######## design 1 ########
design_1/final_congestion.png
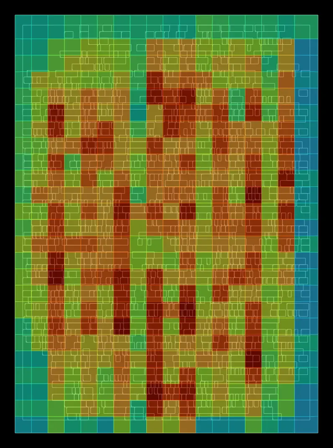

**config.mk**
```make
export PLATFORM = sky130hd
export DESIGN_NAME = seq_divider
export DESIGN_NICKNAME = d
export VERILOG_FILES = /design/src/rtl/seq_divider.sv
export SDC_FILE = /design/constraint.sdc
export NUM_CORES = 1
export LEC_CHECK = 0
export ABC_CLOCK_PERIOD_IN_PS = 5500
export CORE_ASPECT_RATIO = 1.4
export CORE_MARGIN = 3
export CORE_UTILIZATION = 53
export CTS_BUF_LIST = sky130_fd_sc_hd__clkbuf_8
export DETAILED_ROUTE_END_ITERATION = 7
export PLACE_DENSITY = 0.78
export REMOVE_ABC_BUFFERS = 1
export SYNTH_ARGS = -nofsm -noshare
export SYNTH_HDL_FRONTEND = slang
export SYNTH_SLANG_ARGS = --single-unit
```
**constraint.sdc**
```tcl
create_clock -name clk -period 5.5 [get_ports clk]
set_input_delay 1.1 -clock clk [delete_from_list [all_inputs] [get_ports clk]]
set_output_delay 1.1 -clock clk [all_outputs]
set_load 0.02 [all_outputs]
```
**src/rtl/seq_divider.sv**
```systemverilog
`default_nettype none
// +--------------------------------------------------------------------------+
// | Module   : seq_divider                                                   |
// | Purpose  : 32-cycle restoring divider, MIPS DIV/DIVU semantics (HI/LO).  |
// | Revision : 1.0 - initial release                                         |
// +--------------------------------------------------------------------------+
module seq_divider #(
    parameter int WIDTH = 32
) (
    input  logic             clk,
    input  logic             reset,
    input  logic             start,
    input  logic             is_signed,
    input  logic [WIDTH-1:0] dividend,
    input  logic [WIDTH-1:0] divisor,
    output logic             busy,
    output logic             done,
    output logic [WIDTH-1:0] hi,
    output logic [WIDTH-1:0] lo,
    output logic             div_by_zero
);

    typedef enum logic [1:0] {
        S_IDLE = 2'd0,
        S_ITER = 2'd1,
        S_SIGN = 2'd2,
        S_DONE = 2'd3
    } state_t;

    localparam logic [4:0] c_LAST_ITER = 5'd31;

    state_t           r_state;
    state_t           w_next;
    logic [4:0]       r_cnt;
    logic             r_neg_q;
    logic             r_neg_r;
    logic             r_dvz;
    logic [WIDTH-1:0] r_dvsr;
    logic [WIDTH-1:0] r_rem;
    logic [WIDTH-1:0] r_quo;
    logic             r_busy;
    logic             r_done;
    logic [WIDTH-1:0] r_hi;
    logic [WIDTH-1:0] r_lo;
    logic             r_dbz;

    logic [WIDTH-1:0] w_dvd_mag;
    logic [WIDTH-1:0] w_dvs_mag;
    logic [WIDTH:0]   w_shift;
    logic [WIDTH:0]   w_trial;
    logic [WIDTH-1:0] w_hi_fix;
    logic [WIDTH-1:0] w_lo_fix;

    assign w_dvd_mag = (is_signed && dividend[WIDTH-1]) ? -dividend : dividend;
    assign w_dvs_mag = (is_signed && divisor[WIDTH-1])  ? -divisor  : divisor;

    // Trial subtraction on the shifted remainder; bit WIDTH is the borrow/sign.
    assign w_shift = {r_rem, r_quo[WIDTH-1]};
    assign w_trial = w_shift - {1'b0, r_dvsr};

    // Negating the remainder magnitude also reproduces the raw dividend for /0.
    assign w_hi_fix = r_neg_r ? -r_rem : r_rem;
    assign w_lo_fix = r_dvz ? '1 : (r_neg_q ? -r_quo : r_quo);

    always_comb begin
        w_next = r_state;
        case (r_state)
            S_IDLE: if (start) w_next = S_ITER;
            S_ITER: if (r_cnt == c_LAST_ITER) w_next = S_SIGN;
            S_SIGN: w_next = S_DONE;
            S_DONE: w_next = S_IDLE;
            default: w_next = S_IDLE;
        endcase
    end

    always_ff @(posedge clk or posedge reset) begin
        if (reset) begin
            r_state <= S_IDLE;
            r_busy  <= 1'b0;
            r_done  <= 1'b0;
        end else begin
            r_state <= w_next;
            r_busy  <= (w_next != S_IDLE);
            r_done  <= (w_next == S_DONE);
        end
    end

    always_ff @(posedge clk or posedge reset) begin
        if (reset) begin
            r_cnt   <= '0;
            r_neg_q <= 1'b0;
            r_neg_r <= 1'b0;
            r_dvz   <= 1'b0;
            r_dvsr  <= '0;
            r_rem   <= '0;
            r_quo   <= '0;
            r_hi    <= '0;
            r_lo    <= '0;
            r_dbz   <= 1'b0;
        end else begin
            case (r_state)
                S_IDLE: begin
                    if (start) begin
                        r_neg_q <= is_signed & (dividend[WIDTH-1] ^ divisor[WIDTH-1]);
                        r_neg_r <= is_signed & dividend[WIDTH-1];
                        r_dvz   <= (divisor == '0);
                        r_dvsr  <= w_dvs_mag;
                        r_quo   <= w_dvd_mag;
                        r_rem   <= '0;
                        r_cnt   <= '0;
                    end
                end
                S_ITER: begin
                    if (!w_trial[WIDTH]) begin
                        r_rem <= w_trial[WIDTH-1:0];
                        r_quo <= {r_quo[WIDTH-2:0], 1'b1};
                    end else begin
                        r_rem <= w_shift[WIDTH-1:0];
                        r_quo <= {r_quo[WIDTH-2:0], 1'b0};
                    end
                    r_cnt <= r_cnt + 5'd1;
                end
                S_SIGN: begin
                    r_hi  <= w_hi_fix;
                    r_lo  <= w_lo_fix;
                    r_dbz <= r_dvz;
                end
                default: ;
            endcase
        end
    end

    assign busy        = r_busy;
    assign done        = r_done;
    assign hi          = r_hi;
    assign lo          = r_lo;
    assign div_by_zero = r_dbz;

endmodule
`default_nettype wire

```
######## design 2 ########
<file path="config.mk">
export PLATFORM = sky130hd
export DESIGN_NAME = pulse_level_gen
export DESIGN_NICKNAME = d
export VERILOG_FILES = /design/src/rtl/pulse_level_gen.sv
export SDC_FILE = /design/constraint.sdc
export NUM_CORES = 1
export LEC_CHECK = 0
export CORE_MARGIN = 2
export CORE_UTILIZATION = 51
export CTS_BUF_LIST = sky130_fd_sc_hd__clkbuf_4 sky130_fd_sc_hd__clkbuf_8 sky130_fd_sc_hd__clkbuf_16
export DETAILED_ROUTE_END_ITERATION = 7
export GPL_ROUTABILITY_DRIVEN = 0
export PLACE_DENSITY_LB_ADDON = 0.12
export RECOVER_POWER = 50
export SETUP_SLACK_MARGIN = 0.3
export SYNTH_ARGS = -nofsm -noshare
export SYNTH_HDL_FRONTEND = slang
export SYNTH_SLANG_ARGS = --single-unit
export TNS_END_PERCENT = 5
</file>
<file path="constraint.sdc">
create_clock -name clk -period 3.1 [get_ports clk]
set_input_delay 0.465 -clock clk [delete_from_list [all_inputs] [get_ports clk]]
set_output_delay 0.465 -clock clk [all_outputs]
set_load 0.005 [all_outputs]
</file>
<file path="src/rtl/pulse_level_gen.sv">
// Turns single-cycle request events into fixed-width level pulses separated by a guaranteed low gap.
// Requests that arrive while a pulse is in progress wait in a saturating pending counter.
module pulse_level_gen #(
    parameter int HIGH_CYCLES = 4,
    parameter int LOW_CYCLES  = 2,
    parameter int CNT_W       = 4
) (
    input  logic             clk,
    input  logic             reset,
    input  logic             pulse_in,
    output logic             level_out,
    output logic             busy,
    output logic [CNT_W-1:0] pending,
    output logic             overflow
);

    localparam int MAX_PH = (HIGH_CYCLES > LOW_CYCLES) ? HIGH_CYCLES : LOW_CYCLES;
    localparam int PH_W   = (MAX_PH > 1) ? $clog2(MAX_PH) : 1;

    localparam logic [PH_W-1:0]  HIGH_LAST = PH_W'(HIGH_CYCLES - 1);
    localparam logic [PH_W-1:0]  LOW_LAST  = PH_W'(LOW_CYCLES - 1);
    localparam logic [CNT_W-1:0] PEND_MAX  = '1;

    typedef enum logic [1:0] {
        S_IDLE,
        S_HIGH,
        S_LOW
    } state_t;

    state_t           r_state;
    state_t           w_state_next;
    logic [PH_W-1:0]  r_phase;
    logic [PH_W-1:0]  w_phase_next;
    logic [CNT_W-1:0] r_pending;
    logic [CNT_W-1:0] w_pending_next;
    logic             r_level;
    logic             r_busy;
    logic             r_overflow;
    logic             w_have_req;
    logic             w_start;
    logic             w_drop;

    // NOTE: every signal written here gets a default first, so no path through the case infers a latch.
    always_comb begin
        w_have_req   = pulse_in | (r_pending != '0);
        w_state_next = r_state;
        w_phase_next = r_phase;
        w_start      = 1'b0;

        case (r_state)
            S_IDLE: begin
                if (w_have_req) begin
                    w_start      = 1'b1;
                    w_state_next = S_HIGH;
                    w_phase_next = '0;
                end
            end
            S_HIGH: begin
                if (r_phase == HIGH_LAST) begin
                    w_state_next = S_LOW;
                    w_phase_next = '0;
                end else begin
                    w_phase_next = r_phase + PH_W'(1);
                end
            end
            S_LOW: begin
                if (r_phase == LOW_LAST) begin
                    w_phase_next = '0;
                    if (w_have_req) begin
                        w_start      = 1'b1;
                        w_state_next = S_HIGH;
                    end else begin
                        w_state_next = S_IDLE;
                    end
                end else begin
                    w_phase_next = r_phase + PH_W'(1);
                end
            end
            default: begin
                w_state_next = S_IDLE;
                w_phase_next = '0;
            end
        endcase

        // A start in the same cycle absorbs the incoming request, so only a stalled full counter drops one.
        w_drop = pulse_in & ~w_start & (r_pending == PEND_MAX);

        case ({pulse_in & ~w_drop, w_start})
            2'b10:   w_pending_next = r_pending + CNT_W'(1);
            2'b01:   w_pending_next = r_pending - CNT_W'(1);
            default: w_pending_next = r_pending;
        endcase
    end

    // NOTE: sequential state uses non-blocking assignments so every register samples pre-edge values.
    always_ff @(posedge clk) begin
        if (reset) begin
            r_state    <= S_IDLE;
            r_phase    <= '0;
            r_pending  <= '0;
            r_level    <= 1'b0;
            r_busy     <= 1'b0;
            r_overflow <= 1'b0;
        end else begin
            r_state    <= w_state_next;
            r_phase    <= w_phase_next;
            r_pending  <= w_pending_next;
            r_level    <= (w_state_next == S_HIGH);
            r_busy     <= (w_state_next != S_IDLE);
            r_overflow <= w_drop;
        end
    end

    assign level_out = r_level;
    assign busy      = r_busy;
    assign pending   = r_pending;
    assign overflow  = r_overflow;

endmodule

</file>
######## design 3 ########
## src/rtl/pong_pixel_renderer.sv

```systemverilog
`default_nettype none
// pong_pixel_renderer: per-frame snapshot of paddle/ball positions and a 3-stage
// pixel colour pipeline with matching de/hsync/vsync delay for direct VGA drive.
module pong_pixel_renderer #(
   parameter int X_POS_W   = 10,
   parameter int Y_POS_W   = 10,
   parameter int H_RES     = 640,
   parameter int V_RES     = 480,
   parameter int PADDLE_W  = 8,
   parameter int PADDLE_H  = 64,
   parameter int BALL_SIDE = 8,
   parameter int BORDER    = 8,
   parameter int RGB_W     = 12
) (
   input  logic               clk_i,
   input  logic               rst_ni,
   input  logic               new_frame_i,
   input  logic [X_POS_W-1:0] player_paddle_x_i,
   input  logic [Y_POS_W-1:0] player_paddle_y_i,
   input  logic [X_POS_W-1:0] pc_paddle_x_i,
   input  logic [Y_POS_W-1:0] pc_paddle_y_i,
   input  logic [X_POS_W-1:0] ball_x_i,
   input  logic [Y_POS_W-1:0] ball_y_i,
   input  logic [X_POS_W-1:0] pixel_x_i,
   input  logic [Y_POS_W-1:0] pixel_y_i,
   input  logic               de_i,
   input  logic               hsync_i,
   input  logic               vsync_i,
   output logic [RGB_W-1:0]   rgb_o,
   output logic               de_o,
   output logic               hsync_o,
   output logic               vsync_o
);

   localparam logic [X_POS_W:0]   PADDLE_W_X  = (X_POS_W+1)'(PADDLE_W);
   localparam logic [Y_POS_W:0]   PADDLE_H_Y  = (Y_POS_W+1)'(PADDLE_H);
   localparam logic [X_POS_W:0]   BALL_W_X    = (X_POS_W+1)'(BALL_SIDE);
   localparam logic [Y_POS_W:0]   BALL_H_Y    = (Y_POS_W+1)'(BALL_SIDE);
   localparam logic [Y_POS_W-1:0] BORDER_TOP  = Y_POS_W'(BORDER);
   localparam logic [Y_POS_W-1:0] BORDER_BOT  = Y_POS_W'(V_RES - BORDER);
   localparam logic [X_POS_W-1:0] NET_LEFT    = X_POS_W'(H_RES/2 - 1);
   localparam logic [X_POS_W-1:0] NET_RIGHT   = X_POS_W'(H_RES/2);
   localparam logic [RGB_W-1:0]   COL_WHITE   = RGB_W'(12'hFFF);
   localparam logic [RGB_W-1:0]   COL_PLAYER  = RGB_W'(12'h0F0);
   localparam logic [RGB_W-1:0]   COL_PC      = RGB_W'(12'hF00);
   localparam logic [RGB_W-1:0]   COL_NET     = RGB_W'(12'h888);

   // Spans are evaluated one bit wider so an object at the far edge never wraps to 0.
   function automatic logic in_span_x(input logic [X_POS_W-1:0] p,
                                      input logic [X_POS_W-1:0] left,
                                      input logic [X_POS_W:0]   len);
      return ({1'b0, p} >= {1'b0, left}) && ({1'b0, p} < ({1'b0, left} + len));
   endfunction

   function automatic logic in_span_y(input logic [Y_POS_W-1:0] p,
                                      input logic [Y_POS_W-1:0] top,
                                      input logic [Y_POS_W:0]   len);
      return ({1'b0, p} >= {1'b0, top}) && ({1'b0, p} < ({1'b0, top} + len));
   endfunction

   logic [X_POS_W-1:0] snap_player_x, snap_pc_x, snap_ball_x;
   logic [Y_POS_W-1:0] snap_player_y, snap_pc_y, snap_ball_y;
   logic               snap_valid;

   logic [X_POS_W-1:0] px1;
   logic [Y_POS_W-1:0] py1;
   logic               de1, hs1, vs1;

   logic               ball2, player2, pc2, border2, net2;
   logic               de2, hs2, vs2;

   logic               ball_hit, player_hit, pc_hit, border_hit, net_hit;
   logic [RGB_W-1:0]   colour;

   always_ff @(posedge clk_i or negedge rst_ni) begin
      if (!rst_ni) begin
         snap_player_x <= '0;
         snap_player_y <= '0;
         snap_pc_x     <= '0;
         snap_pc_y     <= '0;
         snap_ball_x   <= '0;
         snap_ball_y   <= '0;
         snap_valid    <= 1'b0;
      end else if (new_frame_i) begin
         snap_player_x <= player_paddle_x_i;
         snap_player_y <= player_paddle_y_i;
         snap_pc_x     <= pc_paddle_x_i;
         snap_pc_y     <= pc_paddle_y_i;
         snap_ball_x   <= ball_x_i;
         snap_ball_y   <= ball_y_i;
         snap_valid    <= 1'b1;
      end
   end

   always_comb begin
      ball_hit   = snap_valid && in_span_x(px1, snap_ball_x, BALL_W_X)
                              && in_span_y(py1, snap_ball_y, BALL_H_Y);
      player_hit = snap_valid && in_span_x(px1, snap_player_x, PADDLE_W_X)
                              && in_span_y(py1, snap_player_y, PADDLE_H_Y);
      pc_hit     = snap_valid && in_span_x(px1, snap_pc_x, PADDLE_W_X)
                              && in_span_y(py1, snap_pc_y, PADDLE_H_Y);
      border_hit = (py1 < BORDER_TOP) || (py1 >= BORDER_BOT);
      net_hit    = ((px1 == NET_LEFT) || (px1 == NET_RIGHT)) && (py1[3] == 1'b0);
   end

   always_comb begin
      colour = '0;
      if (de2) begin
         if (ball2)        colour = COL_WHITE;
         else if (player2) colour = COL_PLAYER;
         else if (pc2)     colour = COL_PC;
         else if (border2) colour = COL_WHITE;
         else if (net2)    colour = COL_NET;
      end
   end

   always_ff @(posedge clk_i or negedge rst_ni) begin
      if (!rst_ni) begin
         px1     <= '0;
         py1     <= '0;
         de1     <= 1'b0;
         hs1     <= 1'b1;
         vs1     <= 1'b1;
         ball2   <= 1'b0;
         player2 <= 1'b0;
         pc2     <= 1'b0;
         border2 <= 1'b0;
         net2    <= 1'b0;
         de2     <= 1'b0;
         hs2     <= 1'b1;
         vs2     <= 1'b1;
         rgb_o   <= '0;
         de_o    <= 1'b0;
         hsync_o <= 1'b1;
         vsync_o <= 1'b1;
      end else begin
         px1     <= pixel_x_i;
         py1     <= pixel_y_i;
         de1     <= de_i;
         hs1     <= hsync_i;
         vs1     <= vsync_i;
         ball2   <= ball_hit;
         player2 <= player_hit;
         pc2     <= pc_hit;
         border2 <= border_hit;
         net2    <= net_hit;
         de2     <= de1;
         hs2     <= hs1;
         vs2     <= vs1;
         rgb_o   <= colour;
         de_o    <= de2;
         hsync_o <= hs2;
         vsync_o <= vs2;
      end
   end

endmodule
`default_nettype wire
```

## config.mk

```make
export PLATFORM = sky130hd
export DESIGN_NAME = pong_pixel_renderer
export DESIGN_NICKNAME = d
export VERILOG_FILES = /design/src/rtl/pong_pixel_renderer.sv
export SDC_FILE = /design/constraint.sdc
export NUM_CORES = 1
export LEC_CHECK = 0
export CORE_UTILIZATION = 49
export CTS_CLUSTER_SIZE = 14
export DETAILED_ROUTE_END_ITERATION = 12
export PLACE_DENSITY_LB_ADDON = 0.15
export SLEW_MARGIN = 40
export SYNTH_ARGS = -nofsm -noshare
export SYNTH_HDL_FRONTEND = slang
export SYNTH_SLANG_ARGS = --single-unit
```

## constraint.sdc

```tcl
create_clock -name clk_i -period 1.94 [get_ports clk_i]
set_input_delay 0.582 -clock clk_i [delete_from_list [all_inputs] [get_ports clk_i]]
set_output_delay 0.582 -clock clk_i [all_outputs]
set_load 0.05 [all_outputs]
```

######## design 4 ########
## src/rtl/rast_pkg.sv

```systemverilog
// Shared types and fixed-point helpers for the span walker.
package rast_pkg;

    localparam int unsigned FRAC_DEFAULT = 8;
    localparam int unsigned CW_DEFAULT   = 32;
    localparam int unsigned SPAN_W       = 64;

    typedef logic signed [SPAN_W-1:0] fx_t;

    // Incoming span, sign-extended to the widest supported coordinate width
    typedef struct packed {
        fx_t y;
        fx_t x0;
        fx_t x1;
        fx_t z0;
        fx_t z1;
    } span_t;

    typedef enum logic [1:0] {
        ST_IDLE,
        ST_DIV,
        ST_PRESTEP,
        ST_WALK
    } span_state_e;

    function automatic fx_t fx_one(input int unsigned frac);
        return 64'sd1 <<< frac;
    endfunction

    function automatic fx_t fx_ceil(input fx_t v, input int unsigned frac);
        return (v + fx_one(frac) - 64'sd1) >>> frac;
    endfunction

endpackage

```

## src/rtl/rast_span_walker_div.sv

```systemverilog
// Signed restoring serial divider: CW cycles from start to done_c, truncates toward zero.
module rast_div #(
    parameter int unsigned CW = 32
) (
    input  logic          CLK,
    input  logic          RESET,
    input  logic          start,
    input  logic [CW-1:0] dividend,
    input  logic [CW-1:0] divisor,
    output logic          done_c,
    output logic [CW-1:0] quotient
);

    localparam int unsigned CNT_W = (CW > 1) ? $clog2(CW) : 1;

    logic             busy;
    logic [CNT_W-1:0] cnt;
    logic [CW-1:0]    rem;
    logic [CW-1:0]    dvd;
    logic [CW-1:0]    dvs;
    logic             neg;
    logic             zero_div;

    logic [CW:0]      rem_sh;
    logic [CW:0]      rem_sub;
    logic             ge;
    logic [CW-1:0]    rem_nx;
    logic [CW-1:0]    dvd_nx;

    function automatic logic [CW-1:0] mag(input logic [CW-1:0] v);
        return v[CW-1] ? (~v + CW'(1)) : v;
    endfunction

    assign done_c = busy && (cnt == CNT_W'(CW - 1));

    // One restoring step: a clear borrow bit means the divisor fits
    always_comb begin
        rem_sh  = {rem, dvd[CW-1]};
        rem_sub = rem_sh - {1'b0, dvs};
        ge      = ~rem_sub[CW];
        rem_nx  = ge ? rem_sub[CW-1:0] : rem_sh[CW-1:0];
        dvd_nx  = {dvd[CW-2:0], ge};
    end

    always_ff @(posedge CLK or posedge RESET) begin
        if (RESET) begin
            busy     <= 1'b0;
            cnt      <= '0;
            rem      <= '0;
            dvd      <= '0;
            dvs      <= '0;
            neg      <= 1'b0;
            zero_div <= 1'b0;
            quotient <= '0;
        end else if (start) begin
            busy     <= 1'b1;
            cnt      <= '0;
            rem      <= '0;
            dvd      <= mag(dividend);
            dvs      <= mag(divisor);
            neg      <= dividend[CW-1] ^ divisor[CW-1];
            zero_div <= (divisor == '0);
        end else if (busy) begin
            rem <= rem_nx;
            dvd <= dvd_nx;
            cnt <= cnt + CNT_W'(1);
            if (done_c) begin
                busy <= 1'b0;
                if (zero_div)
                    quotient <= '0;
                else
                    quotient <= neg ? (~dvd_nx + CW'(1)) : dvd_nx;
            end
        end
    end

endmodule

```

## src/rtl/rast_span_walker.sv

```systemverilog
// Span walker: clips a span, derives dz/dx serially, emits LANES pixels per beat.
// Optional statistics counters are built when RAST_SPAN_STATS_EN is defined.
module rast_span_walker
    import rast_pkg::*;
#(
    parameter int unsigned FRAC     = FRAC_DEFAULT,
    parameter int unsigned CW       = CW_DEFAULT,
    parameter int unsigned LANES    = 1,
    parameter int          SCREEN_W = 640
) (
    input  logic                CLK,
    input  logic                RESET,
    input  logic                span_valid,
    output logic                span_ready,
    input  logic [CW-1:0]       span_y,
    input  logic [CW-1:0]       span_x0,
    input  logic [CW-1:0]       span_x1,
    input  logic [CW-1:0]       span_z0,
    input  logic [CW-1:0]       span_z1,
    output logic                pix_valid,
    input  logic                pix_ready,
    output logic [CW-1:0]       pix_x,
    output logic [CW-1:0]       pix_y,
    output logic [LANES*CW-1:0] pix_z,
    output logic [LANES-1:0]    pix_mask,
    output logic                pix_last,
    output logic                busy
`ifdef RAST_SPAN_STATS_EN
    ,
    output logic [31:0]         stat_pixels,
    output logic [31:0]         stat_spans,
    output logic [31:0]         stat_stall
`endif
);

    localparam int unsigned W2 = 2 * CW;

    typedef logic signed [CW-1:0] cw_t;
    typedef logic signed [W2-1:0] w2_t;

    span_state_e state, state_nxt;

    logic accept_c, load_c, adv_c, retire_c;

    span_t         span_in;
    fx_t           ceil0, ceil1;
    cw_t           x_start_in, x_end_in;
    logic [CW-1:0] div_dividend, div_divisor;

    cw_t y_q, x0_q, z0_q, x_start_q, x_end_q;

    logic          div_done_c;
    logic [CW-1:0] div_quot;
    cw_t           dzdx;

    w2_t pre_dx, pre_prod;
    cw_t z_pre;

    cw_t                 base_x, base_z;
    logic [LANES*CW-1:0] beat_z;
    logic [LANES-1:0]    beat_mask;
    logic                beat_last;

    // Clip bounds and divider operands straight from the request
    always_comb begin
        span_in = '{y:  fx_t'($signed(span_y)),
                    x0: fx_t'($signed(span_x0)),
                    x1: fx_t'($signed(span_x1)),
                    z0: fx_t'($signed(span_z0)),
                    z1: fx_t'($signed(span_z1))};
        ceil0        = fx_ceil(span_in.x0, FRAC);
        ceil1        = fx_ceil(span_in.x1, FRAC);
        x_start_in   = (ceil0 < 0) ? '0 : cw_t'(ceil0);
        x_end_in     = (ceil1 > fx_t'(SCREEN_W)) ? cw_t'(SCREEN_W) : cw_t'(ceil1);
        div_dividend = CW'(span_in.z1 - span_in.z0) << FRAC;
        div_divisor  = CW'(span_in.x1 - span_in.x0);
    end

    always_ff @(posedge CLK or posedge RESET) begin
        if (RESET)
            state <= ST_IDLE;
        else
            state <= state_nxt;
    end

    always_comb begin
        state_nxt = state;
        accept_c  = 1'b0;
        load_c    = 1'b0;
        adv_c     = 1'b0;
        retire_c  = 1'b0;
        case (state)
            ST_IDLE: begin
                if (span_valid) begin
                    accept_c  = 1'b1;
                    state_nxt = ST_DIV;
                end
            end
            ST_DIV: begin
                if (x_end_q <= x_start_q)
                    state_nxt = ST_IDLE;
                else if (div_done_c)
                    state_nxt = ST_PRESTEP;
            end
            ST_PRESTEP: begin
                load_c    = 1'b1;
                state_nxt = ST_WALK;
            end
            ST_WALK: begin
                if (pix_ready) begin
                    if (pix_last) begin
                        retire_c  = 1'b1;
                        state_nxt = ST_IDLE;
                    end else begin
                        adv_c = 1'b1;
                    end
                end
            end
            default: state_nxt = ST_IDLE;
        endcase
    end

    always_ff @(posedge CLK or posedge RESET) begin
        if (RESET) begin
            y_q       <= '0;
            x0_q      <= '0;
            z0_q      <= '0;
            x_start_q <= '0;
            x_end_q   <= '0;
        end else if (accept_c) begin
            y_q       <= cw_t'(span_in.y);
            x0_q      <= cw_t'(span_in.x0);
            z0_q      <= cw_t'(span_in.z0);
            x_start_q <= x_start_in;
            x_end_q   <= x_end_in;
        end
    end

    rast_div #(
        .CW (CW)
    ) u_div (
        .CLK      (CLK),
        .RESET    (RESET),
        .start    (accept_c),
        .dividend (div_dividend),
        .divisor  (div_divisor),
        .done_c   (div_done_c),
        .quotient (div_quot)
    );

    assign dzdx = cw_t'(div_quot);

    // Advance z from the true left edge to the first clipped pixel centre
    always_comb begin
        pre_dx   = (w2_t'(x_start_q) <<< FRAC) - w2_t'(x0_q);
        pre_prod = pre_dx * w2_t'(dzdx);
        z_pre    = z0_q + cw_t'(pre_prod >>> FRAC);
    end

    always_comb begin
        if (load_c) begin
            base_x = x_start_q;
            base_z = z_pre;
        end else begin
            base_x = cw_t'(pix_x) + cw_t'(LANES);
            base_z = cw_t'(pix_z[CW-1:0]) + cw_t'(LANES) * dzdx;
        end
        beat_z    = '0;
        beat_mask = '0;
        for (int i = 0; i < int'(LANES); i++) begin
            beat_z[i*CW +: CW] = base_z + cw_t'(i) * dzdx;
            beat_mask[i]       = (base_x + cw_t'(i)) < x_end_q;
        end
        beat_last = (base_x + cw_t'(LANES)) >= x_end_q;
    end

    // Beat registers only move on load or acceptance, so a stall holds them
    always_ff @(posedge CLK or posedge RESET) begin
        if (RESET) begin
            pix_valid <= 1'b0;
            pix_x     <= '0;
            pix_y     <= '0;
            pix_z     <= '0;
            pix_mask  <= '0;
            pix_last  <= 1'b0;
        end else begin
            if (load_c)
                pix_y <= y_q >>> FRAC;
            if (load_c || adv_c) begin
                pix_valid <= 1'b1;
                pix_x     <= base_x;
                pix_z     <= beat_z;
                pix_mask  <= beat_mask;
                pix_last  <= beat_last;
            end else if (retire_c) begin
                pix_valid <= 1'b0;
                pix_mask  <= '0;
                pix_last  <= 1'b0;
            end
        end
    end

    always_ff @(posedge CLK or posedge RESET) begin
        if (RESET) begin
            span_ready <= 1'b1;
            busy       <= 1'b0;
        end else begin
            span_ready <= (state_nxt == ST_IDLE);
            busy       <= (state_nxt != ST_IDLE);
        end
    end

`ifdef RAST_SPAN_STATS_EN
    logic [31:0] beat_pop;

    always_comb begin
        beat_pop = '0;
        for (int i = 0; i < int'(LANES); i++)
            beat_pop = beat_pop + 32'(pix_mask[i]);
    end

    always_ff @(posedge CLK or posedge RESET) begin
        if (RESET) begin
            stat_pixels <= '0;
            stat_spans  <= '0;
            stat_stall  <= '0;
        end else begin
            if (accept_c)
                stat_spans <= stat_spans + 32'd1;
            if (pix_valid && pix_ready)
                stat_pixels <= stat_pixels + beat_pop;
            if (pix_valid && !pix_ready)
                stat_stall <= stat_stall + 32'd1;
        end
    end
`endif

endmodule

```

## config.mk

```make
export PLATFORM = sky130hd
export DESIGN_NAME = rast_span_walker
export DESIGN_NICKNAME = d
export VERILOG_FILES = /design/src/rtl/rast_pkg.sv /design/src/rtl/rast_span_walker_div.sv /design/src/rtl/rast_span_walker.sv
export SDC_FILE = /design/constraint.sdc
export NUM_CORES = 2
export LEC_CHECK = 0
export ABC_CLOCK_PERIOD_IN_PS = 24700
export CORE_UTILIZATION = 65
export CTS_CLUSTER_SIZE = 24
export DETAILED_ROUTE_END_ITERATION = 16
export PLACE_DENSITY = 0.93
export SLEW_MARGIN = 0
export SYNTH_ARGS = -nofsm -noshare
export SYNTH_HDL_FRONTEND = slang
export SYNTH_SLANG_ARGS = --single-unit
```

## constraint.sdc

```tcl
create_clock -name CLK -period 24.7 [get_ports CLK]
set_input_delay 3.705 -clock CLK [delete_from_list [all_inputs] [get_ports CLK]]
set_output_delay 3.705 -clock CLK [all_outputs]
set_load 0.05 [all_outputs]
```


==> notes/layouts.md <==
Pictures saved along the way, in no particular order.

The metal 2 layer.
shot_01.png
Scale: 2 px per um.
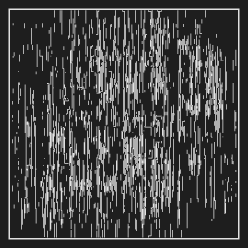
shot_02.png
Scale: 1.5 px per um.
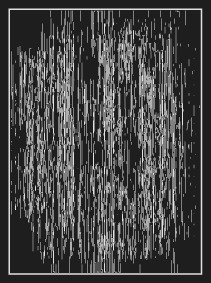
shot_03.png
Scale: 1 px per um.
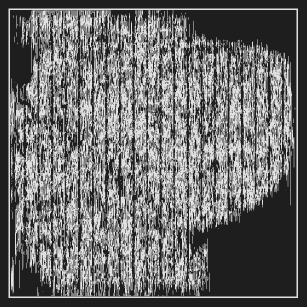
Of these, largest die: shot_03.png
Of these, smallest die: shot_01.png
shot_02.png -> design 1
shot_01.png -> design 3
shot_03.png -> design 4

design_3/final_congestion.png
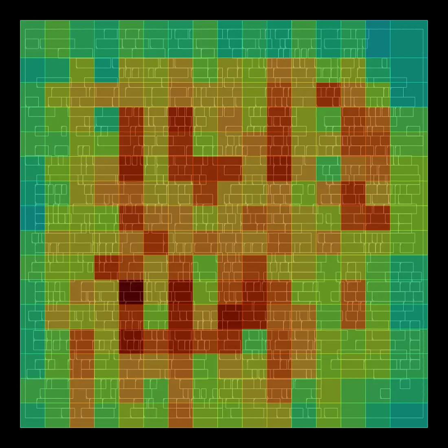
fin util: 67.6%
M3 GR Usage: 5.21%
M1 GR Usage: 30.1%
Global Route met2 Usage: 40.8%

==> Changelog: implementation, design 3 <==
## Implementation

- Status: finished, violations left
- Violated checks: setup timing
- Synth top cell by count: ha_1
- Crit share post-route: 104%
- Dominant flop cell: dfrtp_1
- Seq/total area: 31.0%
- Clkbuf count: 11
- Final clock-cell share: under 10%
- Setup violators final: 2
- First-pass GRT wire length: 24200 um
- Latency at later pin: 0.35 ns
- Setup ws final: -0.0781 ns
- EDFF count, synth: 0
- Chip Area, Yosys: 6140 um2
[design 3: routing by layer]
layer  up-vias  routed length, um  GRT usage [%]
met5         -                  0              0
met4         0                295           9.09
met3        27                656           5.21
met2       119               6870           40.8
met1      2382               6540           30.1
li1       2522                  -              -
[design 3: kinds of logic (layout without fill, tap and decap cells)]
group / count (synthesis) / after routing / synth area share (%)
AND-OR/OR-AND: 165 / 165 / 15.9
AND/OR/NAND/NOR: 151 / 151 / 11.8
adder cells (fa/ha/maj): 102 / 102 / 20.8
flip-flops: 101 / 101 / 41.3
buffers and inverters: 87 / 243 / 5.70
XOR/XNOR: 24 / 24 / 3.42
multiplexers: 6 / 6 / 1.10
[design 3: cell usage in the layout, fill, tap and decap left out, types with 22 or more instances in the layout]
master,synthesis,final
a21oi_1,35,33
nand2_1,63,62
clkdlybuf4s50_1,0,83
buf_4,6,70
nand3_1,22,22
o21ai_0,65,64
inv_1,59,59
ha_1,102,98
dfrtp_1,95,95
nor2_1,22,22
[design 3: sequential cells by signal (all words and copies together), names as in the netlist, 6 cells and up]
register	cells
px1	10
py1	10
rgb_o	6
snap_ball_x	10
snap_ball_y	10
snap_pc_x	10
snap_pc_y	10
snap_player_x	10
snap_player_y	10
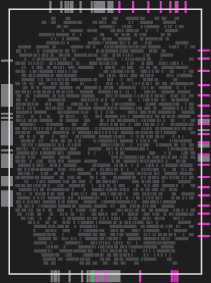
design_1/pins.png
Scale: 1.5 px per um. Pins as bars across the die edge, other pins in grey.
| port | colour | pins | direction | edge |
|---|---|---|---|---|
| `div_by_zero` | green | 1 | output | bottom |
| `hi` | magenta | 32 | output | 19 right, 7 top, 6 bottom |

About design_1/final_congestion.png:
grt peak-use layer: met2
Overall Global Routing Usage: 25.7%

==> Changelog: implementation, design 1 <==
## Implementation

- Status: complete, no violations
- Setup_tns: 0 ns
- Critical Path Source Type: flip-flop
- Chip width: 127 um
- Post-Synthesis Cells: 1265
- Most frequent cells in the layout: 173 x dfrtp_1, 168 x nand2_1, 152 x o21ai_0
- Pin count of the biggest net entering global routing: 107
- Die Span Y: 176 um
- Residual DRC: 0
- Drt total wl: 28000 um
- Post-synth seq share: 39.8%
- Reg2reg end: r_rem[14]$_DFFE_PP0P_
- CP top delay family: AND-OR/OR-AND gates
- Setup violators final: 0
- Slew Viols, Final: 0
- Clock root buffer master: clkbuf_8
- Number of port buffers: approximately 130
- Vias in the first global route: 9548
- Fin util: 64.1%
- Setup ws final: 1.82 ns
- EDFF count, synth: 0
- Simple share: roughly 17%
- Placed cell area: 12400 um2
- Slowest-stage cell, CP: a311oi_1
==> design 1: area by class of cell <==
cell class	instances	area [um2]
timing repair buffer	142	1410
fill	1735	7180
inverter	55	211
clock buffer	19	262
clock inverter	13	140
sequential	173	4330
tap	252	315
multi-input combinational	977	6150
==> design 1: Yosys cell counts, drive strengths merged, types with 7 or more instances <==
library cell  count  area share (%)
xor2             86             6.9
o21ai           157             7.2
o311ai           20             1.6
a31oi            12            0.69
clkbuf           55             1.9
nand2           169             5.8
nor3             15            0.69
nor2b             9            0.52
or3              16             1.0
a22oi            27             1.9
a21oi            79             3.6
o31ai            23             1.8
dfrtp           173              40
nand3            38             1.7
or2               7            0.40
inv              54             1.9
nand2b           16             1.1
xnor2            63             5.1
ha               38             4.4
nor2             80             2.8
and2              8            0.46
a21o             10            0.69
o41ai            15             1.3
a32oi            10            0.80
nor4             11            0.63
or4               8            0.62
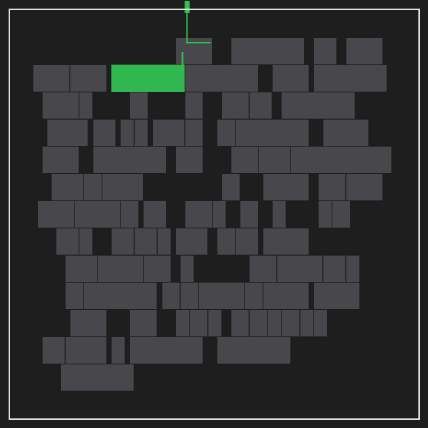
design_2/port_nets.png
Scale: 10 px per um.
| port | colour | direction | edge | end cells | buffers | wire |
|---|---|---|---|---|---|---|
| `overflow` | green | output | top | 1 | 1 | 6.90 um |

==> Changelog: implementation, design 2 <==
## Implementation

- CP Capture Type: flip-flop
- Adders+Majority by Area: 14.5%
- Number of max-cap violations: 0
- Yosys top cell by area: dfxtp_1
- Crit Path Max Fanout: 3
- Reg2reg end: pending[2]$_SDFFE_PP0P_
- Max Clock Skew: 0.00983 ns
- Flop-to-flop setup slack: just over 0.7 ns
- Status: complete, no violations
- Dominant flop cell: dfxtp_1
- Synth top cell by count: dfxtp_1
- Non-clk buf share: between 10% and 20%
- Cts repair resizes: 0
- Routed metal-1 wire length: 639 um
- Wire length per cell: 12.2 um
- DR pass1 iterations: 3
- XORs/XNORs by Area: 0%
==> design 2: stage by stage <==
stage	util, %	cell area, um2	setup slack, ns
2_1_floorplan	-	692	0.722
3_3_place_gp	62.8	807	0.381
3_5_place_dp	62.8	807	0.352
4_1_cts	65.1	837	0.640
5_1_grt	64.6	830	0.559
6_report	64.6	830	0.648
==> design 2: cells by family (layout without fill, tap and decap cells) <==
| logic type | Yosys count | count (layout) |
|---|---|---|
| simple gates | 32 | 32 |
| compound gates | 18 | 18 |
| flops | 11 | 11 |
| fa+ha+maj | 8 | 8 |
| buf+inv | 7 | 20 |
| mux | 2 | 2 |
==> design 2: tightest hold or removal path, stage by stage (launching register included) <==
cell,delay (ns)
dfxtp_1,0.34
nand3_1,0.08
a21oi_1,0.06
==> design 2: cell usage in the layout, fill, tap and decap left out, types with 2 or more instances in the layout <==
cell type and count:
mux2_1 2, clkbuf_4 4, dfxtp_1 11, nand2_1 4
dlygate4sd3_1 5, inv_1 5, nand3_1 4, nor2b_1 5
ha_1 8, nor2_1 5, clkdlybuf4s50_1 4, a211oi_1 2
clkbuf_1 2, o21ai_0 5, a21oi_1 5, nor3_1 4
design_4/final_congestion.png
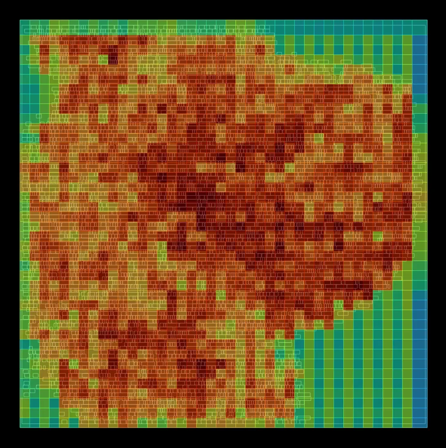
M3 GR Usage: 13.4%
Overall Global Routing Usage: 40.5%
Global Route met2 Usage: 62.8%
M1 GR Usage: 49.0%
fin util: 72.6%

design_4/pins.png
Scale: 1 px per um. Pins as bars across the die edge, other pins in grey.
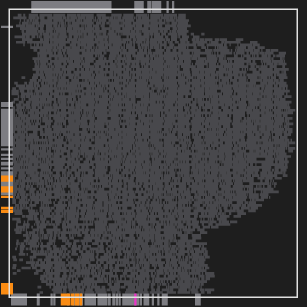
| port | colour | pins | direction | edge |
|---|---|---|---|---|
| `span_x1` | orange | 32 | input | 20 left, 12 bottom |
| `span_ready` | magenta | 1 | output | bottom |
all pins by edge: 106 top, 93 bottom, 66 left
Die Span Y: 287 um
number of port buffers: 248
chip width: 287 um

==> Changelog: implementation, design 4 <==
## Implementation

- Status: complete, no violations
- Slowest-stage cell, CP: nand3_1
- Setup_tns: 0 ns
- First-pass GRT wire length: 259000 um
- Post-synth top cells: 975 x inv_1, 891 x nand2_1, 653 x fa_1, 435 x ha_1, 408 x and2_1
- Crit Path Max Fanout: 21
- Max incr delay on CP: roughly 0.86 ns
- Non-clk buf share: under 10%
- Non-Clock Buffer Count: 327
- Area delta synth->final: 9.61%
- Routed metal-1 wire length: 56300 um
- Tapcells: between 1000 and 1500
- Metal2 WL: approximately 73000 um
- Dominant flop cell: dfrtp_1
- Wire length per cell: 22.0 um
- Largest class: combinational gates
- Setup repair bufs after CTS: 0
- CORE AREA: a little under 80000 um2
- Highest clock rate: 68.3 MHz
- Minimum clock period: 14.64 ns
- Final Non-Filler Cells: 7391
- Vias: 46417
## design 4: worst paths after layout
kind	start	end	slack, ns	cells after the start
hold reg to reg	y_q[19]$_DFFE_PP0P_	pix_y[11]$_DFFE_PP0P_	0.47	2
max in group asynchronous	RESET	pix_z[29]$_DFFE_PP0P_	19.38	3
min in group asynchronous	RESET	pix_x[25]$_DFFE_PP0P_	3.67	2
setup reg to reg	x_start_q[1]$_DFFE_PP0P_	pix_z[31]$_DFFE_PP0P_	10.06	43
setup / recovery	x_start_q[1]$_DFFE_PP0P_	pix_z[31]$_DFFE_PP0P_	10.06	43
hold / removal	y_q[19]$_DFFE_PP0P_	pix_y[11]$_DFFE_PP0P_	0.47	2
## design 4: cells by family (layout without fill, tap and decap cells)
family / Yosys count / count (layout) / share of synthesized area (%)
simple gates: 2063 / 2063 / 18.9
buf+inv: 1248 / 1376 / 8.96
fa+ha+maj: 1088 / 1088 / 35.2
compound gates: 1013 / 1013 / 12.1
xor+xnor: 401 / 401 / 6.82
flops: 370 / 370 / 17.6
mux: 25 / 25 / 0.483
other cells: 0 / 5 / 0

######## design 5 ########
===== src/rtl/updown_counter_mod.sv =====
// Up/down counter with programmable modulus, step, wrap/saturate mode and flags.
// Optional ce prescaler enabled by defining COUNTER_PRESCALE_EN.
module updown_counter_mod #(
  parameter int WIDTH    = 8,
  parameter int STEP_W   = 4,
  parameter int PRESCALE = 4
) (
  input  logic              clk,
  input  logic              rst,
  input  logic              load_n,
  input  logic [WIDTH-1:0]  data_load,
  input  logic              ce,
  input  logic              up_down,
  input  logic [STEP_W-1:0] step,
  input  logic [WIDTH-1:0]  limit,
  input  logic              sat_mode,
  input  logic              clr_flags,
  output logic [WIDTH-1:0]  count_out,
  output logic              max_count,
  output logic              zero,
  output logic              wrap_pulse,
  output logic              ovf_sticky,
  output logic              unf_sticky
);

  logic [WIDTH-1:0] r_count;
  logic             r_wrap;
  logic             r_ovf;
  logic             r_unf;
  logic             w_tick;

`ifdef COUNTER_PRESCALE_EN
  localparam int PW = (PRESCALE > 1) ? $clog2(PRESCALE) : 1;
  logic [PW-1:0] r_pre;
  logic          w_pre_last;

  assign w_pre_last = (r_pre == PW'(PRESCALE - 1));
  assign w_tick     = ce & w_pre_last;

  always_ff @(posedge clk) begin
    if (rst || !load_n) begin
      r_pre <= '0;
    end else if (ce) begin
      r_pre <= w_pre_last ? '0 : r_pre + 1'b1;
    end
  end
`else
  logic w_unused_pre;
  assign w_unused_pre = PRESCALE[0];
  assign w_tick       = ce;
`endif

  // All arithmetic is one bit wider so carries/borrows stay visible.
  logic [WIDTH:0]   w_cnt_x;
  logic [WIDTH:0]   w_lim_x;
  logic [WIDTH:0]   w_step_x;
  logic [WIDTH:0]   w_lim1;
  logic [WIDTH:0]   w_sum;
  logic [WIDTH:0]   w_up_wrap;
  logic [WIDTH:0]   w_dn_sub;
  logic [WIDTH:0]   w_dn_wrap;
  logic [WIDTH-1:0] w_ld;
  logic [WIDTH-1:0] w_next;
  logic             w_ovf;
  logic             w_unf;

  assign w_cnt_x   = {1'b0, r_count};
  assign w_lim_x   = {1'b0, limit};
  assign w_step_x  = {{(WIDTH + 1 - STEP_W){1'b0}}, step};
  assign w_lim1    = w_lim_x + 1'b1;
  assign w_sum     = w_cnt_x + w_step_x;
  assign w_up_wrap = w_sum - w_lim1;
  assign w_dn_sub  = w_cnt_x - w_step_x;
  assign w_dn_wrap = w_cnt_x + w_lim1 - w_step_x;
  assign w_ld      = (data_load > limit) ? limit : data_load;

  always_comb begin
    w_next = r_count;
    w_ovf  = 1'b0;
    w_unf  = 1'b0;
    if (w_tick && (step != '0)) begin
      unique case (1'b1)
        up_down: begin
          if (w_sum > w_lim_x) begin
            w_ovf = 1'b1;
            if (sat_mode)
              w_next = limit;
            else if (w_cnt_x > w_lim_x)
              w_next = '0;
            else if (w_up_wrap > w_lim_x)
              w_next = limit;
            else
              w_next = w_up_wrap[WIDTH-1:0];
          end else begin
            w_next = w_sum[WIDTH-1:0];
          end
        end
        !up_down: begin
          if (w_cnt_x >= w_step_x) begin
            if (w_dn_sub > w_lim_x)
              w_next = limit;
            else
              w_next = w_dn_sub[WIDTH-1:0];
          end else begin
            w_unf = 1'b1;
            if (sat_mode)
              w_next = '0;
            else if (w_dn_wrap > w_lim_x)
              w_next = limit;
            else
              w_next = w_dn_wrap[WIDTH-1:0];
          end
        end
        default: w_next = r_count;
      endcase
    end
  end

  always_ff @(posedge clk) begin
    if (rst) begin
      r_count <= '0;
      r_wrap  <= 1'b0;
      r_ovf   <= 1'b0;
      r_unf   <= 1'b0;
    end else if (!load_n) begin
      r_count <= w_ld;
      r_wrap  <= 1'b0;
      r_ovf   <= r_ovf & ~clr_flags;
      r_unf   <= r_unf & ~clr_flags;
    end else begin
      r_count <= w_next;
      r_wrap  <= w_ovf | w_unf;
      r_ovf   <= (r_ovf & ~clr_flags) | w_ovf;
      r_unf   <= (r_unf & ~clr_flags) | w_unf;
    end
  end

  assign count_out  = r_count;
  assign max_count  = (r_count == limit);
  assign zero       = (r_count == '0);
  assign wrap_pulse = r_wrap;
  assign ovf_sticky = r_ovf;
  assign unf_sticky = r_unf;

endmodule

===== config.mk =====
export PLATFORM = sky130hd
export DESIGN_NAME = updown_counter_mod
export DESIGN_NICKNAME = d
export VERILOG_FILES = /design/src/rtl/updown_counter_mod.sv
export SDC_FILE = /design/constraint.sdc
export NUM_CORES = 1
export LEC_CHECK = 0
export ABC_AREA = 1
export CORE_MARGIN = 4
export CORE_UTILIZATION = 50
export CTS_CLUSTER_DIAMETER = 50
export CTS_CLUSTER_SIZE = 28
export DETAILED_ROUTE_END_ITERATION = 10
export PLACE_DENSITY = 0.8
export SKIP_LAST_GASP = 1
export SYNTH_ARGS = -nofsm -noshare
export SYNTH_HDL_FRONTEND = slang
export SYNTH_SLANG_ARGS = --single-unit

===== constraint.sdc =====
create_clock -name clk -period 4 [get_ports clk]
set_input_delay 0.4 -clock clk [delete_from_list [all_inputs] [get_ports clk]]
set_output_delay 0.4 -clock clk [all_outputs]
set_load 0.03 [all_outputs]

######## design 6 ########
File: src/rtl/step_scheduler_if.sv
// step_scheduler_if: wishbone slave bus bundle for the step scheduler
interface step_scheduler_if;
  logic        wb_stb_i;
  logic        wb_cyc_i;
  logic        wb_we_i;
  logic [3:0]  wb_adr_i;
  logic [31:0] wb_dat_i;
  logic [31:0] wb_dat_o;
  logic        wb_ack_o;
  modport master (output wb_stb_i, wb_cyc_i, wb_we_i, wb_adr_i, wb_dat_i, input wb_dat_o, wb_ack_o);
  modport slave (input wb_stb_i, wb_cyc_i, wb_we_i, wb_adr_i, wb_dat_i, output wb_dat_o, wb_ack_o);
endinterface

File: src/rtl/step_scheduler.sv
// step_scheduler: queued stepper-motor move executor with wishbone register access
module step_scheduler #(
  parameter int QDEPTH = 4
) (
  input  logic             clk,
  input  logic             rst_n,
  input  logic [31:0]      counter,
  input  logic             shutdown,
  step_scheduler_if.slave  wb,
  output logic             step,
  output logic             dir,
  output logic             irq
);
  localparam int AW = $clog2(QDEPTH);
  localparam logic [AW:0] FULL = (AW + 1)'(QDEPTH);
  localparam logic [1:0] IDLE = 2'd0, LOAD = 2'd1, WAIT = 2'd2, PULSE = 2'd3;
  logic [63:0]   q [QDEPTH];
  logic [AW-1:0] wp, rp;
  logic [AW:0]   occ;
  logic [1:0]    state;
  logic          enable, irq_en, overflow;
  logic [7:0]    pulse_w, pulse_cnt;
  logic [31:0]   interval_reg, last_time, position, interval, next_time, rdata, diff;
  logic [15:0]   cnt;
  logic [14:0]   add;
  logic          acc, wr, empty, full, push, pop, due;
  logic [63:0]   head;
  assign acc   = wb.wb_stb_i & wb.wb_cyc_i & ~wb.wb_ack_o;
  assign wr    = acc & wb.wb_we_i;
  assign empty = occ == '0;
  assign full  = occ == FULL;
  assign push  = wr & (wb.wb_adr_i == 4'd3) & ~shutdown & ~full;
  assign pop   = state == LOAD;
  assign head  = q[rp];
  assign diff  = counter - next_time;
  assign due   = ~diff[31];
  assign irq   = irq_en & enable & empty & (state == IDLE);
  always_comb begin
    rdata = wb.wb_adr_i == 4'd0 ? {24'd0, overflow, 3'(occ), irq_en, empty, enable, 1'b0} :
            wb.wb_adr_i == 4'd1 ? {24'd0, pulse_w} :
            wb.wb_adr_i == 4'd2 ? interval_reg :
            wb.wb_adr_i == 4'd4 ? last_time :
            wb.wb_adr_i == 4'd5 ? position : 32'd0;
  end
  // queue entry: {interval[63:32], count[31:16], add[15:1], dir[0]}
  always_ff @(posedge clk) begin
    if (push) q[wp] <= {interval_reg, wb.wb_dat_i[15:0], wb.wb_dat_i[30:16], wb.wb_dat_i[31]};
  end
  always_ff @(posedge clk) begin
    if (!rst_n) begin
      state        <= IDLE;
      step         <= 1'b0;
      dir          <= 1'b0;
      wb.wb_ack_o  <= 1'b0;
      wb.wb_dat_o  <= 32'd0;
      wp           <= '0;
      rp           <= '0;
      occ          <= '0;
      enable       <= 1'b0;
      irq_en       <= 1'b0;
      overflow     <= 1'b0;
      pulse_w      <= 8'd2;
      pulse_cnt    <= 8'd0;
      interval_reg <= 32'd0;
      last_time    <= 32'd0;
      position     <= 32'd0;
      interval     <= 32'd0;
      next_time    <= 32'd0;
      cnt          <= 16'd0;
      add          <= 15'd0;
    end else begin
      wb.wb_ack_o <= acc;
      wb.wb_dat_o <= acc ? rdata : 32'd0;
      if (wr && wb.wb_adr_i == 4'd0) begin
        enable   <= wb.wb_dat_i[1];
        irq_en   <= wb.wb_dat_i[3];
        overflow <= 1'b0;
      end
      if (wr && wb.wb_adr_i == 4'd1) pulse_w <= wb.wb_dat_i[7:0];
      if (wr && wb.wb_adr_i == 4'd2) interval_reg <= wb.wb_dat_i;
      if (wr && wb.wb_adr_i == 4'd3 && full && !shutdown) overflow <= 1'b1;
      if (wr && wb.wb_adr_i == 4'd4 && state == IDLE) last_time <= wb.wb_dat_i;
      if (push) wp <= wp + AW'(1);
      if (pop) rp <= rp + AW'(1);
      occ <= occ + (AW + 1)'(push) - (AW + 1)'(pop);
      case (state)
        IDLE: if (enable && !empty) state <= LOAD;
        LOAD: begin
          dir       <= head[0];
          add       <= head[15:1];
          cnt       <= head[31:16];
          interval  <= head[63:32];
          next_time <= last_time + head[63:32];
          state     <= head[31:16] == 16'd0 ? IDLE : WAIT;
        end
        WAIT: if (due) begin
          step      <= 1'b1;
          last_time <= next_time;
          cnt       <= cnt - 16'd1;
          position  <= dir ? position - 32'd1 : position + 32'd1;
          interval  <= interval + {{17{add[14]}}, add};
          pulse_cnt <= pulse_w == 8'd0 ? 8'd1 : pulse_w;
          state     <= PULSE;
        end
        default: if (pulse_cnt <= 8'd1) begin
          step      <= 1'b0;
          next_time <= last_time + interval;
          state     <= cnt != 16'd0 ? WAIT : (enable && !empty) ? LOAD : IDLE;
        end else begin
          pulse_cnt <= pulse_cnt - 8'd1;
        end
      endcase
      // emergency stop overrides everything above, keeping LAST_TIME and POSITION
      if (shutdown) begin
        state  <= IDLE;
        step   <= 1'b0;
        enable <= 1'b0;
        wp     <= '0;
        rp     <= '0;
        occ    <= '0;
      end
    end
  end
endmodule
File: src/flat_wrapper.sv
// flat-port wrapper written by rule: the top's interface ports become plain ports
module step_scheduler_flat 
#(
  parameter int QDEPTH = 4
)
  (clk, rst_n, counter, shutdown, step, dir, irq, wb_wb_stb_i, wb_wb_cyc_i, wb_wb_we_i, wb_wb_adr_i, wb_wb_dat_i, wb_wb_dat_o, wb_wb_ack_o);
  step_scheduler_if wb_i ();
  input  logic clk;
  input  logic rst_n;
  input  logic [31:0] counter;
  input  logic shutdown;
  output logic step;
  output logic dir;
  output logic irq;
  input wire logic [$bits(wb_i.wb_stb_i)-1:0] wb_wb_stb_i;
  input wire logic [$bits(wb_i.wb_cyc_i)-1:0] wb_wb_cyc_i;
  input wire logic [$bits(wb_i.wb_we_i)-1:0] wb_wb_we_i;
  input wire logic [$bits(wb_i.wb_adr_i)-1:0] wb_wb_adr_i;
  input wire logic [$bits(wb_i.wb_dat_i)-1:0] wb_wb_dat_i;
  output wire logic [$bits(wb_i.wb_dat_o)-1:0] wb_wb_dat_o;
  output wire logic [$bits(wb_i.wb_ack_o)-1:0] wb_wb_ack_o;
  assign wb_i.wb_stb_i = wb_wb_stb_i;
  assign wb_i.wb_cyc_i = wb_wb_cyc_i;
  assign wb_i.wb_we_i = wb_wb_we_i;
  assign wb_i.wb_adr_i = wb_wb_adr_i;
  assign wb_i.wb_dat_i = wb_wb_dat_i;
  assign wb_wb_dat_o = wb_i.wb_dat_o;
  assign wb_wb_ack_o = wb_i.wb_ack_o;
  step_scheduler #(.QDEPTH(QDEPTH)) u_core (.clk(clk), .rst_n(rst_n), .counter(counter), .shutdown(shutdown), .wb(wb_i), .step(step), .dir(dir), .irq(irq));
endmodule
File: config.mk
export PLATFORM = sky130hd
export DESIGN_NAME = step_scheduler_flat
export DESIGN_NICKNAME = d
export VERILOG_FILES = /design/src/rtl/step_scheduler_if.sv /design/src/rtl/step_scheduler.sv /design/src/flat_wrapper.sv
export SDC_FILE = /design/constraint.sdc
export NUM_CORES = 1
export LEC_CHECK = 0
export ABC_AREA = 0
export CORE_MARGIN = 3
export CORE_UTILIZATION = 45
export CTS_BUF_LIST = sky130_fd_sc_hd__clkbuf_8 sky130_fd_sc_hd__clkbuf_16
export DETAILED_ROUTE_END_ITERATION = 10
export SLEW_MARGIN = 40
export SYNTH_ARGS = -nofsm -noshare
export SYNTH_HDL_FRONTEND = slang
export SYNTH_SLANG_ARGS = --single-unit
File: constraint.sdc
create_clock -name clk -period 6 [get_ports clk]
set_input_delay 0.9 -clock clk [delete_from_list [all_inputs] [get_ports clk]]
set_output_delay 0.9 -clock clk [all_outputs]
set_load 0.005 [all_outputs]
######## design 7 ########
### src/rtl/led_mem_arbiter.sv
// led_mem_arbiter: two-requester arbiter in front of a single-port BRAM.
//
// Each rising edge picks at most one eligible requester (req high and not
// granted at the previous edge) and registers a one-cycle memory command
// (ena/wea/addra/dina) together with a one-cycle grant pulse. Reads return
// through a 2-stage {valid,id} shift so data comes back two edges after the
// grant, in grant order.
//
// Build option:
//   LED_MEM_ARB_RR_EN  defined   -> round-robin on contention (the requester
//                                   not most recently granted wins)
//                      undefined -> fixed priority, requester 0 wins
//
// Ports:
//   clk, rst                  clock, synchronous active-high reset
//   req0/1, we0/1             request, 1 = write / 0 = read
//   addr0/1, wdata0/1         access address and write data
//   gnt0/1                    one-cycle grant pulse
//   rvalid0/1, rdata          one-cycle read return, rdata held otherwise
//   busy                      access or read return in flight
//   ena, wea, addra, dina     BRAM command port
//   douta                     BRAM read data, valid one cycle after the read
module led_mem_arbiter #(
  parameter int AW = 4,
  parameter int DW = 16
) (
  input  logic          clk,
  input  logic          rst,
  input  logic          req0,
  input  logic          req1,
  input  logic          we0,
  input  logic          we1,
  input  logic [AW-1:0] addr0,
  input  logic [AW-1:0] addr1,
  input  logic [DW-1:0] wdata0,
  input  logic [DW-1:0] wdata1,
  output logic          gnt0,
  output logic          gnt1,
  output logic          rvalid0,
  output logic          rvalid1,
  output logic [DW-1:0] rdata,
  output logic          busy,
  output logic          ena,
  output logic          wea,
  output logic [AW-1:0] addra,
  output logic [DW-1:0] dina,
  input  logic [DW-1:0] douta
);

  logic          gnt0_q, gnt1_q, gnt0_d, gnt1_d;
  logic          ena_q, wea_q, ena_d, wea_d;
  logic [AW-1:0] addra_q, addra_d;
  logic [DW-1:0] dina_q, dina_d;
  logic          rvalid0_q, rvalid1_q, rvalid0_d, rvalid1_d;
  logic [DW-1:0] rdata_q, rdata_d;
  // Read-return shift: stage 0 loads with the grant, stage 1 one edge later
  // (BRAM sampling the command), rvalid/rdata register on the next edge.
  logic [1:0]    vld_pipe_q, vld_pipe_d;
  logic [1:0]    id_pipe_q, id_pipe_d;
  logic          elig0, elig1, prio0;

`ifdef LED_MEM_ARB_RR_EN
  // 1 = requester 1 was granted most recently; reset to 1 so requester 0
  // wins the first contention.
  logic last1_q;
  assign prio0 = last1_q;
  always_ff @(posedge clk) begin
    if (rst)        last1_q <= 1'b1;
    else if (ena_d) last1_q <= gnt1_d;
  end
`else
  assign prio0 = 1'b1;
`endif

  always_comb begin
    // The registered grant doubles as the "granted at previous edge" mask.
    elig0 = req0 & ~gnt0_q;
    elig1 = req1 & ~gnt1_q;
    gnt0_d = elig0 & (~elig1 | prio0);
    gnt1_d = elig1 & ~gnt0_d;

    ena_d   = gnt0_d | gnt1_d;
    wea_d   = 1'b0;
    addra_d = addra_q;
    dina_d  = dina_q;
    if (gnt0_d) begin
      wea_d   = we0;
      addra_d = addr0;
      dina_d  = wdata0;
    end else if (gnt1_d) begin
      wea_d   = we1;
      addra_d = addr1;
      dina_d  = wdata1;
    end

    vld_pipe_d = {vld_pipe_q[0], ena_d & ~wea_d};
    id_pipe_d  = {id_pipe_q[0], gnt1_d};

    rvalid0_d = vld_pipe_q[1] & ~id_pipe_q[1];
    rvalid1_d = vld_pipe_q[1] &  id_pipe_q[1];
    rdata_d   = vld_pipe_q[1] ? douta : rdata_q;
  end

  always_ff @(posedge clk) begin
    if (rst) begin
      gnt0_q     <= 1'b0;
      gnt1_q     <= 1'b0;
      ena_q      <= 1'b0;
      wea_q      <= 1'b0;
      addra_q    <= '0;
      dina_q     <= '0;
      vld_pipe_q <= '0;
      id_pipe_q  <= '0;
      rvalid0_q  <= 1'b0;
      rvalid1_q  <= 1'b0;
      rdata_q    <= '0;
    end else begin
      gnt0_q     <= gnt0_d;
      gnt1_q     <= gnt1_d;
      ena_q      <= ena_d;
      wea_q      <= wea_d;
      addra_q    <= addra_d;
      dina_q     <= dina_d;
      vld_pipe_q <= vld_pipe_d;
      id_pipe_q  <= id_pipe_d;
      rvalid0_q  <= rvalid0_d;
      rvalid1_q  <= rvalid1_d;
      rdata_q    <= rdata_d;
    end
  end

  assign gnt0    = gnt0_q;
  assign gnt1    = gnt1_q;
  assign ena     = ena_q;
  assign wea     = wea_q;
  assign addra   = addra_q;
  assign dina    = dina_q;
  assign rvalid0 = rvalid0_q;
  assign rvalid1 = rvalid1_q;
  assign rdata   = rdata_q;
  assign busy    = ena_q | vld_pipe_q[0] | vld_pipe_q[1];

endmodule

### config.mk
export PLATFORM = sky130hd
export DESIGN_NAME = led_mem_arbiter
export DESIGN_NICKNAME = d
export VERILOG_FILES = /design/src/rtl/led_mem_arbiter.sv
export SDC_FILE = /design/constraint.sdc
export NUM_CORES = 1
export LEC_CHECK = 0
export CORE_MARGIN = 10
export CORE_UTILIZATION = 52
export CTS_BUF_LIST = sky130_fd_sc_hd__clkbuf_16
export DETAILED_ROUTE_END_ITERATION = 10
export DONT_BUFFER_PORTS = 1
export PLACE_DENSITY = 0.76
export SETUP_SLACK_MARGIN = 0.02
export SYNTH_ARGS = -nofsm -noshare
export SYNTH_HDL_FRONTEND = slang
export SYNTH_SLANG_ARGS = --single-unit
### constraint.sdc
create_clock -name clk -period 2.4 [get_ports clk]
set_input_delay 0.24 -clock clk [delete_from_list [all_inputs] [get_ports clk]]
set_output_delay 0.24 -clock clk [all_outputs]
set_load 0.01 [all_outputs]
######## design 8 ########
`src/rtl/rf_pkg.sv`:
```
// Shared types and default sizes for the multi-port register file.
package rf_pkg;

  typedef enum logic {
    CLEAR = 1'b0,
    IDLE  = 1'b1
  } rf_state_t;

  localparam int unsigned RF_DATA_W   = 32;
  localparam int unsigned RF_NUM_REGS = 32;
  localparam int unsigned RF_ZERO     = 0;

endpackage

```
`src/rtl/rf_scoreboard.sv`:
```
// Pending-write scoreboard: one busy bit per register, set on reserve, cleared on write.
module rf_scoreboard
  import rf_pkg::*;
#(
  parameter  int unsigned NUM_REGS = RF_NUM_REGS,
  localparam int unsigned ADDR_W   = $clog2(NUM_REGS)
) (
  input  logic                clk,
  input  logic                rst_n,
  input  logic                flush,
  input  logic                set_en,
  input  logic [ADDR_W-1:0]   set_addr,
  input  logic                clr_en,
  input  logic [ADDR_W-1:0]   clr_addr,
  output logic [NUM_REGS-1:0] busy
);

  logic [NUM_REGS-1:0] busy_q;
  logic [NUM_REGS-1:0] busy_d;

  // Set is applied after clear so a new producer supersedes the completing one.
  always_comb begin
    busy_d = busy_q;
    if (flush) begin
      busy_d = '0;
    end else begin
      if (clr_en) busy_d[clr_addr] = 1'b0;
      if (set_en) busy_d[set_addr] = 1'b1;
    end
    busy_d[RF_ZERO] = 1'b0;
  end

  always_ff @(posedge clk or negedge rst_n) begin
    if (!rst_n) busy_q <= '0;
    else        busy_q <= busy_d;
  end

  assign busy = busy_q;

endmodule

```
`src/rtl/regfile_mp.sv`:
```
// Multi-read, single-write register file with zero register, sequenced clear and scoreboard.
// Optional build macro RF_BYPASS_EN enables same-cycle write-to-read forwarding.
module regfile_mp
  import rf_pkg::*;
#(
  parameter  int unsigned DATA_W   = RF_DATA_W,
  parameter  int unsigned NUM_REGS = RF_NUM_REGS,
  parameter  int unsigned NUM_RD   = 2,
  localparam int unsigned ADDR_W   = $clog2(NUM_REGS)
) (
  input  logic                     clk,
  input  logic                     rst_n,
  input  logic                     clr_req,
  output logic                     ready,
  input  logic [NUM_RD*ADDR_W-1:0] rd_addr,
  output logic [NUM_RD*DATA_W-1:0] rd_data,
  output logic [NUM_RD-1:0]        rd_busy,
  input  logic                     wr_en,
  input  logic [ADDR_W-1:0]        wr_addr,
  input  logic [DATA_W-1:0]        wr_data,
  input  logic                     rsv_en,
  input  logic [ADDR_W-1:0]        rsv_addr,
  output logic [NUM_REGS-1:0]      busy
);

  rf_state_t           state_q, state_d;
  logic [ADDR_W-1:0]   cnt_q, cnt_d;
  logic [DATA_W-1:0]   rf_q [NUM_REGS];

  logic                in_clear;
  logic                accept;
  logic                wr_fire;
  logic                rsv_fire;
  logic                flush;
  logic                arr_we;
  logic [ADDR_W-1:0]   arr_addr;
  logic [DATA_W-1:0]   arr_data;
  logic [ADDR_W-1:0]   ra;

  // Clear sequencer: register 0 is never stored, so the walk covers 1..NUM_REGS-1.
  always_ff @(posedge clk or negedge rst_n) begin
    if (!rst_n) begin
      state_q <= CLEAR;
      cnt_q   <= ADDR_W'(1);
    end else begin
      state_q <= state_d;
      cnt_q   <= cnt_d;
    end
  end

  always_comb begin
    state_d = state_q;
    cnt_d   = cnt_q;
    case (state_q)
      CLEAR: begin
        cnt_d = cnt_q + ADDR_W'(1);
        if (cnt_q == ADDR_W'(NUM_REGS - 1)) state_d = IDLE;
      end
      IDLE: begin
        if (clr_req) begin
          state_d = CLEAR;
          cnt_d   = ADDR_W'(1);
        end
      end
      default: begin
        state_d = CLEAR;
        cnt_d   = ADDR_W'(1);
      end
    endcase
  end

  assign in_clear = (state_q == CLEAR);
  assign ready    = (state_q == IDLE);
  assign accept   = ready && !clr_req;
  assign wr_fire  = accept && wr_en  && (wr_addr  != ADDR_W'(RF_ZERO));
  assign rsv_fire = accept && rsv_en && (rsv_addr != ADDR_W'(RF_ZERO));
  assign flush    = in_clear || clr_req;

  // Single array write port shared by the clear walk and the functional write.
  always_comb begin
    arr_we   = wr_fire;
    arr_addr = wr_addr;
    arr_data = wr_data;
    if (in_clear) begin
      arr_we   = 1'b1;
      arr_addr = cnt_q;
      arr_data = '0;
    end
  end

  always_ff @(posedge clk) begin
    if (arr_we) rf_q[arr_addr] <= arr_data;
  end

  rf_scoreboard #(
    .NUM_REGS (NUM_REGS)
  ) u_scoreboard (
    .clk      (clk),
    .rst_n    (rst_n),
    .flush    (flush),
    .set_en   (rsv_fire),
    .set_addr (rsv_addr),
    .clr_en   (wr_fire),
    .clr_addr (wr_addr),
    .busy     (busy)
  );

  // Read ports; zero register and clear-in-progress read as zero.
  always_comb begin
    rd_data = '0;
    rd_busy = '0;
    ra      = '0;
    for (int unsigned k = 0; k < NUM_RD; k++) begin
      ra = rd_addr[k*ADDR_W +: ADDR_W];
      if (!in_clear && (ra != ADDR_W'(RF_ZERO))) begin
        rd_data[k*DATA_W +: DATA_W] = rf_q[ra];
        rd_busy[k]                  = busy[ra];
`ifdef RF_BYPASS_EN
        if (wr_fire && (wr_addr == ra)) begin
          rd_data[k*DATA_W +: DATA_W] = wr_data;
          rd_busy[k]                  = rsv_fire && (rsv_addr == ra);
        end
`endif
      end
    end
  end

endmodule

```
`config.mk`:
```
export PLATFORM = sky130hd
export DESIGN_NAME = regfile_mp
export DESIGN_NICKNAME = d
export VERILOG_FILES = /design/src/rtl/rf_pkg.sv /design/src/rtl/rf_scoreboard.sv /design/src/rtl/regfile_mp.sv
export SDC_FILE = /design/constraint.sdc
export NUM_CORES = 1
export LEC_CHECK = 0
export CAP_MARGIN = 20
export CORE_MARGIN = 4
export CORE_UTILIZATION = 56
export DETAILED_ROUTE_END_ITERATION = 12
export PLACE_DENSITY = 0.77
export REMOVE_ABC_BUFFERS = 1
export SYNTH_ARGS = -nofsm -noshare
export SYNTH_HDL_FRONTEND = slang
export SYNTH_SLANG_ARGS = --single-unit
```
`constraint.sdc`:
```
create_clock -name clk -period 2.87 [get_ports clk]
set_clock_uncertainty 0.05 [all_clocks]
set_input_delay 0.7175 -clock clk [delete_from_list [all_inputs] [get_ports clk]]
set_output_delay 0.7175 -clock clk [all_outputs]
set_load 0.1 [all_outputs]
```

==> gallery <==
I/O nets highlighted.
(a)
Scale: 4 px per um.
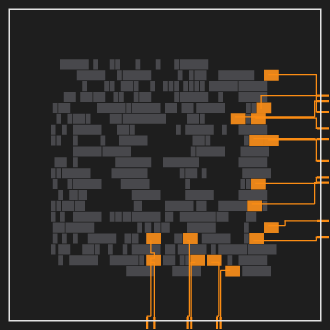
(b)
Scale: 1 px per um.
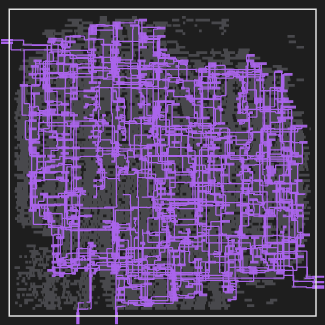
(c)
Scale: 1.5 px per um.
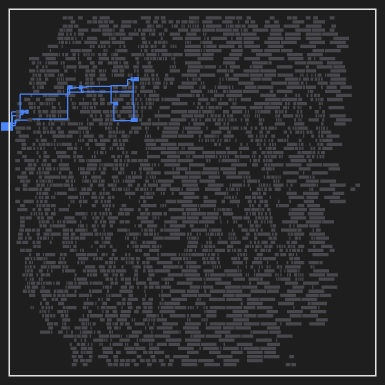
(d)
Scale: 4 px per um.
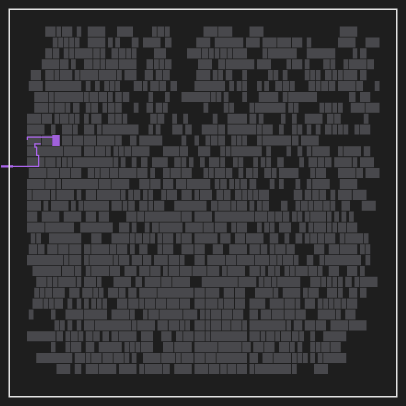
Design 5 is (d).
Design 6 is (c).
Design 8 is (b).
Design 7 is (a).

design_7/final_congestion.png
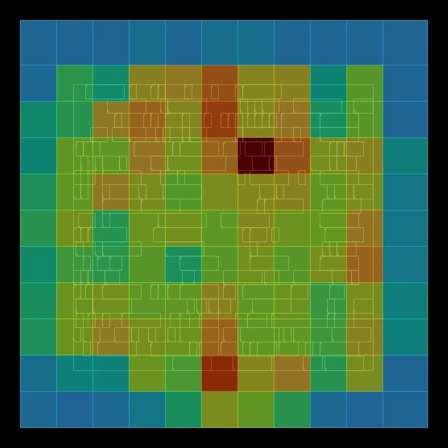
Global Route met2 Usage: 24.7%
fin util: 60.0%
M3 GR Usage: 7.60%
grt peak-use layer: met2

design_7/metal_stack.png
Scale: 4 px per um.
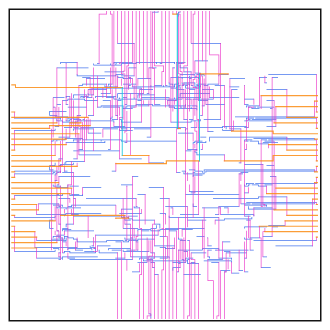
| layer | colour | wire length |
|---|---|---|
| met3 | orange | 512 um |
| met4 | cyan | 67.3 um |
| met2 | magenta | 2290 um |
| met1 | blue | 1670 um |
wire length per cell: 19.8 um
Overall Global Routing Usage: 14.3%
drt total wl: 4540 um
vias: 1319

==> Changelog: implementation, design 7 <==
## Implementation

- Post-synth seq share: between 50% and 60%
- Non-Clock Buffer Count: 2
- Max layer used: met4
- Slew Viols, Final: 0
- CP top delay family: simple AND/OR/NAND/NOR gates
- Post-Place Worst Slack: 0.848 ns
- Fillcell total: 296
- Reg2reg end: addra[2]$_SDFFE_PP0P_
- DR vias/cell: 5.76
- EDFF count, synth: 0
- Setup_tns: 0 ns
- Status: complete, no violations
- Hpwl dp: 3520 um
- Hold WC Path Type: input pin to flip-flop
- Cells in synth_stat.txt: 191
- Clkbuf count: 5
- Slew margin rel.: between 50% and 60%
- Crit share post-route: 63.0%
- Worst vdd ir: 0.442 mV
- Net Sw Frac: between 20 and 25%
## design 7: worst max path at each step
stage,end,startpoint,slack [ns]
floorplan,busy,vld_pipe_q[1]$_SDFF_PP0_,1.30
global placement,dina[11]$_SDFFE_PP0P_,id_pipe_q[0]$_SDFF_PP0_,0.95
detailed placement,dina[10]$_SDFFE_PP0P_,id_pipe_q[0]$_SDFF_PP0_,0.85
CTS,dina[15]$_SDFFE_PP0P_,id_pipe_q[0]$_SDFF_PP0_,0.85
global route,dina[6]$_SDFFE_PP0P_,id_pipe_q[0]$_SDFF_PP0_,0.74
finish,addra[2]$_SDFFE_PP0P_,id_pipe_q[0]$_SDFF_PP0_,0.89
## design 7: registers in the layout (all words and copies together), names as in the netlist, 2 cells and up
name        cells
rdata          16
vld_pipe_q      2
id_pipe_q       2
dina           16
addra           4
## design 7: metal layers
layer  GRT usage (%)  vias up
met5               0        -
met4            5.47        0
met3            7.60        6
met2            24.7       68
met1            14.4      611
li1                -      634
## design 7: power by group through the flow
stage	Combinational [mW]	Clock [mW]	Sequential (mW)
detailed placement	0.111	0	0.861
global route	0.123	0.782	0.849
floorplan	0.110	0	0.847
global placement	0.102	0	0.859
finish	0.108	0.732	0.843
CTS	0.110	0.748	0.845
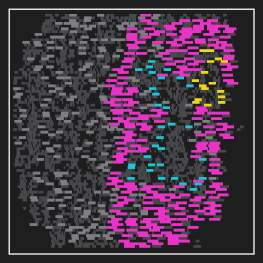
design_6/registers.png
Scale: 1 px per um.
| signal | colour | flops |
|---|---|---|
| `u_core.q` | magenta | 256 |
| `u_core.interval` | cyan | 32 |
| `u_core.cnt` | yellow | 16 |
not coloured: 208
sequential power: 3.66 mW
Seq/total area: 44.1%

design_6/pins.png
Scale: 1 px per um. Pins as bars across the die edge, other pins in grey.
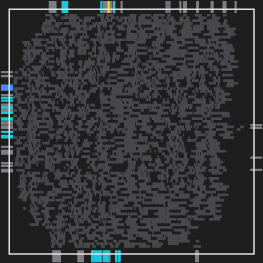
| port | colour | pins | direction | edge |
|---|---|---|---|---|
| `shutdown` | yellow | 1 | input | top |
| `wb_wb_dat_o` | cyan | 32 | output | 15 bottom, 9 left, 8 top |
| `wb_wb_adr_i` | blue | 4 | input | left |

==> Changelog: implementation, design 6 <==
## Implementation

- Slew Viols, Final: 0
- Fillcell total: 4864
- Synth top cell by count: nand2_1
- Number of port buffers: 109
- Status: complete, no violations
- Max Buffers Root-to-Sink: 3
- Top cells by area: edfxtp_1 30%, dfxtp_1 20%, ha_1 6.5%
- Most frequent cells in the layout: 322 x nand2_1, 256 x edfxtp_1, 254 x dfxtp_1
- Latency at later pin: just over 0.6 ns
- Number of inserted diodes: 0
- Dominant logic cell type in the layout: nand2_1
- Residual DRC: 0
- Largest register FFs: around 260
- Dominant flop cell: edfxtp_1
- Slew margin rel.: between 40 and 50%
- Logic area: 11800 um2
- Max-area cell share: 30.3%
- Drt total wl: 73900 um
- Clkbuf count: 56
- Highest clock rate: ~220 MHz
- Crit share post-route: 76.2%
- Tapcells: roughly 750
- Flop pwr share: between 40% and 50%
- Iteration-0 DRC Markers: ~1900
- P_comb: 0.188 mW
- Cts repair resizes: 0
- Critical path class: flip-flop to flip-flop
- CORE AREA: 55400 um2
- Routed metal-1 wire length: 33300 um
- Worst setup path endpoint: u_core.next_time[30]$_SDFFE_PN0P_
- GPL Wtd Cong: between 0.8 and 0.9
- Mapped Area: 25300 um2
- Overall Global Routing Usage: 24.6%
- CTS tree: done
- Pre-Place Util: 45.7%
- Critical R2R Launch: u_core.state[0]$_SDFFE_PP0P_
- Logic share of the area: around two fifths
- Clk pwr share: 47.8%
-- design 6: logic make-up (layout without fill, tap and decap cells) --
kind of cell             Yosys count  in the layout  synth area share [%]
AND/OR/NAND/NOR                  759            759                  13.0
AND-OR/OR-AND                    610            610                  15.6
flip-flops                       512            512                  50.6
buffers and inverters            193            310                  3.16
adder cells (fa/ha/maj)          135            135                  6.79
multiplexers                     123            123                  8.04
XOR/XNOR                          81             81                  2.80
-- design 6: worst max-delay path, stage by stage (launching register included) --
cell and delay, ns:
dfxtp_1 0.63, nand2b_2 0.14, inv_2 0.12, buf_4 0.56, nand2_1 0.10, nand2_1 0.20
ha_1 0.31, a211oi_1 0.34, o21bai_1 0.20, o221a_2 0.32, a21o_1 0.23, a31oi_1 0.32
a21o_1 0.24, o21ai_2 0.11, a221oi_1 0.32, or4_1 0.16, o311ai_0 0.11
-- design 6: stage by stage --
stage               cell area [um2]  setup WS (ns)
detailed placement            27200           1.45
finish                        29100           1.43
floorplan                     25300           1.41
CTS                           29100           1.46
global route                  29100           1.20
global placement              27100           1.50
-- design 6: per-layer routing --
metal	track usage (%)	up-vias
li1	-	9095
met1	35.1	9635
met2	39.1	646
met3	4.02	102
met4	6.38	0
met5	0	-
design_5/pins.png
Scale: 3 px per um. Pins as bars across the die edge, other pins in grey.
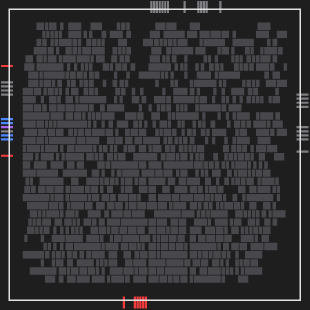
| port | colour | pins | direction | edge |
|---|---|---|---|---|
| `limit` | red | 8 | input | 6 bottom, 2 left |
| `zero` | purple | 1 | output | left |
| `step` | blue | 4 | input | left |
all pins by edge: 13 top, 12 left, 9 right, 6 bottom

design_5/met2.png
Scale: 3 px per um.
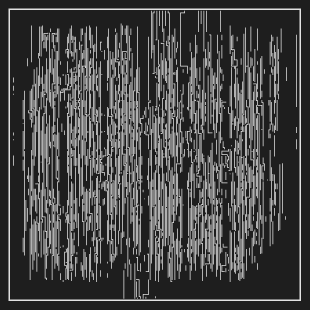
nets with wire on the layer: 768
share of all routed wire: 49%
Global Route met2 Usage: 58.0%
vias: 5067
drt total wl: 16200 um

==> Changelog: implementation, design 5 <==
## Implementation

- Status: complete, no violations
- Top cells by area: ha_1 24%, nand2_1 16%, inv_1 11%
- First-pass GRT wire length: around 23000 um
- Area delta synth->final: 48.6%
- Hold_ws: 0.469 ns
- M3 GR Usage: under 10%
- Critical R2R Launch: count_out[3]$_SDFFE_PP0P_
- Tapcells: roughly 100
- Residual DRC: 0
- Minimum clock period: 3.85 ns
- Crit share post-route: 96.3%
- Vias in the first global route: 4716
- Pwr Total: 2.46 mW
- Seq/total area: roughly 3.8%
- Max power group: combinational logic
design 5: cells by family after synthesis:
logic type                 Yosys count  synth area share [%]
adders and majority gates           83                  27.8
buffers and inverters              121                  12.3
DFF                                 11                  5.62
xor gates and xnor gates            28                  6.26
AOI/OAI and AO/OA                   99                  14.3
and+or+nand+nor                    300                  33.7
design 5: sequential cells by signal (all words and copies together), names as in the netlist:
signal      count
unf_sticky      1
ovf_sticky      1
count_out       8
wrap_pulse      1
design 5: critical path, cell delays in order:
cell and delay (ns):
clkbuf_4 0.16, inv_1 0.07, nor3_2 0.21, xor2_1 0.09, buf_4 0.15, fa_1 0.49
inv_1 0.07, ha_4 0.29, inv_1 0.06, a21oi_2 0.10, o21ai_1 0.07, nand2_1 0.11
xor2_2 0.18, inv_1 0.06, ha_1 0.27, and3_1 0.21, nand2_1 0.07, nand2_1 0.05
nand2_2 0.12, nand2_4 0.08, o21ai_0 0.28, o21ai_1 0.12, nand2_1 0.08, nand2_1 0.06
nor2_1 0.08, nor2_1 0.05
design 5: timing repair:
item / in CTS / in global routing
resized: 37 / 69
pin swaps: 10 / 36
gates cloned: 0 / 2
setup buffers: 6 / 11
endpoints found under the setup margin: 8 / 8
design_8/final_congestion.png
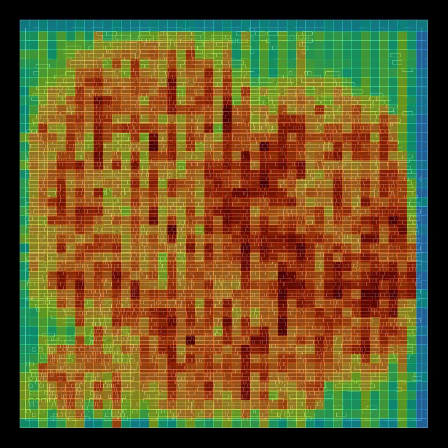
M1 GR Usage: 45.5%
fin util: 71.5%
Global Route met2 Usage: 55.9%
wire length per cell: 36.7 um
grt peak-use layer: met2

==> Changelog: implementation, design 8 <==
## Implementation

- Setup violators final: roughly 66
- Post-synth top cells: 1024 x edfxtp_1, 388 x mux4_2, 276 x mux2i_1, 252 x a22oi_1, 98 x clkbuf_1
- Max layer used: met4
- Compound-Gate Fraction of Synth Area: roughly 5.7%
- Nets@finish: 3357
- DP Cell Count: 4315
- Top cells by area: edfxtp_1 62%, mux4_2 18%, mux2i_1 5.6%
- Slowest-stage cell, CP: dfrtp_2
- Violated checks: setup timing
- CP bufs+invs: 4
- Max-area cell share: 62.2%
- Endpoints failing hold: 0
- Net Sw Frac: 29.6%
- RSZ-0062 raised after global routing: true
- Number of port buffers: 154
- CP Cell Sequence: buf_6 > buf_8 > and4bb_4 > a22o_1 > a31oi_2 > nand4_1 > buf_4 > buf_12
- Pre-Place Util: 56.7%
- Reg clk slew, reported paths: 0.06 ns
- Max Buffers Root-to-Sink: 3
- Setup ws final: -0.677 ns
- Post-Synthesis Cells: roughly 2800
- Crit share post-route: 124%
- Critical path class: flip-flop to primary output
- Flop-to-flop setup slack: 0.21 ns
- CTS tree: done
- # rows: between 100 and 150
- Combinational fraction of design power: 23.0%
- Hold_ws: around 0.40 ns
- Mapped Area: 49500 um2
- Status: finished, violations left
- Number of inserted diodes: 0
- P_clk: 13.6 mW
## design 8: what timing repair did
item                       4_1_cts  5_1_grt
setup endpoints to repair       66       66
gates resized                  154       51
buffers inserted                15       12
cloned                           8        1
pin swaps                       64       48
## design 8: area by class of cell
class | instances | area [um2]
sequential | 1061 | 31700
timing repair buffer | 634 | 8200
clock inverter | 63 | 532
clock buffer | 136 | 2830
multi-input combinational | 1486 | 17600
inverter | 10 | 37.5
fill | 5033 | 24900
tap | 1155 | 1450
## design 8: cell usage in the layout (no fill, tap or decap), types with 10 or more instances in the layout
cell             synthesis  layout
a21oi_1                 83      53
a21oi_2                  0      28
a22oi_1                252     191
a22oi_2                  0      61
and2_1                  38      32
and3_1                  61      43
and3_4                   0      17
buf_12                   0     240
buf_4                   19     299
buf_6                   21      27
buf_8                    0      12
clkbuf_1                98      25
clkbuf_16                0     108
clkdlybuf4s50_1          0      46
clkinv_1                 0      21
clkinv_2                 0      23
dfrtp_1                 36      35
edfxtp_1              1024    1024
inv_1                   10      10
mux2i_1                276     276
mux4_2                 388     388
nand2_1                 58      57
nand3_1                 74      74
nand4_1                 71      71
nor2_1                  48      11
nor2_4                   0      36
o21ai_0                 30      30

######## design 9 ########
design_9/port_nets.png
Scale: 3 px per um.
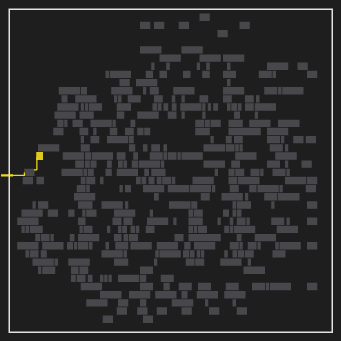

**src/rtl/ro_freq_meter_pkg.sv**
```systemverilog
// Shared types and default constants for the ring-oscillator frequency meter.
`timescale 1ns/1ps
package ro_freq_meter_pkg;

  typedef enum logic [1:0] {
    IDLE    = 2'd0,
    SETTLE  = 2'd1,
    MEASURE = 2'd2,
    DONE    = 2'd3
  } state_t;

  localparam int DEFAULT_GATE_CYCLES   = 100000;
  localparam int DEFAULT_SETTLE_CYCLES = 16;
  localparam int DEFAULT_COUNT_WIDTH   = 24;

endpackage

```
**src/rtl/ro_freq_meter_sync_rise_detect.sv**
```systemverilog
// Brings the free-running ring-oscillator output into the clk domain through a
// two-flop synchroniser and emits a one-cycle pulse for every rising edge seen.
`timescale 1ns/1ps
module sync_rise_detect (
  input  logic clk,
  input  logic rst,
  input  logic i_async,
  output logic o_rise
);

  (* ASYNC_REG = "TRUE" *) logic r_sync1;
  (* ASYNC_REG = "TRUE" *) logic r_sync2;
  logic r_hist;

  // Synchroniser chain plus one history flop for edge detection
  always_ff @(posedge clk) begin
    if (rst) begin
      r_sync1 <= 1'b0;
      r_sync2 <= 1'b0;
      r_hist  <= 1'b0;
    end else begin
      r_sync1 <= i_async;
      r_sync2 <= r_sync1;
      r_hist  <= r_sync2;
    end
  end

  assign o_rise = r_sync2 & ~r_hist;

endmodule

```
**src/rtl/ro_freq_meter.sv**
```systemverilog
// Ring-oscillator frequency meter: enables the oscillator, lets it settle, then
// counts its rising edges over a fixed gate window of clk cycles.
// Optional build macro RO_FREQ_SAT_EN: the edge counter saturates and an
// overflow output reports a saturated window; otherwise the counter wraps.
`timescale 1ns/1ps
module ro_freq_meter
  import ro_freq_meter_pkg::*;
#(
  parameter int GATE_CYCLES   = DEFAULT_GATE_CYCLES,
  parameter int SETTLE_CYCLES = DEFAULT_SETTLE_CYCLES,
  parameter int COUNT_WIDTH   = DEFAULT_COUNT_WIDTH
) (
  input  logic                   clk,
  input  logic                   rst,
  input  logic                   meas_req,
  input  logic                   continuous,
  input  logic                   ro_clk,
  output logic                   ro_start,
  output logic                   busy,
  output logic [COUNT_WIDTH-1:0] count,
`ifdef RO_FREQ_SAT_EN
  output logic                   overflow,
`endif
  output logic                   count_valid
);

  localparam int GW = $clog2(GATE_CYCLES + 1);
  localparam int SW = $clog2(SETTLE_CYCLES + 1);
  localparam logic [GW-1:0] GATE_LAST   = GW'(GATE_CYCLES - 1);
  localparam logic [SW-1:0] SETTLE_LAST = SW'(SETTLE_CYCLES - 1);

  state_t                 r_state;
  state_t                 w_state_nxt;
  logic [SW-1:0]          r_settle_cnt;
  logic [GW-1:0]          r_gate_cnt;
  logic [COUNT_WIDTH-1:0] r_edge_cnt;
  logic [COUNT_WIDTH-1:0] w_edge_nxt;
  logic [COUNT_WIDTH-1:0] r_count;
  logic                   r_count_valid;
  logic                   r_ro_start;
  logic                   w_rise;
  logic                   w_settle_done;
  logic                   w_gate_done;

`ifdef RO_FREQ_SAT_EN
  logic r_ovf_flag;
  logic w_ovf_nxt;
  logic r_overflow;

  function automatic logic [COUNT_WIDTH-1:0] inc_sat(
    input logic [COUNT_WIDTH-1:0] v,
    input logic                   en
  );
    if (en && (v != {COUNT_WIDTH{1'b1}})) return v + COUNT_WIDTH'(1);
    return v;
  endfunction

  assign w_edge_nxt = inc_sat(r_edge_cnt, w_rise);
  assign w_ovf_nxt  = r_ovf_flag | (w_rise & (&r_edge_cnt));
`else
  function automatic logic [COUNT_WIDTH-1:0] inc_wrap(
    input logic [COUNT_WIDTH-1:0] v,
    input logic                   en
  );
    return v + COUNT_WIDTH'(en);
  endfunction

  assign w_edge_nxt = inc_wrap(r_edge_cnt, w_rise);
`endif

  sync_rise_detect u_sync (
    .clk     (clk),
    .rst     (rst),
    .i_async (ro_clk),
    .o_rise  (w_rise)
  );

  assign w_settle_done = (r_state == SETTLE)  && (r_settle_cnt == SETTLE_LAST);
  assign w_gate_done   = (r_state == MEASURE) && (r_gate_cnt == GATE_LAST);

  // FSM state register
  always_ff @(posedge clk) begin
    if (rst) r_state <= IDLE;
    else     r_state <= w_state_nxt;
  end

  // Next-state logic; requests outside IDLE are dropped, continuous only matters in DONE
  always_comb begin
    w_state_nxt = r_state;
    case (r_state)
      IDLE:    if (meas_req) w_state_nxt = SETTLE;
      SETTLE:  if (w_settle_done) w_state_nxt = MEASURE;
      MEASURE: if (w_gate_done) w_state_nxt = DONE;
      DONE:    w_state_nxt = continuous ? MEASURE : IDLE;
      default: w_state_nxt = IDLE;
    endcase
  end

  // Settle/gate timers and edge counter; all restart from zero outside their state
  always_ff @(posedge clk) begin
    if (rst) begin
      r_settle_cnt <= '0;
      r_gate_cnt   <= '0;
      r_edge_cnt   <= '0;
    end else begin
      r_settle_cnt <= (r_state == SETTLE)  ? r_settle_cnt + SW'(1) : '0;
      r_gate_cnt   <= (r_state == MEASURE) ? r_gate_cnt + GW'(1)   : '0;
      r_edge_cnt   <= (r_state == MEASURE) ? w_edge_nxt            : '0;
    end
  end

`ifdef RO_FREQ_SAT_EN
  // Sticky overflow for the current window, published with the count
  always_ff @(posedge clk) begin
    if (rst) begin
      r_ovf_flag <= 1'b0;
      r_overflow <= 1'b0;
    end else begin
      r_ovf_flag <= (r_state == MEASURE) ? w_ovf_nxt : 1'b0;
      if (w_gate_done) r_overflow <= w_ovf_nxt;
    end
  end

  assign overflow = r_overflow;
`endif

  // Result capture (includes a rise on the final gate cycle) and registered oscillator enable
  always_ff @(posedge clk) begin
    if (rst) begin
      r_count       <= '0;
      r_count_valid <= 1'b0;
      r_ro_start    <= 1'b0;
    end else begin
      r_count_valid <= w_gate_done;
      if (w_gate_done) r_count <= w_edge_nxt;
      r_ro_start    <= (w_state_nxt != IDLE);
    end
  end

  assign count       = r_count;
  assign count_valid = r_count_valid;
  assign ro_start    = r_ro_start;
  assign busy        = (r_state != IDLE);

endmodule

```
**config.mk**
```make
export PLATFORM = sky130hd
export DESIGN_NAME = ro_freq_meter
export DESIGN_NICKNAME = d
export VERILOG_FILES = /design/src/rtl/ro_freq_meter_pkg.sv /design/src/rtl/ro_freq_meter_sync_rise_detect.sv /design/src/rtl/ro_freq_meter.sv
export SDC_FILE = /design/constraint.sdc
export NUM_CORES = 1
export LEC_CHECK = 0
export CAP_MARGIN = 5
export CORE_UTILIZATION = 28
export CTS_CLUSTER_DIAMETER = 60
export DETAILED_ROUTE_END_ITERATION = 7
export GPL_ROUTABILITY_DRIVEN = 0
export PLACE_DENSITY = 0.48
export SYNTH_ARGS = -nofsm -noshare
export SYNTH_HDL_FRONTEND = slang
export SYNTH_SLANG_ARGS = --single-unit
```
**constraint.sdc**
```tcl
create_clock -name clk -period 6 [get_ports clk]
set_input_delay 1.2 -clock clk [delete_from_list [all_inputs] [get_ports clk]]
set_output_delay 1.2 -clock clk [all_outputs]
set_load 0.005 [all_outputs]
```
######## design 10 ########
File: config.mk
export PLATFORM = sky130hd
export DESIGN_NAME = mem_seq
export DESIGN_NICKNAME = d
export VERILOG_FILES = /design/src/rtl/mem_seq.sv
export SDC_FILE = /design/constraint.sdc
export NUM_CORES = 1
export LEC_CHECK = 0
export CORE_UTILIZATION = 44
export DETAILED_ROUTE_END_ITERATION = 10
export PLACE_DENSITY_LB_ADDON = 0.25
export SETUP_SLACK_MARGIN = 0.1
export SLEW_MARGIN = 10
export SYNTH_ARGS = -nofsm -noshare
export SYNTH_HDL_FRONTEND = slang
export SYNTH_SLANG_ARGS = --single-unit
File: constraint.sdc
create_clock -name clk -period 5.15 [get_ports clk]
set_input_delay 1.03 -clock clk [delete_from_list [all_inputs] [get_ports clk]]
set_output_delay 1.03 -clock clk [all_outputs]
set_load 0.05 [all_outputs]
File: src/rtl/mem_seq.sv
// mem_seq: memory sequencer and arbiter for the single byte-wide memory.
//
// Three requesters share the memory: debug/loader (0), core data (1) and
// core fetch (2). One request is granted per IDLE cycle, split into byte
// beats on the memory port, and answered with a one-cycle rq_done pulse.
// Read data is assembled little-endian and zero-extended.
//
// Ports:
//   clk        system clock, all state on the rising edge
//   rst        asynchronous active-low reset (release synchronised here)
//   rq_valid   per-requester request valid, held until its rq_done
//   rq_we      per-requester write enable (1 = store)
//   rq_addr    per-requester byte address, requester i at [i*ADDR_W +: ADDR_W]
//   rq_size    per-requester size at [2i +: 2]: 00 byte, 01 half, 10 word
//   rq_wdata   per-requester store data at [32i +: 32], little-endian
//   rq_done    one-cycle completion pulse to the granted requester
//   rq_err     misaligned or reserved size, valid with rq_done
//   rd_data    zero-extended read result, valid with rq_done
//   mem_addr   byte address to memory
//   mem_wdata  write byte
//   mem_we     write strobe
//   mem_re     read strobe
//   mem_rdata  read byte, combinational from mem_addr
module mem_seq #(
  parameter int ADDR_W = 32
) (
  input  logic                  clk,
  input  logic                  rst,
  input  logic [2:0]            rq_valid,
  input  logic [2:0]            rq_we,
  input  logic [3*ADDR_W-1:0]   rq_addr,
  input  logic [5:0]            rq_size,
  input  logic [95:0]           rq_wdata,
  output logic [2:0]            rq_done,
  output logic                  rq_err,
  output logic [31:0]           rd_data,
  output logic [ADDR_W-1:0]     mem_addr,
  output logic [7:0]            mem_wdata,
  output logic                  mem_we,
  output logic                  mem_re,
  input  logic [7:0]            mem_rdata
);

  typedef enum logic [1:0] {
    S_IDLE = 2'd0,
    S_XFER = 2'd1,
    S_RESP = 2'd2
  } state_e;

  state_e              state_q;
  logic [1:0]          rst_sync_q;
  logic                rst_n_s;
  logic [1:0]          id_q;
  logic                we_q;
  logic [ADDR_W-1:0]   addr_q;
  logic [31:0]         wdata_q;
  logic [31:0]         rdata_q;
  logic [1:0]          idx_q;
  logic [1:0]          last_q;
  logic [1:0]          starve_q;
  logic [2:0]          rq_done_q;
  logic                rq_err_q;
  logic [31:0]         rd_data_q;
  logic [ADDR_W-1:0]   mem_addr_q;
  logic [7:0]          mem_wdata_q;
  logic                mem_we_q;
  logic                mem_re_q;

  logic                gnt_any_s;
  logic [1:0]          gnt_id_s;
  logic                sel_we_s;
  logic [ADDR_W-1:0]   sel_addr_s;
  logic [1:0]          sel_size_s;
  logic [31:0]         sel_wdata_s;
  logic                sel_err_s;
  logic [1:0]          sel_last_s;
  logic [1:0]          starve_d;
  logic [1:0]          idx_nx_s;
  logic [31:0]         rdata_d;
  logic [7:0]          wbyte_nx_s;

  // Reset release synchroniser; assertion stays asynchronous.
  always_ff @(posedge clk or negedge rst) begin
    if (!rst) begin
      rst_sync_q <= 2'b00;
    end else begin
      rst_sync_q <= {rst_sync_q[0], 1'b1};
    end
  end

  assign rst_n_s = rst_sync_q[1];

  // Arbitration: debug first; fetch wins over data when data is idle or
  // after two consecutive data grants that made fetch wait.
  always_comb begin
    gnt_any_s = 1'b1;
    gnt_id_s  = 2'd0;
    if (rq_valid[0]) begin
      gnt_id_s = 2'd0;
    end else if (rq_valid[2] && ((starve_q == 2'd2) || !rq_valid[1])) begin
      gnt_id_s = 2'd2;
    end else if (rq_valid[1]) begin
      gnt_id_s = 2'd1;
    end else begin
      gnt_any_s = 1'b0;
    end
  end

  // Starvation count: only a data grant while fetch waits advances it.
  always_comb begin
    if ((gnt_id_s == 2'd1) && rq_valid[2]) begin
      starve_d = starve_q + 2'd1;
    end else begin
      starve_d = 2'd0;
    end
  end

  // Winner's request fields.
  always_comb begin
    sel_we_s    = rq_we[gnt_id_s];
    sel_addr_s  = rq_addr[gnt_id_s*ADDR_W +: ADDR_W];
    sel_size_s  = rq_size[gnt_id_s*2 +: 2];
    sel_wdata_s = rq_wdata[gnt_id_s*32 +: 32];
  end

  // Alignment check and beat count for the winner.
  always_comb begin
    case (sel_size_s)
      2'b00: begin
        sel_err_s  = 1'b0;
        sel_last_s = 2'd0;
      end
      2'b01: begin
        sel_err_s  = sel_addr_s[0];
        sel_last_s = 2'd1;
      end
      2'b10: begin
        sel_err_s  = |sel_addr_s[1:0];
        sel_last_s = 2'd3;
      end
      default: begin
        sel_err_s  = 1'b1;
        sel_last_s = 2'd0;
      end
    endcase
  end

  // Beat datapath: next index, next store byte, accumulator with this beat.
  always_comb begin
    idx_nx_s   = idx_q + 2'd1;
    wbyte_nx_s = wdata_q[{idx_nx_s, 3'b000} +: 8];
    rdata_d    = rdata_q;
    rdata_d[{idx_q, 3'b000} +: 8] = mem_rdata;
  end

  // Sequencer FSM with registered outputs.
  always_ff @(posedge clk or negedge rst_n_s) begin
    if (!rst_n_s) begin
      state_q     <= S_IDLE;
      id_q        <= 2'd0;
      we_q        <= 1'b0;
      addr_q      <= '0;
      wdata_q     <= 32'h0000_0000;
      rdata_q     <= 32'h0000_0000;
      idx_q       <= 2'd0;
      last_q      <= 2'd0;
      starve_q    <= 2'd0;
      rq_done_q   <= 3'b000;
      rq_err_q    <= 1'b0;
      rd_data_q   <= 32'h0000_0000;
      mem_addr_q  <= '0;
      mem_wdata_q <= 8'h00;
      mem_we_q    <= 1'b0;
      mem_re_q    <= 1'b0;
    end else begin
      case (state_q)
        S_IDLE: begin
          if (gnt_any_s) begin
            id_q     <= gnt_id_s;
            we_q     <= sel_we_s;
            addr_q   <= sel_addr_s;
            wdata_q  <= sel_wdata_s;
            rdata_q  <= 32'h0000_0000;
            idx_q    <= 2'd0;
            last_q   <= sel_last_s;
            starve_q <= starve_d;
            if (sel_err_s) begin
              // Rejected without touching memory.
              state_q   <= S_RESP;
              rq_done_q <= 3'b001 << gnt_id_s;
              rq_err_q  <= 1'b1;
            end else begin
              state_q     <= S_XFER;
              mem_addr_q  <= sel_addr_s;
              mem_wdata_q <= sel_we_s ? sel_wdata_s[7:0] : 8'h00;
              mem_we_q    <= sel_we_s;
              mem_re_q    <= !sel_we_s;
            end
          end
        end
        S_XFER: begin
          if (!we_q) begin
            rdata_q <= rdata_d;
          end
          if (idx_q == last_q) begin
            state_q     <= S_RESP;
            rq_done_q   <= 3'b001 << id_q;
            rd_data_q   <= we_q ? 32'h0000_0000 : rdata_d;
            mem_addr_q  <= '0;
            mem_wdata_q <= 8'h00;
            mem_we_q    <= 1'b0;
            mem_re_q    <= 1'b0;
          end else begin
            idx_q       <= idx_nx_s;
            // Plain ADDR_W addition: wraps, no carry out.
            mem_addr_q  <= addr_q + {{(ADDR_W-2){1'b0}}, idx_nx_s};
            mem_wdata_q <= we_q ? wbyte_nx_s : 8'h00;
          end
        end
        S_RESP: begin
          state_q   <= S_IDLE;
          rq_done_q <= 3'b000;
          rq_err_q  <= 1'b0;
          rd_data_q <= 32'h0000_0000;
        end
        default: begin
          state_q     <= S_IDLE;
          rq_done_q   <= 3'b000;
          rq_err_q    <= 1'b0;
          rd_data_q   <= 32'h0000_0000;
          mem_addr_q  <= '0;
          mem_wdata_q <= 8'h00;
          mem_we_q    <= 1'b0;
          mem_re_q    <= 1'b0;
        end
      endcase
    end
  end

  assign rq_done   = rq_done_q;
  assign rq_err    = rq_err_q;
  assign rd_data   = rd_data_q;
  assign mem_addr  = mem_addr_q;
  assign mem_wdata = mem_wdata_q;
  assign mem_we    = mem_we_q;
  assign mem_re    = mem_re_q;

endmodule

######## design 11 ########
<file path="config.mk">
export PLATFORM = sky130hd
export DESIGN_NAME = mc_ctrl_flat
export DESIGN_NICKNAME = d
export VERILOG_FILES = /design/src/rtl/mc_pkg.sv /design/src/rtl/mc_if.sv /design/src/rtl/mc_decode.sv /design/src/rtl/mc_ctrl.sv /design/src/flat_wrapper.sv
export SDC_FILE = /design/constraint.sdc
export NUM_CORES = 1
export LEC_CHECK = 0
export CAP_MARGIN = 20
export CORE_MARGIN = 2
export CORE_UTILIZATION = 35
export CTS_CLUSTER_SIZE = 30
export DETAILED_ROUTE_END_ITERATION = 12
export GPL_TIMING_DRIVEN = 0
export MAX_ROUTING_LAYER = met4
export PLACE_DENSITY = 0.61
export SKIP_LAST_GASP = 1
export SYNTH_ARGS = -nofsm -noshare
export SYNTH_HDL_FRONTEND = slang
export SYNTH_SLANG_ARGS = --single-unit
</file>
<file path="constraint.sdc">
create_clock -name clk -period 6.9 [get_ports clk]
set_input_delay 0.69 -clock clk [delete_from_list [all_inputs] [get_ports clk]]
set_output_delay 0.69 -clock clk [all_outputs]
set_load 0.005 [all_outputs]
</file>
<file path="src/rtl/mc_pkg.sv">
// Shared encodings for the multi-cycle MIPS control unit: states, opcodes,
// datapath mux selects and the decoded-instruction payload.
package mc_pkg;

  localparam int unsigned CNT_W = 32;
  localparam int unsigned SEL_W = 2;

  typedef enum logic [3:0] {
    S_RESET    = 4'd0,
    S_FETCH    = 4'd1,
    S_DECODE   = 4'd2,
    S_EXE_R    = 4'd3,
    S_EXE_I    = 4'd4,
    S_WB_ALU   = 4'd5,
    S_MEM_ADDR = 4'd6,
    S_MEM_RD   = 4'd7,
    S_WB_MEM   = 4'd8,
    S_MEM_WR   = 4'd9,
    S_BRANCH   = 4'd10,
    S_JUMP     = 4'd11,
    S_JAL      = 4'd12,
    S_JR       = 4'd13
  } state_t;

  typedef enum logic [3:0] {
    C_R_ALU, C_JR, C_I_ALU, C_LOAD, C_STORE,
    C_BRANCH, C_JUMP, C_JAL, C_NOP, C_ILLEGAL
  } iclass_t;

  localparam logic [5:0] OP_SPECIAL = 6'b000000;
  localparam logic [5:0] OP_J       = 6'b000010;
  localparam logic [5:0] OP_JAL     = 6'b000011;
  localparam logic [5:0] OP_BEQ     = 6'b000100;
  localparam logic [5:0] OP_ORI     = 6'b001101;
  localparam logic [5:0] OP_LUI     = 6'b001111;
  localparam logic [5:0] OP_LW      = 6'b100011;
  localparam logic [5:0] OP_SW      = 6'b101011;

  localparam logic [5:0] FN_SLL  = 6'b000000;
  localparam logic [5:0] FN_JR   = 6'b001000;
  localparam logic [5:0] FN_ADDU = 6'b100001;
  localparam logic [5:0] FN_SUBU = 6'b100011;

  localparam logic [SEL_W-1:0] PC_SEQ = 2'd0, PC_BR = 2'd1, PC_JMP = 2'd2, PC_REG = 2'd3;
  localparam logic [SEL_W-1:0] ALU_ADD = 2'd0, ALU_SUB = 2'd1, ALU_OR = 2'd2, ALU_LUI = 2'd3;
  localparam logic [SEL_W-1:0] SRCB_RT = 2'd0, SRCB_SEXT = 2'd1, SRCB_ZEXT = 2'd2;
  localparam logic [SEL_W-1:0] DST_RT = 2'd0, DST_RD = 2'd1, DST_RA = 2'd2;
  localparam logic [SEL_W-1:0] WSEL_ALU = 2'd0, WSEL_MDR = 2'd1, WSEL_PC = 2'd2;

  typedef struct packed {
    iclass_t          cls;
    logic [SEL_W-1:0] alu_op;
  } dec_t;

endpackage

</file>
<file path="src/rtl/mc_if.sv">
// Control bundle between the control unit (master) and the shared datapath (slave).
interface mc_if;
  logic [5:0]  op;
  logic [5:0]  funct;
  logic        zero;
  logic        mem_ready;
  logic        mem_req;
  logic        mem_we;
  logic        ir_we;
  logic        pc_we;
  logic [1:0]  pc_src;
  logic [1:0]  alu_op;
  logic [1:0]  alu_srcb;
  logic        gpr_we;
  logic [1:0]  gpr_dst;
  logic [1:0]  gpr_wsel;
  logic        instr_done;
  logic        illegal;
  logic [31:0] instr_cnt;
  logic [3:0]  state_o;

  modport master (
    input  op, funct, zero, mem_ready,
    output mem_req, mem_we, ir_we, pc_we, pc_src, alu_op, alu_srcb,
           gpr_we, gpr_dst, gpr_wsel, instr_done, illegal, instr_cnt, state_o
  );

  modport slave (
    output op, funct, zero, mem_ready,
    input  mem_req, mem_we, ir_we, pc_we, pc_src, alu_op, alu_srcb,
           gpr_we, gpr_dst, gpr_wsel, instr_done, illegal, instr_cnt, state_o
  );
endinterface

</file>
<file path="src/rtl/mc_decode.sv">
// Combinational IR opcode/funct decode into an instruction class plus the
// ALU operation that class needs in its execute step.
module mc_decode
  import mc_pkg::*;
(
  input  logic [5:0] op,
  input  logic [5:0] funct,
  output dec_t       dec
);

  always_comb begin
    dec.cls    = C_ILLEGAL;
    dec.alu_op = ALU_ADD;
    case (op)
      OP_SPECIAL: begin
        case (funct)
          FN_ADDU: dec.cls = C_R_ALU;
          FN_SUBU: begin dec.cls = C_R_ALU; dec.alu_op = ALU_SUB; end
          FN_JR:   dec.cls = C_JR;
          // any shift amount is accepted: sll is a nop here
          FN_SLL:  dec.cls = C_NOP;
          default: dec.cls = C_ILLEGAL;
        endcase
      end
      OP_ORI:  begin dec.cls = C_I_ALU; dec.alu_op = ALU_OR;  end
      OP_LUI:  begin dec.cls = C_I_ALU; dec.alu_op = ALU_LUI; end
      OP_LW:   dec.cls = C_LOAD;
      OP_SW:   dec.cls = C_STORE;
      OP_BEQ:  begin dec.cls = C_BRANCH; dec.alu_op = ALU_SUB; end
      OP_J:    dec.cls = C_JUMP;
      OP_JAL:  dec.cls = C_JAL;
      default: dec.cls = C_ILLEGAL;
    endcase
  end

endmodule

</file>
<file path="src/rtl/mc_ctrl.sv">
// Multi-cycle MIPS control FSM: sequences the shared datapath through
// fetch/decode/execute/memory/writeback and counts retired instructions.
module mc_ctrl
  import mc_pkg::*;
(
  input  logic clk,
  input  logic rst,
  mc_if.master bus
);

  state_t           state_q;
  dec_t             dec;
  dec_t             dec_q;
  logic [CNT_W-1:0] cnt_q;

  mc_decode u_decode (
    .op    (bus.op),
    .funct (bus.funct),
    .dec   (dec)
  );

  // State sequencing; the decode result is captured once in DECODE
  always_ff @(posedge clk or posedge rst) begin
    if (rst) begin
      state_q <= S_RESET;
      dec_q   <= '{cls: C_NOP, alu_op: ALU_ADD};
      cnt_q   <= '0;
    end else begin
      if (bus.instr_done) cnt_q <= cnt_q + CNT_W'(1);
      case (state_q)
        S_RESET:  state_q <= S_FETCH;
        S_FETCH:  if (bus.mem_ready) state_q <= S_DECODE;
        S_DECODE: begin
          dec_q <= dec;
          case (dec.cls)
            C_R_ALU:          state_q <= S_EXE_R;
            C_I_ALU:          state_q <= S_EXE_I;
            C_LOAD, C_STORE:  state_q <= S_MEM_ADDR;
            C_BRANCH:         state_q <= S_BRANCH;
            C_JUMP:           state_q <= S_JUMP;
            C_JAL:            state_q <= S_JAL;
            C_JR:             state_q <= S_JR;
            default:          state_q <= S_FETCH;
          endcase
        end
        S_EXE_R, S_EXE_I: state_q <= S_WB_ALU;
        S_MEM_ADDR: state_q <= (dec_q.cls == C_STORE) ? S_MEM_WR : S_MEM_RD;
        S_MEM_RD:   if (bus.mem_ready) state_q <= S_WB_MEM;
        S_MEM_WR:   if (bus.mem_ready) state_q <= S_FETCH;
        S_WB_ALU, S_WB_MEM, S_BRANCH, S_JUMP, S_JAL, S_JR: state_q <= S_FETCH;
        default:    state_q <= S_RESET;
      endcase
    end
  end

  // Datapath controls from the current state; only the memory-handshake
  // strobes, branch pc_we and DECODE completion look at live inputs
  always_comb begin
    bus.mem_req    = 1'b0;
    bus.mem_we     = 1'b0;
    bus.ir_we      = 1'b0;
    bus.pc_we      = 1'b0;
    bus.pc_src     = PC_SEQ;
    bus.alu_op     = ALU_ADD;
    bus.alu_srcb   = SRCB_RT;
    bus.gpr_we     = 1'b0;
    bus.gpr_dst    = DST_RT;
    bus.gpr_wsel   = WSEL_ALU;
    bus.instr_done = 1'b0;
    bus.illegal    = 1'b0;
    case (state_q)
      S_FETCH: begin
        bus.mem_req = 1'b1;
        if (bus.mem_ready) begin
          bus.ir_we = 1'b1;
          bus.pc_we = 1'b1;
        end
      end
      S_DECODE: begin
        bus.instr_done = (dec.cls == C_NOP) || (dec.cls == C_ILLEGAL);
        bus.illegal    = (dec.cls == C_ILLEGAL);
      end
      S_EXE_R: bus.alu_op = dec_q.alu_op;
      S_EXE_I: begin
        bus.alu_op   = dec_q.alu_op;
        bus.alu_srcb = (dec_q.alu_op == ALU_OR) ? SRCB_ZEXT : SRCB_RT;
      end
      S_WB_ALU: begin
        bus.gpr_we     = 1'b1;
        bus.gpr_dst    = (dec_q.cls == C_R_ALU) ? DST_RD : DST_RT;
        bus.instr_done = 1'b1;
      end
      S_MEM_ADDR: bus.alu_srcb = SRCB_SEXT;
      S_MEM_RD:   bus.mem_req = 1'b1;
      S_WB_MEM: begin
        bus.gpr_we     = 1'b1;
        bus.gpr_wsel   = WSEL_MDR;
        bus.instr_done = 1'b1;
      end
      S_MEM_WR: begin
        bus.mem_req    = 1'b1;
        bus.mem_we     = 1'b1;
        bus.instr_done = bus.mem_ready;
      end
      S_BRANCH: begin
        bus.alu_op     = ALU_SUB;
        bus.pc_src     = PC_BR;
        bus.pc_we      = bus.zero;
        bus.instr_done = 1'b1;
      end
      S_JUMP: begin
        bus.pc_we      = 1'b1;
        bus.pc_src     = PC_JMP;
        bus.instr_done = 1'b1;
      end
      S_JAL: begin
        bus.pc_we      = 1'b1;
        bus.pc_src     = PC_JMP;
        bus.gpr_we     = 1'b1;
        bus.gpr_dst    = DST_RA;
        bus.gpr_wsel   = WSEL_PC;
        bus.instr_done = 1'b1;
      end
      S_JR: begin
        bus.pc_we      = 1'b1;
        bus.pc_src     = PC_REG;
        bus.instr_done = 1'b1;
      end
      default: ;
    endcase
  end

  assign bus.instr_cnt = cnt_q;
  assign bus.state_o   = state_q;

endmodule

</file>
<file path="src/flat_wrapper.sv">
// flat-port wrapper written by rule: the top's interface ports become plain ports
module mc_ctrl_flat import mc_pkg::*;
  (clk, rst, bus_op, bus_funct, bus_zero, bus_mem_ready, bus_mem_req, bus_mem_we, bus_ir_we, bus_pc_we, bus_pc_src, bus_alu_op, bus_alu_srcb, bus_gpr_we, bus_gpr_dst, bus_gpr_wsel, bus_instr_done, bus_illegal, bus_instr_cnt, bus_state_o);
  mc_if bus_i ();
  input  logic clk;
  input  logic rst;
  input wire logic [$bits(bus_i.op)-1:0] bus_op;
  input wire logic [$bits(bus_i.funct)-1:0] bus_funct;
  input wire logic [$bits(bus_i.zero)-1:0] bus_zero;
  input wire logic [$bits(bus_i.mem_ready)-1:0] bus_mem_ready;
  output wire logic [$bits(bus_i.mem_req)-1:0] bus_mem_req;
  output wire logic [$bits(bus_i.mem_we)-1:0] bus_mem_we;
  output wire logic [$bits(bus_i.ir_we)-1:0] bus_ir_we;
  output wire logic [$bits(bus_i.pc_we)-1:0] bus_pc_we;
  output wire logic [$bits(bus_i.pc_src)-1:0] bus_pc_src;
  output wire logic [$bits(bus_i.alu_op)-1:0] bus_alu_op;
  output wire logic [$bits(bus_i.alu_srcb)-1:0] bus_alu_srcb;
  output wire logic [$bits(bus_i.gpr_we)-1:0] bus_gpr_we;
  output wire logic [$bits(bus_i.gpr_dst)-1:0] bus_gpr_dst;
  output wire logic [$bits(bus_i.gpr_wsel)-1:0] bus_gpr_wsel;
  output wire logic [$bits(bus_i.instr_done)-1:0] bus_instr_done;
  output wire logic [$bits(bus_i.illegal)-1:0] bus_illegal;
  output wire logic [$bits(bus_i.instr_cnt)-1:0] bus_instr_cnt;
  output wire logic [$bits(bus_i.state_o)-1:0] bus_state_o;
  assign bus_i.op = bus_op;
  assign bus_i.funct = bus_funct;
  assign bus_i.zero = bus_zero;
  assign bus_i.mem_ready = bus_mem_ready;
  assign bus_mem_req = bus_i.mem_req;
  assign bus_mem_we = bus_i.mem_we;
  assign bus_ir_we = bus_i.ir_we;
  assign bus_pc_we = bus_i.pc_we;
  assign bus_pc_src = bus_i.pc_src;
  assign bus_alu_op = bus_i.alu_op;
  assign bus_alu_srcb = bus_i.alu_srcb;
  assign bus_gpr_we = bus_i.gpr_we;
  assign bus_gpr_dst = bus_i.gpr_dst;
  assign bus_gpr_wsel = bus_i.gpr_wsel;
  assign bus_instr_done = bus_i.instr_done;
  assign bus_illegal = bus_i.illegal;
  assign bus_instr_cnt = bus_i.instr_cnt;
  assign bus_state_o = bus_i.state_o;
  mc_ctrl u_core (.clk(clk), .rst(rst), .bus(bus_i));
endmodule
</file>
######## design 12 ########
==> config.mk <==
export PLATFORM = sky130hd
export DESIGN_NAME = edge_period_counter
export DESIGN_NICKNAME = d
export VERILOG_FILES = /design/src/rtl/edge_period_counter.sv
export SDC_FILE = /design/constraint.sdc
export NUM_CORES = 1
export LEC_CHECK = 0
export ABC_CLOCK_PERIOD_IN_PS = 3500
export CAP_MARGIN = 10
export CORE_AREA = 2 2 129 131
export DETAILED_ROUTE_END_ITERATION = 8
export DIE_AREA = 0 0 131 133
export PLACE_DENSITY = 0.44
export SYNTH_ARGS = -nofsm -noshare
export SYNTH_HDL_FRONTEND = slang
export SYNTH_SLANG_ARGS = --single-unit
==> constraint.sdc <==
create_clock -name clk_i -period 3.5 [get_ports clk_i]
set_clock_uncertainty 0.05 [all_clocks]
set_input_delay 0.35 -clock clk_i [delete_from_list [all_inputs] [get_ports clk_i]]
set_output_delay 0.35 -clock clk_i [all_outputs]
set_load 0.005 [all_outputs]
==> src/rtl/edge_period_counter.sv <==
// Measures clock cycles between accepted reference pulses, rejects glitches,
// flags loss of reference by timeout and tracks period stability for a lock indication.
`timescale 1ns/1ps
module edge_period_counter #(
    parameter int unsigned CNT_WIDTH      = 24,
    parameter int unsigned TIMEOUT_CYCLES = 3_604_480,
    parameter int unsigned MIN_PERIOD     = 1_024,
    parameter int unsigned TOL_CYCLES     = 32,
    parameter int unsigned LOCK_COUNT     = 4
) (
    input  logic                 clk_i,
    input  logic                 rst_n_i,
    input  logic                 posedge_i,
    output logic [CNT_WIDTH-1:0] period_o,
    output logic                 period_valid_o,
    output logic                 timeout_o,
    output logic                 locked_o
);

    localparam int unsigned MW = $clog2(LOCK_COUNT + 1);
    localparam logic [CNT_WIDTH-1:0] TimeoutCnt = CNT_WIDTH'(TIMEOUT_CYCLES);
    localparam logic [CNT_WIDTH-1:0] MinPeriod  = CNT_WIDTH'(MIN_PERIOD);
    localparam logic [CNT_WIDTH-1:0] TolCycles  = CNT_WIDTH'(TOL_CYCLES);
    localparam logic [MW-1:0]        LockMax    = MW'(LOCK_COUNT);
    localparam longint unsigned      CntMax     = (64'd1 << CNT_WIDTH) - 64'd1;

    // The counter must be able to reach the timeout value without wrapping.
    if (64'(TIMEOUT_CYCLES) > CntMax) begin : g_bad_timeout
        $error("TIMEOUT_CYCLES does not fit in CNT_WIDTH bits");
    end
    if (MIN_PERIOD > TIMEOUT_CYCLES) begin : g_bad_min_period
        $error("MIN_PERIOD must not exceed TIMEOUT_CYCLES");
    end

    typedef enum logic {
        WAIT_FIRST,
        MEASURE
    } state_e;

    state_e                 state_q, state_d;
    logic [CNT_WIDTH-1:0]   cnt_q, cnt_d;
    logic [CNT_WIDTH-1:0]   period_q, period_d;
    logic                   valid_q, valid_d;
    logic                   timeout_q, timeout_d;
    logic [MW-1:0]          match_q, match_d;
    logic [CNT_WIDTH-1:0]   prev_q, prev_d;
    logic                   prev_valid_q, prev_valid_d;
    logic [CNT_WIDTH-1:0]   diff;

    assign diff = (cnt_q >= prev_q) ? (cnt_q - prev_q) : (prev_q - cnt_q);

    always_comb begin
        state_d      = state_q;
        cnt_d        = cnt_q;
        period_d     = period_q;
        valid_d      = 1'b0;
        timeout_d    = 1'b0;
        match_d      = match_q;
        prev_d       = prev_q;
        prev_valid_d = prev_valid_q;

        unique case (state_q)
            WAIT_FIRST: begin
                if (posedge_i) begin
                    state_d      = MEASURE;
                    cnt_d        = CNT_WIDTH'(1);
                    match_d      = '0;
                    prev_valid_d = 1'b0;
                end
            end
            MEASURE: begin
                // A pulse at exactly the timeout count is accepted, since MinPeriod <= TimeoutCnt.
                if (posedge_i && (cnt_q >= MinPeriod)) begin
                    period_d     = cnt_q;
                    valid_d      = 1'b1;
                    cnt_d        = CNT_WIDTH'(1);
                    prev_d       = cnt_q;
                    prev_valid_d = 1'b1;
                    if (!prev_valid_q) begin
                        match_d = '0;
                    end else if (diff <= TolCycles) begin
                        match_d = (match_q == LockMax) ? match_q : match_q + MW'(1);
                    end else begin
                        match_d = '0;
                    end
                end else if (cnt_q == TimeoutCnt) begin
                    state_d      = WAIT_FIRST;
                    cnt_d        = '0;
                    timeout_d    = 1'b1;
                    match_d      = '0;
                    prev_valid_d = 1'b0;
                end else begin
                    cnt_d = cnt_q + CNT_WIDTH'(1);
                end
            end
        endcase
    end

    always_ff @(posedge clk_i) begin
        if (!rst_n_i) begin
            state_q      <= WAIT_FIRST;
            cnt_q        <= '0;
            period_q     <= '0;
            valid_q      <= 1'b0;
            timeout_q    <= 1'b0;
            match_q      <= '0;
            prev_q       <= '0;
            prev_valid_q <= 1'b0;
        end else begin
            state_q      <= state_d;
            cnt_q        <= cnt_d;
            period_q     <= period_d;
            valid_q      <= valid_d;
            timeout_q    <= timeout_d;
            match_q      <= match_d;
            prev_q       <= prev_d;
            prev_valid_q <= prev_valid_d;
        end
    end

    assign period_o       = period_q;
    assign period_valid_o = valid_q;
    assign timeout_o      = timeout_q;
    assign locked_o       = (match_q == LockMax);

endmodule

design_12/port_nets.png
Scale: 3 px per um.
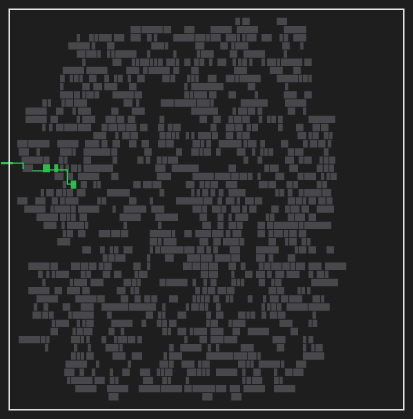
| port | colour | direction | edge | end cells | buffers | wire |
|---|---|---|---|---|---|---|
| `posedge_i` | green | input | left | 3 | 1 | 25.5 um |
Ports: 30
number of port buffers: 29

==> Changelog: implementation, design 12 <==
## Implementation

- Slowest-stage cell, CP: nor4_4
- Overall Global Routing Usage: 19.7%
- DR vias/cell: a little over 5
- Flop pwr share: 42.0%
- CP top delay family: simple AND/OR/NAND/NOR gates
- First-pass GRT wire length: 26500 um
- Cell Type Count: 62
- Highest clock rate: 290 MHz
- Slew Viols, Final: 0
- Pre-Place Util: 29.0%
- Most used cell, CP: nor4_4
- CTS tree: done
- Logic share of the area: 54.0%
- GRT overflow: 0
- Initial antenna violation count: 0
- Mux share: ~2.4%
- Leakage Power: 2.64 nW
- Largest regs: cnt_q (24), prev_q (24), match_q (3)
- Critical Path Source Type: flip-flop
- Synth top cell by count: nand2_1
- Post-synth seq share: between 20% and 30%
- Clk pwr share: 41.7%
- Max incr delay on CP: 0.41 ns
- Combinational fraction of design power: 16.3%
- P_clk: 0.625 mW
- Seq/total area: between 10% and 20%
- DR pass1 iterations: 5
- Status: complete, no violations
- Cts repair resizes: 3
- Max-area cell share: 23.5%
- Area delta synth->final: 37.6%
- Hold WC Path Type: flip-flop to flip-flop
- Residual DRC: 0
- Max Buffers Root-to-Sink: 2
- CP arrival: around 3.6 ns
- Post-Synthesis Cells: 639
- Logic area: ~3500 um2
- Setup_tns: 0 ns
- Actual slew at the worst max-slew pin: 0.649 ns
- Compound-Gate Fraction of Synth Area: 21.7%
- RSZ-0062 raised after global routing: true
[design 12: worst paths after layout]
kind	startpoint	to	depth (start not counted)	slack, ns
setup reg to reg	prev_q[11]$_SDFFE_PN0P_	match_q[0]$_SDFFE_PN0P_	15	0.05
setup / recovery	prev_q[11]$_SDFFE_PN0P_	match_q[0]$_SDFFE_PN0P_	15	0.05
hold reg to reg	prev_valid_q$_SDFFE_PN0P_	prev_valid_q$_SDFFE_PN0P_	2	0.43
hold / removal	prev_valid_q$_SDFFE_PN0P_	prev_valid_q$_SDFFE_PN0P_	2	0.43
[design 12: metal layers]
layer / vias to the layer above / GRT usage, % / wire [um]
li1: 2476 / - / -
met1: 2351 / 28.1 / 8150
met2: 125 / 31.5 / 7880
met3: 14 / 3.07 / 896
met4: 0 / 3.72 / 159
met5: - / 0 / 0
[design 12: stage by stage]
step	util (%)	instance area, um2	setup WS, ns	hold WS, ns	instances
4_1_cts	38.2	6170	0.0145	0.433	982
3_3_place_gp	36.8	5950	-0.174	0.416	970
6_report	39.9	6460	0.0466	0.432	986
5_1_grt	39.9	6460	-0.0541	0.475	986
2_1_floorplan	-	4690	0.162	0.399	639
3_5_place_dp	36.8	5950	-0.208	0.422	970
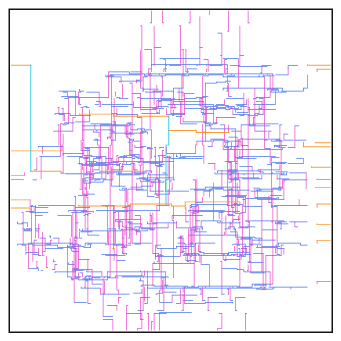
design_9/metal_stack.png
Scale: 3 px per um.
| layer | colour | wire length |
|---|---|---|
| met1 | blue | 2730 um |
| met4 | cyan | 79.8 um |
| met3 | orange | 256 um |
| met2 | magenta | 2580 um |
Overall Global Routing Usage: 11.0%
wire length per cell: 11.3 um
drt total wl: 5650 um

design_9/registers.png
Scale: 2 px per um.
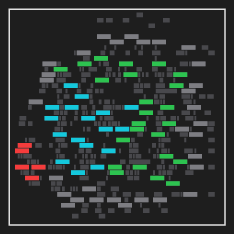
| signal | colour | flops |
|---|---|---|
| `r_gate_cnt` | cyan | 17 |
| `r_edge_cnt` | green | 24 |
| `r_settle_cnt` | red | 5 |
not coloured: 31

Notes on design_9/port_nets.png above:
| port | colour | direction | edge | end cells | buffers | wire |
|---|---|---|---|---|---|---|
| `ro_clk` | yellow | input | left | 1 | 1 | 10.2 um |

==> Changelog: implementation, design 9 <==
## Implementation

- Flop area: ~1500 um2
- Setup_tns: 0 ns
- Compound-Gate Fraction of Synth Area: 9.46%
- Combinational fraction of design power: 1.5%
- Status: complete, no violations
- Simple share: 23.0%
- Latency at later pin: 0.35 ns
- Number of inserted diodes: 0
- DRT antenna net count: 0
- Cts repair resizes: 0
- CP arrival: 3.02 ns
- CTS tree: done
- Worst EP required: 6.25 ns
- M1 GR Usage: 13.5%
- Hold WC Path Type: flip-flop to flip-flop
- Flop pwr share: 53.3%
- Final Non-Filler Cells: ~500
- First-pass GRT wire length: about 10000 um
-- design 9: cells in the mapped netlist, types with 4 or more instances --
cell type	instances	share of area, %
xnor2_1	12	3.4
nor2_1	71	8.6
nand4_1	8	1.6
ha_1	5	2.0
inv_1	8	0.97
clkbuf_1	6	0.73
a211oi_2	17	6.9
and3_1	8	1.6
nor2b_1	4	0.81
nand2_1	14	1.7
xor2_1	26	7.4
a211oi_1	5	1.2
dfxtp_1	77	50
nor2_2	4	0.81
nor3_1	6	0.97
nand3_1	22	3.6
-- design 9: worst paths after layout --
| path | startpoint | end | slack, ns | depth (start not counted) |
|---|---|---|---|---|
| setup / recovery | rst | r_gate_cnt[13]$_SDFF_PP0_ | 3.24 | 5 |
| hold / removal | u_sync.r_sync1$_SDFF_PP0_ | u_sync.r_sync2$_SDFF_PP0_ | 0.45 | 1 |
| setup reg to reg | u_sync.r_sync2$_SDFF_PP0_ | count[20]$_SDFFE_PP0P_ | 3.58 | 8 |
| hold reg to reg | u_sync.r_sync1$_SDFF_PP0_ | u_sync.r_sync2$_SDFF_PP0_ | 0.45 | 1 |
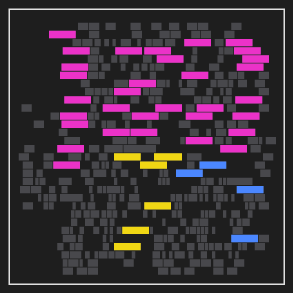
design_11/registers.png
Scale: 3 px per um.
| signal | colour | flops |
|---|---|---|
| `u_core.bus.state_o` | blue | 4 |
| `u_core.bus.instr_cnt` | magenta | 32 |
| `u_core.dec_q` | yellow | 6 |
sequential power: 0.325 mW
Flop area: 1050 um2
fin util: 48.9%
Seq/total area: 29.5%

design_11/pins.png
Scale: 3 px per um. Pins as bars across the die edge, other pins in grey.
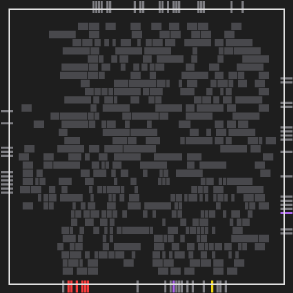
| port | colour | pins | direction | edge |
|---|---|---|---|---|
| `bus_alu_srcb` | purple | 2 | output | 1 right, 1 bottom |
| `bus_op` | red | 6 | input | bottom |
| `bus_zero` | yellow | 1 | input | bottom |
chip width: 91.1 um
number of port buffers: 67

==> Changelog: implementation, design 11 <==
## Implementation

- Hold_ws: 0.485 ns
- Grt peak-use layer: met2
- GPL Wtd Cong: around 0.87
- P_clk: ~0.19 mW
- Leakage Power: about 1.4 nW
- Final Non-Filler Cells: 463
- Clock root buffer master: clkbuf_8
- Crit Path Max Fanout: 7
- Latency at later pin: around 0.29 ns
- Actual slew at the worst max-slew pin: 0.869 ns
- Fillcell total: 754
- Yosys Warn Count: 0
- Ys async rst share: 100%
- Drt total wl: 6480 um
- Metal3 WL: 250 um
- Residual DRC: 0
- Most used cell, CP: clkdlybuf4s50_1
- Hold WC Path Type: flip-flop to flip-flop
- Number of inserted diodes: 0
- Switch Pwr: ~0.3 mW
- Chip area: 8310 um2
- EDFF count, synth: 0
- Status: complete, no violations
- First-pass GRT wire length: 11400 um
- CP bufs+invs: 2
[design 11: layout make-up]
type                            count  area (um2)  share of cell area (%)
Sequential cell                    42        1050                    29.5
Multi-Input combinational cell    221        1490                    41.7
Tap cell                           99         124                    3.48
Inverter                           10        37.5                    1.05
Buffer                             16        81.3                    2.28
Clock buffer                        6        72.6                    2.04
Clock inverter                      2        37.5                    1.05
Timing Repair Buffer               67         671                    18.8
[design 11: cells in the final DEF (no fill, tap or decap), drive strengths merged, types with 3 or more instances in the layout]
cell / instances
clkdlybuf4s50: 67
dfrtp: 41
xnor2: 27
nor2: 25
nand3: 24
nand2: 21
and3: 15
clkbuf: 14
inv: 10
o21ai: 10
nor3: 9
a21oi: 9
nand4: 9
buf: 8
nor2b: 7
a211oi: 6
nand2b: 4
and2: 4
xor2: 4
o21a: 4
o32ai: 3
a31oi: 3
and4: 3
or3: 3
o211ai: 3
o22ai: 3
[design 11: flip-flops by register name, summed over array words and instances (netlist names)]
| signal | cells |
|---|---|
| u_core.bus.instr_cnt | 32 |
| u_core.bus.state_o | 4 |
| u_core.dec_q | 6 |
design_10/met2.png
Scale: 2 px per um.
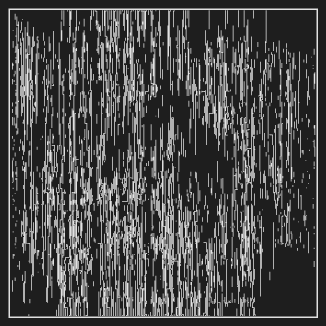
nets with wire on the layer: 1213
wire length on this layer: 13900 um
longest straight run: 70.2 um
Global Route met2 Usage: 41.5%
vias: 8709
drt total wl: 29100 um

design_10/pins.png
Scale: 2 px per um. Pins as bars across the die edge, other pins in grey.
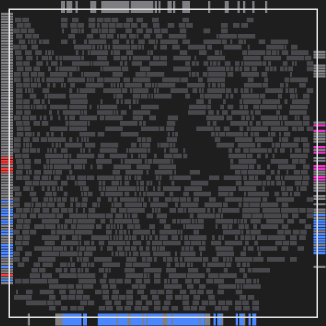
| port | colour | pins | direction | edge |
|---|---|---|---|---|
| `rq_size` | red | 6 | input | left |
| `mem_rdata` | magenta | 8 | input | right |
| `rq_addr` | blue | 96 | input | 69 bottom, 15 left, 12 right |

==> Changelog: implementation, design 10 <==
## Implementation

- CORE AREA: 22100 um2
- Status: complete, no violations
- Net Sw Frac: 42.8%
- Dominant logic cell type in the layout: clkdlybuf4s50_1
- Reg2reg end: mem_addr[10]$_DFFE_PN0P_
- Adders+Majority by Area: 1.57%
- Number of inserted diodes: 0
- Residual DRC: 0
- Dominant flop cell: dfrtp_1
- Post-synthesis register bit count: 187
- Critical path class: flip-flop to flip-flop
- Largest logic family: AND-OR/OR-AND gates
- Leakage Power: 5.83 nW
- CTS tree: done
- GRT overflow: 0
- Max Buffers Root-to-Sink: 2
- XORs/XNORs by Area: around 2.6%
- Yosys Warn Count: 0
- Max power group: combinational logic
- Actual slew at the worst max-slew pin: 1.14 ns
- Post-synth top cells: 187 x dfrtp_1, 143 x nand2_1, 74 x o21ai_0, 70 x a21oi_1
- Post-Synthesis Cells: 996
- Pin count of the biggest net entering global routing: 129
- Mux share: 12.1%
- Top cells by area: dfrtp_1 47%, mux2_4 5.8%, nand2_1 5.3%
- P_comb: 3.13 mW
- Syn nets: 1222
- Pre-Place Util: 45.5%
- Design area: 13700 um2
- H-tree level count: 4
- Critical R2R Launch: idx_q[0]$_DFFE_PN0P_
-- design 10: worst max-delay path, cell delays in order, from the launching register on --
cell	delay, ns
dfrtp_1	0.32
buf_4	0.27
inv_1	0.18
ha_1	0.69
inv_1	0.21
fa_1	0.50
nand4b_1	0.28
nor2_1	0.55
and4_1	0.30
xnor2_1	0.13
o22ai_1	0.10
mux2_4	0.29
-- design 10: layout make-up --
cell class / count / area [um2]
clock buffer: 18 / 439
fill: 1810 / 8350
inverter: 16 / 60.1
clock inverter: 14 / 146
timing repair buffer: 303 / 3020
multi-input combinational: 723 / 5050
tap: 280 / 350
sequential: 187 / 4680
-- design 10: layer usage --
metal	up-vias	wire, um
met5	-	0
met2	337	13900
met1	4203	12900
met3	32	1860
met4	0	433
li1	4137	-
-- design 10: stage by stage --
| stage | power, mW | cells |
|---|---|---|
| 2_1_floorplan | 4.50 | 996 |
| 3_3_place_gp | 5.42 | 1509 |
| 3_5_place_dp | 5.49 | 1509 |
| 4_1_cts | 6.82 | 1541 |
| 5_1_grt | 7.19 | 1541 |
| 6_report | 6.80 | 1541 |

==> screenshots <==
Track usage over the die.
picture 1
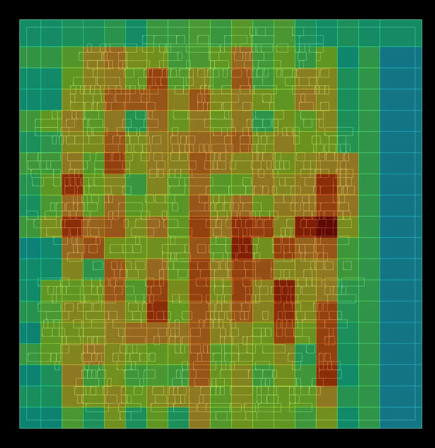
picture 2
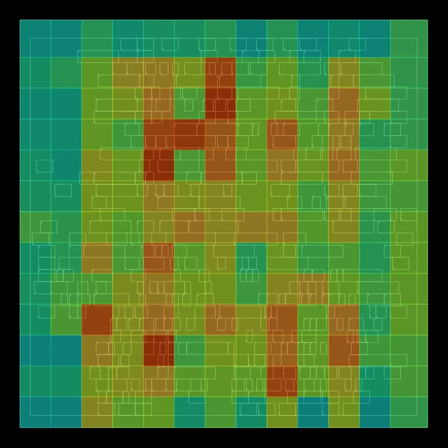
picture 3
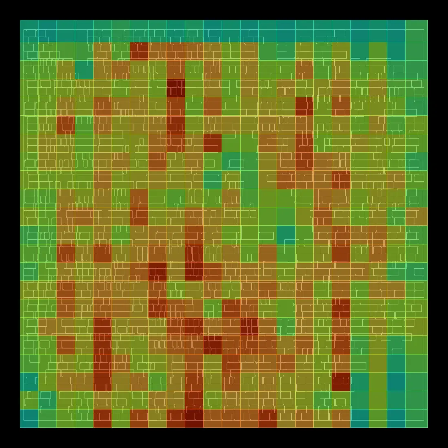
picture 4
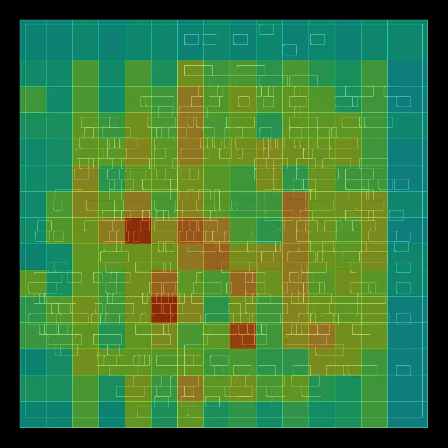
design 9 -> picture 4
design 12 -> picture 1
design 11 -> picture 2
design 10 -> picture 3
Of these, highest track usage: picture 3
Of these, lowest track usage: picture 4


######## design 13 ########
design_13/pins.png
Scale: 4 px per um. Pins as bars across the die edge, other pins in grey.
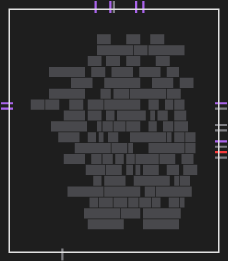

`config.mk`:
```
export PLATFORM = sky130hd
export DESIGN_NAME = byte_serializer_flat
export DESIGN_NICKNAME = d
export VERILOG_FILES = /design/src/rtl/ser_pkg.sv /design/src/rtl/byte_serializer_if.sv /design/src/rtl/byte_serializer_counter.sv /design/src/rtl/byte_serializer.sv /design/src/flat_wrapper.sv
export SDC_FILE = /design/constraint.sdc
export NUM_CORES = 1
export LEC_CHECK = 0
export CORE_ASPECT_RATIO = 1.2
export CORE_MARGIN = 5
export CORE_UTILIZATION = 40
export DETAILED_ROUTE_END_ITERATION = 10
export PLACE_DENSITY = 0.78
export SYNTH_ARGS = -nofsm -noshare
export SYNTH_HDL_FRONTEND = slang
export SYNTH_SLANG_ARGS = --single-unit
export TNS_END_PERCENT = 20
```
`constraint.sdc`:
```
create_clock -name clk -period 1.5 [get_ports clk]
set_input_delay 0.3 -clock clk [delete_from_list [all_inputs] [get_ports clk]]
set_output_delay 0.3 -clock clk [all_outputs]
set_load 0.02 [all_outputs]
```
`src/rtl/ser_pkg.sv`:
```
// Shared definitions for the byte serializer: one-hot FSM states and the
// bit-counter width helper.
package ser_pkg;

   typedef enum logic [1:0] {
      ST_IDLE  = 2'b01,
      ST_SHIFT = 2'b10
   } serState_e;

   // A counter for n states needs at least one bit even when n is 2.
   function automatic int cntWidth(input int n);
      return (n <= 2) ? 1 : $clog2(n);
   endfunction

endpackage

```
`src/rtl/byte_serializer_if.sv`:
```
// Word-in / bit-out bundle between the word producer, the serializer and the
// 101 detector that consumes the serial stream.
interface byte_serializer_if #(
   parameter int DATA_W = 8
);

   logic [DATA_W-1:0] in_data;
   logic              in_valid;
   logic              in_ready;
   logic              ser_data;
   logic              ser_valid;
   logic              frame_start;
   logic              busy;

   modport master (
      output in_data,
      output in_valid,
      input  in_ready,
      input  ser_data,
      input  ser_valid,
      input  frame_start,
      input  busy
   );

   modport slave (
      input  in_data,
      input  in_valid,
      output in_ready,
      output ser_data,
      output ser_valid,
      output frame_start,
      output busy
   );

endinterface

```
`src/rtl/byte_serializer_counter.sv`:
```
// Modulo-N bit counter: counts 0..N-1 while enabled and flags the final count.
module mod_n_counter
   import ser_pkg::*;
#(
   parameter int N = 8,
   localparam int CW = cntWidth(N)
) (
   input  logic          clk,
   input  logic          rst,
   input  logic          clr,
   input  logic          en,
   output logic [CW-1:0] cnt,
   output logic          last
);

   logic [CW-1:0] cnt_q;
   logic [CW-1:0] cnt_d;

   // Clear wins over enable so a reload on the final count restarts at zero.
   always_comb begin
      cnt_d = cnt_q;
      if (clr) begin
         cnt_d = '0;
      end else if (en) begin
         cnt_d = last ? '0 : cnt_q + CW'(1);
      end
   end

   always_ff @(posedge clk or posedge rst) begin
      if (rst) begin
         cnt_q <= '0;
      end else begin
         cnt_q <= cnt_d;
      end
   end

   assign cnt  = cnt_q;
   assign last = (cnt_q == CW'(N - 1));

endmodule

```
`src/rtl/byte_serializer.sv`:
```
// Parallel-to-serial stage feeding the 101 detector: words arrive on a
// valid/ready handshake and leave one bit per clock, idle level in between.
module byte_serializer
   import ser_pkg::*;
#(
   parameter int DATA_W    = 8,
   parameter bit MSB_FIRST = 1'b1,
   parameter bit IDLE_BIT  = 1'b0
) (
   input logic              clk,
   input logic              rst,
   byte_serializer_if.slave bus
);

   localparam int CW = cntWidth(DATA_W);

   serState_e         state_q;
   logic [DATA_W-1:0] shift_q;
   logic              serData_q;
   logic              serValid_q;
   logic              frameStart_q;
   logic              busy_q;

   logic              accept;
   logic              lastBit;
   logic              inShift;
   logic [CW-1:0]     bitCntUnused;
   logic [DATA_W-1:0] loadShift_d;
   logic [DATA_W-1:0] stepShift_d;
   logic              firstBit_d;
   logic              nextBit_d;

   // The bit on ser_data already lives in serData_q, so the shift register
   // only ever holds the bits that are still to come.
   if (MSB_FIRST) begin : g_msbFirst
      assign firstBit_d  = bus.in_data[DATA_W-1];
      assign loadShift_d = bus.in_data << 1;
      assign nextBit_d   = shift_q[DATA_W-1];
      assign stepShift_d = shift_q << 1;
   end else begin : g_lsbFirst
      assign firstBit_d  = bus.in_data[0];
      assign loadShift_d = bus.in_data >> 1;
      assign nextBit_d   = shift_q[0];
      assign stepShift_d = shift_q >> 1;
   end

   assign inShift      = (state_q == ST_SHIFT);
   assign bus.in_ready = ~rst & ((state_q == ST_IDLE) | (inShift & lastBit));
   assign accept       = bus.in_valid & bus.in_ready;

   mod_n_counter #(
      .N (DATA_W)
   ) u_bitCnt (
      .clk  (clk),
      .rst  (rst),
      .clr  (accept),
      .en   (inShift),
      .cnt  (bitCntUnused),
      .last (lastBit)
   );

   // An accept on the last-bit cycle reloads in place, so consecutive words
   // run with no idle gap while the state stays SHIFT.
   always_ff @(posedge clk or posedge rst) begin
      if (rst) begin
         state_q      <= ST_IDLE;
         shift_q      <= '0;
         serData_q    <= IDLE_BIT;
         serValid_q   <= 1'b0;
         frameStart_q <= 1'b0;
         busy_q       <= 1'b0;
      end else begin
         case (state_q)
            ST_IDLE: begin
               if (accept) begin
                  state_q      <= ST_SHIFT;
                  shift_q      <= loadShift_d;
                  serData_q    <= firstBit_d;
                  serValid_q   <= 1'b1;
                  frameStart_q <= 1'b1;
                  busy_q       <= 1'b1;
               end else begin
                  serData_q    <= IDLE_BIT;
                  serValid_q   <= 1'b0;
                  frameStart_q <= 1'b0;
                  busy_q       <= 1'b0;
               end
            end
            ST_SHIFT: begin
               if (!lastBit) begin
                  shift_q      <= stepShift_d;
                  serData_q    <= nextBit_d;
                  serValid_q   <= 1'b1;
                  frameStart_q <= 1'b0;
                  busy_q       <= 1'b1;
               end else if (accept) begin
                  shift_q      <= loadShift_d;
                  serData_q    <= firstBit_d;
                  serValid_q   <= 1'b1;
                  frameStart_q <= 1'b1;
                  busy_q       <= 1'b1;
               end else begin
                  state_q      <= ST_IDLE;
                  serData_q    <= IDLE_BIT;
                  serValid_q   <= 1'b0;
                  frameStart_q <= 1'b0;
                  busy_q       <= 1'b0;
               end
            end
            default: begin
               state_q      <= ST_IDLE;
               shift_q      <= '0;
               serData_q    <= IDLE_BIT;
               serValid_q   <= 1'b0;
               frameStart_q <= 1'b0;
               busy_q       <= 1'b0;
            end
         endcase
      end
   end

   assign bus.ser_data    = serData_q;
   assign bus.ser_valid   = serValid_q;
   assign bus.frame_start = frameStart_q;
   assign bus.busy        = busy_q;

endmodule

```
`src/flat_wrapper.sv`:
```
// flat-port wrapper written by rule: the top's interface ports become plain ports
module byte_serializer_flat import ser_pkg::*;
#(
   parameter int DATA_W    = 8,
   parameter bit MSB_FIRST = 1'b1,
   parameter bit IDLE_BIT  = 1'b0
)
  (clk, rst, bus_in_data, bus_in_valid, bus_in_ready, bus_ser_data, bus_ser_valid, bus_frame_start, bus_busy);
  byte_serializer_if #(.DATA_W(DATA_W)) bus_i ();
  input logic clk;
  input logic rst;
  input wire logic [$bits(bus_i.in_data)-1:0] bus_in_data;
  input wire logic [$bits(bus_i.in_valid)-1:0] bus_in_valid;
  output wire logic [$bits(bus_i.in_ready)-1:0] bus_in_ready;
  output wire logic [$bits(bus_i.ser_data)-1:0] bus_ser_data;
  output wire logic [$bits(bus_i.ser_valid)-1:0] bus_ser_valid;
  output wire logic [$bits(bus_i.frame_start)-1:0] bus_frame_start;
  output wire logic [$bits(bus_i.busy)-1:0] bus_busy;
  assign bus_i.in_data = bus_in_data;
  assign bus_i.in_valid = bus_in_valid;
  assign bus_in_ready = bus_i.in_ready;
  assign bus_ser_data = bus_i.ser_data;
  assign bus_ser_valid = bus_i.ser_valid;
  assign bus_frame_start = bus_i.frame_start;
  assign bus_busy = bus_i.busy;
  byte_serializer #(.DATA_W(DATA_W), .MSB_FIRST(MSB_FIRST), .IDLE_BIT(IDLE_BIT)) u_core (.clk(clk), .rst(rst), .bus(bus_i));
endmodule
```
######## design 14 ########
<file path="src/rtl/regset_pkg.sv">
// rtl/regset_pkg.sv - shared widths, address map and reset value for regset
package regset_pkg;

    localparam int          ADDR_W        = 10;
    localparam int          DATA_W        = 32;
    localparam logic [9:0]  DATA0_ADDR    = 10'h000;
    localparam logic [9:0]  DATA0_SR_ADDR = 10'h004;
    localparam logic [31:0] DATA0_RST     = 32'h0000_0000;

    typedef enum logic [1:0] {
        SEL_NONE,
        SEL_DATA0,
        SEL_DATA0_SR
    } reg_sel_e;

endpackage

</file>
<file path="src/rtl/regset_rw_reg.sv">
// rtl/regset_rw_reg.sv - write-enabled register with async active-low reset
module regset_rw_reg #(
    parameter int                DATA_W  = 32,
    parameter logic [DATA_W-1:0] RST_VAL = '0
) (
    input  logic              clk,
    input  logic              rst_n,
    input  logic              we,
    input  logic [DATA_W-1:0] d,
    output logic [DATA_W-1:0] q
);

    always_ff @(posedge clk or negedge rst_n) begin
        if (!rst_n) begin
            q <= RST_VAL;
        end else if (we) begin
            q <= d;
        end
    end

endmodule

</file>
<file path="src/rtl/regset.sv">
// rtl/regset.sv - DATA0 read/write register with read-only DATA0_SR mirror
module regset
    import regset_pkg::*;
#(
    parameter int                ADDR_W    = regset_pkg::ADDR_W,
    parameter int                DATA_W    = regset_pkg::DATA_W,
    parameter logic [DATA_W-1:0] DATA0_RST = DATA_W'(regset_pkg::DATA0_RST)
) (
    input  logic              clk,
    input  logic              rst_n,
    input  logic              wr_en,
    input  logic              rd_en,
    input  logic [ADDR_W-1:0] addr,
    input  logic [DATA_W-1:0] wdata,
    output logic [DATA_W-1:0] rdata
);

    reg_sel_e          sel;
    logic [DATA_W-1:0] data0;
    logic              data0_we;

    // Full-width compare so upper address bits never alias onto a register.
    always_comb begin
        sel = SEL_NONE;
        if (addr == ADDR_W'(DATA0_ADDR)) begin
            sel = SEL_DATA0;
        end else if (addr == ADDR_W'(DATA0_SR_ADDR)) begin
            sel = SEL_DATA0_SR;
        end
    end

    assign data0_we = wr_en && (sel == SEL_DATA0);

    regset_rw_reg #(
        .DATA_W  (DATA_W),
        .RST_VAL (DATA0_RST)
    ) u_data0 (
        .clk   (clk),
        .rst_n (rst_n),
        .we    (data0_we),
        .d     (wdata),
        .q     (data0)
    );

    always_comb begin
        rdata = '0;
        if (rd_en) begin
            case (sel)
                SEL_DATA0, SEL_DATA0_SR: rdata = data0;
                default:                 rdata = '0;
            endcase
        end
    end

endmodule

</file>
<file path="config.mk">
export PLATFORM = sky130hd
export DESIGN_NAME = regset
export DESIGN_NICKNAME = d
export VERILOG_FILES = /design/src/rtl/regset_pkg.sv /design/src/rtl/regset_rw_reg.sv /design/src/rtl/regset.sv
export SDC_FILE = /design/constraint.sdc
export NUM_CORES = 1
export LEC_CHECK = 0
export CORE_MARGIN = 4
export CORE_UTILIZATION = 55
export CTS_CLUSTER_DIAMETER = 120
export CTS_CLUSTER_SIZE = 10
export DETAILED_ROUTE_END_ITERATION = 10
export DONT_BUFFER_PORTS = 1
export GPL_TIMING_DRIVEN = 1
export PLACE_DENSITY = 0.73
export RECOVER_POWER = 100
export SYNTH_ARGS = -nofsm -noshare
export SYNTH_HDL_FRONTEND = slang
export SYNTH_SLANG_ARGS = --single-unit
</file>
<file path="constraint.sdc">
create_clock -name clk -period 2.5 [get_ports clk]
set_input_delay 0.625 -clock clk [delete_from_list [all_inputs] [get_ports clk]]
set_output_delay 0.625 -clock clk [all_outputs]
set_load 0.005 [all_outputs]
</file>
######## design 15 ########
===== src/rtl/pwm_pkg.sv =====
// rtl/pwm_pkg.sv - shared mode/reset constants and saturating step helper for pwm_multicanal
package pwm_pkg;
  localparam logic MODO_MANUAL = 1'b0;
  localparam logic MODO_REF    = 1'b1;
  localparam int   NF_RST      = 1;

  // Opposing presses or no press hold the value; otherwise move by step, clamped to [lo, hi].
  function automatic logic [31:0] sat_step(input logic [31:0] val, input logic up, input logic dn,
                                           input logic [31:0] step, input logic [31:0] lo,
                                           input logic [31:0] hi);
    logic [32:0] sum;
    sum = {1'b0, val} + {1'b0, step};
    sat_step = val;
    if (up && !dn) begin
      sat_step = (sum > {1'b0, hi}) ? hi : sum[31:0];
    end else if (dn && !up) begin
      sat_step = (val < lo + step) ? lo : val - step;
    end
  endfunction
endpackage


===== src/rtl/pwm_canal.sv =====
// rtl/pwm_canal.sv - one PWM channel: manual duty, period-boundary shadow, compare flop
// PWM_PHASE_STAGGER_EN offsets this channel's compare count by IDX * 2^CNT_W / N_CH.
module pwm_canal
  import pwm_pkg::*;
#(
  parameter int CNT_W = 8,
  parameter int STEP  = 1,
  parameter int N_CH  = 4,
  parameter int IDX   = 0
) (
  input  logic             clk,
  input  logic             rst_n,
  input  logic             en,
  input  logic             up,
  input  logic             dn,
  input  logic             load,
  input  logic             modo,
  input  logic [CNT_W-1:0] ref_duty,
  input  logic [CNT_W-1:0] cnt,
  output logic [CNT_W-1:0] shadow,
  output logic             pwm
);
`ifdef PWM_PHASE_STAGGER_EN
  localparam logic [CNT_W-1:0] OFFSET = CNT_W'(IDX * ((1 << CNT_W) / N_CH));
`else
  localparam logic [CNT_W-1:0] OFFSET = '0;
`endif
  localparam logic [31:0] DUTY_MAX = 32'((1 << CNT_W) - 1);

  logic [CNT_W-1:0] manual;
  logic [CNT_W-1:0] eff;
  logic [CNT_W-1:0] cnt_k;

  assign eff   = (modo == MODO_REF) ? ref_duty : manual;
  assign cnt_k = cnt + OFFSET;

  always_ff @(posedge clk or negedge rst_n) begin
    if (!rst_n) begin
      manual <= '0;
      shadow <= '0;
      pwm    <= 1'b0;
    end else if (en) begin
      manual <= CNT_W'(sat_step(32'(manual), up, dn, 32'(STEP), 32'd0, DUTY_MAX));
      if (load) shadow <= eff;
      pwm <= (cnt_k < shadow);
    end else begin
      pwm <= 1'b0;
    end
  end
endmodule


===== src/rtl/pwm_multicanal.sv =====
// rtl/pwm_multicanal.sv - multi-channel PWM top: buttons, frequency index, prescaler, counter
// Optional PWM_PHASE_STAGGER_EN (see pwm_canal) staggers channel phases.
module pwm_multicanal
  import pwm_pkg::*;
#(
  parameter int N_CH   = 4,
  parameter int CNT_W  = 8,
  parameter int DIV_W  = 8,
  parameter int NF_MAX = 255,
  parameter int STEP   = 1,
  localparam int SEL_W = (N_CH > 1) ? $clog2(N_CH) : 1
) (
  input  logic                  CLKNEXYS,
  input  logic                  MRst,
  input  logic                  MEn,
  input  logic                  Modo_i,
  input  logic                  aumf_i,
  input  logic                  bajaf_i,
  input  logic                  aumC_i,
  input  logic                  bajaC_i,
  input  logic [SEL_W-1:0]      Sel_ch_i,
  input  logic [N_CH*CNT_W-1:0] REF,
  output logic [DIV_W-1:0]      numF_o,
  output logic [CNT_W-1:0]      duty_o,
  output logic [N_CH-1:0]       SALIDAM
);
  logic [3:0]       btn;
  logic [3:0]       btn_q;
  logic [3:0]       press;
  logic [DIV_W-1:0] numf;
  logic [DIV_W-1:0] pre;
  logic [CNT_W-1:0] cnt;
  logic             tick;
  logic             wrap;
  logic [CNT_W-1:0] shadow_arr [N_CH];

  assign btn   = {bajaC_i, aumC_i, bajaf_i, aumf_i};
  assign press = btn & ~btn_q & {4{MEn}};
  assign tick  = MEn && (pre >= numf);
  assign wrap  = tick && (cnt == '1);

  // Edge registers reset high and keep tracking while disabled so held buttons never count.
  always_ff @(posedge CLKNEXYS or negedge MRst) begin
    if (!MRst) begin
      btn_q <= '1;
      numf  <= DIV_W'(NF_RST);
      pre   <= '0;
      cnt   <= '0;
    end else begin
      btn_q <= btn;
      if (MEn) begin
        numf <= DIV_W'(sat_step(32'(numf), press[0], press[1], 32'd1, 32'(NF_RST), 32'(NF_MAX)));
        pre  <= tick ? '0 : pre + 1'b1;
        if (tick) cnt <= cnt + 1'b1;
      end
    end
  end

  for (genvar k = 0; k < N_CH; k++) begin : g_ch
    pwm_canal #(.CNT_W(CNT_W), .STEP(STEP), .N_CH(N_CH), .IDX(k)) u_canal (
      .clk      (CLKNEXYS),
      .rst_n    (MRst),
      .en       (MEn),
      .up       (press[2] && (Sel_ch_i == SEL_W'(k))),
      .dn       (press[3] && (Sel_ch_i == SEL_W'(k))),
      .load     (wrap),
      .modo     (Modo_i),
      .ref_duty (REF[k*CNT_W +: CNT_W]),
      .cnt      (cnt),
      .shadow   (shadow_arr[k]),
      .pwm      (SALIDAM[k])
    );
  end

  always_comb begin
    duty_o = '0;
    for (int k = 0; k < N_CH; k++) begin
      if (Sel_ch_i == SEL_W'(k)) duty_o = shadow_arr[k];
    end
  end

  assign numF_o = numf;
endmodule


===== config.mk =====
export PLATFORM = sky130hd
export DESIGN_NAME = pwm_multicanal
export DESIGN_NICKNAME = d
export VERILOG_FILES = /design/src/rtl/pwm_pkg.sv /design/src/rtl/pwm_canal.sv /design/src/rtl/pwm_multicanal.sv
export SDC_FILE = /design/constraint.sdc
export NUM_CORES = 1
export LEC_CHECK = 0
export ABC_AREA = 1
export CORE_MARGIN = 4
export CORE_UTILIZATION = 35
export CTS_CLUSTER_SIZE = 28
export DETAILED_ROUTE_END_ITERATION = 6
export GPL_ROUTABILITY_DRIVEN = 0
export PLACE_DENSITY = 0.6
export SLEW_MARGIN = 20
export SYNTH_ARGS = -nofsm -noshare
export SYNTH_HDL_FRONTEND = slang
export SYNTH_SLANG_ARGS = --single-unit

===== constraint.sdc =====
create_clock -name CLKNEXYS -period 1.95 [get_ports CLKNEXYS]
set_clock_uncertainty 0.05 [all_clocks]
set_input_delay 0.39 -clock CLKNEXYS [delete_from_list [all_inputs] [get_ports CLKNEXYS]]
set_output_delay 0.39 -clock CLKNEXYS [all_outputs]
set_load 0.05 [all_outputs]


==> layout pictures side by side <==
Signal wires by layer.
panel A
Scale: 6 px per um.
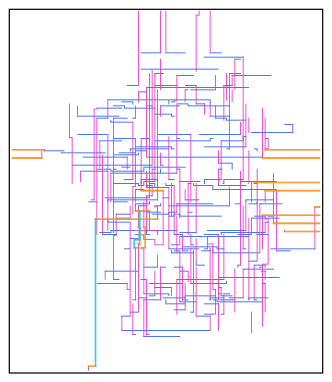
panel B
Scale: 6 px per um.
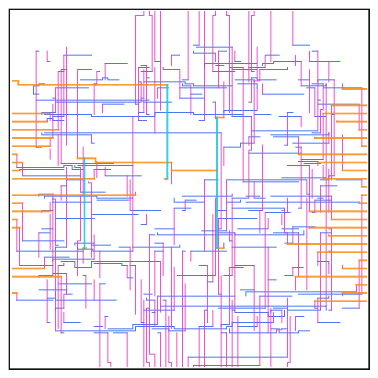
panel C
Scale: 2 px per um.
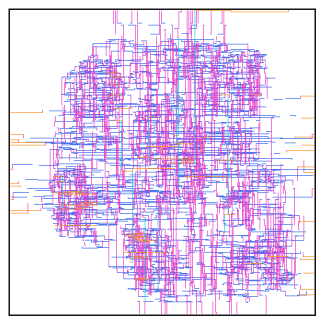
The one with the largest die is panel C.
The one with the most wire is panel C.
- panel B = design 14
- panel A = design 13
- panel C = design 15

design_13/registers.png
Scale: 4 px per um.
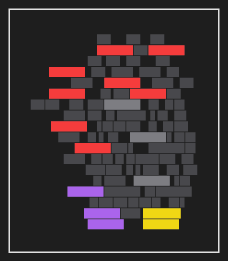
| signal | colour | flops |
|---|---|---|
| `u_core.shift_q` | red | 8 |
| `u_core.u_bitCnt.cnt` | purple | 3 |
| `u_core.state_q` | yellow | 2 |
not coloured: 3

design_13/final_congestion.png
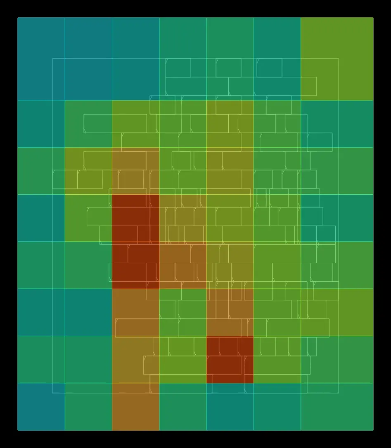
Overall Global Routing Usage: 12.9%
Global Route met2 Usage: 22.1%
grt peak-use layer: met2

## Picture notes: design_13/pins.png
| port | colour | pins | direction | edge |
|---|---|---|---|---|
| `bus_in_data` | purple | 8 | input | 4 top, 2 left, 2 right |
| `bus_ser_valid` | red | 1 | output | right |
all pins by edge: 8 right, 5 top, 2 left, 1 bottom

==> Changelog: implementation, design 13 <==
## Implementation

- P_comb: between 0.9 and 1 mW
- Number of max-cap violations: 0
- Top cells by area: dfrtp_1 44%, o2bb2ai_2 12%, mux2i_1 11%
- Status: finished, violations left
- Worst setup startpoint: u_core.state_q[0]$_DFFE_PP1P_
- Vias: 616
- First-pass GRT wire length: 2990 um
- CP arrival: 1.39 ns
- CTS tree: done
- Flop area: 402 um2
- Metal3 WL: 97 um
- Non-Clock Buffer Count: 31
- Number of port buffers: 15
- Setup ws final: -0.190 ns
- Reg clk slew, reported paths: 0.09 ns
- Routed metal-1 wire length: a little over 700 um
- Flop-to-flop setup slack: -0.11 ns
- FFs & Latches: 16
- Violated checks: setup timing
- Clk sinks: 16
- Setup violators final: 11
## design 13: registers in the layout, indices dropped and copies added (netlist names)
signal	flops
u_core.bus.busy	1
u_core.u_bitCnt.cnt	3
u_core.bus.frame_start	1
u_core.bus.ser_data	1
u_core.state_q	2
u_core.shift_q	8
## design 13: critical path: stages, from the launching register on
cell     delay (ns)
dfstp_2        0.57
inv_2          0.06
ha_4           0.16
a21oi_4        0.12
nor2_1         0.05
buf_4          0.15
## design 13: cells by family (layout without fill, tap and decap cells)
kind of cell / Yosys count / after routing / synth area share, %
muxes: 10 / 10 / 12.0
buffers and inverters: 9 / 39 / 6.51
DFF: 16 / 16 / 47.5
and+or+nand+nor: 15 / 15 / 9.32
AOI/OAI and AO/OA: 13 / 13 / 18.8
adders and majority gates: 4 / 4 / 5.92
## design 13: stage by stage
stage	power, mW	area, um2	util (%)	std cells
2_1_floorplan	1.14	846	-	67
6_report	1.89	1230	60.0	127
4_1_cts	1.77	1180	57.4	126
3_5_place_dp	1.43	1100	53.8	120
3_3_place_gp	1.40	1100	53.8	120
5_1_grt	2.01	1230	60.0	127
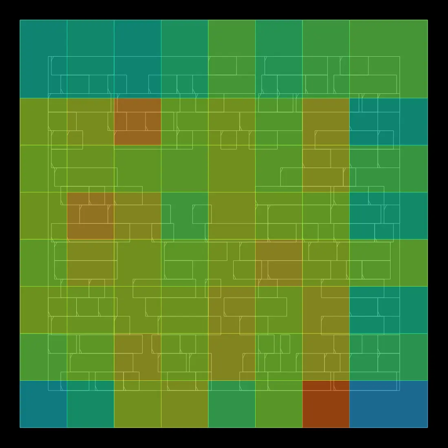
design_14/final_congestion.png
Global Route met2 Usage: 24.4%
M1 GR Usage: 18.4%

==> Changelog: implementation, design 14 <==
## Implementation

- Final clock-cell share: 4.84%
- Clock root buffer master: clkbuf_4
- Cell Type Count: 13
- Hpwl dp: 1960 um
- Worst vdd ir: 0.442 mV
- Non-Clock Buffer Count: 6
- Largest Register: u_data0.q
- Chip width: 59.7 um
- DR vias/cell: 5.88
- Seq/total area: 48.4%
- Power density over cell area: 568 nW/um2
- Cells in synth_stat.txt: 109
- Number of max-cap violations: 1
- P_comb: around 0.025 mW
- Non-clk buf share: approximately 4.4%
- Logic area: between 600 and 700 um2
- Post-synthesis register bit count: 32
- DRT antenna net count: 0
- Post-synth seq share: between 50% and 60%
- Status: finished, violations left
- Slew Viols, Final: 33
- P_clk: 0.388 mW
- Largest register FFs: 32
- Crit share post-route: between 90% and 100%
- Endpoints failing hold: 0
- Minimum clock period: 2.48 ns
- Yosys top cell by area: dfrtp_1
- Post-Place Worst Slack: between 0.002 and 0.0025 ns
- Worst EP required: 1.88 ns
- Violated checks: capacitance limit, slew limit
- Pwr Total: between 0.9 and 1 mW
- Nets@finish: 162
- Dominant logic cell type in the layout: dfrtp_1
- Initial antenna violation count: 0
- Wire length per cell: slightly below 20 um
- Setup violators final: 0
- Flop pwr share: 56.1%
- Design area: 1660 um2
- Fillcell total: between 150 and 200
[design 14: cell usage after synthesis (all sizes together)]
cell and instances:
or4b 1, dfrtp 32, or4 1, nand2b 1
nor4 1, clkbuf 3, buf 3, and2 32
nor3 1, or3 1, mux2 32, or2 1
[design 14: stage by stage]
step                      std cells  util, %
after floorplan                 109        -
after global placement          135     59.9
after detailed placement        135     59.9
after CTS                       144     64.1
after global routing            147     65.6
final                           147     65.6
[design 14: repair_timing]
item,4_1_cts,5_1_grt
cloned,0,2
setup endpoints to repair,1,32
gates resized,1,10
hold endpoints to repair,32,0
hold buffers,1,0
pin swaps,0,8
buffers inserted,0,1
[design 14: cell families after synthesis]
| family | after synthesis | share of synthesized area [%] |
|---|---|---|
| and+or+nand+nor | 39 | 18.1 |
| DFF | 32 | 54.4 |
| muxes | 32 | 24.5 |
| buffers and inverters | 6 | 3.06 |
[design 14: worst max-delay path, stage by stage]
cell	delay, ns
or4_4	0.54
nor3_4	0.32
clkbuf_16	0.22
and2_4	0.14
[design 14: per-layer routing]
metal  GRT usage (%)  up-vias  share of wire [%]
met5               0        -                  0
met4            10.4        0                1.8
met3            6.91        7                 10
met2            24.4       50                 50
met1            18.4      418                 38
li1                -      390                  -
design_15/port_nets.png
Scale: 2 px per um.
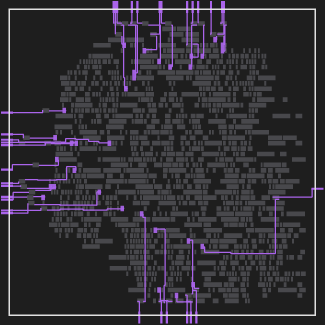
| port | colour | direction | edge | end cells | buffers | wire |
|---|---|---|---|---|---|---|
| `REF` | purple | input | 13 top, 12 left, 6 bottom, 1 right | 32 | 32 | 1040 um |

==> Changelog: implementation, design 15 <==
## Implementation

- Status: finished, violations left
- Violated checks: setup timing
- Syn nets: 1138
- Post-Synthesis Cells: around 1000
- Setup ws final: -0.0128 ns
- CP Cell Sequence: ha_4 > inv_2 > a21oi_2 > o21ai_1 > nand2_1 > o2111ai_4 > nand3_4 > buf_12 > clkbuf_16 > nand2_1 > o21ai_1
- DR pass1 iterations: 5
- Ports: between 60 and 70
- Grt peak-use layer: met2
- Largest regs: g_ch.u_canal.manual (32), g_ch.u_canal.shadow (32)
- Post-Place Worst Slack: -0.589 ns
- Critical Path Source Type: flip-flop
- Drt total wl: 20700 um
- Iteration-0 DRC Markers: 380
- Setup violators final: 17
design 15: worst max-delay path, delay by kind of cell, from the launching register on:
| kind | cells | cell delay, ns |
|---|---|---|
| buffers and inverters | 3 | 0.37 |
| AOI/OAI and AO/OA | 4 | 0.42 |
| adders and majority gates | 1 | 0.14 |
| and+or+nand+nor | 3 | 0.28 |
| DFF | 1 | 0.60 |
design 15: cell usage in the layout (no fill, tap or decap), types with 12 or more instances in the layout:
master / instances
inv_1: 118
nand2_1: 191
inv_2: 15
nand3_1: 66
o21ai_1: 37
ha_1: 53
buf_12: 16
nor2_2: 12
nor2_1: 115
clkbuf_16: 13
o21ai_0: 47
clkdlybuf4s50_1: 37
a21oi_1: 107
dfrtp_1: 82
xor2_1: 27
nand4_1: 14
buf_4: 96
design 15: kinds of logic after synthesis:
logic type | share of synthesized area [%]
flops | 33.1
compound gates | 16.3
fa+ha+maj | 9.96
simple gates | 26.6
buf+inv | 9.76
xor+xnor | 4.33
design 15: area by class of cell:
cell class,instances,area [um2]
Timing Repair Buffer,162,1590
Clock inverter,2,15.0
Clock buffer,13,260
Sequential cell,96,2420
Tap cell,270,338
Fill cell,2016,10800
Multi-Input combinational cell,768,4410
Inverter,136,518

######## design 16 ########
design_16/port_nets.png
Scale: 4 px per um.
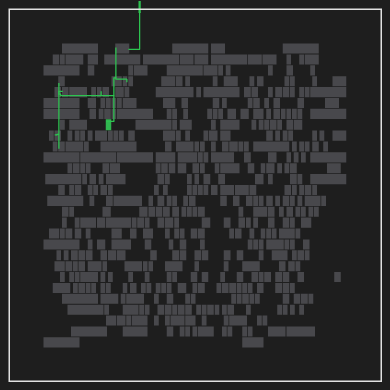

<file path="src/rtl/sine_stream_pkg.sv">
// Shared types and elaboration-time helpers for the sine stream source.
package sine_stream_pkg;

    typedef enum logic [1:0] {
        IDLE = 2'd0,
        RUN  = 2'd1,
        DONE = 2'd2
    } state_e;

    localparam real PI = 3.14159265358979323846;

    function automatic int unsigned mid_of(input int unsigned bitsize);
        return 32'd1 << (bitsize - 1);
    endfunction

    function automatic int unsigned amp_of(input int unsigned bitsize, input int unsigned margin);
        return mid_of(bitsize) - margin;
    endfunction

    // Counter width able to hold 0..n-1 (at least one bit).
    function automatic int unsigned cnt_width(input int unsigned n);
        return (n <= 2) ? 1 : $clog2(n);
    endfunction

    // First-quadrant ROM entry, rounded half away from zero (argument is never negative).
    function automatic int lut_entry(input int unsigned amp, input int unsigned j,
                                     input int unsigned f_sine);
        real x;
        x = real'(amp) * $sin(2.0 * PI * real'(j) / real'(f_sine));
        return $rtoi($floor(x + 0.5));
    endfunction

endpackage

</file>
<file path="src/rtl/sine_stream_if.sv">
// Sample-stream bundle between the sine source and a filter input.
interface sine_stream_if #(
    parameter int unsigned BITSIZE = 12
);
    logic               EN;
    logic [BITSIZE-1:0] DATA_OUT;
    logic               START_FLAG;
    logic               BUSY;
    logic               DONE;

    modport master (input EN, output DATA_OUT, output START_FLAG, output BUSY, output DONE);
    modport slave  (output EN, input DATA_OUT, input START_FLAG, input BUSY, input DONE);
endinterface

</file>
<file path="src/rtl/sine_quarter_lut.sv">
// Combinational quarter-wave sine ROM, Q+1 entries, contents fixed at elaboration.
module sine_quarter_lut
    import sine_stream_pkg::*;
#(
    parameter int unsigned BITSIZE    = 12,
    parameter int unsigned F_SINE     = 256,
    parameter int unsigned AMP_MARGIN = 10,
    parameter int unsigned AW         = 7
) (
    input  logic [AW-1:0]      addr_i,
    output logic [BITSIZE-2:0] data_o
);
    localparam int unsigned Q   = F_SINE / 4;
    localparam int unsigned AMP = amp_of(BITSIZE, AMP_MARGIN);

    logic [BITSIZE-2:0] rom [0:Q];

    for (genvar j = 0; j <= Q; j++) begin : g_rom
        assign rom[j] = (BITSIZE-1)'(lut_entry(AMP, j, F_SINE));
    end

    // ROM read; addresses beyond Q are never issued by the top level.
    always_comb begin
        data_o = '0;
        if (addr_i <= AW'(Q))
            data_o = rom[addr_i];
    end
endmodule

</file>
<file path="src/rtl/sine_stream_source.sv">
// Quantized offset-binary sine source: one sample per PERIOD clocks with a one-cycle strobe.
module sine_stream_source
    import sine_stream_pkg::*;
#(
    parameter int unsigned BITSIZE     = 12,
    parameter int unsigned F_SINE      = 256,
    parameter int unsigned NUM_PERIODS = 8,
    parameter int unsigned PERIOD      = 8,
    parameter int unsigned AMP_MARGIN  = 10
) (
    input  logic           CLK,
    input  logic           nRST,
    sine_stream_if.master  bus
);
    localparam int unsigned Q   = F_SINE / 4;
    localparam int unsigned PHW = cnt_width(F_SINE);
    localparam int unsigned IVW = cnt_width(PERIOD);
    localparam int unsigned PCW = cnt_width(NUM_PERIODS);
    localparam int unsigned LAW = cnt_width(Q + 1);
    localparam logic [BITSIZE-1:0]   MID_U = BITSIZE'(mid_of(BITSIZE));
    localparam logic signed [BITSIZE:0] MID_S = (BITSIZE+1)'(mid_of(BITSIZE));

    state_e             state_q, state_d;
    logic [IVW-1:0]     ivl_q, ivl_d;
    logic [PHW-1:0]     phase_q, phase_d;
    logic [PCW-1:0]     per_q, per_d;
    logic               last_q, last_d;
    logic [BITSIZE-1:0] data_q, data_d;
    logic               strobe_q, strobe_d;

    logic [PHW-1:0]        lut_idx;
    logic [BITSIZE-2:0]    lut_val;
    logic signed [BITSIZE:0] lut_ext;
    logic signed [BITSIZE:0] sample;

    sine_quarter_lut #(
        .BITSIZE    (BITSIZE),
        .F_SINE     (F_SINE),
        .AMP_MARGIN (AMP_MARGIN),
        .AW         (LAW)
    ) u_lut (
        .addr_i (LAW'(lut_idx)),
        .data_o (lut_val)
    );

    // Fold the phase into the first quadrant and apply the half-wave sign around MID.
    always_comb begin
        lut_idx = phase_q;
        unique case (phase_q[PHW-1 -: 2])
            2'd0:    lut_idx = phase_q;
            2'd1:    lut_idx = PHW'(2 * Q) - phase_q;
            2'd2:    lut_idx = phase_q - PHW'(2 * Q);
            default: lut_idx = PHW'(0) - phase_q;  // 4Q wraps to 0, giving F_SINE-p
        endcase
        lut_ext = $signed({2'b00, lut_val});
        sample  = phase_q[PHW-1] ? (MID_S - lut_ext) : (MID_S + lut_ext);
    end

    // State register and counters.
    always_ff @(posedge CLK or negedge nRST) begin
        if (!nRST) begin
            state_q  <= IDLE;
            ivl_q    <= '0;
            phase_q  <= '0;
            per_q    <= '0;
            last_q   <= 1'b0;
            data_q   <= MID_U;
            strobe_q <= 1'b0;
        end else begin
            state_q  <= state_d;
            ivl_q    <= ivl_d;
            phase_q  <= phase_d;
            per_q    <= per_d;
            last_q   <= last_d;
            data_q   <= data_d;
            strobe_q <= strobe_d;
        end
    end

    // Next-state: abort has priority over both the run end and a due strobe.
    always_comb begin
        state_d  = state_q;
        ivl_d    = ivl_q;
        phase_d  = phase_q;
        per_d    = per_q;
        last_d   = last_q;
        data_d   = data_q;
        strobe_d = 1'b0;
        unique case (state_q)
            IDLE: begin
                if (bus.EN) begin
                    state_d = RUN;
                    ivl_d   = '0;
                    phase_d = '0;
                    per_d   = '0;
                    last_d  = 1'b0;
                end
            end
            RUN: begin
                if (!bus.EN) begin
                    state_d = IDLE;
                    data_d  = MID_U;
                end else if (last_q) begin
                    state_d = DONE;
                end else if (ivl_q == IVW'(PERIOD - 1)) begin
                    ivl_d    = '0;
                    strobe_d = 1'b1;
                    data_d   = BITSIZE'(sample);
                    phase_d  = phase_q + 1'b1;
                    if (phase_q == PHW'(F_SINE - 1)) begin
                        per_d = per_q + 1'b1;
                        if ((NUM_PERIODS != 0) && (per_q == PCW'(NUM_PERIODS - 1)))
                            last_d = 1'b1;
                    end
                end else begin
                    ivl_d = ivl_q + 1'b1;
                end
            end
            DONE: begin
                if (!bus.EN) begin
                    state_d = IDLE;
                    data_d  = MID_U;
                end
            end
            default: state_d = IDLE;
        endcase
    end

    // Output drive.
    always_comb begin
        bus.DATA_OUT   = data_q;
        bus.START_FLAG = strobe_q;
        bus.BUSY       = (state_q == RUN);
        bus.DONE       = (state_q == DONE);
    end
endmodule

</file>
<file path="src/flat_wrapper.sv">
// flat-port wrapper written by rule: the top's interface ports become plain ports
module sine_stream_source_flat import sine_stream_pkg::*;
#(
    parameter int unsigned BITSIZE     = 12,
    parameter int unsigned F_SINE      = 256,
    parameter int unsigned NUM_PERIODS = 8,
    parameter int unsigned PERIOD      = 8,
    parameter int unsigned AMP_MARGIN  = 10
)
  (CLK, nRST, bus_EN, bus_DATA_OUT, bus_START_FLAG, bus_BUSY, bus_DONE);
  sine_stream_if #(.BITSIZE(BITSIZE)) bus_i ();
  input  logic CLK;
  input  logic nRST;
  input wire logic [$bits(bus_i.EN)-1:0] bus_EN;
  output wire logic [$bits(bus_i.DATA_OUT)-1:0] bus_DATA_OUT;
  output wire logic [$bits(bus_i.START_FLAG)-1:0] bus_START_FLAG;
  output wire logic [$bits(bus_i.BUSY)-1:0] bus_BUSY;
  output wire logic [$bits(bus_i.DONE)-1:0] bus_DONE;
  assign bus_i.EN = bus_EN;
  assign bus_DATA_OUT = bus_i.DATA_OUT;
  assign bus_START_FLAG = bus_i.START_FLAG;
  assign bus_BUSY = bus_i.BUSY;
  assign bus_DONE = bus_i.DONE;
  sine_stream_source #(.BITSIZE(BITSIZE), .F_SINE(F_SINE), .NUM_PERIODS(NUM_PERIODS), .PERIOD(PERIOD), .AMP_MARGIN(AMP_MARGIN)) u_core (.CLK(CLK), .nRST(nRST), .bus(bus_i));
endmodule
</file>
<file path="config.mk">
export PLATFORM = sky130hd
export DESIGN_NAME = sine_stream_source_flat
export DESIGN_NICKNAME = d
export VERILOG_FILES = /design/src/rtl/sine_stream_pkg.sv /design/src/rtl/sine_stream_if.sv /design/src/rtl/sine_quarter_lut.sv /design/src/rtl/sine_stream_source.sv /design/src/flat_wrapper.sv
export SDC_FILE = /design/constraint.sdc
export NUM_CORES = 1
export LEC_CHECK = 0
export ABC_AREA = 1
export CORE_MARGIN = 8
export CORE_UTILIZATION = 50
export CTS_CLUSTER_DIAMETER = 120
export DETAILED_ROUTE_END_ITERATION = 10
export GPL_TIMING_DRIVEN = 0
export PLACE_DENSITY_LB_ADDON = 0.12
export SLEW_MARGIN = 5
export SYNTH_ARGS = -nofsm -noshare
export SYNTH_HDL_FRONTEND = slang
export SYNTH_SLANG_ARGS = --single-unit
</file>
<file path="constraint.sdc">
create_clock -name CLK -period 4 [get_ports CLK]
set_input_delay 0.6 -clock CLK [delete_from_list [all_inputs] [get_ports CLK]]
set_output_delay 0.6 -clock CLK [all_outputs]
set_load 0.005 [all_outputs]
</file>
######## design 17 ########
[config.mk]
export PLATFORM = sky130hd
export DESIGN_NAME = rgb_stream_packer
export DESIGN_NICKNAME = d
export VERILOG_FILES = /design/src/rtl/rgb_stream_packer.sv
export SDC_FILE = /design/constraint.sdc
export NUM_CORES = 1
export LEC_CHECK = 0
export CAP_MARGIN = 20
export CELL_PAD_IN_SITES_DETAIL_PLACEMENT = 0
export CELL_PAD_IN_SITES_GLOBAL_PLACEMENT = 1
export CORE_MARGIN = 2
export CORE_UTILIZATION = 31
export CTS_CLUSTER_DIAMETER = 60
export CTS_CLUSTER_SIZE = 30
export DETAILED_ROUTE_END_ITERATION = 10
export PLACE_DENSITY = 0.65
export SYNTH_ARGS = -nofsm -noshare
export SYNTH_HDL_FRONTEND = slang
export SYNTH_SLANG_ARGS = --single-unit
[constraint.sdc]
create_clock -name clk -period 3.4 [get_ports clk]
set_input_delay 0.34 -clock clk [delete_from_list [all_inputs] [get_ports clk]]
set_output_delay 0.34 -clock clk [all_outputs]
set_load 0.005 [all_outputs]
[src/rtl/rgb_stream_packer.sv]
// Packs a color-tagged serial R/G/B stream into {R,G,B} words behind a small FIFO.
// Define RGB_PACKER_FLAG_CHECK_EN to compare last_col/last_pic against internal counters.

`ifndef RED
`define RED   2'b00
`endif
`ifndef GREEN
`define GREEN 2'b01
`endif
`ifndef BLUE
`define BLUE  2'b10
`endif
`ifndef VOID
`define VOID  2'b11
`endif

module rgb_stream_packer #(
    parameter int COLOR_DEPTH = 8,
    parameter int IMG_COL     = 1024,
    parameter int IMG_ROW     = 1024,
    parameter int BAND_ROWS   = 4,
    parameter int FIFO_DEPTH  = 4
) (
    input  logic                     clk,
    input  logic                     rst,
    input  logic [COLOR_DEPTH-1:0]   pixel_in,
    input  logic                     valid_in,
    input  logic [1:0]               color_in,
    input  logic                     last_col_in,
    input  logic                     last_pic_in,
    input  logic                     err_clr,
    output logic [3*COLOR_DEPTH-1:0] rgb_data,
    output logic                     rgb_last_band,
    output logic                     rgb_last_pic,
    output logic                     rgb_valid,
    input  logic                     rgb_ready,
    output logic                     frame_done,
    output logic [19:0]              pix_cnt,
    output logic                     err_order,
    output logic                     err_flag,
    output logic                     err_overflow
);
    localparam int PIX_W   = 3 * COLOR_DEPTH;
    localparam int ENTRY_W = PIX_W + 2;
    localparam int AW      = $clog2(FIFO_DEPTH);

    typedef enum logic [1:0] {S_R, S_G, S_B} state_t;

    state_t                 state;
    logic [COLOR_DEPTH-1:0] r_p0, g_p0;
    logic [ENTRY_W-1:0]     mem [FIFO_DEPTH];
    logic [AW:0]            wr_ptr, rd_ptr;
    logic [ENTRY_W-1:0]     head;
    logic                   is_red, is_green, is_blue;
    logic                   push_try, push_ok, pop, full, empty, overflow, order_bad;

    assign is_red    = valid_in && (color_in == `RED);
    assign is_green  = valid_in && (color_in == `GREEN);
    assign is_blue   = valid_in && (color_in == `BLUE);
    assign push_try  = is_blue && (state == S_B);
    assign order_bad = valid_in && !((state == S_R && is_red) ||
                                     (state == S_G && is_green) ||
                                     (state == S_B && is_blue));

    assign empty    = (wr_ptr == rd_ptr);
    assign full     = (wr_ptr[AW] != rd_ptr[AW]) && (wr_ptr[AW-1:0] == rd_ptr[AW-1:0]);
    assign pop      = !empty && rgb_ready;
    // A pop in the same cycle frees the slot, so a full FIFO can still accept the push.
    assign push_ok  = push_try && (!full || pop);
    assign overflow = push_try && full && !pop;

    assign head          = mem[rd_ptr[AW-1:0]];
    assign rgb_valid     = !empty;
    assign rgb_data      = rgb_valid ? head[ENTRY_W-1:2] : '0;
    assign rgb_last_band = rgb_valid && head[1];
    assign rgb_last_pic  = rgb_valid && head[0];

    // Datapath registers: no reset, their contents are only observed through valid control.
    always_ff @(posedge clk) begin
        if (is_red)
            r_p0 <= pixel_in;
        if (is_green && state == S_G)
            g_p0 <= pixel_in;
        if (push_ok)
            mem[wr_ptr[AW-1:0]] <= {r_p0, g_p0, pixel_in, last_col_in, last_pic_in};
    end

    always_ff @(posedge clk or posedge rst) begin
        if (rst) begin
            state        <= S_R;
            wr_ptr       <= '0;
            rd_ptr       <= '0;
            pix_cnt      <= '0;
            frame_done   <= 1'b0;
            err_order    <= 1'b0;
            err_overflow <= 1'b0;
        end else begin
            // RED always restarts a triplet, so a stray RED resynchronises the stream.
            if (valid_in) begin
                if (is_red)
                    state <= S_G;
                else if (state == S_G && is_green)
                    state <= S_B;
                else
                    state <= S_R;
            end
            if (push_ok)
                wr_ptr <= wr_ptr + 1'b1;
            if (pop)
                rd_ptr <= rd_ptr + 1'b1;
            if (push_try)
                pix_cnt <= last_pic_in ? '0 : pix_cnt + 1'b1;
            frame_done   <= push_try && last_pic_in;
            err_order    <= order_bad || (err_order && !err_clr);
            err_overflow <= overflow  || (err_overflow && !err_clr);
        end
    end

`ifdef RGB_PACKER_FLAG_CHECK_EN
    localparam int              BAND_LEN   = IMG_COL * BAND_ROWS;
    localparam int              BAND_W     = $clog2(BAND_LEN + 1);
    localparam logic [BAND_W-1:0] BAND_LAST  = BAND_W'(BAND_LEN - 1);
    localparam logic [19:0]     FRAME_LAST = 20'(IMG_COL * IMG_ROW - 1);

    // band_cnt tracks pix_cnt mod BAND_LEN without a divider.
    logic [BAND_W-1:0] band_cnt;
    logic              flag_bad;

    assign flag_bad = push_try && ((last_col_in != (band_cnt == BAND_LAST)) ||
                                   (last_pic_in != (pix_cnt == FRAME_LAST)));

    always_ff @(posedge clk or posedge rst) begin
        if (rst) begin
            band_cnt <= '0;
            err_flag <= 1'b0;
        end else begin
            if (push_try)
                band_cnt <= (last_pic_in || band_cnt == BAND_LAST) ? '0 : band_cnt + 1'b1;
            err_flag <= flag_bad || (err_flag && !err_clr);
        end
    end
`else
    assign err_flag = 1'b0;
`endif

endmodule

design_17/registers.png
Scale: 2 px per um.
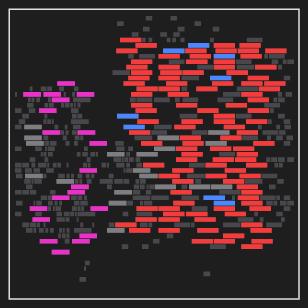
| signal | colour | flops |
|---|---|---|
| `pix_cnt` | magenta | 20 |
| `mem` | red | 104 |
| `g_p0` | blue | 8 |
fin util: 39.6%
Flop area: 4380 um2
sequential power: 2.07 mW
Seq/total area: 57.0%

design_17/pins.png
Scale: 2 px per um. Pins as bars across the die edge, other pins in grey.
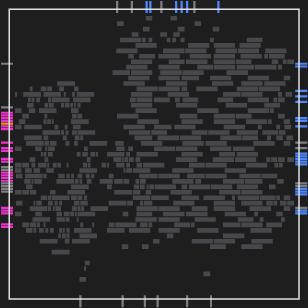
| port | colour | pins | direction | edge |
|---|---|---|---|---|
| `rgb_data` | blue | 24 | output | 18 right, 6 top |
| `pix_cnt` | magenta | 20 | output | left |
| `frame_done` | orange | 1 | output | left |
all pins by edge: 29 left, 23 right, 10 top, 6 bottom
chip width: 144 um
Die Span Y: 144 um
number of port buffers: 66

==> Changelog: implementation, design 17 <==
## Implementation

- H-tree level count: 4
- Syn Area/Cell: 17.2 um2
- XORs/XNORs by Area: approximately 1.2%
- Minimum clock period: 2.84 ns
- Iteration-0 DRC Markers: 153
- Cells in synth_stat.txt: 354
- EDFF count, synth: 120
- Vias in the first global route: 3614
- Net Sw Frac: about a quarter
- Max Clock Skew: 0.00983 ns
- Max layer used: met4
- Mux share: 9.98%
- Actual slew at the worst max-slew pin: 0.904 ns
- Residual DRC: 0
- Status: complete, no violations
- Crit Path Max Fanout: 28
- Mapped Area: 6090 um2
- Critical path class: flip-flop to primary output
- Dominant logic cell type in the layout: edfxtp_1
- Top cells by area: edfxtp_1 59%, dfrtp_1 13%, mux4_2 9.6%
- Post-Synthesis Cells: 354
- Non-Clock Buffer Count: 76
- Highest clock rate: 352 MHz
- Overall Global Routing Usage: 12.9%
- CTS tree: done
- Pre-Place Util: 31.4%
- Worst EP required: a little over 3 ns
- # rows: 51
- Post-synth top cells: 120 x edfxtp_1, 31 x dfrtp_1, 30 x and2_1, 26 x mux4_2, 16 x o21ai_0
- Tapcells: 265
- Count of tool warnings: 29
- FFs & Latches: 151
- CP arrival: between 2 and 3 ns
- P_int: a little under 4 mW
- Setup ws final: about 0.56 ns
- Cts repair resizes: 0
- Inverter count: 7
- Leakage Power: 2.60 nW
- Pin count of the biggest net entering global routing: 32
- Flop pwr share: between 30% and 40%
- GRT overflow: 0
- Worst setup path endpoint: rgb_data[20]
- Dominant flop cell: edfxtp_1
- Clk sinks: 151
- Logic area: 1610 um2
-- design 17: sequential cells by signal, summed over array words and instances, names as in the netlist --
register      flops
mem             104
pix_cnt          20
g_p0              8
r_p0              8
rd_ptr            3
wr_ptr            3
state             2
err_order         1
err_overflow      1
frame_done        1
-- design 17: critical path: stages (launching register included) --
cell and delay (ns):
dfrtp_2 0.36, buf_4 0.49, mux4_2 0.60, and2_1 0.18
clkdlybuf4s50_1 0.45
-- design 17: per-stage QoR --
| stage | hold slack (ns) | area, um2 | utilization, % | std cells |
|---|---|---|---|---|
| after floorplan | 0.439 | 6100 | - | 354 |
| after global routing | 0.338 | 7690 | 39.6 | 710 |
| after detailed placement | 0.480 | 7080 | 36.5 | 678 |
| after CTS | 0.319 | 7690 | 39.6 | 710 |
| after global placement | 0.467 | 7080 | 36.5 | 678 |
| final | 0.302 | 7690 | 39.6 | 710 |
-- design 17: kinds of logic after synthesis --
| logic type | after synthesis |
|---|---|
| other | 1 |
| and+or+nand+nor | 86 |
| DFF | 151 |
| AOI/OAI and AO/OA | 50 |
| xor gates and xnor gates | 8 |
| adders and majority gates | 6 |
| muxes | 28 |
| buffers and inverters | 24 |
design_16/metal_stack.png
Scale: 4 px per um.
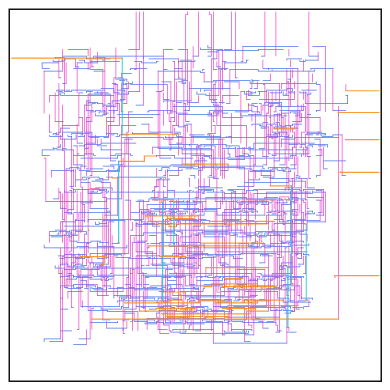
| layer | colour | wire length |
|---|---|---|
| met1 | blue | 3540 um |
| met2 | magenta | 3810 um |
| met4 | cyan | 133 um |
| met3 | orange | 545 um |

## Picture notes: design_16/port_nets.png
| port | colour | direction | edge | end cells | buffers | wire |
|---|---|---|---|---|---|---|
| `bus_BUSY` | green | output | top | 1 | 1 | 70.7 um |

==> Changelog: implementation, design 16 <==
## Implementation

- Most frequent cells in the layout: 155 x nand2_1, 75 x nand3_1, 45 x inv_1
- Flop-to-flop setup slack: about 0.41 ns
- Ports: 18
- Yosys Warn Count: 0
- CP Capture Type: flip-flop
- Reg2reg end: u_core.bus.DATA_OUT[8]$_DFFE_PN0P_
- Pwr Total: 0.830 mW
- Hpwl dp: ~6200 um
- Wire length per cell: 14.3 um
- Mapped Area: about 3000 um2
- Status: complete, no violations
- Highest clock rate: between 200 and 300 MHz
- Residual DRC: 0
- GRT overflow: 0
- CP arrival: 3.77 ns
- DR vias/cell: about 5.5
- Combinational fraction of design power: between 20 and 30%
- Crit Path Max Fanout: 10
- Pin count of the biggest net entering global routing: 31
- Critical Path Source Type: flip-flop
- FF-to-FF path depth: 22
- Pre-Place Util: 50.8%
- Switch Pwr: around 0.3 mW
- Slew Viols, Final: 0
- Cts bufs inserted: 5
- RSZ-0062 raised after global routing: false
- Power density over cell area: 253 nW/um2
- Max Buffers Root-to-Sink: 2
- Largest logic family: simple AND/OR/NAND/NOR gates
- CTS tree: done
- Vias: 3055
- Vias in the first global route: 2963
- Post-Synthesis Cells: 460
- Clk pwr share: 31.2%
- DRT antenna net count: 0
- Die Span Y: between 90 and 100 um
- Chip width: ~93 um
- Worst setup startpoint: u_core.phase_q[0]$_DFFE_PN0P_
- Leakage Power: 1.70 nW
- Hold WC Path Type: input pin to async pin
## design 16: final cells by class
class	instances	area (um2)
fillers	612	2490
flip-flops and latches	30	752
plain buffers	16	133
inverters	51	191
repair buffers	17	165
well taps	75	93.8
clock buffers	6	82.6
multi-input cells	363	1860
clock inverters	2	12.5
## design 16: synth_stat cells, drive strengths merged
master / number
ha: 15
dfstp: 1
o21a: 2
dfrtp: 29
nor4: 1
o41ai: 1
clkbuf: 1
nor2: 33
o311ai: 1
a2bb2oi: 1
inv: 51
o21ai: 22
xnor2: 1
nand3: 82
a31oi: 1
nand3b: 1
nor3: 9
a211oi: 3
nand4: 8
a21oi: 13
o211ai: 1
buf: 15
nand2: 168
## design 16: state kept, by name (all words and copies together) (netlist names)
name	count
u_core.bus.DATA_OUT	12
u_core.phase_q	8
u_core.ivl_q	3
u_core.per_q	3
u_core.state_q	2
u_core.bus.START_FLAG	1
u_core.last_q	1
## design 16: worst max-delay path, delay by kind of cell (launching register included)
family	cells	cell delay (ns)
AOI/OAI and AO/OA	2	0.33
adders and majority gates	3	0.76
buffers and inverters	5	0.67
DFF	1	0.58
and+or+nand+nor	12	1.13

######## design 18 ########
design_18/registers.png
Scale: 2 px per um.
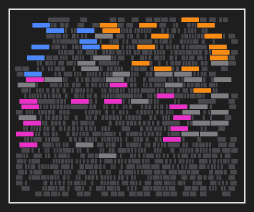

**config.mk**
```make
export PLATFORM = sky130hd
export DESIGN_NAME = neck_detect_flat
export DESIGN_NICKNAME = d
export VERILOG_FILES = /design/src/rtl/neck_pkg.sv /design/src/rtl/neck_if.sv /design/src/rtl/neck_qualify.sv /design/src/rtl/neck_detect.sv /design/src/flat_wrapper.sv
export SDC_FILE = /design/constraint.sdc
export NUM_CORES = 1
export LEC_CHECK = 0
export ABC_AREA = 1
export CAP_MARGIN = 40
export CORE_AREA = 2 2 115 94
export CTS_CLUSTER_DIAMETER = 40
export DETAILED_ROUTE_END_ITERATION = 6
export DIE_AREA = 0 0 117 96
export PLACE_DENSITY = 0.86
export SKIP_CTS_REPAIR_TIMING = 1
export SYNTH_ARGS = -nofsm -noshare
export SYNTH_HDL_FRONTEND = slang
export SYNTH_SLANG_ARGS = --single-unit
```
**constraint.sdc**
```tcl
create_clock -name clk -period 6.6 [get_ports clk]
set_input_delay 0.99 -clock clk [delete_from_list [all_inputs] [get_ports clk]]
set_output_delay 0.99 -clock clk [all_outputs]
set_load 0.005 [all_outputs]
```
**src/rtl/neck_pkg.sv**
```systemverilog
// Shared definitions for the neck detector: FSM state encoding,
// default sample width and the event counter width.
package neck_pkg;

  localparam int DW_DEF = 13;
  localparam int EVT_W  = 16;

  typedef enum logic [1:0] {
    ST_IDLE    = 2'd0,
    ST_ARMED   = 2'd1,
    ST_CONFIRM = 2'd2,
    ST_ALARM   = 2'd3
  } neck_state_e;

endpackage : neck_pkg

```
**src/rtl/neck_if.sv**
```systemverilog
// Derivative sample stream from the differentiator into the neck detector.
interface neck_if #(
  parameter int DW = 13
);
  logic                 sample_vld;
  logic signed [DW-1:0] first_dif;
  logic signed [DW-1:0] third_dif;

  modport master (output sample_vld, output first_dif, output third_dif);
  modport slave  (input  sample_vld, input  first_dif, input  third_dif);
endinterface : neck_if

```
**src/rtl/neck_qualify.sv**
```systemverilog
// Combinational sample qualification: steep negative slope with a large jerk.
// All arithmetic is done two bits wider so negating the most negative sample cannot wrap.
module neck_qualify #(
  parameter int DW = 13
) (
  input  logic                 sample_vld,
  input  logic signed [DW-1:0] first_dif,
  input  logic signed [DW-1:0] third_dif,
  input  logic        [DW-1:0] th_slope,
  input  logic        [DW-1:0] th_jerk,
  output logic                 qualify,
  output logic        [DW:0]   abs_jerk
);

  logic signed [DW+1:0] fd_w_s;
  logic signed [DW+1:0] td_w_s;
  logic signed [DW+1:0] neg_slope_s;
  logic signed [DW+1:0] jerk_th_s;
  logic signed [DW+1:0] abs_w_s;

  // Widen, take magnitudes and compare against the thresholds.
  always_comb begin
    fd_w_s      = {{2{first_dif[DW-1]}}, first_dif};
    td_w_s      = {{2{third_dif[DW-1]}}, third_dif};
    neg_slope_s = -$signed({2'b00, th_slope});
    jerk_th_s   = $signed({2'b00, th_jerk});
    if (td_w_s[DW+1]) begin
      abs_w_s = -td_w_s;
    end else begin
      abs_w_s = td_w_s;
    end
    qualify  = sample_vld && (fd_w_s <= neg_slope_s) && (abs_w_s >= jerk_th_s);
    abs_jerk = abs_w_s[DW:0];
  end

endmodule : neck_qualify

```
**src/rtl/neck_detect.sv**
```systemverilog
// Neck detector: confirms a run of qualifying derivative samples, raises a
// pulse and latched alarm, then ignores a fixed number of samples.
module neck_detect
  import neck_pkg::*;
#(
  parameter int DW        = DW_DEF,
  parameter int CONFIRM_N = 4,
  parameter int HOLDOFF_N = 64
) (
  input  logic             clk,
  input  logic             rst_n,
  input  logic             en,
  neck_if.slave            smp,
  input  logic [DW-1:0]    th_slope,
  input  logic [DW-1:0]    th_jerk,
  input  logic             clr,
  output logic             neck_pulse,
  output logic             neck_alarm,
  output logic [EVT_W-1:0] event_cnt,
  output logic [DW:0]      peak_jerk,
  output logic [1:0]       state
);

  neck_state_e      state_r, state_nxt_s;
  logic [7:0]       hit_r, hit_nxt_s;
  logic [7:0]       hold_r, hold_nxt_s;
  logic [DW:0]      peak_r, peak_nxt_s;
  logic             pulse_r, pulse_nxt_s;
  logic             alarm_r, alarm_nxt_s;
  logic [EVT_W-1:0] evt_r, evt_nxt_s, evt_base_s;
  logic [DW:0]      pj_r, pj_nxt_s;
  logic             qual_s;
  logic [DW:0]      abs_s;
  logic [DW:0]      peak_max_s;
  logic [DW:0]      entry_peak_s;
  logic             enter_s;
  logic [8:0]       hit_inc_s;
  logic [8:0]       hold_inc_s;

  neck_qualify #(.DW(DW)) u_qualify (
    .sample_vld (smp.sample_vld),
    .first_dif  (smp.first_dif),
    .third_dif  (smp.third_dif),
    .th_slope   (th_slope),
    .th_jerk    (th_jerk),
    .qualify    (qual_s),
    .abs_jerk   (abs_s)
  );

  // Next-state, counter and output decode.
  always_comb begin
    state_nxt_s  = state_r;
    hit_nxt_s    = hit_r;
    hold_nxt_s   = hold_r;
    peak_nxt_s   = peak_r;
    pulse_nxt_s  = 1'b0;
    alarm_nxt_s  = clr ? 1'b0 : alarm_r;
    evt_base_s   = clr ? {EVT_W{1'b0}} : evt_r;
    evt_nxt_s    = evt_base_s;
    pj_nxt_s     = clr ? {(DW+1){1'b0}} : pj_r;
    enter_s      = 1'b0;
    entry_peak_s = peak_r;
    peak_max_s   = (abs_s > peak_r) ? abs_s : peak_r;
    hit_inc_s    = {1'b0, hit_r} + 9'd1;
    hold_inc_s   = {1'b0, hold_r} + 9'd1;

    if (!en) begin
      state_nxt_s = ST_IDLE;
      hit_nxt_s   = 8'd0;
      hold_nxt_s  = 8'd0;
      peak_nxt_s  = {(DW+1){1'b0}};
    end else begin
      case (state_r)
        ST_IDLE: begin
          state_nxt_s = ST_ARMED;
        end
        ST_ARMED: begin
          if (qual_s) begin
            hit_nxt_s    = 8'd1;
            peak_nxt_s   = abs_s;
            entry_peak_s = abs_s;
            state_nxt_s  = ST_CONFIRM;
            enter_s      = (9'd1 >= 9'(CONFIRM_N));
          end else begin
            state_nxt_s = ST_ARMED;
          end
        end
        ST_CONFIRM: begin
          if (qual_s) begin
            hit_nxt_s    = hit_inc_s[7:0];
            peak_nxt_s   = peak_max_s;
            entry_peak_s = peak_max_s;
            enter_s      = (hit_inc_s >= 9'(CONFIRM_N));
          end else if (smp.sample_vld) begin
            state_nxt_s = ST_ARMED;
            hit_nxt_s   = 8'd0;
            peak_nxt_s  = {(DW+1){1'b0}};
          end else begin
            state_nxt_s = ST_CONFIRM;
          end
        end
        ST_ALARM: begin
          // Samples arriving in holdoff only advance the holdoff count.
          if (smp.sample_vld) begin
            if (hold_inc_s >= 9'(HOLDOFF_N)) begin
              state_nxt_s = ST_ARMED;
              hold_nxt_s  = 8'd0;
            end else begin
              hold_nxt_s = hold_inc_s[7:0];
            end
          end else begin
            hold_nxt_s = hold_r;
          end
        end
        default: begin
          state_nxt_s = ST_IDLE;
        end
      endcase
    end

    // Confirmation wins over a coincident clr.
    if (enter_s) begin
      state_nxt_s = ST_ALARM;
      pulse_nxt_s = 1'b1;
      alarm_nxt_s = 1'b1;
      evt_nxt_s   = (evt_base_s == {EVT_W{1'b1}}) ? evt_base_s : evt_base_s + {{(EVT_W-1){1'b0}}, 1'b1};
      pj_nxt_s    = entry_peak_s;
      hit_nxt_s   = 8'd0;
      hold_nxt_s  = 8'd0;
      peak_nxt_s  = {(DW+1){1'b0}};
    end else begin
      pulse_nxt_s = 1'b0;
    end
  end

  // State, counters and registered outputs.
  always_ff @(posedge clk or negedge rst_n) begin
    if (!rst_n) begin
      state_r <= ST_IDLE;
      hit_r   <= 8'd0;
      hold_r  <= 8'd0;
      peak_r  <= {(DW+1){1'b0}};
      pulse_r <= 1'b0;
      alarm_r <= 1'b0;
      evt_r   <= {EVT_W{1'b0}};
      pj_r    <= {(DW+1){1'b0}};
    end else begin
      state_r <= state_nxt_s;
      hit_r   <= hit_nxt_s;
      hold_r  <= hold_nxt_s;
      peak_r  <= peak_nxt_s;
      pulse_r <= pulse_nxt_s;
      alarm_r <= alarm_nxt_s;
      evt_r   <= evt_nxt_s;
      pj_r    <= pj_nxt_s;
    end
  end

  assign neck_pulse = pulse_r;
  assign neck_alarm = alarm_r;
  assign event_cnt  = evt_r;
  assign peak_jerk  = pj_r;
  assign state      = state_r;

endmodule : neck_detect
```
**src/flat_wrapper.sv**
```systemverilog
// flat-port wrapper written by rule: the top's interface ports become plain ports
module neck_detect_flat import neck_pkg::*;
#(
  parameter int DW        = DW_DEF,
  parameter int CONFIRM_N = 4,
  parameter int HOLDOFF_N = 64
)
  (clk, rst_n, en, th_slope, th_jerk, clr, neck_pulse, neck_alarm, event_cnt, peak_jerk, state, smp_sample_vld, smp_first_dif, smp_third_dif);
  neck_if #(.DW(DW)) smp_i ();
  input  logic clk;
  input  logic rst_n;
  input  logic en;
  input  logic [DW-1:0] th_slope;
  input  logic [DW-1:0] th_jerk;
  input  logic clr;
  output logic neck_pulse;
  output logic neck_alarm;
  output logic [EVT_W-1:0] event_cnt;
  output logic [DW:0] peak_jerk;
  output logic [1:0] state;
  input wire logic [$bits(smp_i.sample_vld)-1:0] smp_sample_vld;
  input wire logic [$bits(smp_i.first_dif)-1:0] smp_first_dif;
  input wire logic [$bits(smp_i.third_dif)-1:0] smp_third_dif;
  assign smp_i.sample_vld = smp_sample_vld;
  assign smp_i.first_dif = smp_first_dif;
  assign smp_i.third_dif = smp_third_dif;
  neck_detect #(.DW(DW), .CONFIRM_N(CONFIRM_N), .HOLDOFF_N(HOLDOFF_N)) u_core (.clk(clk), .rst_n(rst_n), .en(en), .smp(smp_i), .th_slope(th_slope), .th_jerk(th_jerk), .clr(clr), .neck_pulse(neck_pulse), .neck_alarm(neck_alarm), .event_cnt(event_cnt), .peak_jerk(peak_jerk), .state(state));
endmodule
```
######## design 19 ########
--- src/rtl/fetch_stage.sv ---
// Instruction-fetch stage: owns the PC, issues req/ack reads to instruction
// memory, and loads the IF/ID instruction register. A one-entry skid buffer
// catches a return that lands while decode is stalled. Redirects that arrive
// with a request still in flight park in DISCARD until the stale word is
// returned and dropped.
module fetch_stage #(
  parameter logic [31:0] RESET_PC = 32'h0000_0000,
  parameter int unsigned PC_STEP  = 4
) (
  input  logic        reloj,
  input  logic        reset_n,
  input  logic        stall,
  input  logic        redirect,
  input  logic [31:0] redirect_pc,
  output logic        imem_req,
  output logic [31:0] imem_addr,
  input  logic        imem_ack,
  input  logic [31:0] imem_data,
  output logic        if_valid,
  output logic [31:0] instr,
  output logic [31:0] pc_plus4,
  output logic [4:0]  dir_a,
  output logic [4:0]  dir_b,
  output logic [4:0]  dir_wra,
  output logic [15:0] imd,
  output logic [25:0] address,
  output logic [3:0]  pc_4
);

  localparam logic [1:0] S_IDLE    = 2'd0;
  localparam logic [1:0] S_REQ     = 2'd1;
  localparam logic [1:0] S_FULL    = 2'd2;
  localparam logic [1:0] S_DISCARD = 2'd3;

  localparam logic [31:0] STEP = 32'(PC_STEP);

  logic [1:0]  state_q,      state_d;
  logic [31:0] pc_q,         pc_d;          // address of the next/outstanding fetch
  logic [31:0] redir_pc_q,   redir_pc_d;    // target parked while in DISCARD
  logic [31:0] ir_q,         ir_d;
  logic [31:0] ir_pc4_q,     ir_pc4_d;
  logic        ir_valid_q,   ir_valid_d;
  logic [31:0] skid_q,       skid_d;
  logic [31:0] skid_pc4_q,   skid_pc4_d;
  logic        skid_valid_q, skid_valid_d;

  logic [31:0] target;
  logic [31:0] pc_next;
  logic        consume;

  assign target  = redirect_pc & 32'hFFFF_FFFC;   // low address bits are ignored
  assign pc_next = pc_q + STEP;                   // wraps modulo 2^32
  assign consume = ir_valid_q && !stall;

  // Next-state logic for the FSM, PC, instruction register and skid buffer.
  always_comb begin
    // NOTE: every _d is defaulted to its _q first so no path through the
    // branches below can leave a signal unassigned and infer a latch.
    state_d      = state_q;
    pc_d         = pc_q;
    redir_pc_d   = redir_pc_q;
    ir_d         = ir_q;
    ir_pc4_d     = ir_pc4_q;
    ir_valid_d   = ir_valid_q;
    skid_d       = skid_q;
    skid_pc4_d   = skid_pc4_q;
    skid_valid_d = skid_valid_q;

    if (redirect) begin
      // Redirect overrides stall: the IR and skid are flushed unconditionally.
      ir_valid_d   = 1'b0;
      skid_valid_d = 1'b0;
      if ((state_q == S_REQ || state_q == S_DISCARD) && !imem_ack) begin
        // A read is still in flight: keep its address until the ack, then drop it.
        state_d    = S_DISCARD;
        redir_pc_d = target;
      end else begin
        // Nothing outstanding (or it returns now and is dropped): fetch the target.
        state_d = S_REQ;
        pc_d    = target;
      end
    end else begin
      // Decode takes the IR; the skid refills it ahead of any memory return.
      if (consume) begin
        if (skid_valid_q) begin
          ir_d         = skid_q;
          ir_pc4_d     = skid_pc4_q;
          skid_valid_d = 1'b0;
        end else begin
          ir_valid_d = 1'b0;
        end
      end

      case (state_q)
        S_IDLE: state_d = S_REQ;
        S_REQ: begin
          if (imem_ack) begin
            pc_d = pc_next;
            if (!ir_valid_d) begin
              ir_d       = imem_data;
              ir_pc4_d   = pc_next;
              ir_valid_d = 1'b1;
              state_d    = S_REQ;
            end else begin
              skid_d       = imem_data;
              skid_pc4_d   = pc_next;
              skid_valid_d = 1'b1;
              state_d      = S_FULL;
            end
          end
        end
        S_FULL: begin
          if (!stall) state_d = S_REQ;
        end
        S_DISCARD: begin
          if (imem_ack) begin
            state_d = S_REQ;
            pc_d    = redir_pc_q;
          end
        end
        default: state_d = S_IDLE;
      endcase
    end
  end

  // State registers, all cleared by the asynchronous reset.
  always_ff @(posedge reloj or negedge reset_n) begin
    if (!reset_n) begin
      state_q      <= S_IDLE;
      pc_q         <= RESET_PC;
      redir_pc_q   <= RESET_PC;
      ir_q         <= 32'h0;
      ir_pc4_q     <= 32'h0;
      ir_valid_q   <= 1'b0;
      skid_q       <= 32'h0;
      skid_pc4_q   <= 32'h0;
      skid_valid_q <= 1'b0;
    end else begin
      // NOTE: non-blocking assignments so every register samples the values
      // computed for this edge, independent of statement order.
      state_q      <= state_d;
      pc_q         <= pc_d;
      redir_pc_q   <= redir_pc_d;
      ir_q         <= ir_d;
      ir_pc4_q     <= ir_pc4_d;
      ir_valid_q   <= ir_valid_d;
      skid_q       <= skid_d;
      skid_pc4_q   <= skid_pc4_d;
      skid_valid_q <= skid_valid_d;
    end
  end

  // Memory request: held with the outstanding address in REQ and DISCARD.
  assign imem_req  = (state_q == S_REQ) || (state_q == S_DISCARD);
  assign imem_addr = pc_q;

  // Decode-facing outputs are plain slices of the IF/ID register.
  assign if_valid = ir_valid_q;
  assign instr    = ir_q;
  assign pc_plus4 = ir_pc4_q;
  assign dir_a    = ir_q[25:21];
  assign dir_b    = ir_q[20:16];
  assign dir_wra  = ir_q[15:11];
  assign imd      = ir_q[15:0];
  assign address  = ir_q[25:0];
  assign pc_4     = ir_pc4_q[31:28];

endmodule
--- config.mk ---
export PLATFORM = sky130hd
export DESIGN_NAME = fetch_stage
export DESIGN_NICKNAME = d
export VERILOG_FILES = /design/src/rtl/fetch_stage.sv
export SDC_FILE = /design/constraint.sdc
export NUM_CORES = 1
export LEC_CHECK = 0
export CORE_MARGIN = 2
export CORE_UTILIZATION = 25
export DETAILED_ROUTE_END_ITERATION = 10
export PLACE_DENSITY = 0.49
export SYNTH_ARGS = -nofsm -noshare
export SYNTH_HDL_FRONTEND = slang
export SYNTH_SLANG_ARGS = --single-unit
--- constraint.sdc ---
create_clock -name reloj -period 1.9 [get_ports reloj]
set_clock_uncertainty 0.05 [all_clocks]
set_input_delay 0.19 -clock reloj [delete_from_list [all_inputs] [get_ports reloj]]
set_output_delay 0.19 -clock reloj [all_outputs]
set_load 0.005 [all_outputs]
######## design 20 ########
<file path="src/rtl/config_pkg.sv">
// Shared configuration for the pattern source: word width, pattern modes,
// FSM states and the LFSR tap mask.
package config_pkg;

  localparam int unsigned P_DATA_WIDTH = 8;

  typedef enum logic [1:0] {
    PG_UP    = 2'd0,
    PG_DOWN  = 2'd1,
    PG_LFSR  = 2'd2,
    PG_CONST = 2'd3
  } pg_mode_t;

  typedef enum logic [1:0] {
    IDLE   = 2'd0,
    SEND   = 2'd1,
    FINISH = 2'd2
  } pg_state_t;

  // Galois right-shift taps (x^8 + x^6 + x^5 + x^4 + 1 for 8 bits)
  localparam logic [P_DATA_WIDTH-1:0] PG_LFSR_TAPS = P_DATA_WIDTH'(8'hB8);

endpackage

</file>
<file path="src/rtl/pattern_next.sv">
// Combinational next-word function for the pattern source; shared with the
// receive-side checker so both ends agree on the sequence.
module pattern_next
  import config_pkg::*;
#(
  parameter int unsigned          P_WIDTH = P_DATA_WIDTH,
  parameter logic [P_WIDTH-1:0]   P_TAPS  = P_WIDTH'(PG_LFSR_TAPS)
) (
  input  pg_mode_t             mode_i,
  input  logic [P_WIDTH-1:0]   data_i,
  output logic [P_WIDTH-1:0]   data_next_c
);

  always_comb begin
    data_next_c = data_i;
    unique case (mode_i)
      PG_UP:   data_next_c = data_i + P_WIDTH'(1);
      PG_DOWN: data_next_c = data_i - P_WIDTH'(1);
      PG_LFSR: data_next_c = (data_i >> 1) ^ (data_i[0] ? P_TAPS : '0);
      default: data_next_c = data_i;
    endcase
  end

endmodule

</file>
<file path="src/rtl/pattern_gen.sv">
// Burst test-data source on a valid/ready stream: up/down count, LFSR or
// constant words, with last marking, backpressure hold and a done pulse.
module pattern_gen
  import config_pkg::pg_mode_t, config_pkg::pg_state_t,
         config_pkg::PG_UP, config_pkg::PG_LFSR,
         config_pkg::IDLE, config_pkg::SEND, config_pkg::FINISH;
#(
  parameter int unsigned P_DATA_WIDTH = config_pkg::P_DATA_WIDTH,
  parameter int unsigned P_LEN_WIDTH  = 8
) (
  input  logic                    clk_100,
  input  logic                    a_rst_n,
  input  logic                    s_rst,
  input  logic                    start,
  input  logic [1:0]              mode,
  input  logic [P_DATA_WIDTH-1:0] seed,
  input  logic [P_LEN_WIDTH-1:0]  burst_len,
  output logic                    busy,
  output logic                    done,
  output logic                    valid,
  input  logic                    ready,
  output logic [P_DATA_WIDTH-1:0] data,
  output logic                    last
);

  pg_state_t                 state_q, state_d;
  pg_mode_t                  mode_q, mode_d;
  logic [P_DATA_WIDTH-1:0]   data_q, data_d, data_next_c;
  logic [P_LEN_WIDTH-1:0]    rem_q, rem_d;
  logic                      valid_q, valid_d;
  logic                      busy_q, busy_d;
  logic                      done_q, done_d;
  logic                      last_q, last_d;

  pattern_next #(
    .P_WIDTH (P_DATA_WIDTH)
  ) u_next (
    .mode_i      (mode_q),
    .data_i      (data_q),
    .data_next_c (data_next_c)
  );

  always_ff @(posedge clk_100 or negedge a_rst_n) begin
    if (!a_rst_n) begin
      state_q <= IDLE;
      mode_q  <= PG_UP;
      data_q  <= '0;
      rem_q   <= '0;
      valid_q <= 1'b0;
      busy_q  <= 1'b0;
      done_q  <= 1'b0;
      last_q  <= 1'b0;
    end else begin
      state_q <= state_d;
      mode_q  <= mode_d;
      data_q  <= data_d;
      rem_q   <= rem_d;
      valid_q <= valid_d;
      busy_q  <= busy_d;
      done_q  <= done_d;
      last_q  <= last_d;
    end
  end

  always_comb begin
    state_d = state_q;
    mode_d  = mode_q;
    data_d  = data_q;
    rem_d   = rem_q;
    valid_d = 1'b0;
    busy_d  = 1'b0;
    done_d  = 1'b0;
    last_d  = 1'b0;

    unique case (state_q)
      IDLE: begin
        if (start) begin
          if (burst_len != '0) begin
            mode_d  = pg_mode_t'(mode);
            rem_d   = burst_len;
            // An all-zero LFSR state would never leave zero
            data_d  = ((pg_mode_t'(mode) == PG_LFSR) && (seed == '0))
                      ? P_DATA_WIDTH'(1) : seed;
            state_d = SEND;
          end else begin
            state_d = FINISH;
          end
        end
      end
      SEND: begin
        if (ready) begin
          if (rem_q > P_LEN_WIDTH'(1)) begin
            data_d = data_next_c;
            rem_d  = rem_q - P_LEN_WIDTH'(1);
          end else begin
            rem_d   = '0;
            state_d = FINISH;
          end
        end
      end
      FINISH:  state_d = IDLE;
      default: state_d = IDLE;
    endcase

    if (s_rst) begin
      state_d = IDLE;
      mode_d  = PG_UP;
      data_d  = '0;
      rem_d   = '0;
    end

    // Outputs are registered decodes of the next state
    valid_d = (state_d == SEND);
    busy_d  = (state_d != IDLE);
    done_d  = (state_d == FINISH);
    last_d  = valid_d && (rem_d == P_LEN_WIDTH'(1));
  end

  assign busy  = busy_q;
  assign done  = done_q;
  assign valid = valid_q;
  assign data  = data_q;
  assign last  = last_q;

endmodule

</file>
<file path="config.mk">
export PLATFORM = sky130hd
export DESIGN_NAME = pattern_gen
export DESIGN_NICKNAME = d
export VERILOG_FILES = /design/src/rtl/config_pkg.sv /design/src/rtl/pattern_next.sv /design/src/rtl/pattern_gen.sv
export SDC_FILE = /design/constraint.sdc
export NUM_CORES = 1
export LEC_CHECK = 0
export CAP_MARGIN = 20
export CORE_ASPECT_RATIO = 1.4
export CORE_MARGIN = 1
export CORE_UTILIZATION = 35
export CTS_BUF_LIST = sky130_fd_sc_hd__clkbuf_4 sky130_fd_sc_hd__clkbuf_8
export DETAILED_ROUTE_END_ITERATION = 6
export HOLD_SLACK_MARGIN = 0.15
export PLACE_DENSITY_LB_ADDON = 0.2
export SETUP_SLACK_MARGIN = 0.2
export SYNTH_ARGS = -nofsm -noshare
export SYNTH_HDL_FRONTEND = slang
export SYNTH_SLANG_ARGS = --single-unit
</file>
<file path="constraint.sdc">
create_clock -name clk_100 -period 3.1 [get_ports clk_100]
set_input_delay 0.465 -clock clk_100 [delete_from_list [all_inputs] [get_ports clk_100]]
set_output_delay 0.465 -clock clk_100 [all_outputs]
set_load 0.1 [all_outputs]
</file>
######## design 21 ########
File: src/rtl/experiment1.sv
// -----------------------------------------------------------------------------
// experiment1 -- switch-driven exerciser for one on-chip 256x8 synchronous RAM.
//
// Switches supply address, write data and a write strobe. The strobe's rising
// edge performs one write. Read data is registered, shown on the green LEDs,
// and address / write data / read data are shown as hex digits.
//
// Ports:
//   CLOCK_50_I         in   1     system clock, rising edge
//   RESET_I            in   1     synchronous, active-high reset
//   SWITCH_I           in   18    [7:0] addr, [15:8] wdata, [16] spare, [17] strobe
//   SEVEN_SEGMENT_N_O  out  7x8   active-low segments {g..a}; [7:6] addr,
//                                 [5:4] wdata, [3:2] rdata, [1:0] blank
//   LED_RED_O          out  18    registered switch bank
//   LED_GREEN_O        out  9     [7:0] read data, [8] busy
//
// Optional macro EXPERIMENT1_MEM_CLEAR_EN: after every reset a sequencer
// writes 0x00 to all 256 addresses (busy=1 for 256 cycles); switch writes
// are dropped while it runs. Without it busy is tied to 0.
// -----------------------------------------------------------------------------
module experiment1 (
  input  logic        CLOCK_50_I,
  input  logic        RESET_I,
  input  logic [17:0] SWITCH_I,
  output logic [6:0]  SEVEN_SEGMENT_N_O [7:0],
  output logic [17:0] LED_RED_O,
  output logic [8:0]  LED_GREEN_O
);

  function automatic logic [6:0] hex_to_seg(input logic [3:0] v);
    logic [6:0] seg;
    case (v)
      4'h0:    seg = 7'b1000000;
      4'h1:    seg = 7'b1111001;
      4'h2:    seg = 7'b0100100;
      4'h3:    seg = 7'b0110000;
      4'h4:    seg = 7'b0011001;
      4'h5:    seg = 7'b0010010;
      4'h6:    seg = 7'b0000010;
      4'h7:    seg = 7'b1111000;
      4'h8:    seg = 7'b0000000;
      4'h9:    seg = 7'b0010000;
      4'hA:    seg = 7'b0001000;
      4'hB:    seg = 7'b0000011;
      4'hC:    seg = 7'b1000110;
      4'hD:    seg = 7'b0100001;
      4'hE:    seg = 7'b0000110;
      default: seg = 7'b0001110;
    endcase
    return seg;
  endfunction

  logic [17:0] sw_q, sw_d;
  logic        sw17_dly_q, sw17_dly_d;
  logic [7:0]  rdata_q, rdata_d;
  logic        we;
  logic        busy;
  logic        mem_wr_en;
  logic [7:0]  mem_wr_addr;
  logic [7:0]  mem_wr_data;

  // Each word is stored XORed with its own address, so the all-zero power-up
  // state of the array reads back as mem[i] = i without any init file.
  logic [7:0]  mem_q [256];

  // NOTE: every always_comb output gets a default first, so no path can
  // leave a value unassigned and infer a latch.
  always_comb begin
    sw_d       = SWITCH_I;
    sw17_dly_d = sw_q[17];
    we         = sw_q[17] & ~sw17_dly_q;
    // Read-first: the old word is captured even when a write hits this address.
    rdata_d    = mem_q[sw_q[7:0]] ^ sw_q[7:0];
  end

`ifdef EXPERIMENT1_MEM_CLEAR_EN
  typedef enum logic {IDLE, CLEAR} clr_state_e;

  clr_state_e state_q;
  logic       armed_q;
  logic       busy_q;
  logic [7:0] clr_addr_q;

  // Reset only arms the sweep; it starts on the first cycle out of reset.
  always_ff @(posedge CLOCK_50_I) begin
    if (RESET_I) begin
      state_q    <= IDLE;
      armed_q    <= 1'b1;
      busy_q     <= 1'b0;
      clr_addr_q <= 8'h00;
    end else begin
      case (state_q)
        IDLE: begin
          if (armed_q) begin
            state_q    <= CLEAR;
            armed_q    <= 1'b0;
            busy_q     <= 1'b1;
            clr_addr_q <= 8'h00;
          end
        end
        CLEAR: begin
          clr_addr_q <= clr_addr_q + 8'd1;
          if (clr_addr_q == 8'hFF) begin
            state_q <= IDLE;
            busy_q  <= 1'b0;
          end
        end
        default: state_q <= IDLE;
      endcase
    end
  end

  always_comb begin
    busy        = busy_q;
    mem_wr_en   = 1'b0;
    mem_wr_addr = sw_q[7:0];
    mem_wr_data = sw_q[15:8];
    if (!RESET_I) begin
      if (busy_q) begin
        mem_wr_en   = 1'b1;
        mem_wr_addr = clr_addr_q;
        mem_wr_data = 8'h00;
      end else begin
        mem_wr_en   = we;
      end
    end
  end
`else
  always_comb begin
    busy        = 1'b0;
    mem_wr_en   = we & ~RESET_I;
    mem_wr_addr = sw_q[7:0];
    mem_wr_data = sw_q[15:8];
  end
`endif

  // NOTE: sequential state uses non-blocking assignments so every flop
  // samples pre-edge values regardless of statement order.
  always_ff @(posedge CLOCK_50_I) begin
    if (RESET_I) begin
      sw_q       <= '0;
      sw17_dly_q <= 1'b0;
      rdata_q    <= 8'h00;
    end else begin
      sw_q       <= sw_d;
      sw17_dly_q <= sw17_dly_d;
      rdata_q    <= rdata_d;
    end
  end

  // NOTE: the RAM array has no reset; contents survive RESET_I and the
  // array maps onto block RAM.
  always_ff @(posedge CLOCK_50_I) begin
    if (mem_wr_en) begin
      mem_q[mem_wr_addr] <= mem_wr_data ^ mem_wr_addr;
    end
  end

  always_comb begin
    SEVEN_SEGMENT_N_O[7] = hex_to_seg(sw_q[7:4]);
    SEVEN_SEGMENT_N_O[6] = hex_to_seg(sw_q[3:0]);
    SEVEN_SEGMENT_N_O[5] = hex_to_seg(sw_q[15:12]);
    SEVEN_SEGMENT_N_O[4] = hex_to_seg(sw_q[11:8]);
    SEVEN_SEGMENT_N_O[3] = hex_to_seg(rdata_q[7:4]);
    SEVEN_SEGMENT_N_O[2] = hex_to_seg(rdata_q[3:0]);
    SEVEN_SEGMENT_N_O[1] = 7'h7F;
    SEVEN_SEGMENT_N_O[0] = 7'h7F;
  end

  assign LED_RED_O   = sw_q;
  assign LED_GREEN_O = {busy, rdata_q};

endmodule

File: config.mk
export PLATFORM = sky130hd
export DESIGN_NAME = experiment1
export DESIGN_NICKNAME = d
export VERILOG_FILES = /design/src/rtl/experiment1.sv
export SDC_FILE = /design/constraint.sdc
export NUM_CORES = 2
export LEC_CHECK = 0
export ABC_AREA = 1
export ABC_CLOCK_PERIOD_IN_PS = 20600
export CORE_MARGIN = 1.5
export CORE_UTILIZATION = 47
export DETAILED_ROUTE_END_ITERATION = 10
export PLACE_DENSITY = 0.61
export SLEW_MARGIN = 20
export SYNTH_ARGS = -nofsm -noshare
export SYNTH_HDL_FRONTEND = slang
export SYNTH_SLANG_ARGS = --single-unit
File: constraint.sdc
create_clock -name CLOCK_50_I -period 20.6 [get_ports CLOCK_50_I]
set_input_delay 6.18 -clock CLOCK_50_I [delete_from_list [all_inputs] [get_ports CLOCK_50_I]]
set_output_delay 6.18 -clock CLOCK_50_I [all_outputs]
set_load 0.01 [all_outputs]

==> screenshots <==
Register map, names as in the netlist.
Plate I
Scale: 1 px per um.
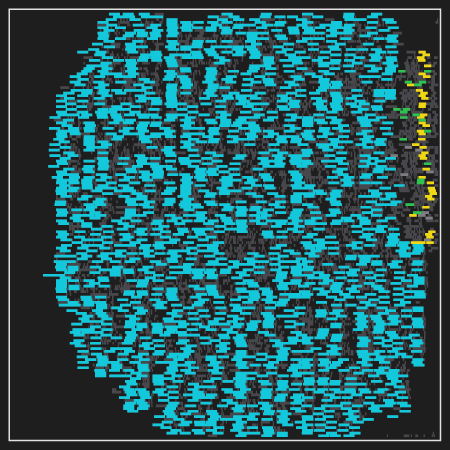
Plate II
Scale: 1.5 px per um.
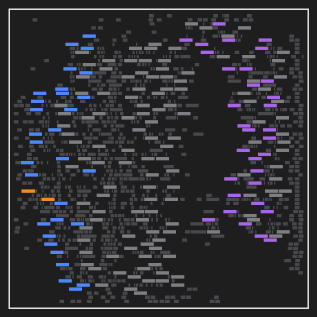
Plate III
Scale: 3 px per um.
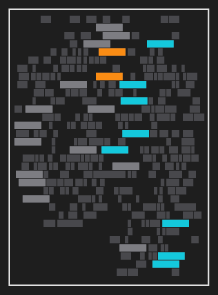
- fewest sequential cells: Plate III
- fewest cells: Plate III
Plate II is design 19.
Plate I is design 21.
Plate III is design 20.

design_18/port_nets.png
Scale: 3 px per um.
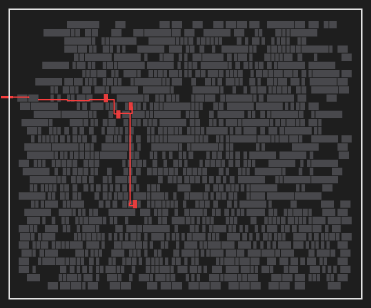
| port | colour | direction | edge | end cells | buffers | wire |
|---|---|---|---|---|---|---|
| `smp_sample_vld` | red | input | left | 4 | 1 | 78.4 um |
number of port buffers: 90
Ports: 91

## Picture notes: design_18/registers.png
| signal | colour | flops |
|---|---|---|
| `u_core.peak_r` | magenta | 14 |
| `u_core.hold_r` | blue | 8 |
| `u_core.event_cnt` | orange | 16 |
not coloured: 26

==> Changelog: implementation, design 18 <==
## Implementation

- Latency at later pin: 0.33 ns
- Actual slew at the worst max-slew pin: 0.829 ns
- GPL Wtd Cong: between 0.9 and 1
- FFs & Latches: ~64
- MI comb cells: between 600 and 700
- RSZ-0062 raised after global routing: false
- Critical Path Source Type: input pin
- Area delta synth->final: 21.4%
- Max power group: clock
- Clock root buffer master: clkbuf_16
- Synth top cell by count: nand2_1
- Switch Pwr: 0.349 mW
- Wire length per cell: 12.7 um
- Vias: roughly 6100
- Final clock-cell share: 4.02%
- Hpwl dp: between 10000 and 15000 um
- Highest clock rate: between 150 and 200 MHz
- Reg clk slew, reported paths: 0.05 ns
- Tapcells: 140
- Critical R2R Launch: u_core.state[0]$_DFFE_PN0P_
- DR pass1 iterations: 5
- P_clk: 0.466 mW
- Worst setup path endpoint: u_core.event_cnt[14]$_DFF_PN0_
- Crit Path Max Fanout: 32
- Setup violators final: 0
- Worst setup startpoint: th_slope[0]
- Routed metal-1 wire length: 6880 um
- Status: complete, no violations
- Most frequent cells in the layout: 288 x nand2_1, 128 x inv_1, 121 x nand3_1
- Yosys Warn Count: 0
- Post-synthesis register bit count: 64
- Worst Min Path Start: u_core.peak_jerk[11]$_DFFE_PN0P_
design 18: per-stage QoR:
step           total power [mW]  std cells  worst slack (ns)  instance area (um2)
2_1_floorplan             0.596        922              2.54                 5930
3_3_place_gp              0.685       1127              1.11                 6890
3_5_place_dp              0.691       1130              1.03                 6910
4_1_cts                    1.16       1145              1.33                 7200
5_1_grt                    1.21       1145             0.717                 7200
6_report                   1.16       1145              1.29                 7200
design 18: cell families after synthesis:
logic type,count (synthesis),share of synthesized area (%)
AND-OR/OR-AND,78,6.79
XOR/XNOR,35,5.17
adder cells (fa/ha/maj),52,11.0
buffers and inverters,161,10.6
flip-flops,64,27.0
other,1,0.0632
AND/OR/NAND/NOR,531,39.4
design 18: flip-flops by register name, summed over array words and instances, names as in the netlist:
| register | cells |
|---|---|
| u_core.event_cnt | 16 |
| u_core.peak_jerk | 14 |
| u_core.peak_r | 14 |
| u_core.hit_r | 8 |
| u_core.hold_r | 8 |
| u_core.state | 2 |
| u_core.neck_alarm | 1 |
| u_core.neck_pulse | 1 |
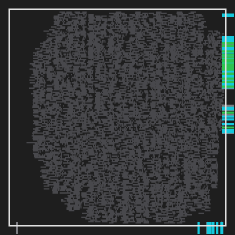
design_21/pins.png
Scale: 0.5 px per um. Pins as bars across the die edge, other pins in grey.
| port | colour | pins | direction | edge |
|---|---|---|---|---|
| `LED_RED_O` | green | 18 | output | right |
| `SEVEN_SEGMENT_N_O` | cyan | 56 | output | 45 right, 11 bottom |
| `RESET_I` | magenta | 1 | input | right |
number of port buffers: 87
chip width: 430 um
Die Span Y: 430 um

design_21/metal_stack.png
Scale: 1 px per um.
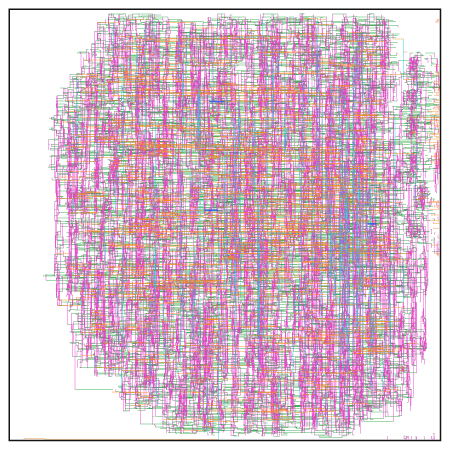
| layer | colour | wire length |
|---|---|---|
| met4 | cyan | 11300 um |
| met1 | green | 102 mm |
| met3 | orange | 26.5 mm |
| met2 | magenta | 117 mm |
| met5 | blue | 33.1 um |
drt total wl: 257000 um
Overall Global Routing Usage: 27.6%

==> Changelog: implementation, design 21 <==
## Implementation

- Status: complete, no violations
- Nets@finish: 7619
- Setup repair bufs after CTS: 0
- Non-Clock Buffer Count: approximately 190
- First-pass GRT wire length: 373000 um
- Critical R2R Launch: LED_RED_O[0]$_SDFF_PP0_
- Flop area: 62900 um2
- Slew margin rel.: 19.1%
- Logic share of the area: 21.7%
- Most frequent cells in the layout: 3648 x nand2_1, 2048 x edfxtp_1, 512 x nor2_1
- Area delta synth->final: 11.9%
- Simple share: 20.2%
- Top cells by area: edfxtp_1 72%, nand2_1 16%, nor2_1 2.3%
- MI comb cells: approximately 5000
- Tapcells: approximately 2400
- Post-Synthesis Cells: 7550
- Post-synth seq share: 73.4%
- Dominant logic cell type in the layout: nand2_1
- RSZ-0062 raised after global routing: false
- Post-synth top cells: 3662 x nand2_1, 2048 x edfxtp_1, 514 x nor2_1, 197 x buf_2, 176 x a22oi_1
- Highest clock rate: 108 MHz
- GPL Wtd Cong: 0.925
- Clock root buffer master: clkbuf_16
- Actual slew at the worst max-slew pin: 1.21 ns
- DR pass1 iterations: 6
- Number of inserted diodes: 1
- Metal2 WL: 117000 um
- H-tree level count: 4
- FFs & Latches: 2117
- Reg2reg end: SEVEN_SEGMENT_N_O[22]$_DFF_P_
- Final clock-cell share: under 10%
- Setup violators final: 0
- Layout cells sized above 1: 6.13%
- Largest logic family: simple AND/OR/NAND/NOR gates
- Clkbuf count: 256
- Worst EP required: 21.09 ns
- Mux share: 0%
- Hold depth: 2
- Critical path class: input pin to flip-flop
- Minimum clock period: 9.22 ns
- Fillcell total: 15397
-- design 21: worst max-delay path by stage --
| stage | slack [ns] | startpoint | end |
|---|---|---|---|
| finish | 11.38 | RESET_I | mem_q[116][6]$_DFFE_PP_ |
| global route | 11.29 | RESET_I | mem_q[212][5]$_DFFE_PP_ |
| CTS | 11.51 | RESET_I | mem_q[116][6]$_DFFE_PP_ |
| detailed placement | 10.61 | RESET_I | mem_q[116][2]$_DFFE_PP_ |
| global placement | 10.66 | RESET_I | mem_q[212][6]$_DFFE_PP_ |
| floorplan | 11.44 | LED_RED_O[0]$_SDFF_PP0_ | mem_q[0][0]$_DFFE_PP_ |
-- design 21: registers in the layout, summed over array words and instances (netlist names) --
signal / cells
rdata_q: 8
sw17_dly_q: 1
LED_RED_O: 18
SEVEN_SEGMENT_N_O: 42
mem_q: 2048
-- design 21: power breakdown --
part / switching [mW] / internal, mW
Combinational: 0.538 / 0.147
Clock: 1.68 / 2.22
Sequential: 0.0115 / 4.81
Total: 2.23 / 7.17
-- design 21: per-layer routing --
metal / global-route usage (%) / vias up
li1: - / 25599
met1: 37.5 / 27929
met2: 43.3 / 3156
met3: 5.63 / 579
met4: 11.8 / 6
met5: 0 / -
design_19/final_congestion.png
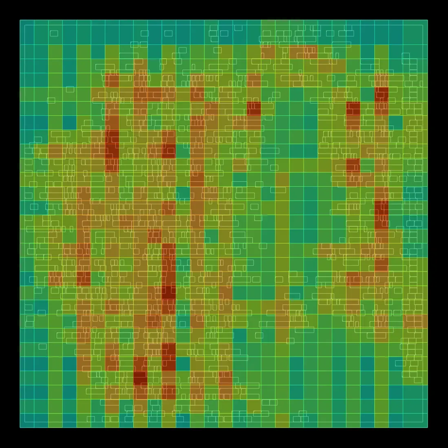
Global Route met2 Usage: 23.4%
wire length per cell: 17.0 um
grt peak-use layer: met2
Overall Global Routing Usage: 15.2%

design_19/pins.png
Scale: 1.5 px per um. Pins as bars across the die edge, other pins in grey.
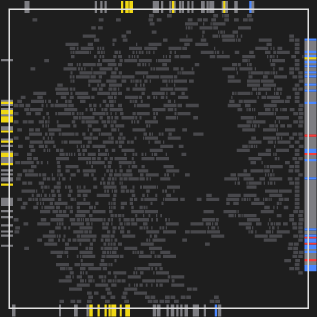
| port | colour | pins | direction | edge |
|---|---|---|---|---|
| `imem_addr` | yellow | 32 | output | 12 left, 12 bottom, 7 top, 1 right |
| `address` | blue | 26 | output | 24 right, 1 top, 1 bottom |
| `dir_wra` | red | 5 | output | right |
all pins by edge: 114 right, 39 left, 38 top, 37 bottom

==> Changelog: implementation, design 19 <==
## Implementation

- Reg clk slew, reported paths: 0.07 ns
- Pre-Place Util: 25.2%
- Power density over cell area: about 1000 nW/um2
- Flop area: 4760 um2
- P_comb: 4.47 mW
- Residual DRC: 0
- Leakage Power: 5.66 nW
- Net Sw Frac: roughly 30%
- Design area: 13700 um2
- Chip width: just under 200 um
- Ys async rst share: 100%
- DR vias/cell: about 4.6
- Setup violators final: 0
- FFs & Latches: roughly 190
- Slowest-stage cell, CP: dfrtp_1
- Tapcells: 511
- MI comb cells: 645
- P_clk: 3.84 mW
- CP Depth: 7
- Slew Viols, Final: 0
- Chip Area, Yosys: 9440 um2
- GPL Wtd Cong: 0.825
- EDFF count, synth: 0
- Number of max-cap violations: 0
- Status: complete, no violations
- Logic area: a little over 4000 um2
- Setup_tns: 0 ns
- CP Cell Sequence: nand3_2 > nor4_4 > buf_4 > buf_6 > nand4_1 > o21ai_1 > o2bb2a_2
design 19: layout by cell type (no fill, tap or decap), types with 5 or more instances in the layout:
cell type / count
clkdlybuf4s50_1: 222
dfrtp_1: 186
nand2_1: 118
buf_4: 106
nor2_1: 102
o21ai_0: 66
mux2_2: 66
a21oi_1: 61
a31oi_1: 44
buf_12: 20
clkbuf_16: 18
nand3_1: 15
and3_1: 15
nand4_1: 13
nor3_1: 12
inv_1: 11
xor2_1: 10
xnor2_1: 7
a22oi_1: 7
buf_6: 7
a2bb2oi_1: 6
o31ai_1: 5
o211ai_1: 5
design 19: cell families after synthesis:
family	count (synthesis)	synth area share [%]
fa+ha+maj	1	0.133
flops	190	50.4
compound gates	229	14.7
other cells	1	0.0397
simple gates	321	15.8
xor+xnor	22	2.04
buf+inv	137	8.60
mux	70	8.30
design 19: per-layer routing:
layer | share of wire, % | wire (um) | GRT usage, %
met2 | 45 | 13400 | 23.4
met4 | 1.2 | 366 | 4.07
met3 | 6.0 | 1770 | 3.29
met1 | 48 | 14200 | 21.5
met5 | 0 | 0 | 0
design_20/pins.png
Scale: 3 px per um. Pins as bars across the die edge, other pins in grey.
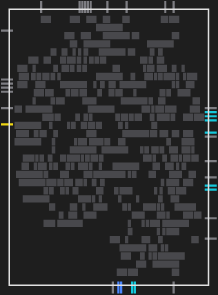
| port | colour | pins | direction | edge |
|---|---|---|---|---|
| `mode` | blue | 2 | input | bottom |
| `seed` | cyan | 8 | input | 6 right, 2 bottom |
| `s_rst` | yellow | 1 | input | left |

==> Changelog: implementation, design 20 <==
## Implementation

- Pre-Place Util: 36.3%
- Die Span Y: 91.5 um
- Clk pwr share: about 23%
- Minimum clock period: 2.66 ns
- CP bufs+invs: 1
- GPL Wtd Cong: 0.881
- Max incr delay on CP: 0.39 ns
- Number of port buffers: 34
- Critical Path Source Type: flip-flop
- Number of inserted diodes: 0
- Wire length per cell: 16.5 um
- Cts hold-fix bufs: 0
- Leakage Power: 1.06 nW
- Vias: between 1500 and 2000
- Post-synth top cells: 30 x nor2_1, 27 x a21oi_1, 24 x dfrtp_1, 20 x nand2_1, 16 x o21ai_0
- Status: complete, no violations
- Crit Path Max Fanout: 9
- Critical path class: flip-flop to flip-flop
[design 20: cell usage in the layout (no fill, tap or decap), types with 4 or more instances in the layout]
cell             count
xnor2_1              5
mux2i_1              4
a21o_1               5
o211ai_1             5
nand3_1              5
nor2_1              30
buf_4               19
clkdlybuf4s50_1     22
inv_1                9
o21ai_0             16
a21oi_1             27
ha_1                11
nor3_1               9
nand2_1             20
dfrtp_1             24
[design 20: routing by layer]
layer	vias to the layer above	global-route usage (%)	routed length, um
met5	-	0	0
met4	0	6.91	104
met3	7	1.88	189
met2	36	40.1	3170
met1	915	23.1	2240
li1	965	-	-
[design 20: worst max path at each step]
stage	start	end	slack (ns)	cells after the start
global placement	ready	last$_DFF_PN0_	0.37	7
finish	mode_q[1]$_DFFE_PN0P_	data[7]$_DFFE_PN0P_	0.44	9
CTS	mode_q[1]$_DFFE_PN0P_	data[7]$_DFFE_PN0P_	0.42	9
global route	mode_q[1]$_DFFE_PN0P_	data[7]$_DFFE_PN0P_	0.28	9
detailed placement	burst_len[0]	data[3]$_DFFE_PN0P_	0.35	7
floorplan	data[1]$_DFFE_PN0P_	data[7]$_DFFE_PN0P_	0.37	7

######## design 22 ########
## src/rtl/audio_pacer_if.sv

```systemverilog
// audio_pacer_if: sample input strobe, stereo output strobe and FIFO status of the audio pacer.
interface audio_pacer_if #(
  parameter int IN_WIDTH = 10,
  parameter int DEPTH_LOG2 = 4
);
  logic signed [IN_WIDTH-1:0] in_data;
  logic in_valid;
  logic signed [IN_WIDTH-1:0] out_left;
  logic signed [IN_WIDTH-1:0] out_right;
  logic out_valid;
  logic [DEPTH_LOG2:0] level;
  logic running;
  logic overflow;
  logic underflow;
  modport master (
    output in_data, in_valid,
    input out_left, out_right, out_valid, level, running, overflow, underflow
  );
  modport slave (
    input in_data, in_valid,
    output out_left, out_right, out_valid, level, running, overflow, underflow
  );
endinterface

```

## src/rtl/audio_pacer.sv

```systemverilog
// audio_pacer: buffers bursty mono samples in a FIFO and replays them on both channels at a fixed tick rate.
module audio_pacer #(
  parameter int IN_WIDTH = 10,
  parameter int DEPTH_LOG2 = 4,
  parameter int PERIOD = 1536
) (
  input logic clk,
  input logic reset_n,
  audio_pacer_if.slave bus
);
  localparam int CW = $clog2(PERIOD);
  localparam logic [CW-1:0] LAST = CW'(PERIOD - 1);
  localparam logic [DEPTH_LOG2:0] FULL = (DEPTH_LOG2 + 1)'(2 ** DEPTH_LOG2);
  localparam logic [DEPTH_LOG2:0] HALF = (DEPTH_LOG2 + 1)'(2 ** (DEPTH_LOG2 - 1));
  typedef enum logic {PRIME, RUN} state_t;
  state_t state, state_nx;
  logic [CW-1:0] cnt;
  logic [DEPTH_LOG2-1:0] wptr, rptr;
  logic [DEPTH_LOG2:0] level;
  logic signed [IN_WIDTH-1:0] mem [2 ** DEPTH_LOG2];
  logic signed [IN_WIDTH-1:0] sample;
  logic tick, empty, full, rd, wr;
  assign tick = cnt == LAST;
  assign empty = level == '0;
  assign full = level == FULL;
  assign bus.level = level;
  assign bus.running = state == RUN;
  always_comb begin
    state_nx = state;
    rd = 1'b0;
    wr = 1'b0;
    sample = '0;
    rd = tick && (state == RUN ? !empty : level >= HALF);
    state_nx = !tick ? state : (state == RUN ? (empty ? PRIME : RUN) : (level >= HALF ? RUN : PRIME));
    wr = bus.in_valid && (!full || rd);
    sample = rd ? mem[rptr] : '0;
  end
  always_ff @(posedge clk or negedge reset_n)
    if (!reset_n)
      state <= PRIME;
    else
      state <= state_nx;
  // A full FIFO still accepts a write on a read tick: the head is consumed before the slot is reused.
  always_ff @(posedge clk)
    if (wr)
      mem[wptr] <= bus.in_data;
  always_ff @(posedge clk or negedge reset_n)
    if (!reset_n) begin
      cnt <= '0;
      wptr <= '0;
      rptr <= '0;
      level <= '0;
      bus.out_left <= '0;
      bus.out_right <= '0;
      bus.out_valid <= 1'b0;
      bus.overflow <= 1'b0;
      bus.underflow <= 1'b0;
    end else begin
      cnt <= tick ? '0 : cnt + 1'b1;
      wptr <= wr ? wptr + 1'b1 : wptr;
      rptr <= rd ? rptr + 1'b1 : rptr;
      level <= level + (DEPTH_LOG2 + 1)'(wr) - (DEPTH_LOG2 + 1)'(rd);
      bus.out_left <= tick ? sample : bus.out_left;
      bus.out_right <= tick ? sample : bus.out_right;
      bus.out_valid <= tick;
      bus.overflow <= bus.in_valid && full && !rd;
      bus.underflow <= tick && state == RUN && empty;
    end
endmodule

```

## src/flat_wrapper.sv

```systemverilog
// flat-port wrapper written by rule: the top's interface ports become plain ports
module audio_pacer_flat 
#(
  parameter int IN_WIDTH = 10,
  parameter int DEPTH_LOG2 = 4,
  parameter int PERIOD = 1536
)
  (clk, reset_n, bus_in_data, bus_in_valid, bus_out_left, bus_out_right, bus_out_valid, bus_level, bus_running, bus_overflow, bus_underflow);
  audio_pacer_if #(.IN_WIDTH(IN_WIDTH), .DEPTH_LOG2(DEPTH_LOG2)) bus_i ();
  input logic clk;
  input logic reset_n;
  input wire logic [$bits(bus_i.in_data)-1:0] bus_in_data;
  input wire logic [$bits(bus_i.in_valid)-1:0] bus_in_valid;
  output wire logic [$bits(bus_i.out_left)-1:0] bus_out_left;
  output wire logic [$bits(bus_i.out_right)-1:0] bus_out_right;
  output wire logic [$bits(bus_i.out_valid)-1:0] bus_out_valid;
  output wire logic [$bits(bus_i.level)-1:0] bus_level;
  output wire logic [$bits(bus_i.running)-1:0] bus_running;
  output wire logic [$bits(bus_i.overflow)-1:0] bus_overflow;
  output wire logic [$bits(bus_i.underflow)-1:0] bus_underflow;
  assign bus_i.in_data = bus_in_data;
  assign bus_i.in_valid = bus_in_valid;
  assign bus_out_left = bus_i.out_left;
  assign bus_out_right = bus_i.out_right;
  assign bus_out_valid = bus_i.out_valid;
  assign bus_level = bus_i.level;
  assign bus_running = bus_i.running;
  assign bus_overflow = bus_i.overflow;
  assign bus_underflow = bus_i.underflow;
  audio_pacer #(.IN_WIDTH(IN_WIDTH), .DEPTH_LOG2(DEPTH_LOG2), .PERIOD(PERIOD)) u_core (.clk(clk), .reset_n(reset_n), .bus(bus_i));
endmodule
```

## config.mk

```make
export PLATFORM = sky130hd
export DESIGN_NAME = audio_pacer_flat
export DESIGN_NICKNAME = d
export VERILOG_FILES = /design/src/rtl/audio_pacer_if.sv /design/src/rtl/audio_pacer.sv /design/src/flat_wrapper.sv
export SDC_FILE = /design/constraint.sdc
export NUM_CORES = 1
export LEC_CHECK = 0
export ABC_AREA = 1
export CORE_MARGIN = 1.5
export CORE_UTILIZATION = 50
export CTS_CLUSTER_DIAMETER = 50
export DETAILED_ROUTE_END_ITERATION = 12
export DONT_BUFFER_PORTS = 1
export SYNTH_ARGS = -nofsm -noshare
export SYNTH_HDL_FRONTEND = slang
export SYNTH_SLANG_ARGS = --single-unit
```

## constraint.sdc

```tcl
create_clock -name clk -period 3.05 [get_ports clk]
set_input_delay 0.61 -clock clk [delete_from_list [all_inputs] [get_ports clk]]
set_output_delay 0.61 -clock clk [all_outputs]
set_load 0.05 [all_outputs]
```

######## design 23 ########
===== config.mk =====
export PLATFORM = sky130hd
export DESIGN_NAME = snake_body_update
export DESIGN_NICKNAME = d
export VERILOG_FILES = /design/src/rtl/snake_body_update.sv
export SDC_FILE = /design/constraint.sdc
export NUM_CORES = 1
export LEC_CHECK = 0
export CAP_MARGIN = 5
export CORE_MARGIN = 2
export CORE_UTILIZATION = 30
export DETAILED_ROUTE_END_ITERATION = 8
export SLEW_MARGIN = 15
export SYNTH_ARGS = -nofsm -noshare
export SYNTH_HDL_FRONTEND = slang
export SYNTH_SLANG_ARGS = --single-unit

===== constraint.sdc =====
create_clock -name clk -period 9.5 [get_ports clk]
set_clock_uncertainty 0.2 [all_clocks]
set_input_delay 1.9 -clock clk [delete_from_list [all_inputs] [get_ports clk]]
set_output_delay 1.9 -clock clk [all_outputs]
set_load 0.01 [all_outputs]

===== src/rtl/snake_body_update.sv =====
// Snake body register file: one-cell move per update trigger, sequential self-collision scan, growth.
// Optional define WALL_KILL_EN: leaving the grid ends the game instead of wrapping around.
module snake_body_update #(
    parameter int GRID_W    = 32,
    parameter int GRID_H    = 24,
    parameter int COORD_BIT = 5,
    parameter int MAX_LEN   = 16,
    parameter int LEN_BIT   = 5,
    parameter int INIT_LEN  = 3
) (
    input  logic                 clk,
    input  logic                 reset,
    // dir_valid and grow have no ready: they are taken on any cycle outside DEAD.
    // update_trigger is taken only while busy is low; a trigger seen while busy is dropped.
    input  logic                 update_trigger,
    input  logic [1:0]           dir_in,
    input  logic                 dir_valid,
    input  logic                 grow,
    output logic [COORD_BIT-1:0] head_x,
    output logic [COORD_BIT-1:0] head_y,
    input  logic [LEN_BIT-1:0]   seg_idx,
    output logic [COORD_BIT-1:0] seg_x,
    output logic [COORD_BIT-1:0] seg_y,
    output logic                 seg_live,
    output logic [LEN_BIT-1:0]   length,
    output logic                 busy,
    output logic                 game_over,
    output logic [1:0]           state_dbg
);
    localparam int IDX_BIT = $clog2(MAX_LEN);
    localparam logic [COORD_BIT-1:0] X_MAX = COORD_BIT'(GRID_W - 1);
    localparam logic [COORD_BIT-1:0] Y_MAX = COORD_BIT'(GRID_H - 1);
    localparam logic [COORD_BIT-1:0] X_MID = COORD_BIT'(GRID_W / 2);
    localparam logic [COORD_BIT-1:0] Y_MID = COORD_BIT'(GRID_H / 2);
    localparam logic [LEN_BIT-1:0]   LEN_MAX = LEN_BIT'(MAX_LEN);
    localparam logic [1:0] DIR_R = 2'd0;
    localparam logic [1:0] DIR_D = 2'd1;
    localparam logic [1:0] DIR_L = 2'd2;

    typedef enum logic [1:0] {IDLE, MOVE, CHECK, DEAD} state_t;

    state_t               state_q, state_d;
    logic [1:0]           dir_q, dir_d;
    logic [1:0]           pend_q, pend_d;
    logic                 grow_pend_q, grow_pend_d;
    logic [LEN_BIT-1:0]   len_q, len_d;
    logic [IDX_BIT-1:0]   k_q, k_d;
    logic [COORD_BIT-1:0] body_x_q [MAX_LEN];
    logic [COORD_BIT-1:0] body_x_d [MAX_LEN];
    logic [COORD_BIT-1:0] body_y_q [MAX_LEN];
    logic [COORD_BIT-1:0] body_y_d [MAX_LEN];
    logic [COORD_BIT-1:0] rd_x_q, rd_x_d, rd_y_q, rd_y_d;
    logic                 rd_live_q, rd_live_d;
    logic [COORD_BIT-1:0] next_x, next_y;
    logic                 off_grid, wall_hit;

    // Wrap is modulo the grid size, so edges are detected explicitly rather than by overflow.
    always_comb begin
        next_x   = body_x_q[0];
        next_y   = body_y_q[0];
        off_grid = 1'b0;
        case (pend_q)
            DIR_R: if (body_x_q[0] == X_MAX) begin next_x = '0; off_grid = 1'b1; end
                   else next_x = body_x_q[0] + 1'b1;
            DIR_D: if (body_y_q[0] == Y_MAX) begin next_y = '0; off_grid = 1'b1; end
                   else next_y = body_y_q[0] + 1'b1;
            DIR_L: if (body_x_q[0] == '0) begin next_x = X_MAX; off_grid = 1'b1; end
                   else next_x = body_x_q[0] - 1'b1;
            default: if (body_y_q[0] == '0) begin next_y = Y_MAX; off_grid = 1'b1; end
                     else next_y = body_y_q[0] - 1'b1;
        endcase
    end

`ifdef WALL_KILL_EN
    assign wall_hit = off_grid;
`else
    assign wall_hit = 1'b0;
`endif

    always_comb begin
        state_d     = state_q;
        dir_d       = dir_q;
        pend_d      = pend_q;
        grow_pend_d = grow_pend_q;
        len_d       = len_q;
        k_d         = k_q;
        body_x_d    = body_x_q;
        body_y_d    = body_y_q;

        // Reversal is judged against the direction actually used, not the pending one.
        if (state_q != DEAD) begin
            if (dir_valid && (dir_in != (dir_q ^ 2'd2))) pend_d = dir_in;
            if (grow) grow_pend_d = 1'b1;
        end

        case (state_q)
            IDLE: if (update_trigger) state_d = MOVE;
            MOVE: begin
                if (wall_hit) begin
                    state_d = DEAD;
                end else begin
                    dir_d = pend_q;
                    for (int i = MAX_LEN - 1; i > 0; i--) begin
                        body_x_d[i] = body_x_q[i-1];
                        body_y_d[i] = body_y_q[i-1];
                    end
                    body_x_d[0] = next_x;
                    body_y_d[0] = next_y;
                    if ((grow_pend_q || grow) && (len_q < LEN_MAX)) len_d = len_q + 1'b1;
                    grow_pend_d = 1'b0;
                    k_d         = IDX_BIT'(1);
                    state_d     = CHECK;
                end
            end
            CHECK: begin
                if ((body_x_q[0] == body_x_q[k_q]) && (body_y_q[0] == body_y_q[k_q])) state_d = DEAD;
                else if (LEN_BIT'(k_q) == len_q - 1'b1) state_d = IDLE;
                else k_d = k_q + 1'b1;
            end
            default: ;
        endcase
    end

    always_comb begin
        rd_x_d    = '0;
        rd_y_d    = '0;
        rd_live_d = seg_idx < len_q;
        if (seg_idx < LEN_MAX) begin
            rd_x_d = body_x_q[seg_idx[IDX_BIT-1:0]];
            rd_y_d = body_y_q[seg_idx[IDX_BIT-1:0]];
        end
    end

    always_ff @(posedge clk) begin
        if (reset) begin
            state_q     <= IDLE;
            dir_q       <= DIR_R;
            pend_q      <= DIR_R;
            grow_pend_q <= 1'b0;
            len_q       <= LEN_BIT'(INIT_LEN);
            k_q         <= '0;
            for (int i = 0; i < MAX_LEN; i++) begin
                body_x_q[i] <= (i < INIT_LEN) ? X_MID - COORD_BIT'(i) : '0;
                body_y_q[i] <= (i < INIT_LEN) ? Y_MID : '0;
            end
            rd_x_q    <= '0;
            rd_y_q    <= '0;
            rd_live_q <= 1'b0;
        end else begin
            state_q     <= state_d;
            dir_q       <= dir_d;
            pend_q      <= pend_d;
            grow_pend_q <= grow_pend_d;
            len_q       <= len_d;
            k_q         <= k_d;
            body_x_q    <= body_x_d;
            body_y_q    <= body_y_d;
            rd_x_q      <= rd_x_d;
            rd_y_q      <= rd_y_d;
            rd_live_q   <= rd_live_d;
        end
    end

    assign head_x    = body_x_q[0];
    assign head_y    = body_y_q[0];
    assign seg_x     = rd_x_q;
    assign seg_y     = rd_y_q;
    assign seg_live  = rd_live_q;
    assign length    = len_q;
    assign busy      = (state_q == MOVE) || (state_q == CHECK);
    assign game_over = (state_q == DEAD);
    assign state_dbg = state_q;
endmodule


==> notes/layouts.md <==
Pictures saved along the way, in no particular order.

Register map, names as in the netlist.
image #1
Scale: 1.5 px per um.
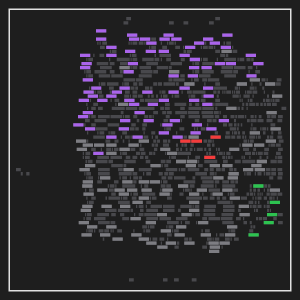
image #2
Scale: 2 px per um.
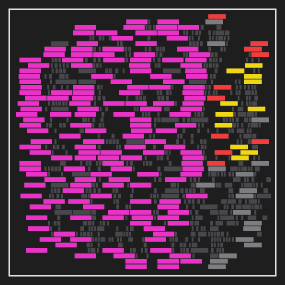
Of these, largest die: image #1
Of these, most cells: image #1
| picture | from |
|---|---|
| image #1 | design 23 |
| image #2 | design 22 |

Key to image #2:
| signal | colour | flops |
|---|---|---|
| `u_core.mem` | magenta | 160 |
| `u_core.bus.out_right` | red | 10 |
| `u_core.cnt` | yellow | 11 |
not coloured: 17

design_22/pins.png
Scale: 2 px per um. Pins as bars across the die edge, other pins in grey.
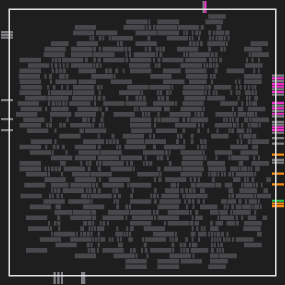
| port | colour | pins | direction | edge |
|---|---|---|---|---|
| `reset_n` | green | 1 | input | right |
| `bus_out_right` | magenta | 10 | output | 9 right, 1 top |
| `bus_level` | orange | 5 | output | right |
all pins by edge: 29 right, 6 left, 5 bottom, 2 top
Die Span Y: 132 um
chip width: 132 um

==> Changelog: implementation, design 22 <==
## Implementation

- Latency at later pin: 0.43 ns
- Compound-Gate Fraction of Synth Area: 0.418%
- Ports: 42
- Largest register FFs: 160
- Largest regs: u_core.mem (160), u_core.cnt (11), u_core.bus.out_right (10)
- Leakage Power: 3.56 nW
- Flop-to-flop setup slack: 0.30 ns
- Top cells by area: edfxtp_1 57%, dfrtp_1 11%, nand2_1 10%
- Adders+Majority by Area: 2.18%
- Slew margin rel.: 35.3%
- Setup_tns: 0 ns
- CP Depth: 15
- CP arrival: 3.06 ns
- Hpwl dp: ~11000 um
- Fillcell total: 1418
- Status: complete, no violations
- Post-synth top cells: 226 x nand2_1, 160 x edfxtp_1, 160 x nand3_1, 39 x inv_1, 38 x dfrtp_1
- # rows: around 47
- Worst EP required: 3.36 ns
- Post-synthesis register bit count: between 150 and 200
- Clock root buffer master: clkbuf_16
- Setup ws final: around 0.30 ns
- Nets@finish: roughly 770
- Syn Area/Cell: between 10 and 15 um2
- Setup repair bufs after CTS: 0
- Vias: 5296
- Minimum clock period: 2.75 ns
- Reg2reg end: u_core.bus.level[4]$_DFF_PN0_
- Design area: 9170 um2
- Slowest-stage cell, CP: fa_1
- Chip area: 17500 um2
- Simple share: 23.2%
- Mux share: 0%
[design 22: where the power goes]
| part | internal, mW | total (mW) | switching [mW] |
|---|---|---|---|
| Combinational | 0.271 | 0.896 | 0.625 |
| Sequential | 3.18 | 3.27 | 0.0954 |
| Clock | 1.13 | 2.13 | 1.00 |
[design 22: cells by family (layout without fill, tap and decap cells)]
family,after synthesis,after routing
adders and majority gates,14,14
xor gates and xnor gates,9,9
buffers and inverters,85,94
AOI/OAI and AO/OA,7,7
and+or+nand+nor,436,436
DFF,198,198
[design 22: cell type report]
type / count / area, um2 / share of cell area (%)
sequential: 198 / 5760 / 62.8
multi-input combinational: 466 / 2240 / 24.5
clock buffer: 18 / 429 / 4.68
tap: 220 / 275 / 3.00
timing repair buffer: 22 / 190 / 2.07
inverter: 40 / 150 / 1.64
clock inverter: 14 / 125 / 1.36
[design 22: what timing repair did]
item	in CTS	in global routing
hold endpoints to repair	38	0
hold buffers	1	0
gates resized	0	0
[design 22: layer usage]
| layer | global-route usage (%) | vias to the layer above |
|---|---|---|
| met5 | 0 | - |
| met4 | 7.88 | 0 |
| met3 | 4.56 | 20 |
| met2 | 34.1 | 178 |
| met1 | 29.0 | 2576 |
| li1 | - | 2522 |
design_23/final_congestion.png
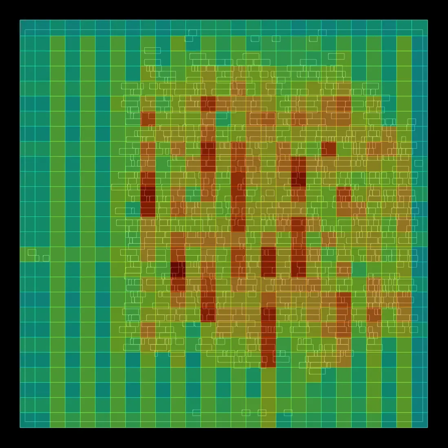
Overall Global Routing Usage: 13.1%
fin util: 34.3%
Global Route met2 Usage: 20.9%
M1 GR Usage: 18.0%
M3 GR Usage: 2.69%

==> Changelog: implementation, design 23 <==
## Implementation

- Status: complete, no violations
- Syn Area/Cell: ~11 um2
- GRT overflow: 0
- Pwr Total: 2.03 mW
- Clkbuf count: 22
- Max power group: sequential cells
- XORs/XNORs by Area: 2.45%
- Compound-Gate Fraction of Synth Area: 6.17%
- Chip width: 187 um
- Minimum clock period: 4.00 ns
- P_int: roughly 1.4 mW
- Critical path class: flip-flop to primary output
- Crit Path Max Fanout: 6
- Adders+Majority by Area: 2.12%
- Cts bufs inserted: 17
- Pre-Place Util: a little under a third
- Vias: about 7000
- EDFF count, synth: 0
- Drt total wl: 22400 um
- P_comb: 0.453 mW
- Power density over cell area: 181 nW/um2
- Logic share of the area: 51.8%
- Die Span Y: 187 um
- Switch Pwr: 0.583 mW
- DRT antenna net count: 0
- Non-Clock Buffer Count: 50
- Residual DRC: 0
- # rows: 66
- Post-Synthesis Cells: 937
- Design area: 11200 um2
- Clk pwr share: 34.7%
- Largest class: combinational gates
- Worst setup startpoint: state_dbg[0]$_SDFFE_PP0P_
- CTS tree: done
- Crit share post-route: 42.1%
## design 23: synth_stat cells (11+ instances only)
cell type	n	area [um2]
a211o_1	13	114
a21oi_1	16	80.1
buf_1	22	82.6
buf_4	11	82.6
clkbuf_1	47	176
dfxtp_1	187	3740
ha_1	17	213
inv_1	18	67.6
mux2i_1	180	1800
mux4_2	80	1800
nand2_1	18	67.6
nor2_1	164	616
nor2b_1	28	175
o21ai_0	13	65.1
xnor2_1	19	166
## design 23: flip-flops by register name (all words and copies together) (netlist names)
register and cells:
body_x_q 75, body_y_q 75, head_x 5, head_y 5, length 5, seg_x 5
seg_y 5, k_q 4, dir_q 2, pend_q 2, state_dbg 2, grow_pend_q 1
seg_live 1
## design 23: per-stage QoR
stage                     setup WS (ns)  cells  hold WS [ns]
after detailed placement           5.08   1339         0.286
final                              5.50   1367         0.294
after floorplan                    5.41    937         0.262
after CTS                          5.48   1367         0.295
after global routing               5.39   1367         0.334
after global placement             5.08   1339         0.278
## design 23: worst max-delay path, cell delays in order, from the launching register on
cell             delay [ns]
dfxtp_1                0.48
inv_1                  0.12
ha_1                   0.32
clkdlybuf4s50_1        0.54

######## design 24 ########
File: src/rtl/cmd_frame_master.sv
// Host-side command framer: serialises a latched command into UART bytes,
// then collects the 0/1/2-byte response or times out waiting for it.
module cmd_frame_master #(
  parameter int unsigned TIMEOUT_CYCLES = 4096
) (
  input  logic        CLK,
  input  logic        RST,
  input  logic        CMD_VALID,
  output logic        CMD_READY,
  input  logic [1:0]  CMD_TYPE,
  input  logic [7:0]  CMD_ADDR,
  input  logic [7:0]  CMD_WDATA,
  input  logic [7:0]  CMD_OP_A,
  input  logic [7:0]  CMD_OP_B,
  input  logic [3:0]  CMD_FUNC,
  output logic [7:0]  TX_DATA,
  output logic        TX_VALID,
  input  logic        TX_BUSY,
  input  logic [7:0]  RX_DATA,
  input  logic        RX_DATA_VALID,
  output logic [15:0] RSP_DATA,
  output logic        CMD_DONE,
  output logic        RSP_TIMEOUT
);
  localparam int unsigned CW = (TIMEOUT_CYCLES > 1) ? $clog2(TIMEOUT_CYCLES) : 1;

  typedef enum logic [1:0] {IDLE, SEND, WAIT_RSP, DONE} state_t;

  state_t          state, state_next;
  logic [1:0]      type_q;
  logic [7:0]      addr_q, wdata_q, opa_q, opb_q;
  logic [3:0]      func_q;
  logic [1:0]      idx;
  logic [CW-1:0]   tmo_cnt;
  logic            rx_got;
  logic [7:0]      rx_lo;
  logic [7:0]      next_byte;
  logic            tx_acc, last_tx, rx_last, tmo_hit;

  function automatic logic [7:0] header(input logic [1:0] t);
    case (t)
      2'b00:   return 8'hAA;
      2'b01:   return 8'hBB;
      2'b10:   return 8'hCC;
      default: return 8'hDD;
    endcase
  endfunction

  function automatic logic [1:0] last_idx(input logic [1:0] t);
    case (t)
      2'b00:   return 2'd2;
      2'b10:   return 2'd3;
      default: return 2'd1;
    endcase
  endfunction

  assign CMD_READY = (state == IDLE);
  assign CMD_DONE  = (state == DONE);

  // Byte following the one currently offered (idx), taken from latched fields
  always_comb begin
    next_byte = '0;
    case (type_q)
      2'b00:   next_byte = (idx == 2'd0) ? addr_q : wdata_q;
      2'b01:   next_byte = addr_q;
      2'b10: begin
        case (idx)
          2'd0:    next_byte = opa_q;
          2'd1:    next_byte = opb_q;
          default: next_byte = {4'h0, func_q};
        endcase
      end
      default: next_byte = {4'h0, func_q};
    endcase
  end

  always_comb begin
    state_next = state;
    tx_acc     = TX_VALID && !TX_BUSY;
    last_tx    = (idx == last_idx(type_q));
    rx_last    = (type_q == 2'b01) || rx_got;
    tmo_hit    = (tmo_cnt == CW'(TIMEOUT_CYCLES - 1));
    case (state)
      IDLE:     if (CMD_VALID) state_next = SEND;
      SEND:     if (tx_acc && last_tx) state_next = (type_q == 2'b00) ? DONE : WAIT_RSP;
      WAIT_RSP: if ((RX_DATA_VALID && rx_last) || (!RX_DATA_VALID && tmo_hit)) state_next = DONE;
      default:  state_next = IDLE;
    endcase
  end

  always_ff @(posedge CLK or negedge RST) begin
    if (!RST) state <= IDLE;
    else      state <= state_next;
  end

  always_ff @(posedge CLK or negedge RST) begin
    if (!RST) begin
      type_q      <= '0;
      addr_q      <= '0;
      wdata_q     <= '0;
      opa_q       <= '0;
      opb_q       <= '0;
      func_q      <= '0;
      idx         <= '0;
      tmo_cnt     <= '0;
      rx_got      <= 1'b0;
      rx_lo       <= '0;
      TX_VALID    <= 1'b0;
      TX_DATA     <= '0;
      RSP_DATA    <= '0;
      RSP_TIMEOUT <= 1'b0;
    end else begin
      case (state)
        IDLE: if (CMD_VALID) begin
          type_q   <= CMD_TYPE;
          addr_q   <= CMD_ADDR;
          wdata_q  <= CMD_WDATA;
          opa_q    <= CMD_OP_A;
          opb_q    <= CMD_OP_B;
          func_q   <= CMD_FUNC;
          idx      <= '0;
          TX_VALID <= 1'b1;
          TX_DATA  <= header(CMD_TYPE);
        end
        SEND: if (tx_acc) begin
          if (last_tx) begin
            TX_VALID <= 1'b0;
            tmo_cnt  <= '0;
            rx_got   <= 1'b0;
            if (type_q == 2'b00) begin
              RSP_DATA    <= '0;
              RSP_TIMEOUT <= 1'b0;
            end
          end else begin
            idx     <= idx + 2'd1;
            TX_DATA <= next_byte;
          end
        end
        WAIT_RSP: begin
          if (RX_DATA_VALID) begin
            tmo_cnt <= '0;
            rx_got  <= 1'b1;
            rx_lo   <= RX_DATA;
            if (rx_last) begin
              RSP_DATA    <= (type_q == 2'b01) ? {8'h00, RX_DATA} : {RX_DATA, rx_lo};
              RSP_TIMEOUT <= 1'b0;
            end
          end else if (tmo_hit) begin
            RSP_DATA    <= '0;
            RSP_TIMEOUT <= 1'b1;
          end else begin
            tmo_cnt <= tmo_cnt + 1'b1;
          end
        end
        default: ;
      endcase
    end
  end
endmodule

File: config.mk
export PLATFORM = sky130hd
export DESIGN_NAME = cmd_frame_master
export DESIGN_NICKNAME = d
export VERILOG_FILES = /design/src/rtl/cmd_frame_master.sv
export SDC_FILE = /design/constraint.sdc
export NUM_CORES = 1
export LEC_CHECK = 0
export CAP_MARGIN = 10
export CORE_MARGIN = 4
export CORE_UTILIZATION = 57
export CTS_CLUSTER_SIZE = 12
export DETAILED_ROUTE_END_ITERATION = 10
export PLACE_DENSITY = 0.84
export SLEW_MARGIN = 20
export SYNTH_ARGS = -nofsm -noshare
export SYNTH_HDL_FRONTEND = slang
export SYNTH_SLANG_ARGS = --single-unit
File: constraint.sdc
create_clock -name CLK -period 5.4 [get_ports CLK]
set_input_delay 0.54 -clock CLK [delete_from_list [all_inputs] [get_ports CLK]]
set_output_delay 0.54 -clock CLK [all_outputs]
set_load 0.02 [all_outputs]
design_24/pins.png
Scale: 3 px per um. Pins as bars across the die edge, other pins in grey.
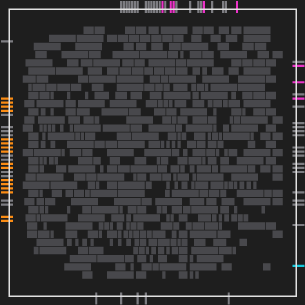
| port | colour | pins | direction | edge |
|---|---|---|---|---|
| `CMD_OP_B` | magenta | 8 | input | 5 top, 3 right |
| `RST` | cyan | 1 | input | right |
| `RSP_DATA` | orange | 16 | output | left |
all pins by edge: 27 left, 26 top, 21 right, 5 bottom

design_24/port_nets.png
Scale: 4 px per um.
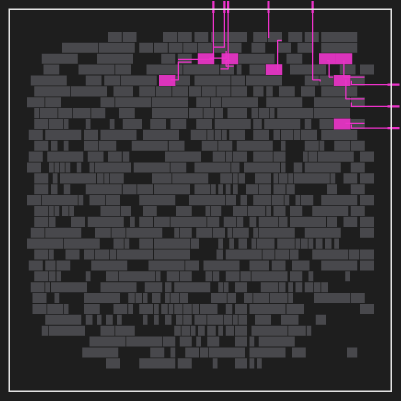
| port | colour | direction | edge | end cells | buffers | wire |
|---|---|---|---|---|---|---|
| `CMD_OP_B` | magenta | input | 5 top, 3 right | 8 | 8 | 162 um |

==> Changelog: implementation <==
## Implementation

- Number of inserted diodes: 0
- Seq/total area: between 40% and 50%
- Clk sinks: 89
- Number of max-cap violations: 0
- RSZ-0062 raised after global routing: false
- Nets@finish: 516
- FFs & Latches: 89
- Max incr delay on CP: ~0.62 ns
- Pin count of the biggest net entering global routing: slightly below 80
- Area delta synth->final: 22.7%
- Largest class: sequential cells
- Cts repair resizes: 0
- Count of tool warnings: 32
- Design area: between 5000 and 6000 um2
- DR vias/cell: 5.88
- Pre-Place Util: 59.0%
- Max-area cell share: between 50 and 60%
- Syn Area/Cell: about 11 um2
- Iteration-0 DRC Markers: 189
- Logic share of the area: 37.1%
- Residual DRC: 0
- Setup violators final: 0
- Worst vdd ir: approximately 0.27 mV
- First-pass GRT wire length: approximately 16000 um
- Endpoints failing hold: 0
- Worst setup startpoint: state[1]$_DFFE_PN0P_
- Max power group: combinational logic
- Vias: ~3300
- P_clk: 0.407 mW
- Status: complete, no violations
- Non-Clock Buffer Count: roughly 80
- Ports: between 70 and 80
- Synth top cell by count: dfrtp_1
- Leakage Power: 2.18 nW
- Number of port buffers: 78
- Max Clock Skew: 0.00983 ns
- DRT antenna net count: 0
==> cells by family (layout without fill, tap and decap cells) <==
logic type               count (synthesis)  in the layout  synth area share (%)
AND-OR/OR-AND                           79             79                  13.3
XOR/XNOR                                 9              9                  1.82
adder cells (fa/ha/maj)                  9              9                  2.60
buffers and inverters                   28            103                  3.30
flip-flops                              89             89                  51.5
multiplexers                            61             61                  15.5
AND/OR/NAND/NOR                        110            110                  12.1
==> flip-flops by register name, summed over array words and instances (netlist names) <==
| name | flops |
|---|---|
| state | 2 |
| RSP_TIMEOUT | 1 |
| addr_q | 8 |
| opa_q | 8 |
| tmo_cnt | 12 |
| RSP_DATA | 16 |
| wdata_q | 8 |
| func_q | 4 |
| TX_VALID | 1 |
| type_q | 2 |
| TX_DATA | 8 |
| opb_q | 8 |
| rx_lo | 8 |
| rx_got | 1 |
| idx | 2 |
==> routing by layer <==
layer | track usage (%) | up-vias
li1 | - | 1533
met1 | 30.4 | 1589
met2 | 35.4 | 148
met3 | 6.16 | 18
met4 | 7.33 | 0
met5 | 0 | -


==> notes/layouts.md <==
Pictures saved along the way, in no particular order.

I/O nets highlighted.
panel A
Scale: 2 px per um.
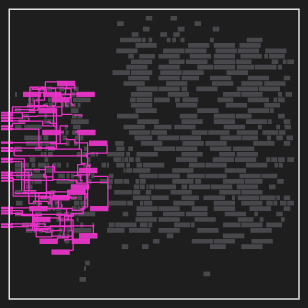
panel B
Scale: 3 px per um.
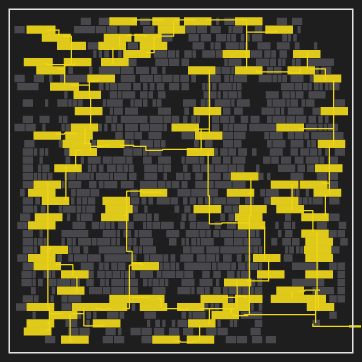
panel C
Scale: 1 px per um.
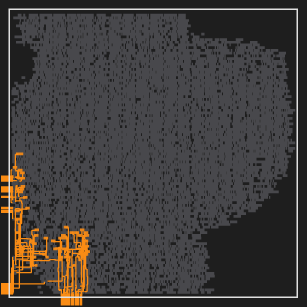
panel D
Scale: 3 px per um.
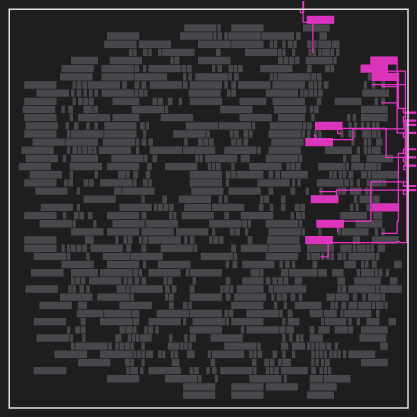
panel E
Scale: 4 px per um.
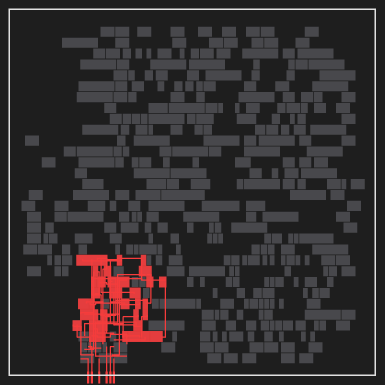
panel F
Scale: 6 px per um.
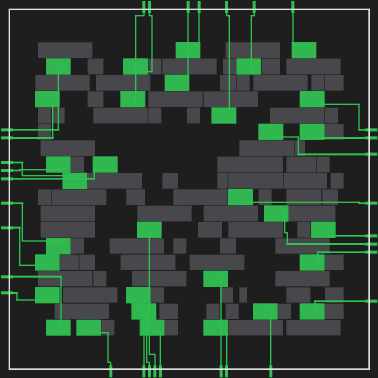
- design 11 = panel E
- design 3 = panel B
- design 17 = panel A
- design 14 = panel F
- design 22 = panel D
- design 4 = panel C

Key to panel C:
| port | colour | direction | edge | end cells | buffers | wire |
|---|---|---|---|---|---|---|
| `span_x1` | orange | input | 20 left, 12 bottom | 86 | 32 | 2160 um |


==> notes/layouts.md <==
Pictures saved along the way, in no particular order.

Signal wires by layer.
image #1
Scale: 3 px per um.
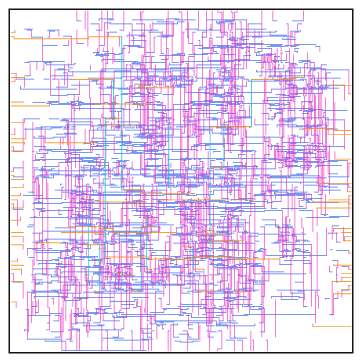
image #2
Scale: 2 px per um.
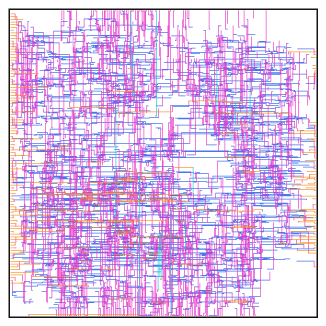
image #3
Scale: 2 px per um.
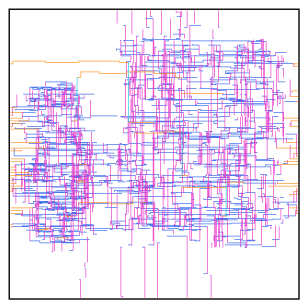
image #4
Scale: 10 px per um.
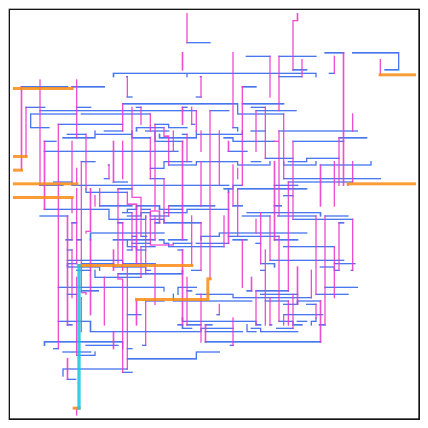
image #5
Scale: 1 px per um.
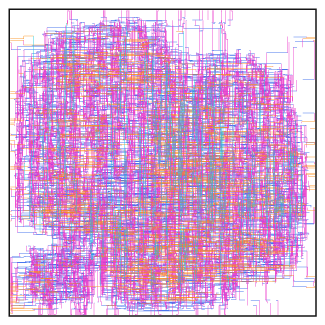
image #6
Scale: 1 px per um.
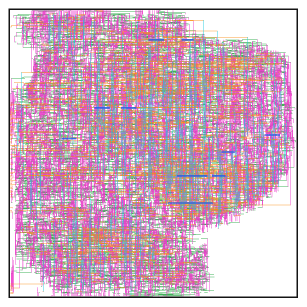
- image #1 = design 3
- image #6 = design 4
- image #3 = design 17
- image #5 = design 8
- image #4 = design 2
- image #2 = design 10

Power and IR drop assume default switching activity.
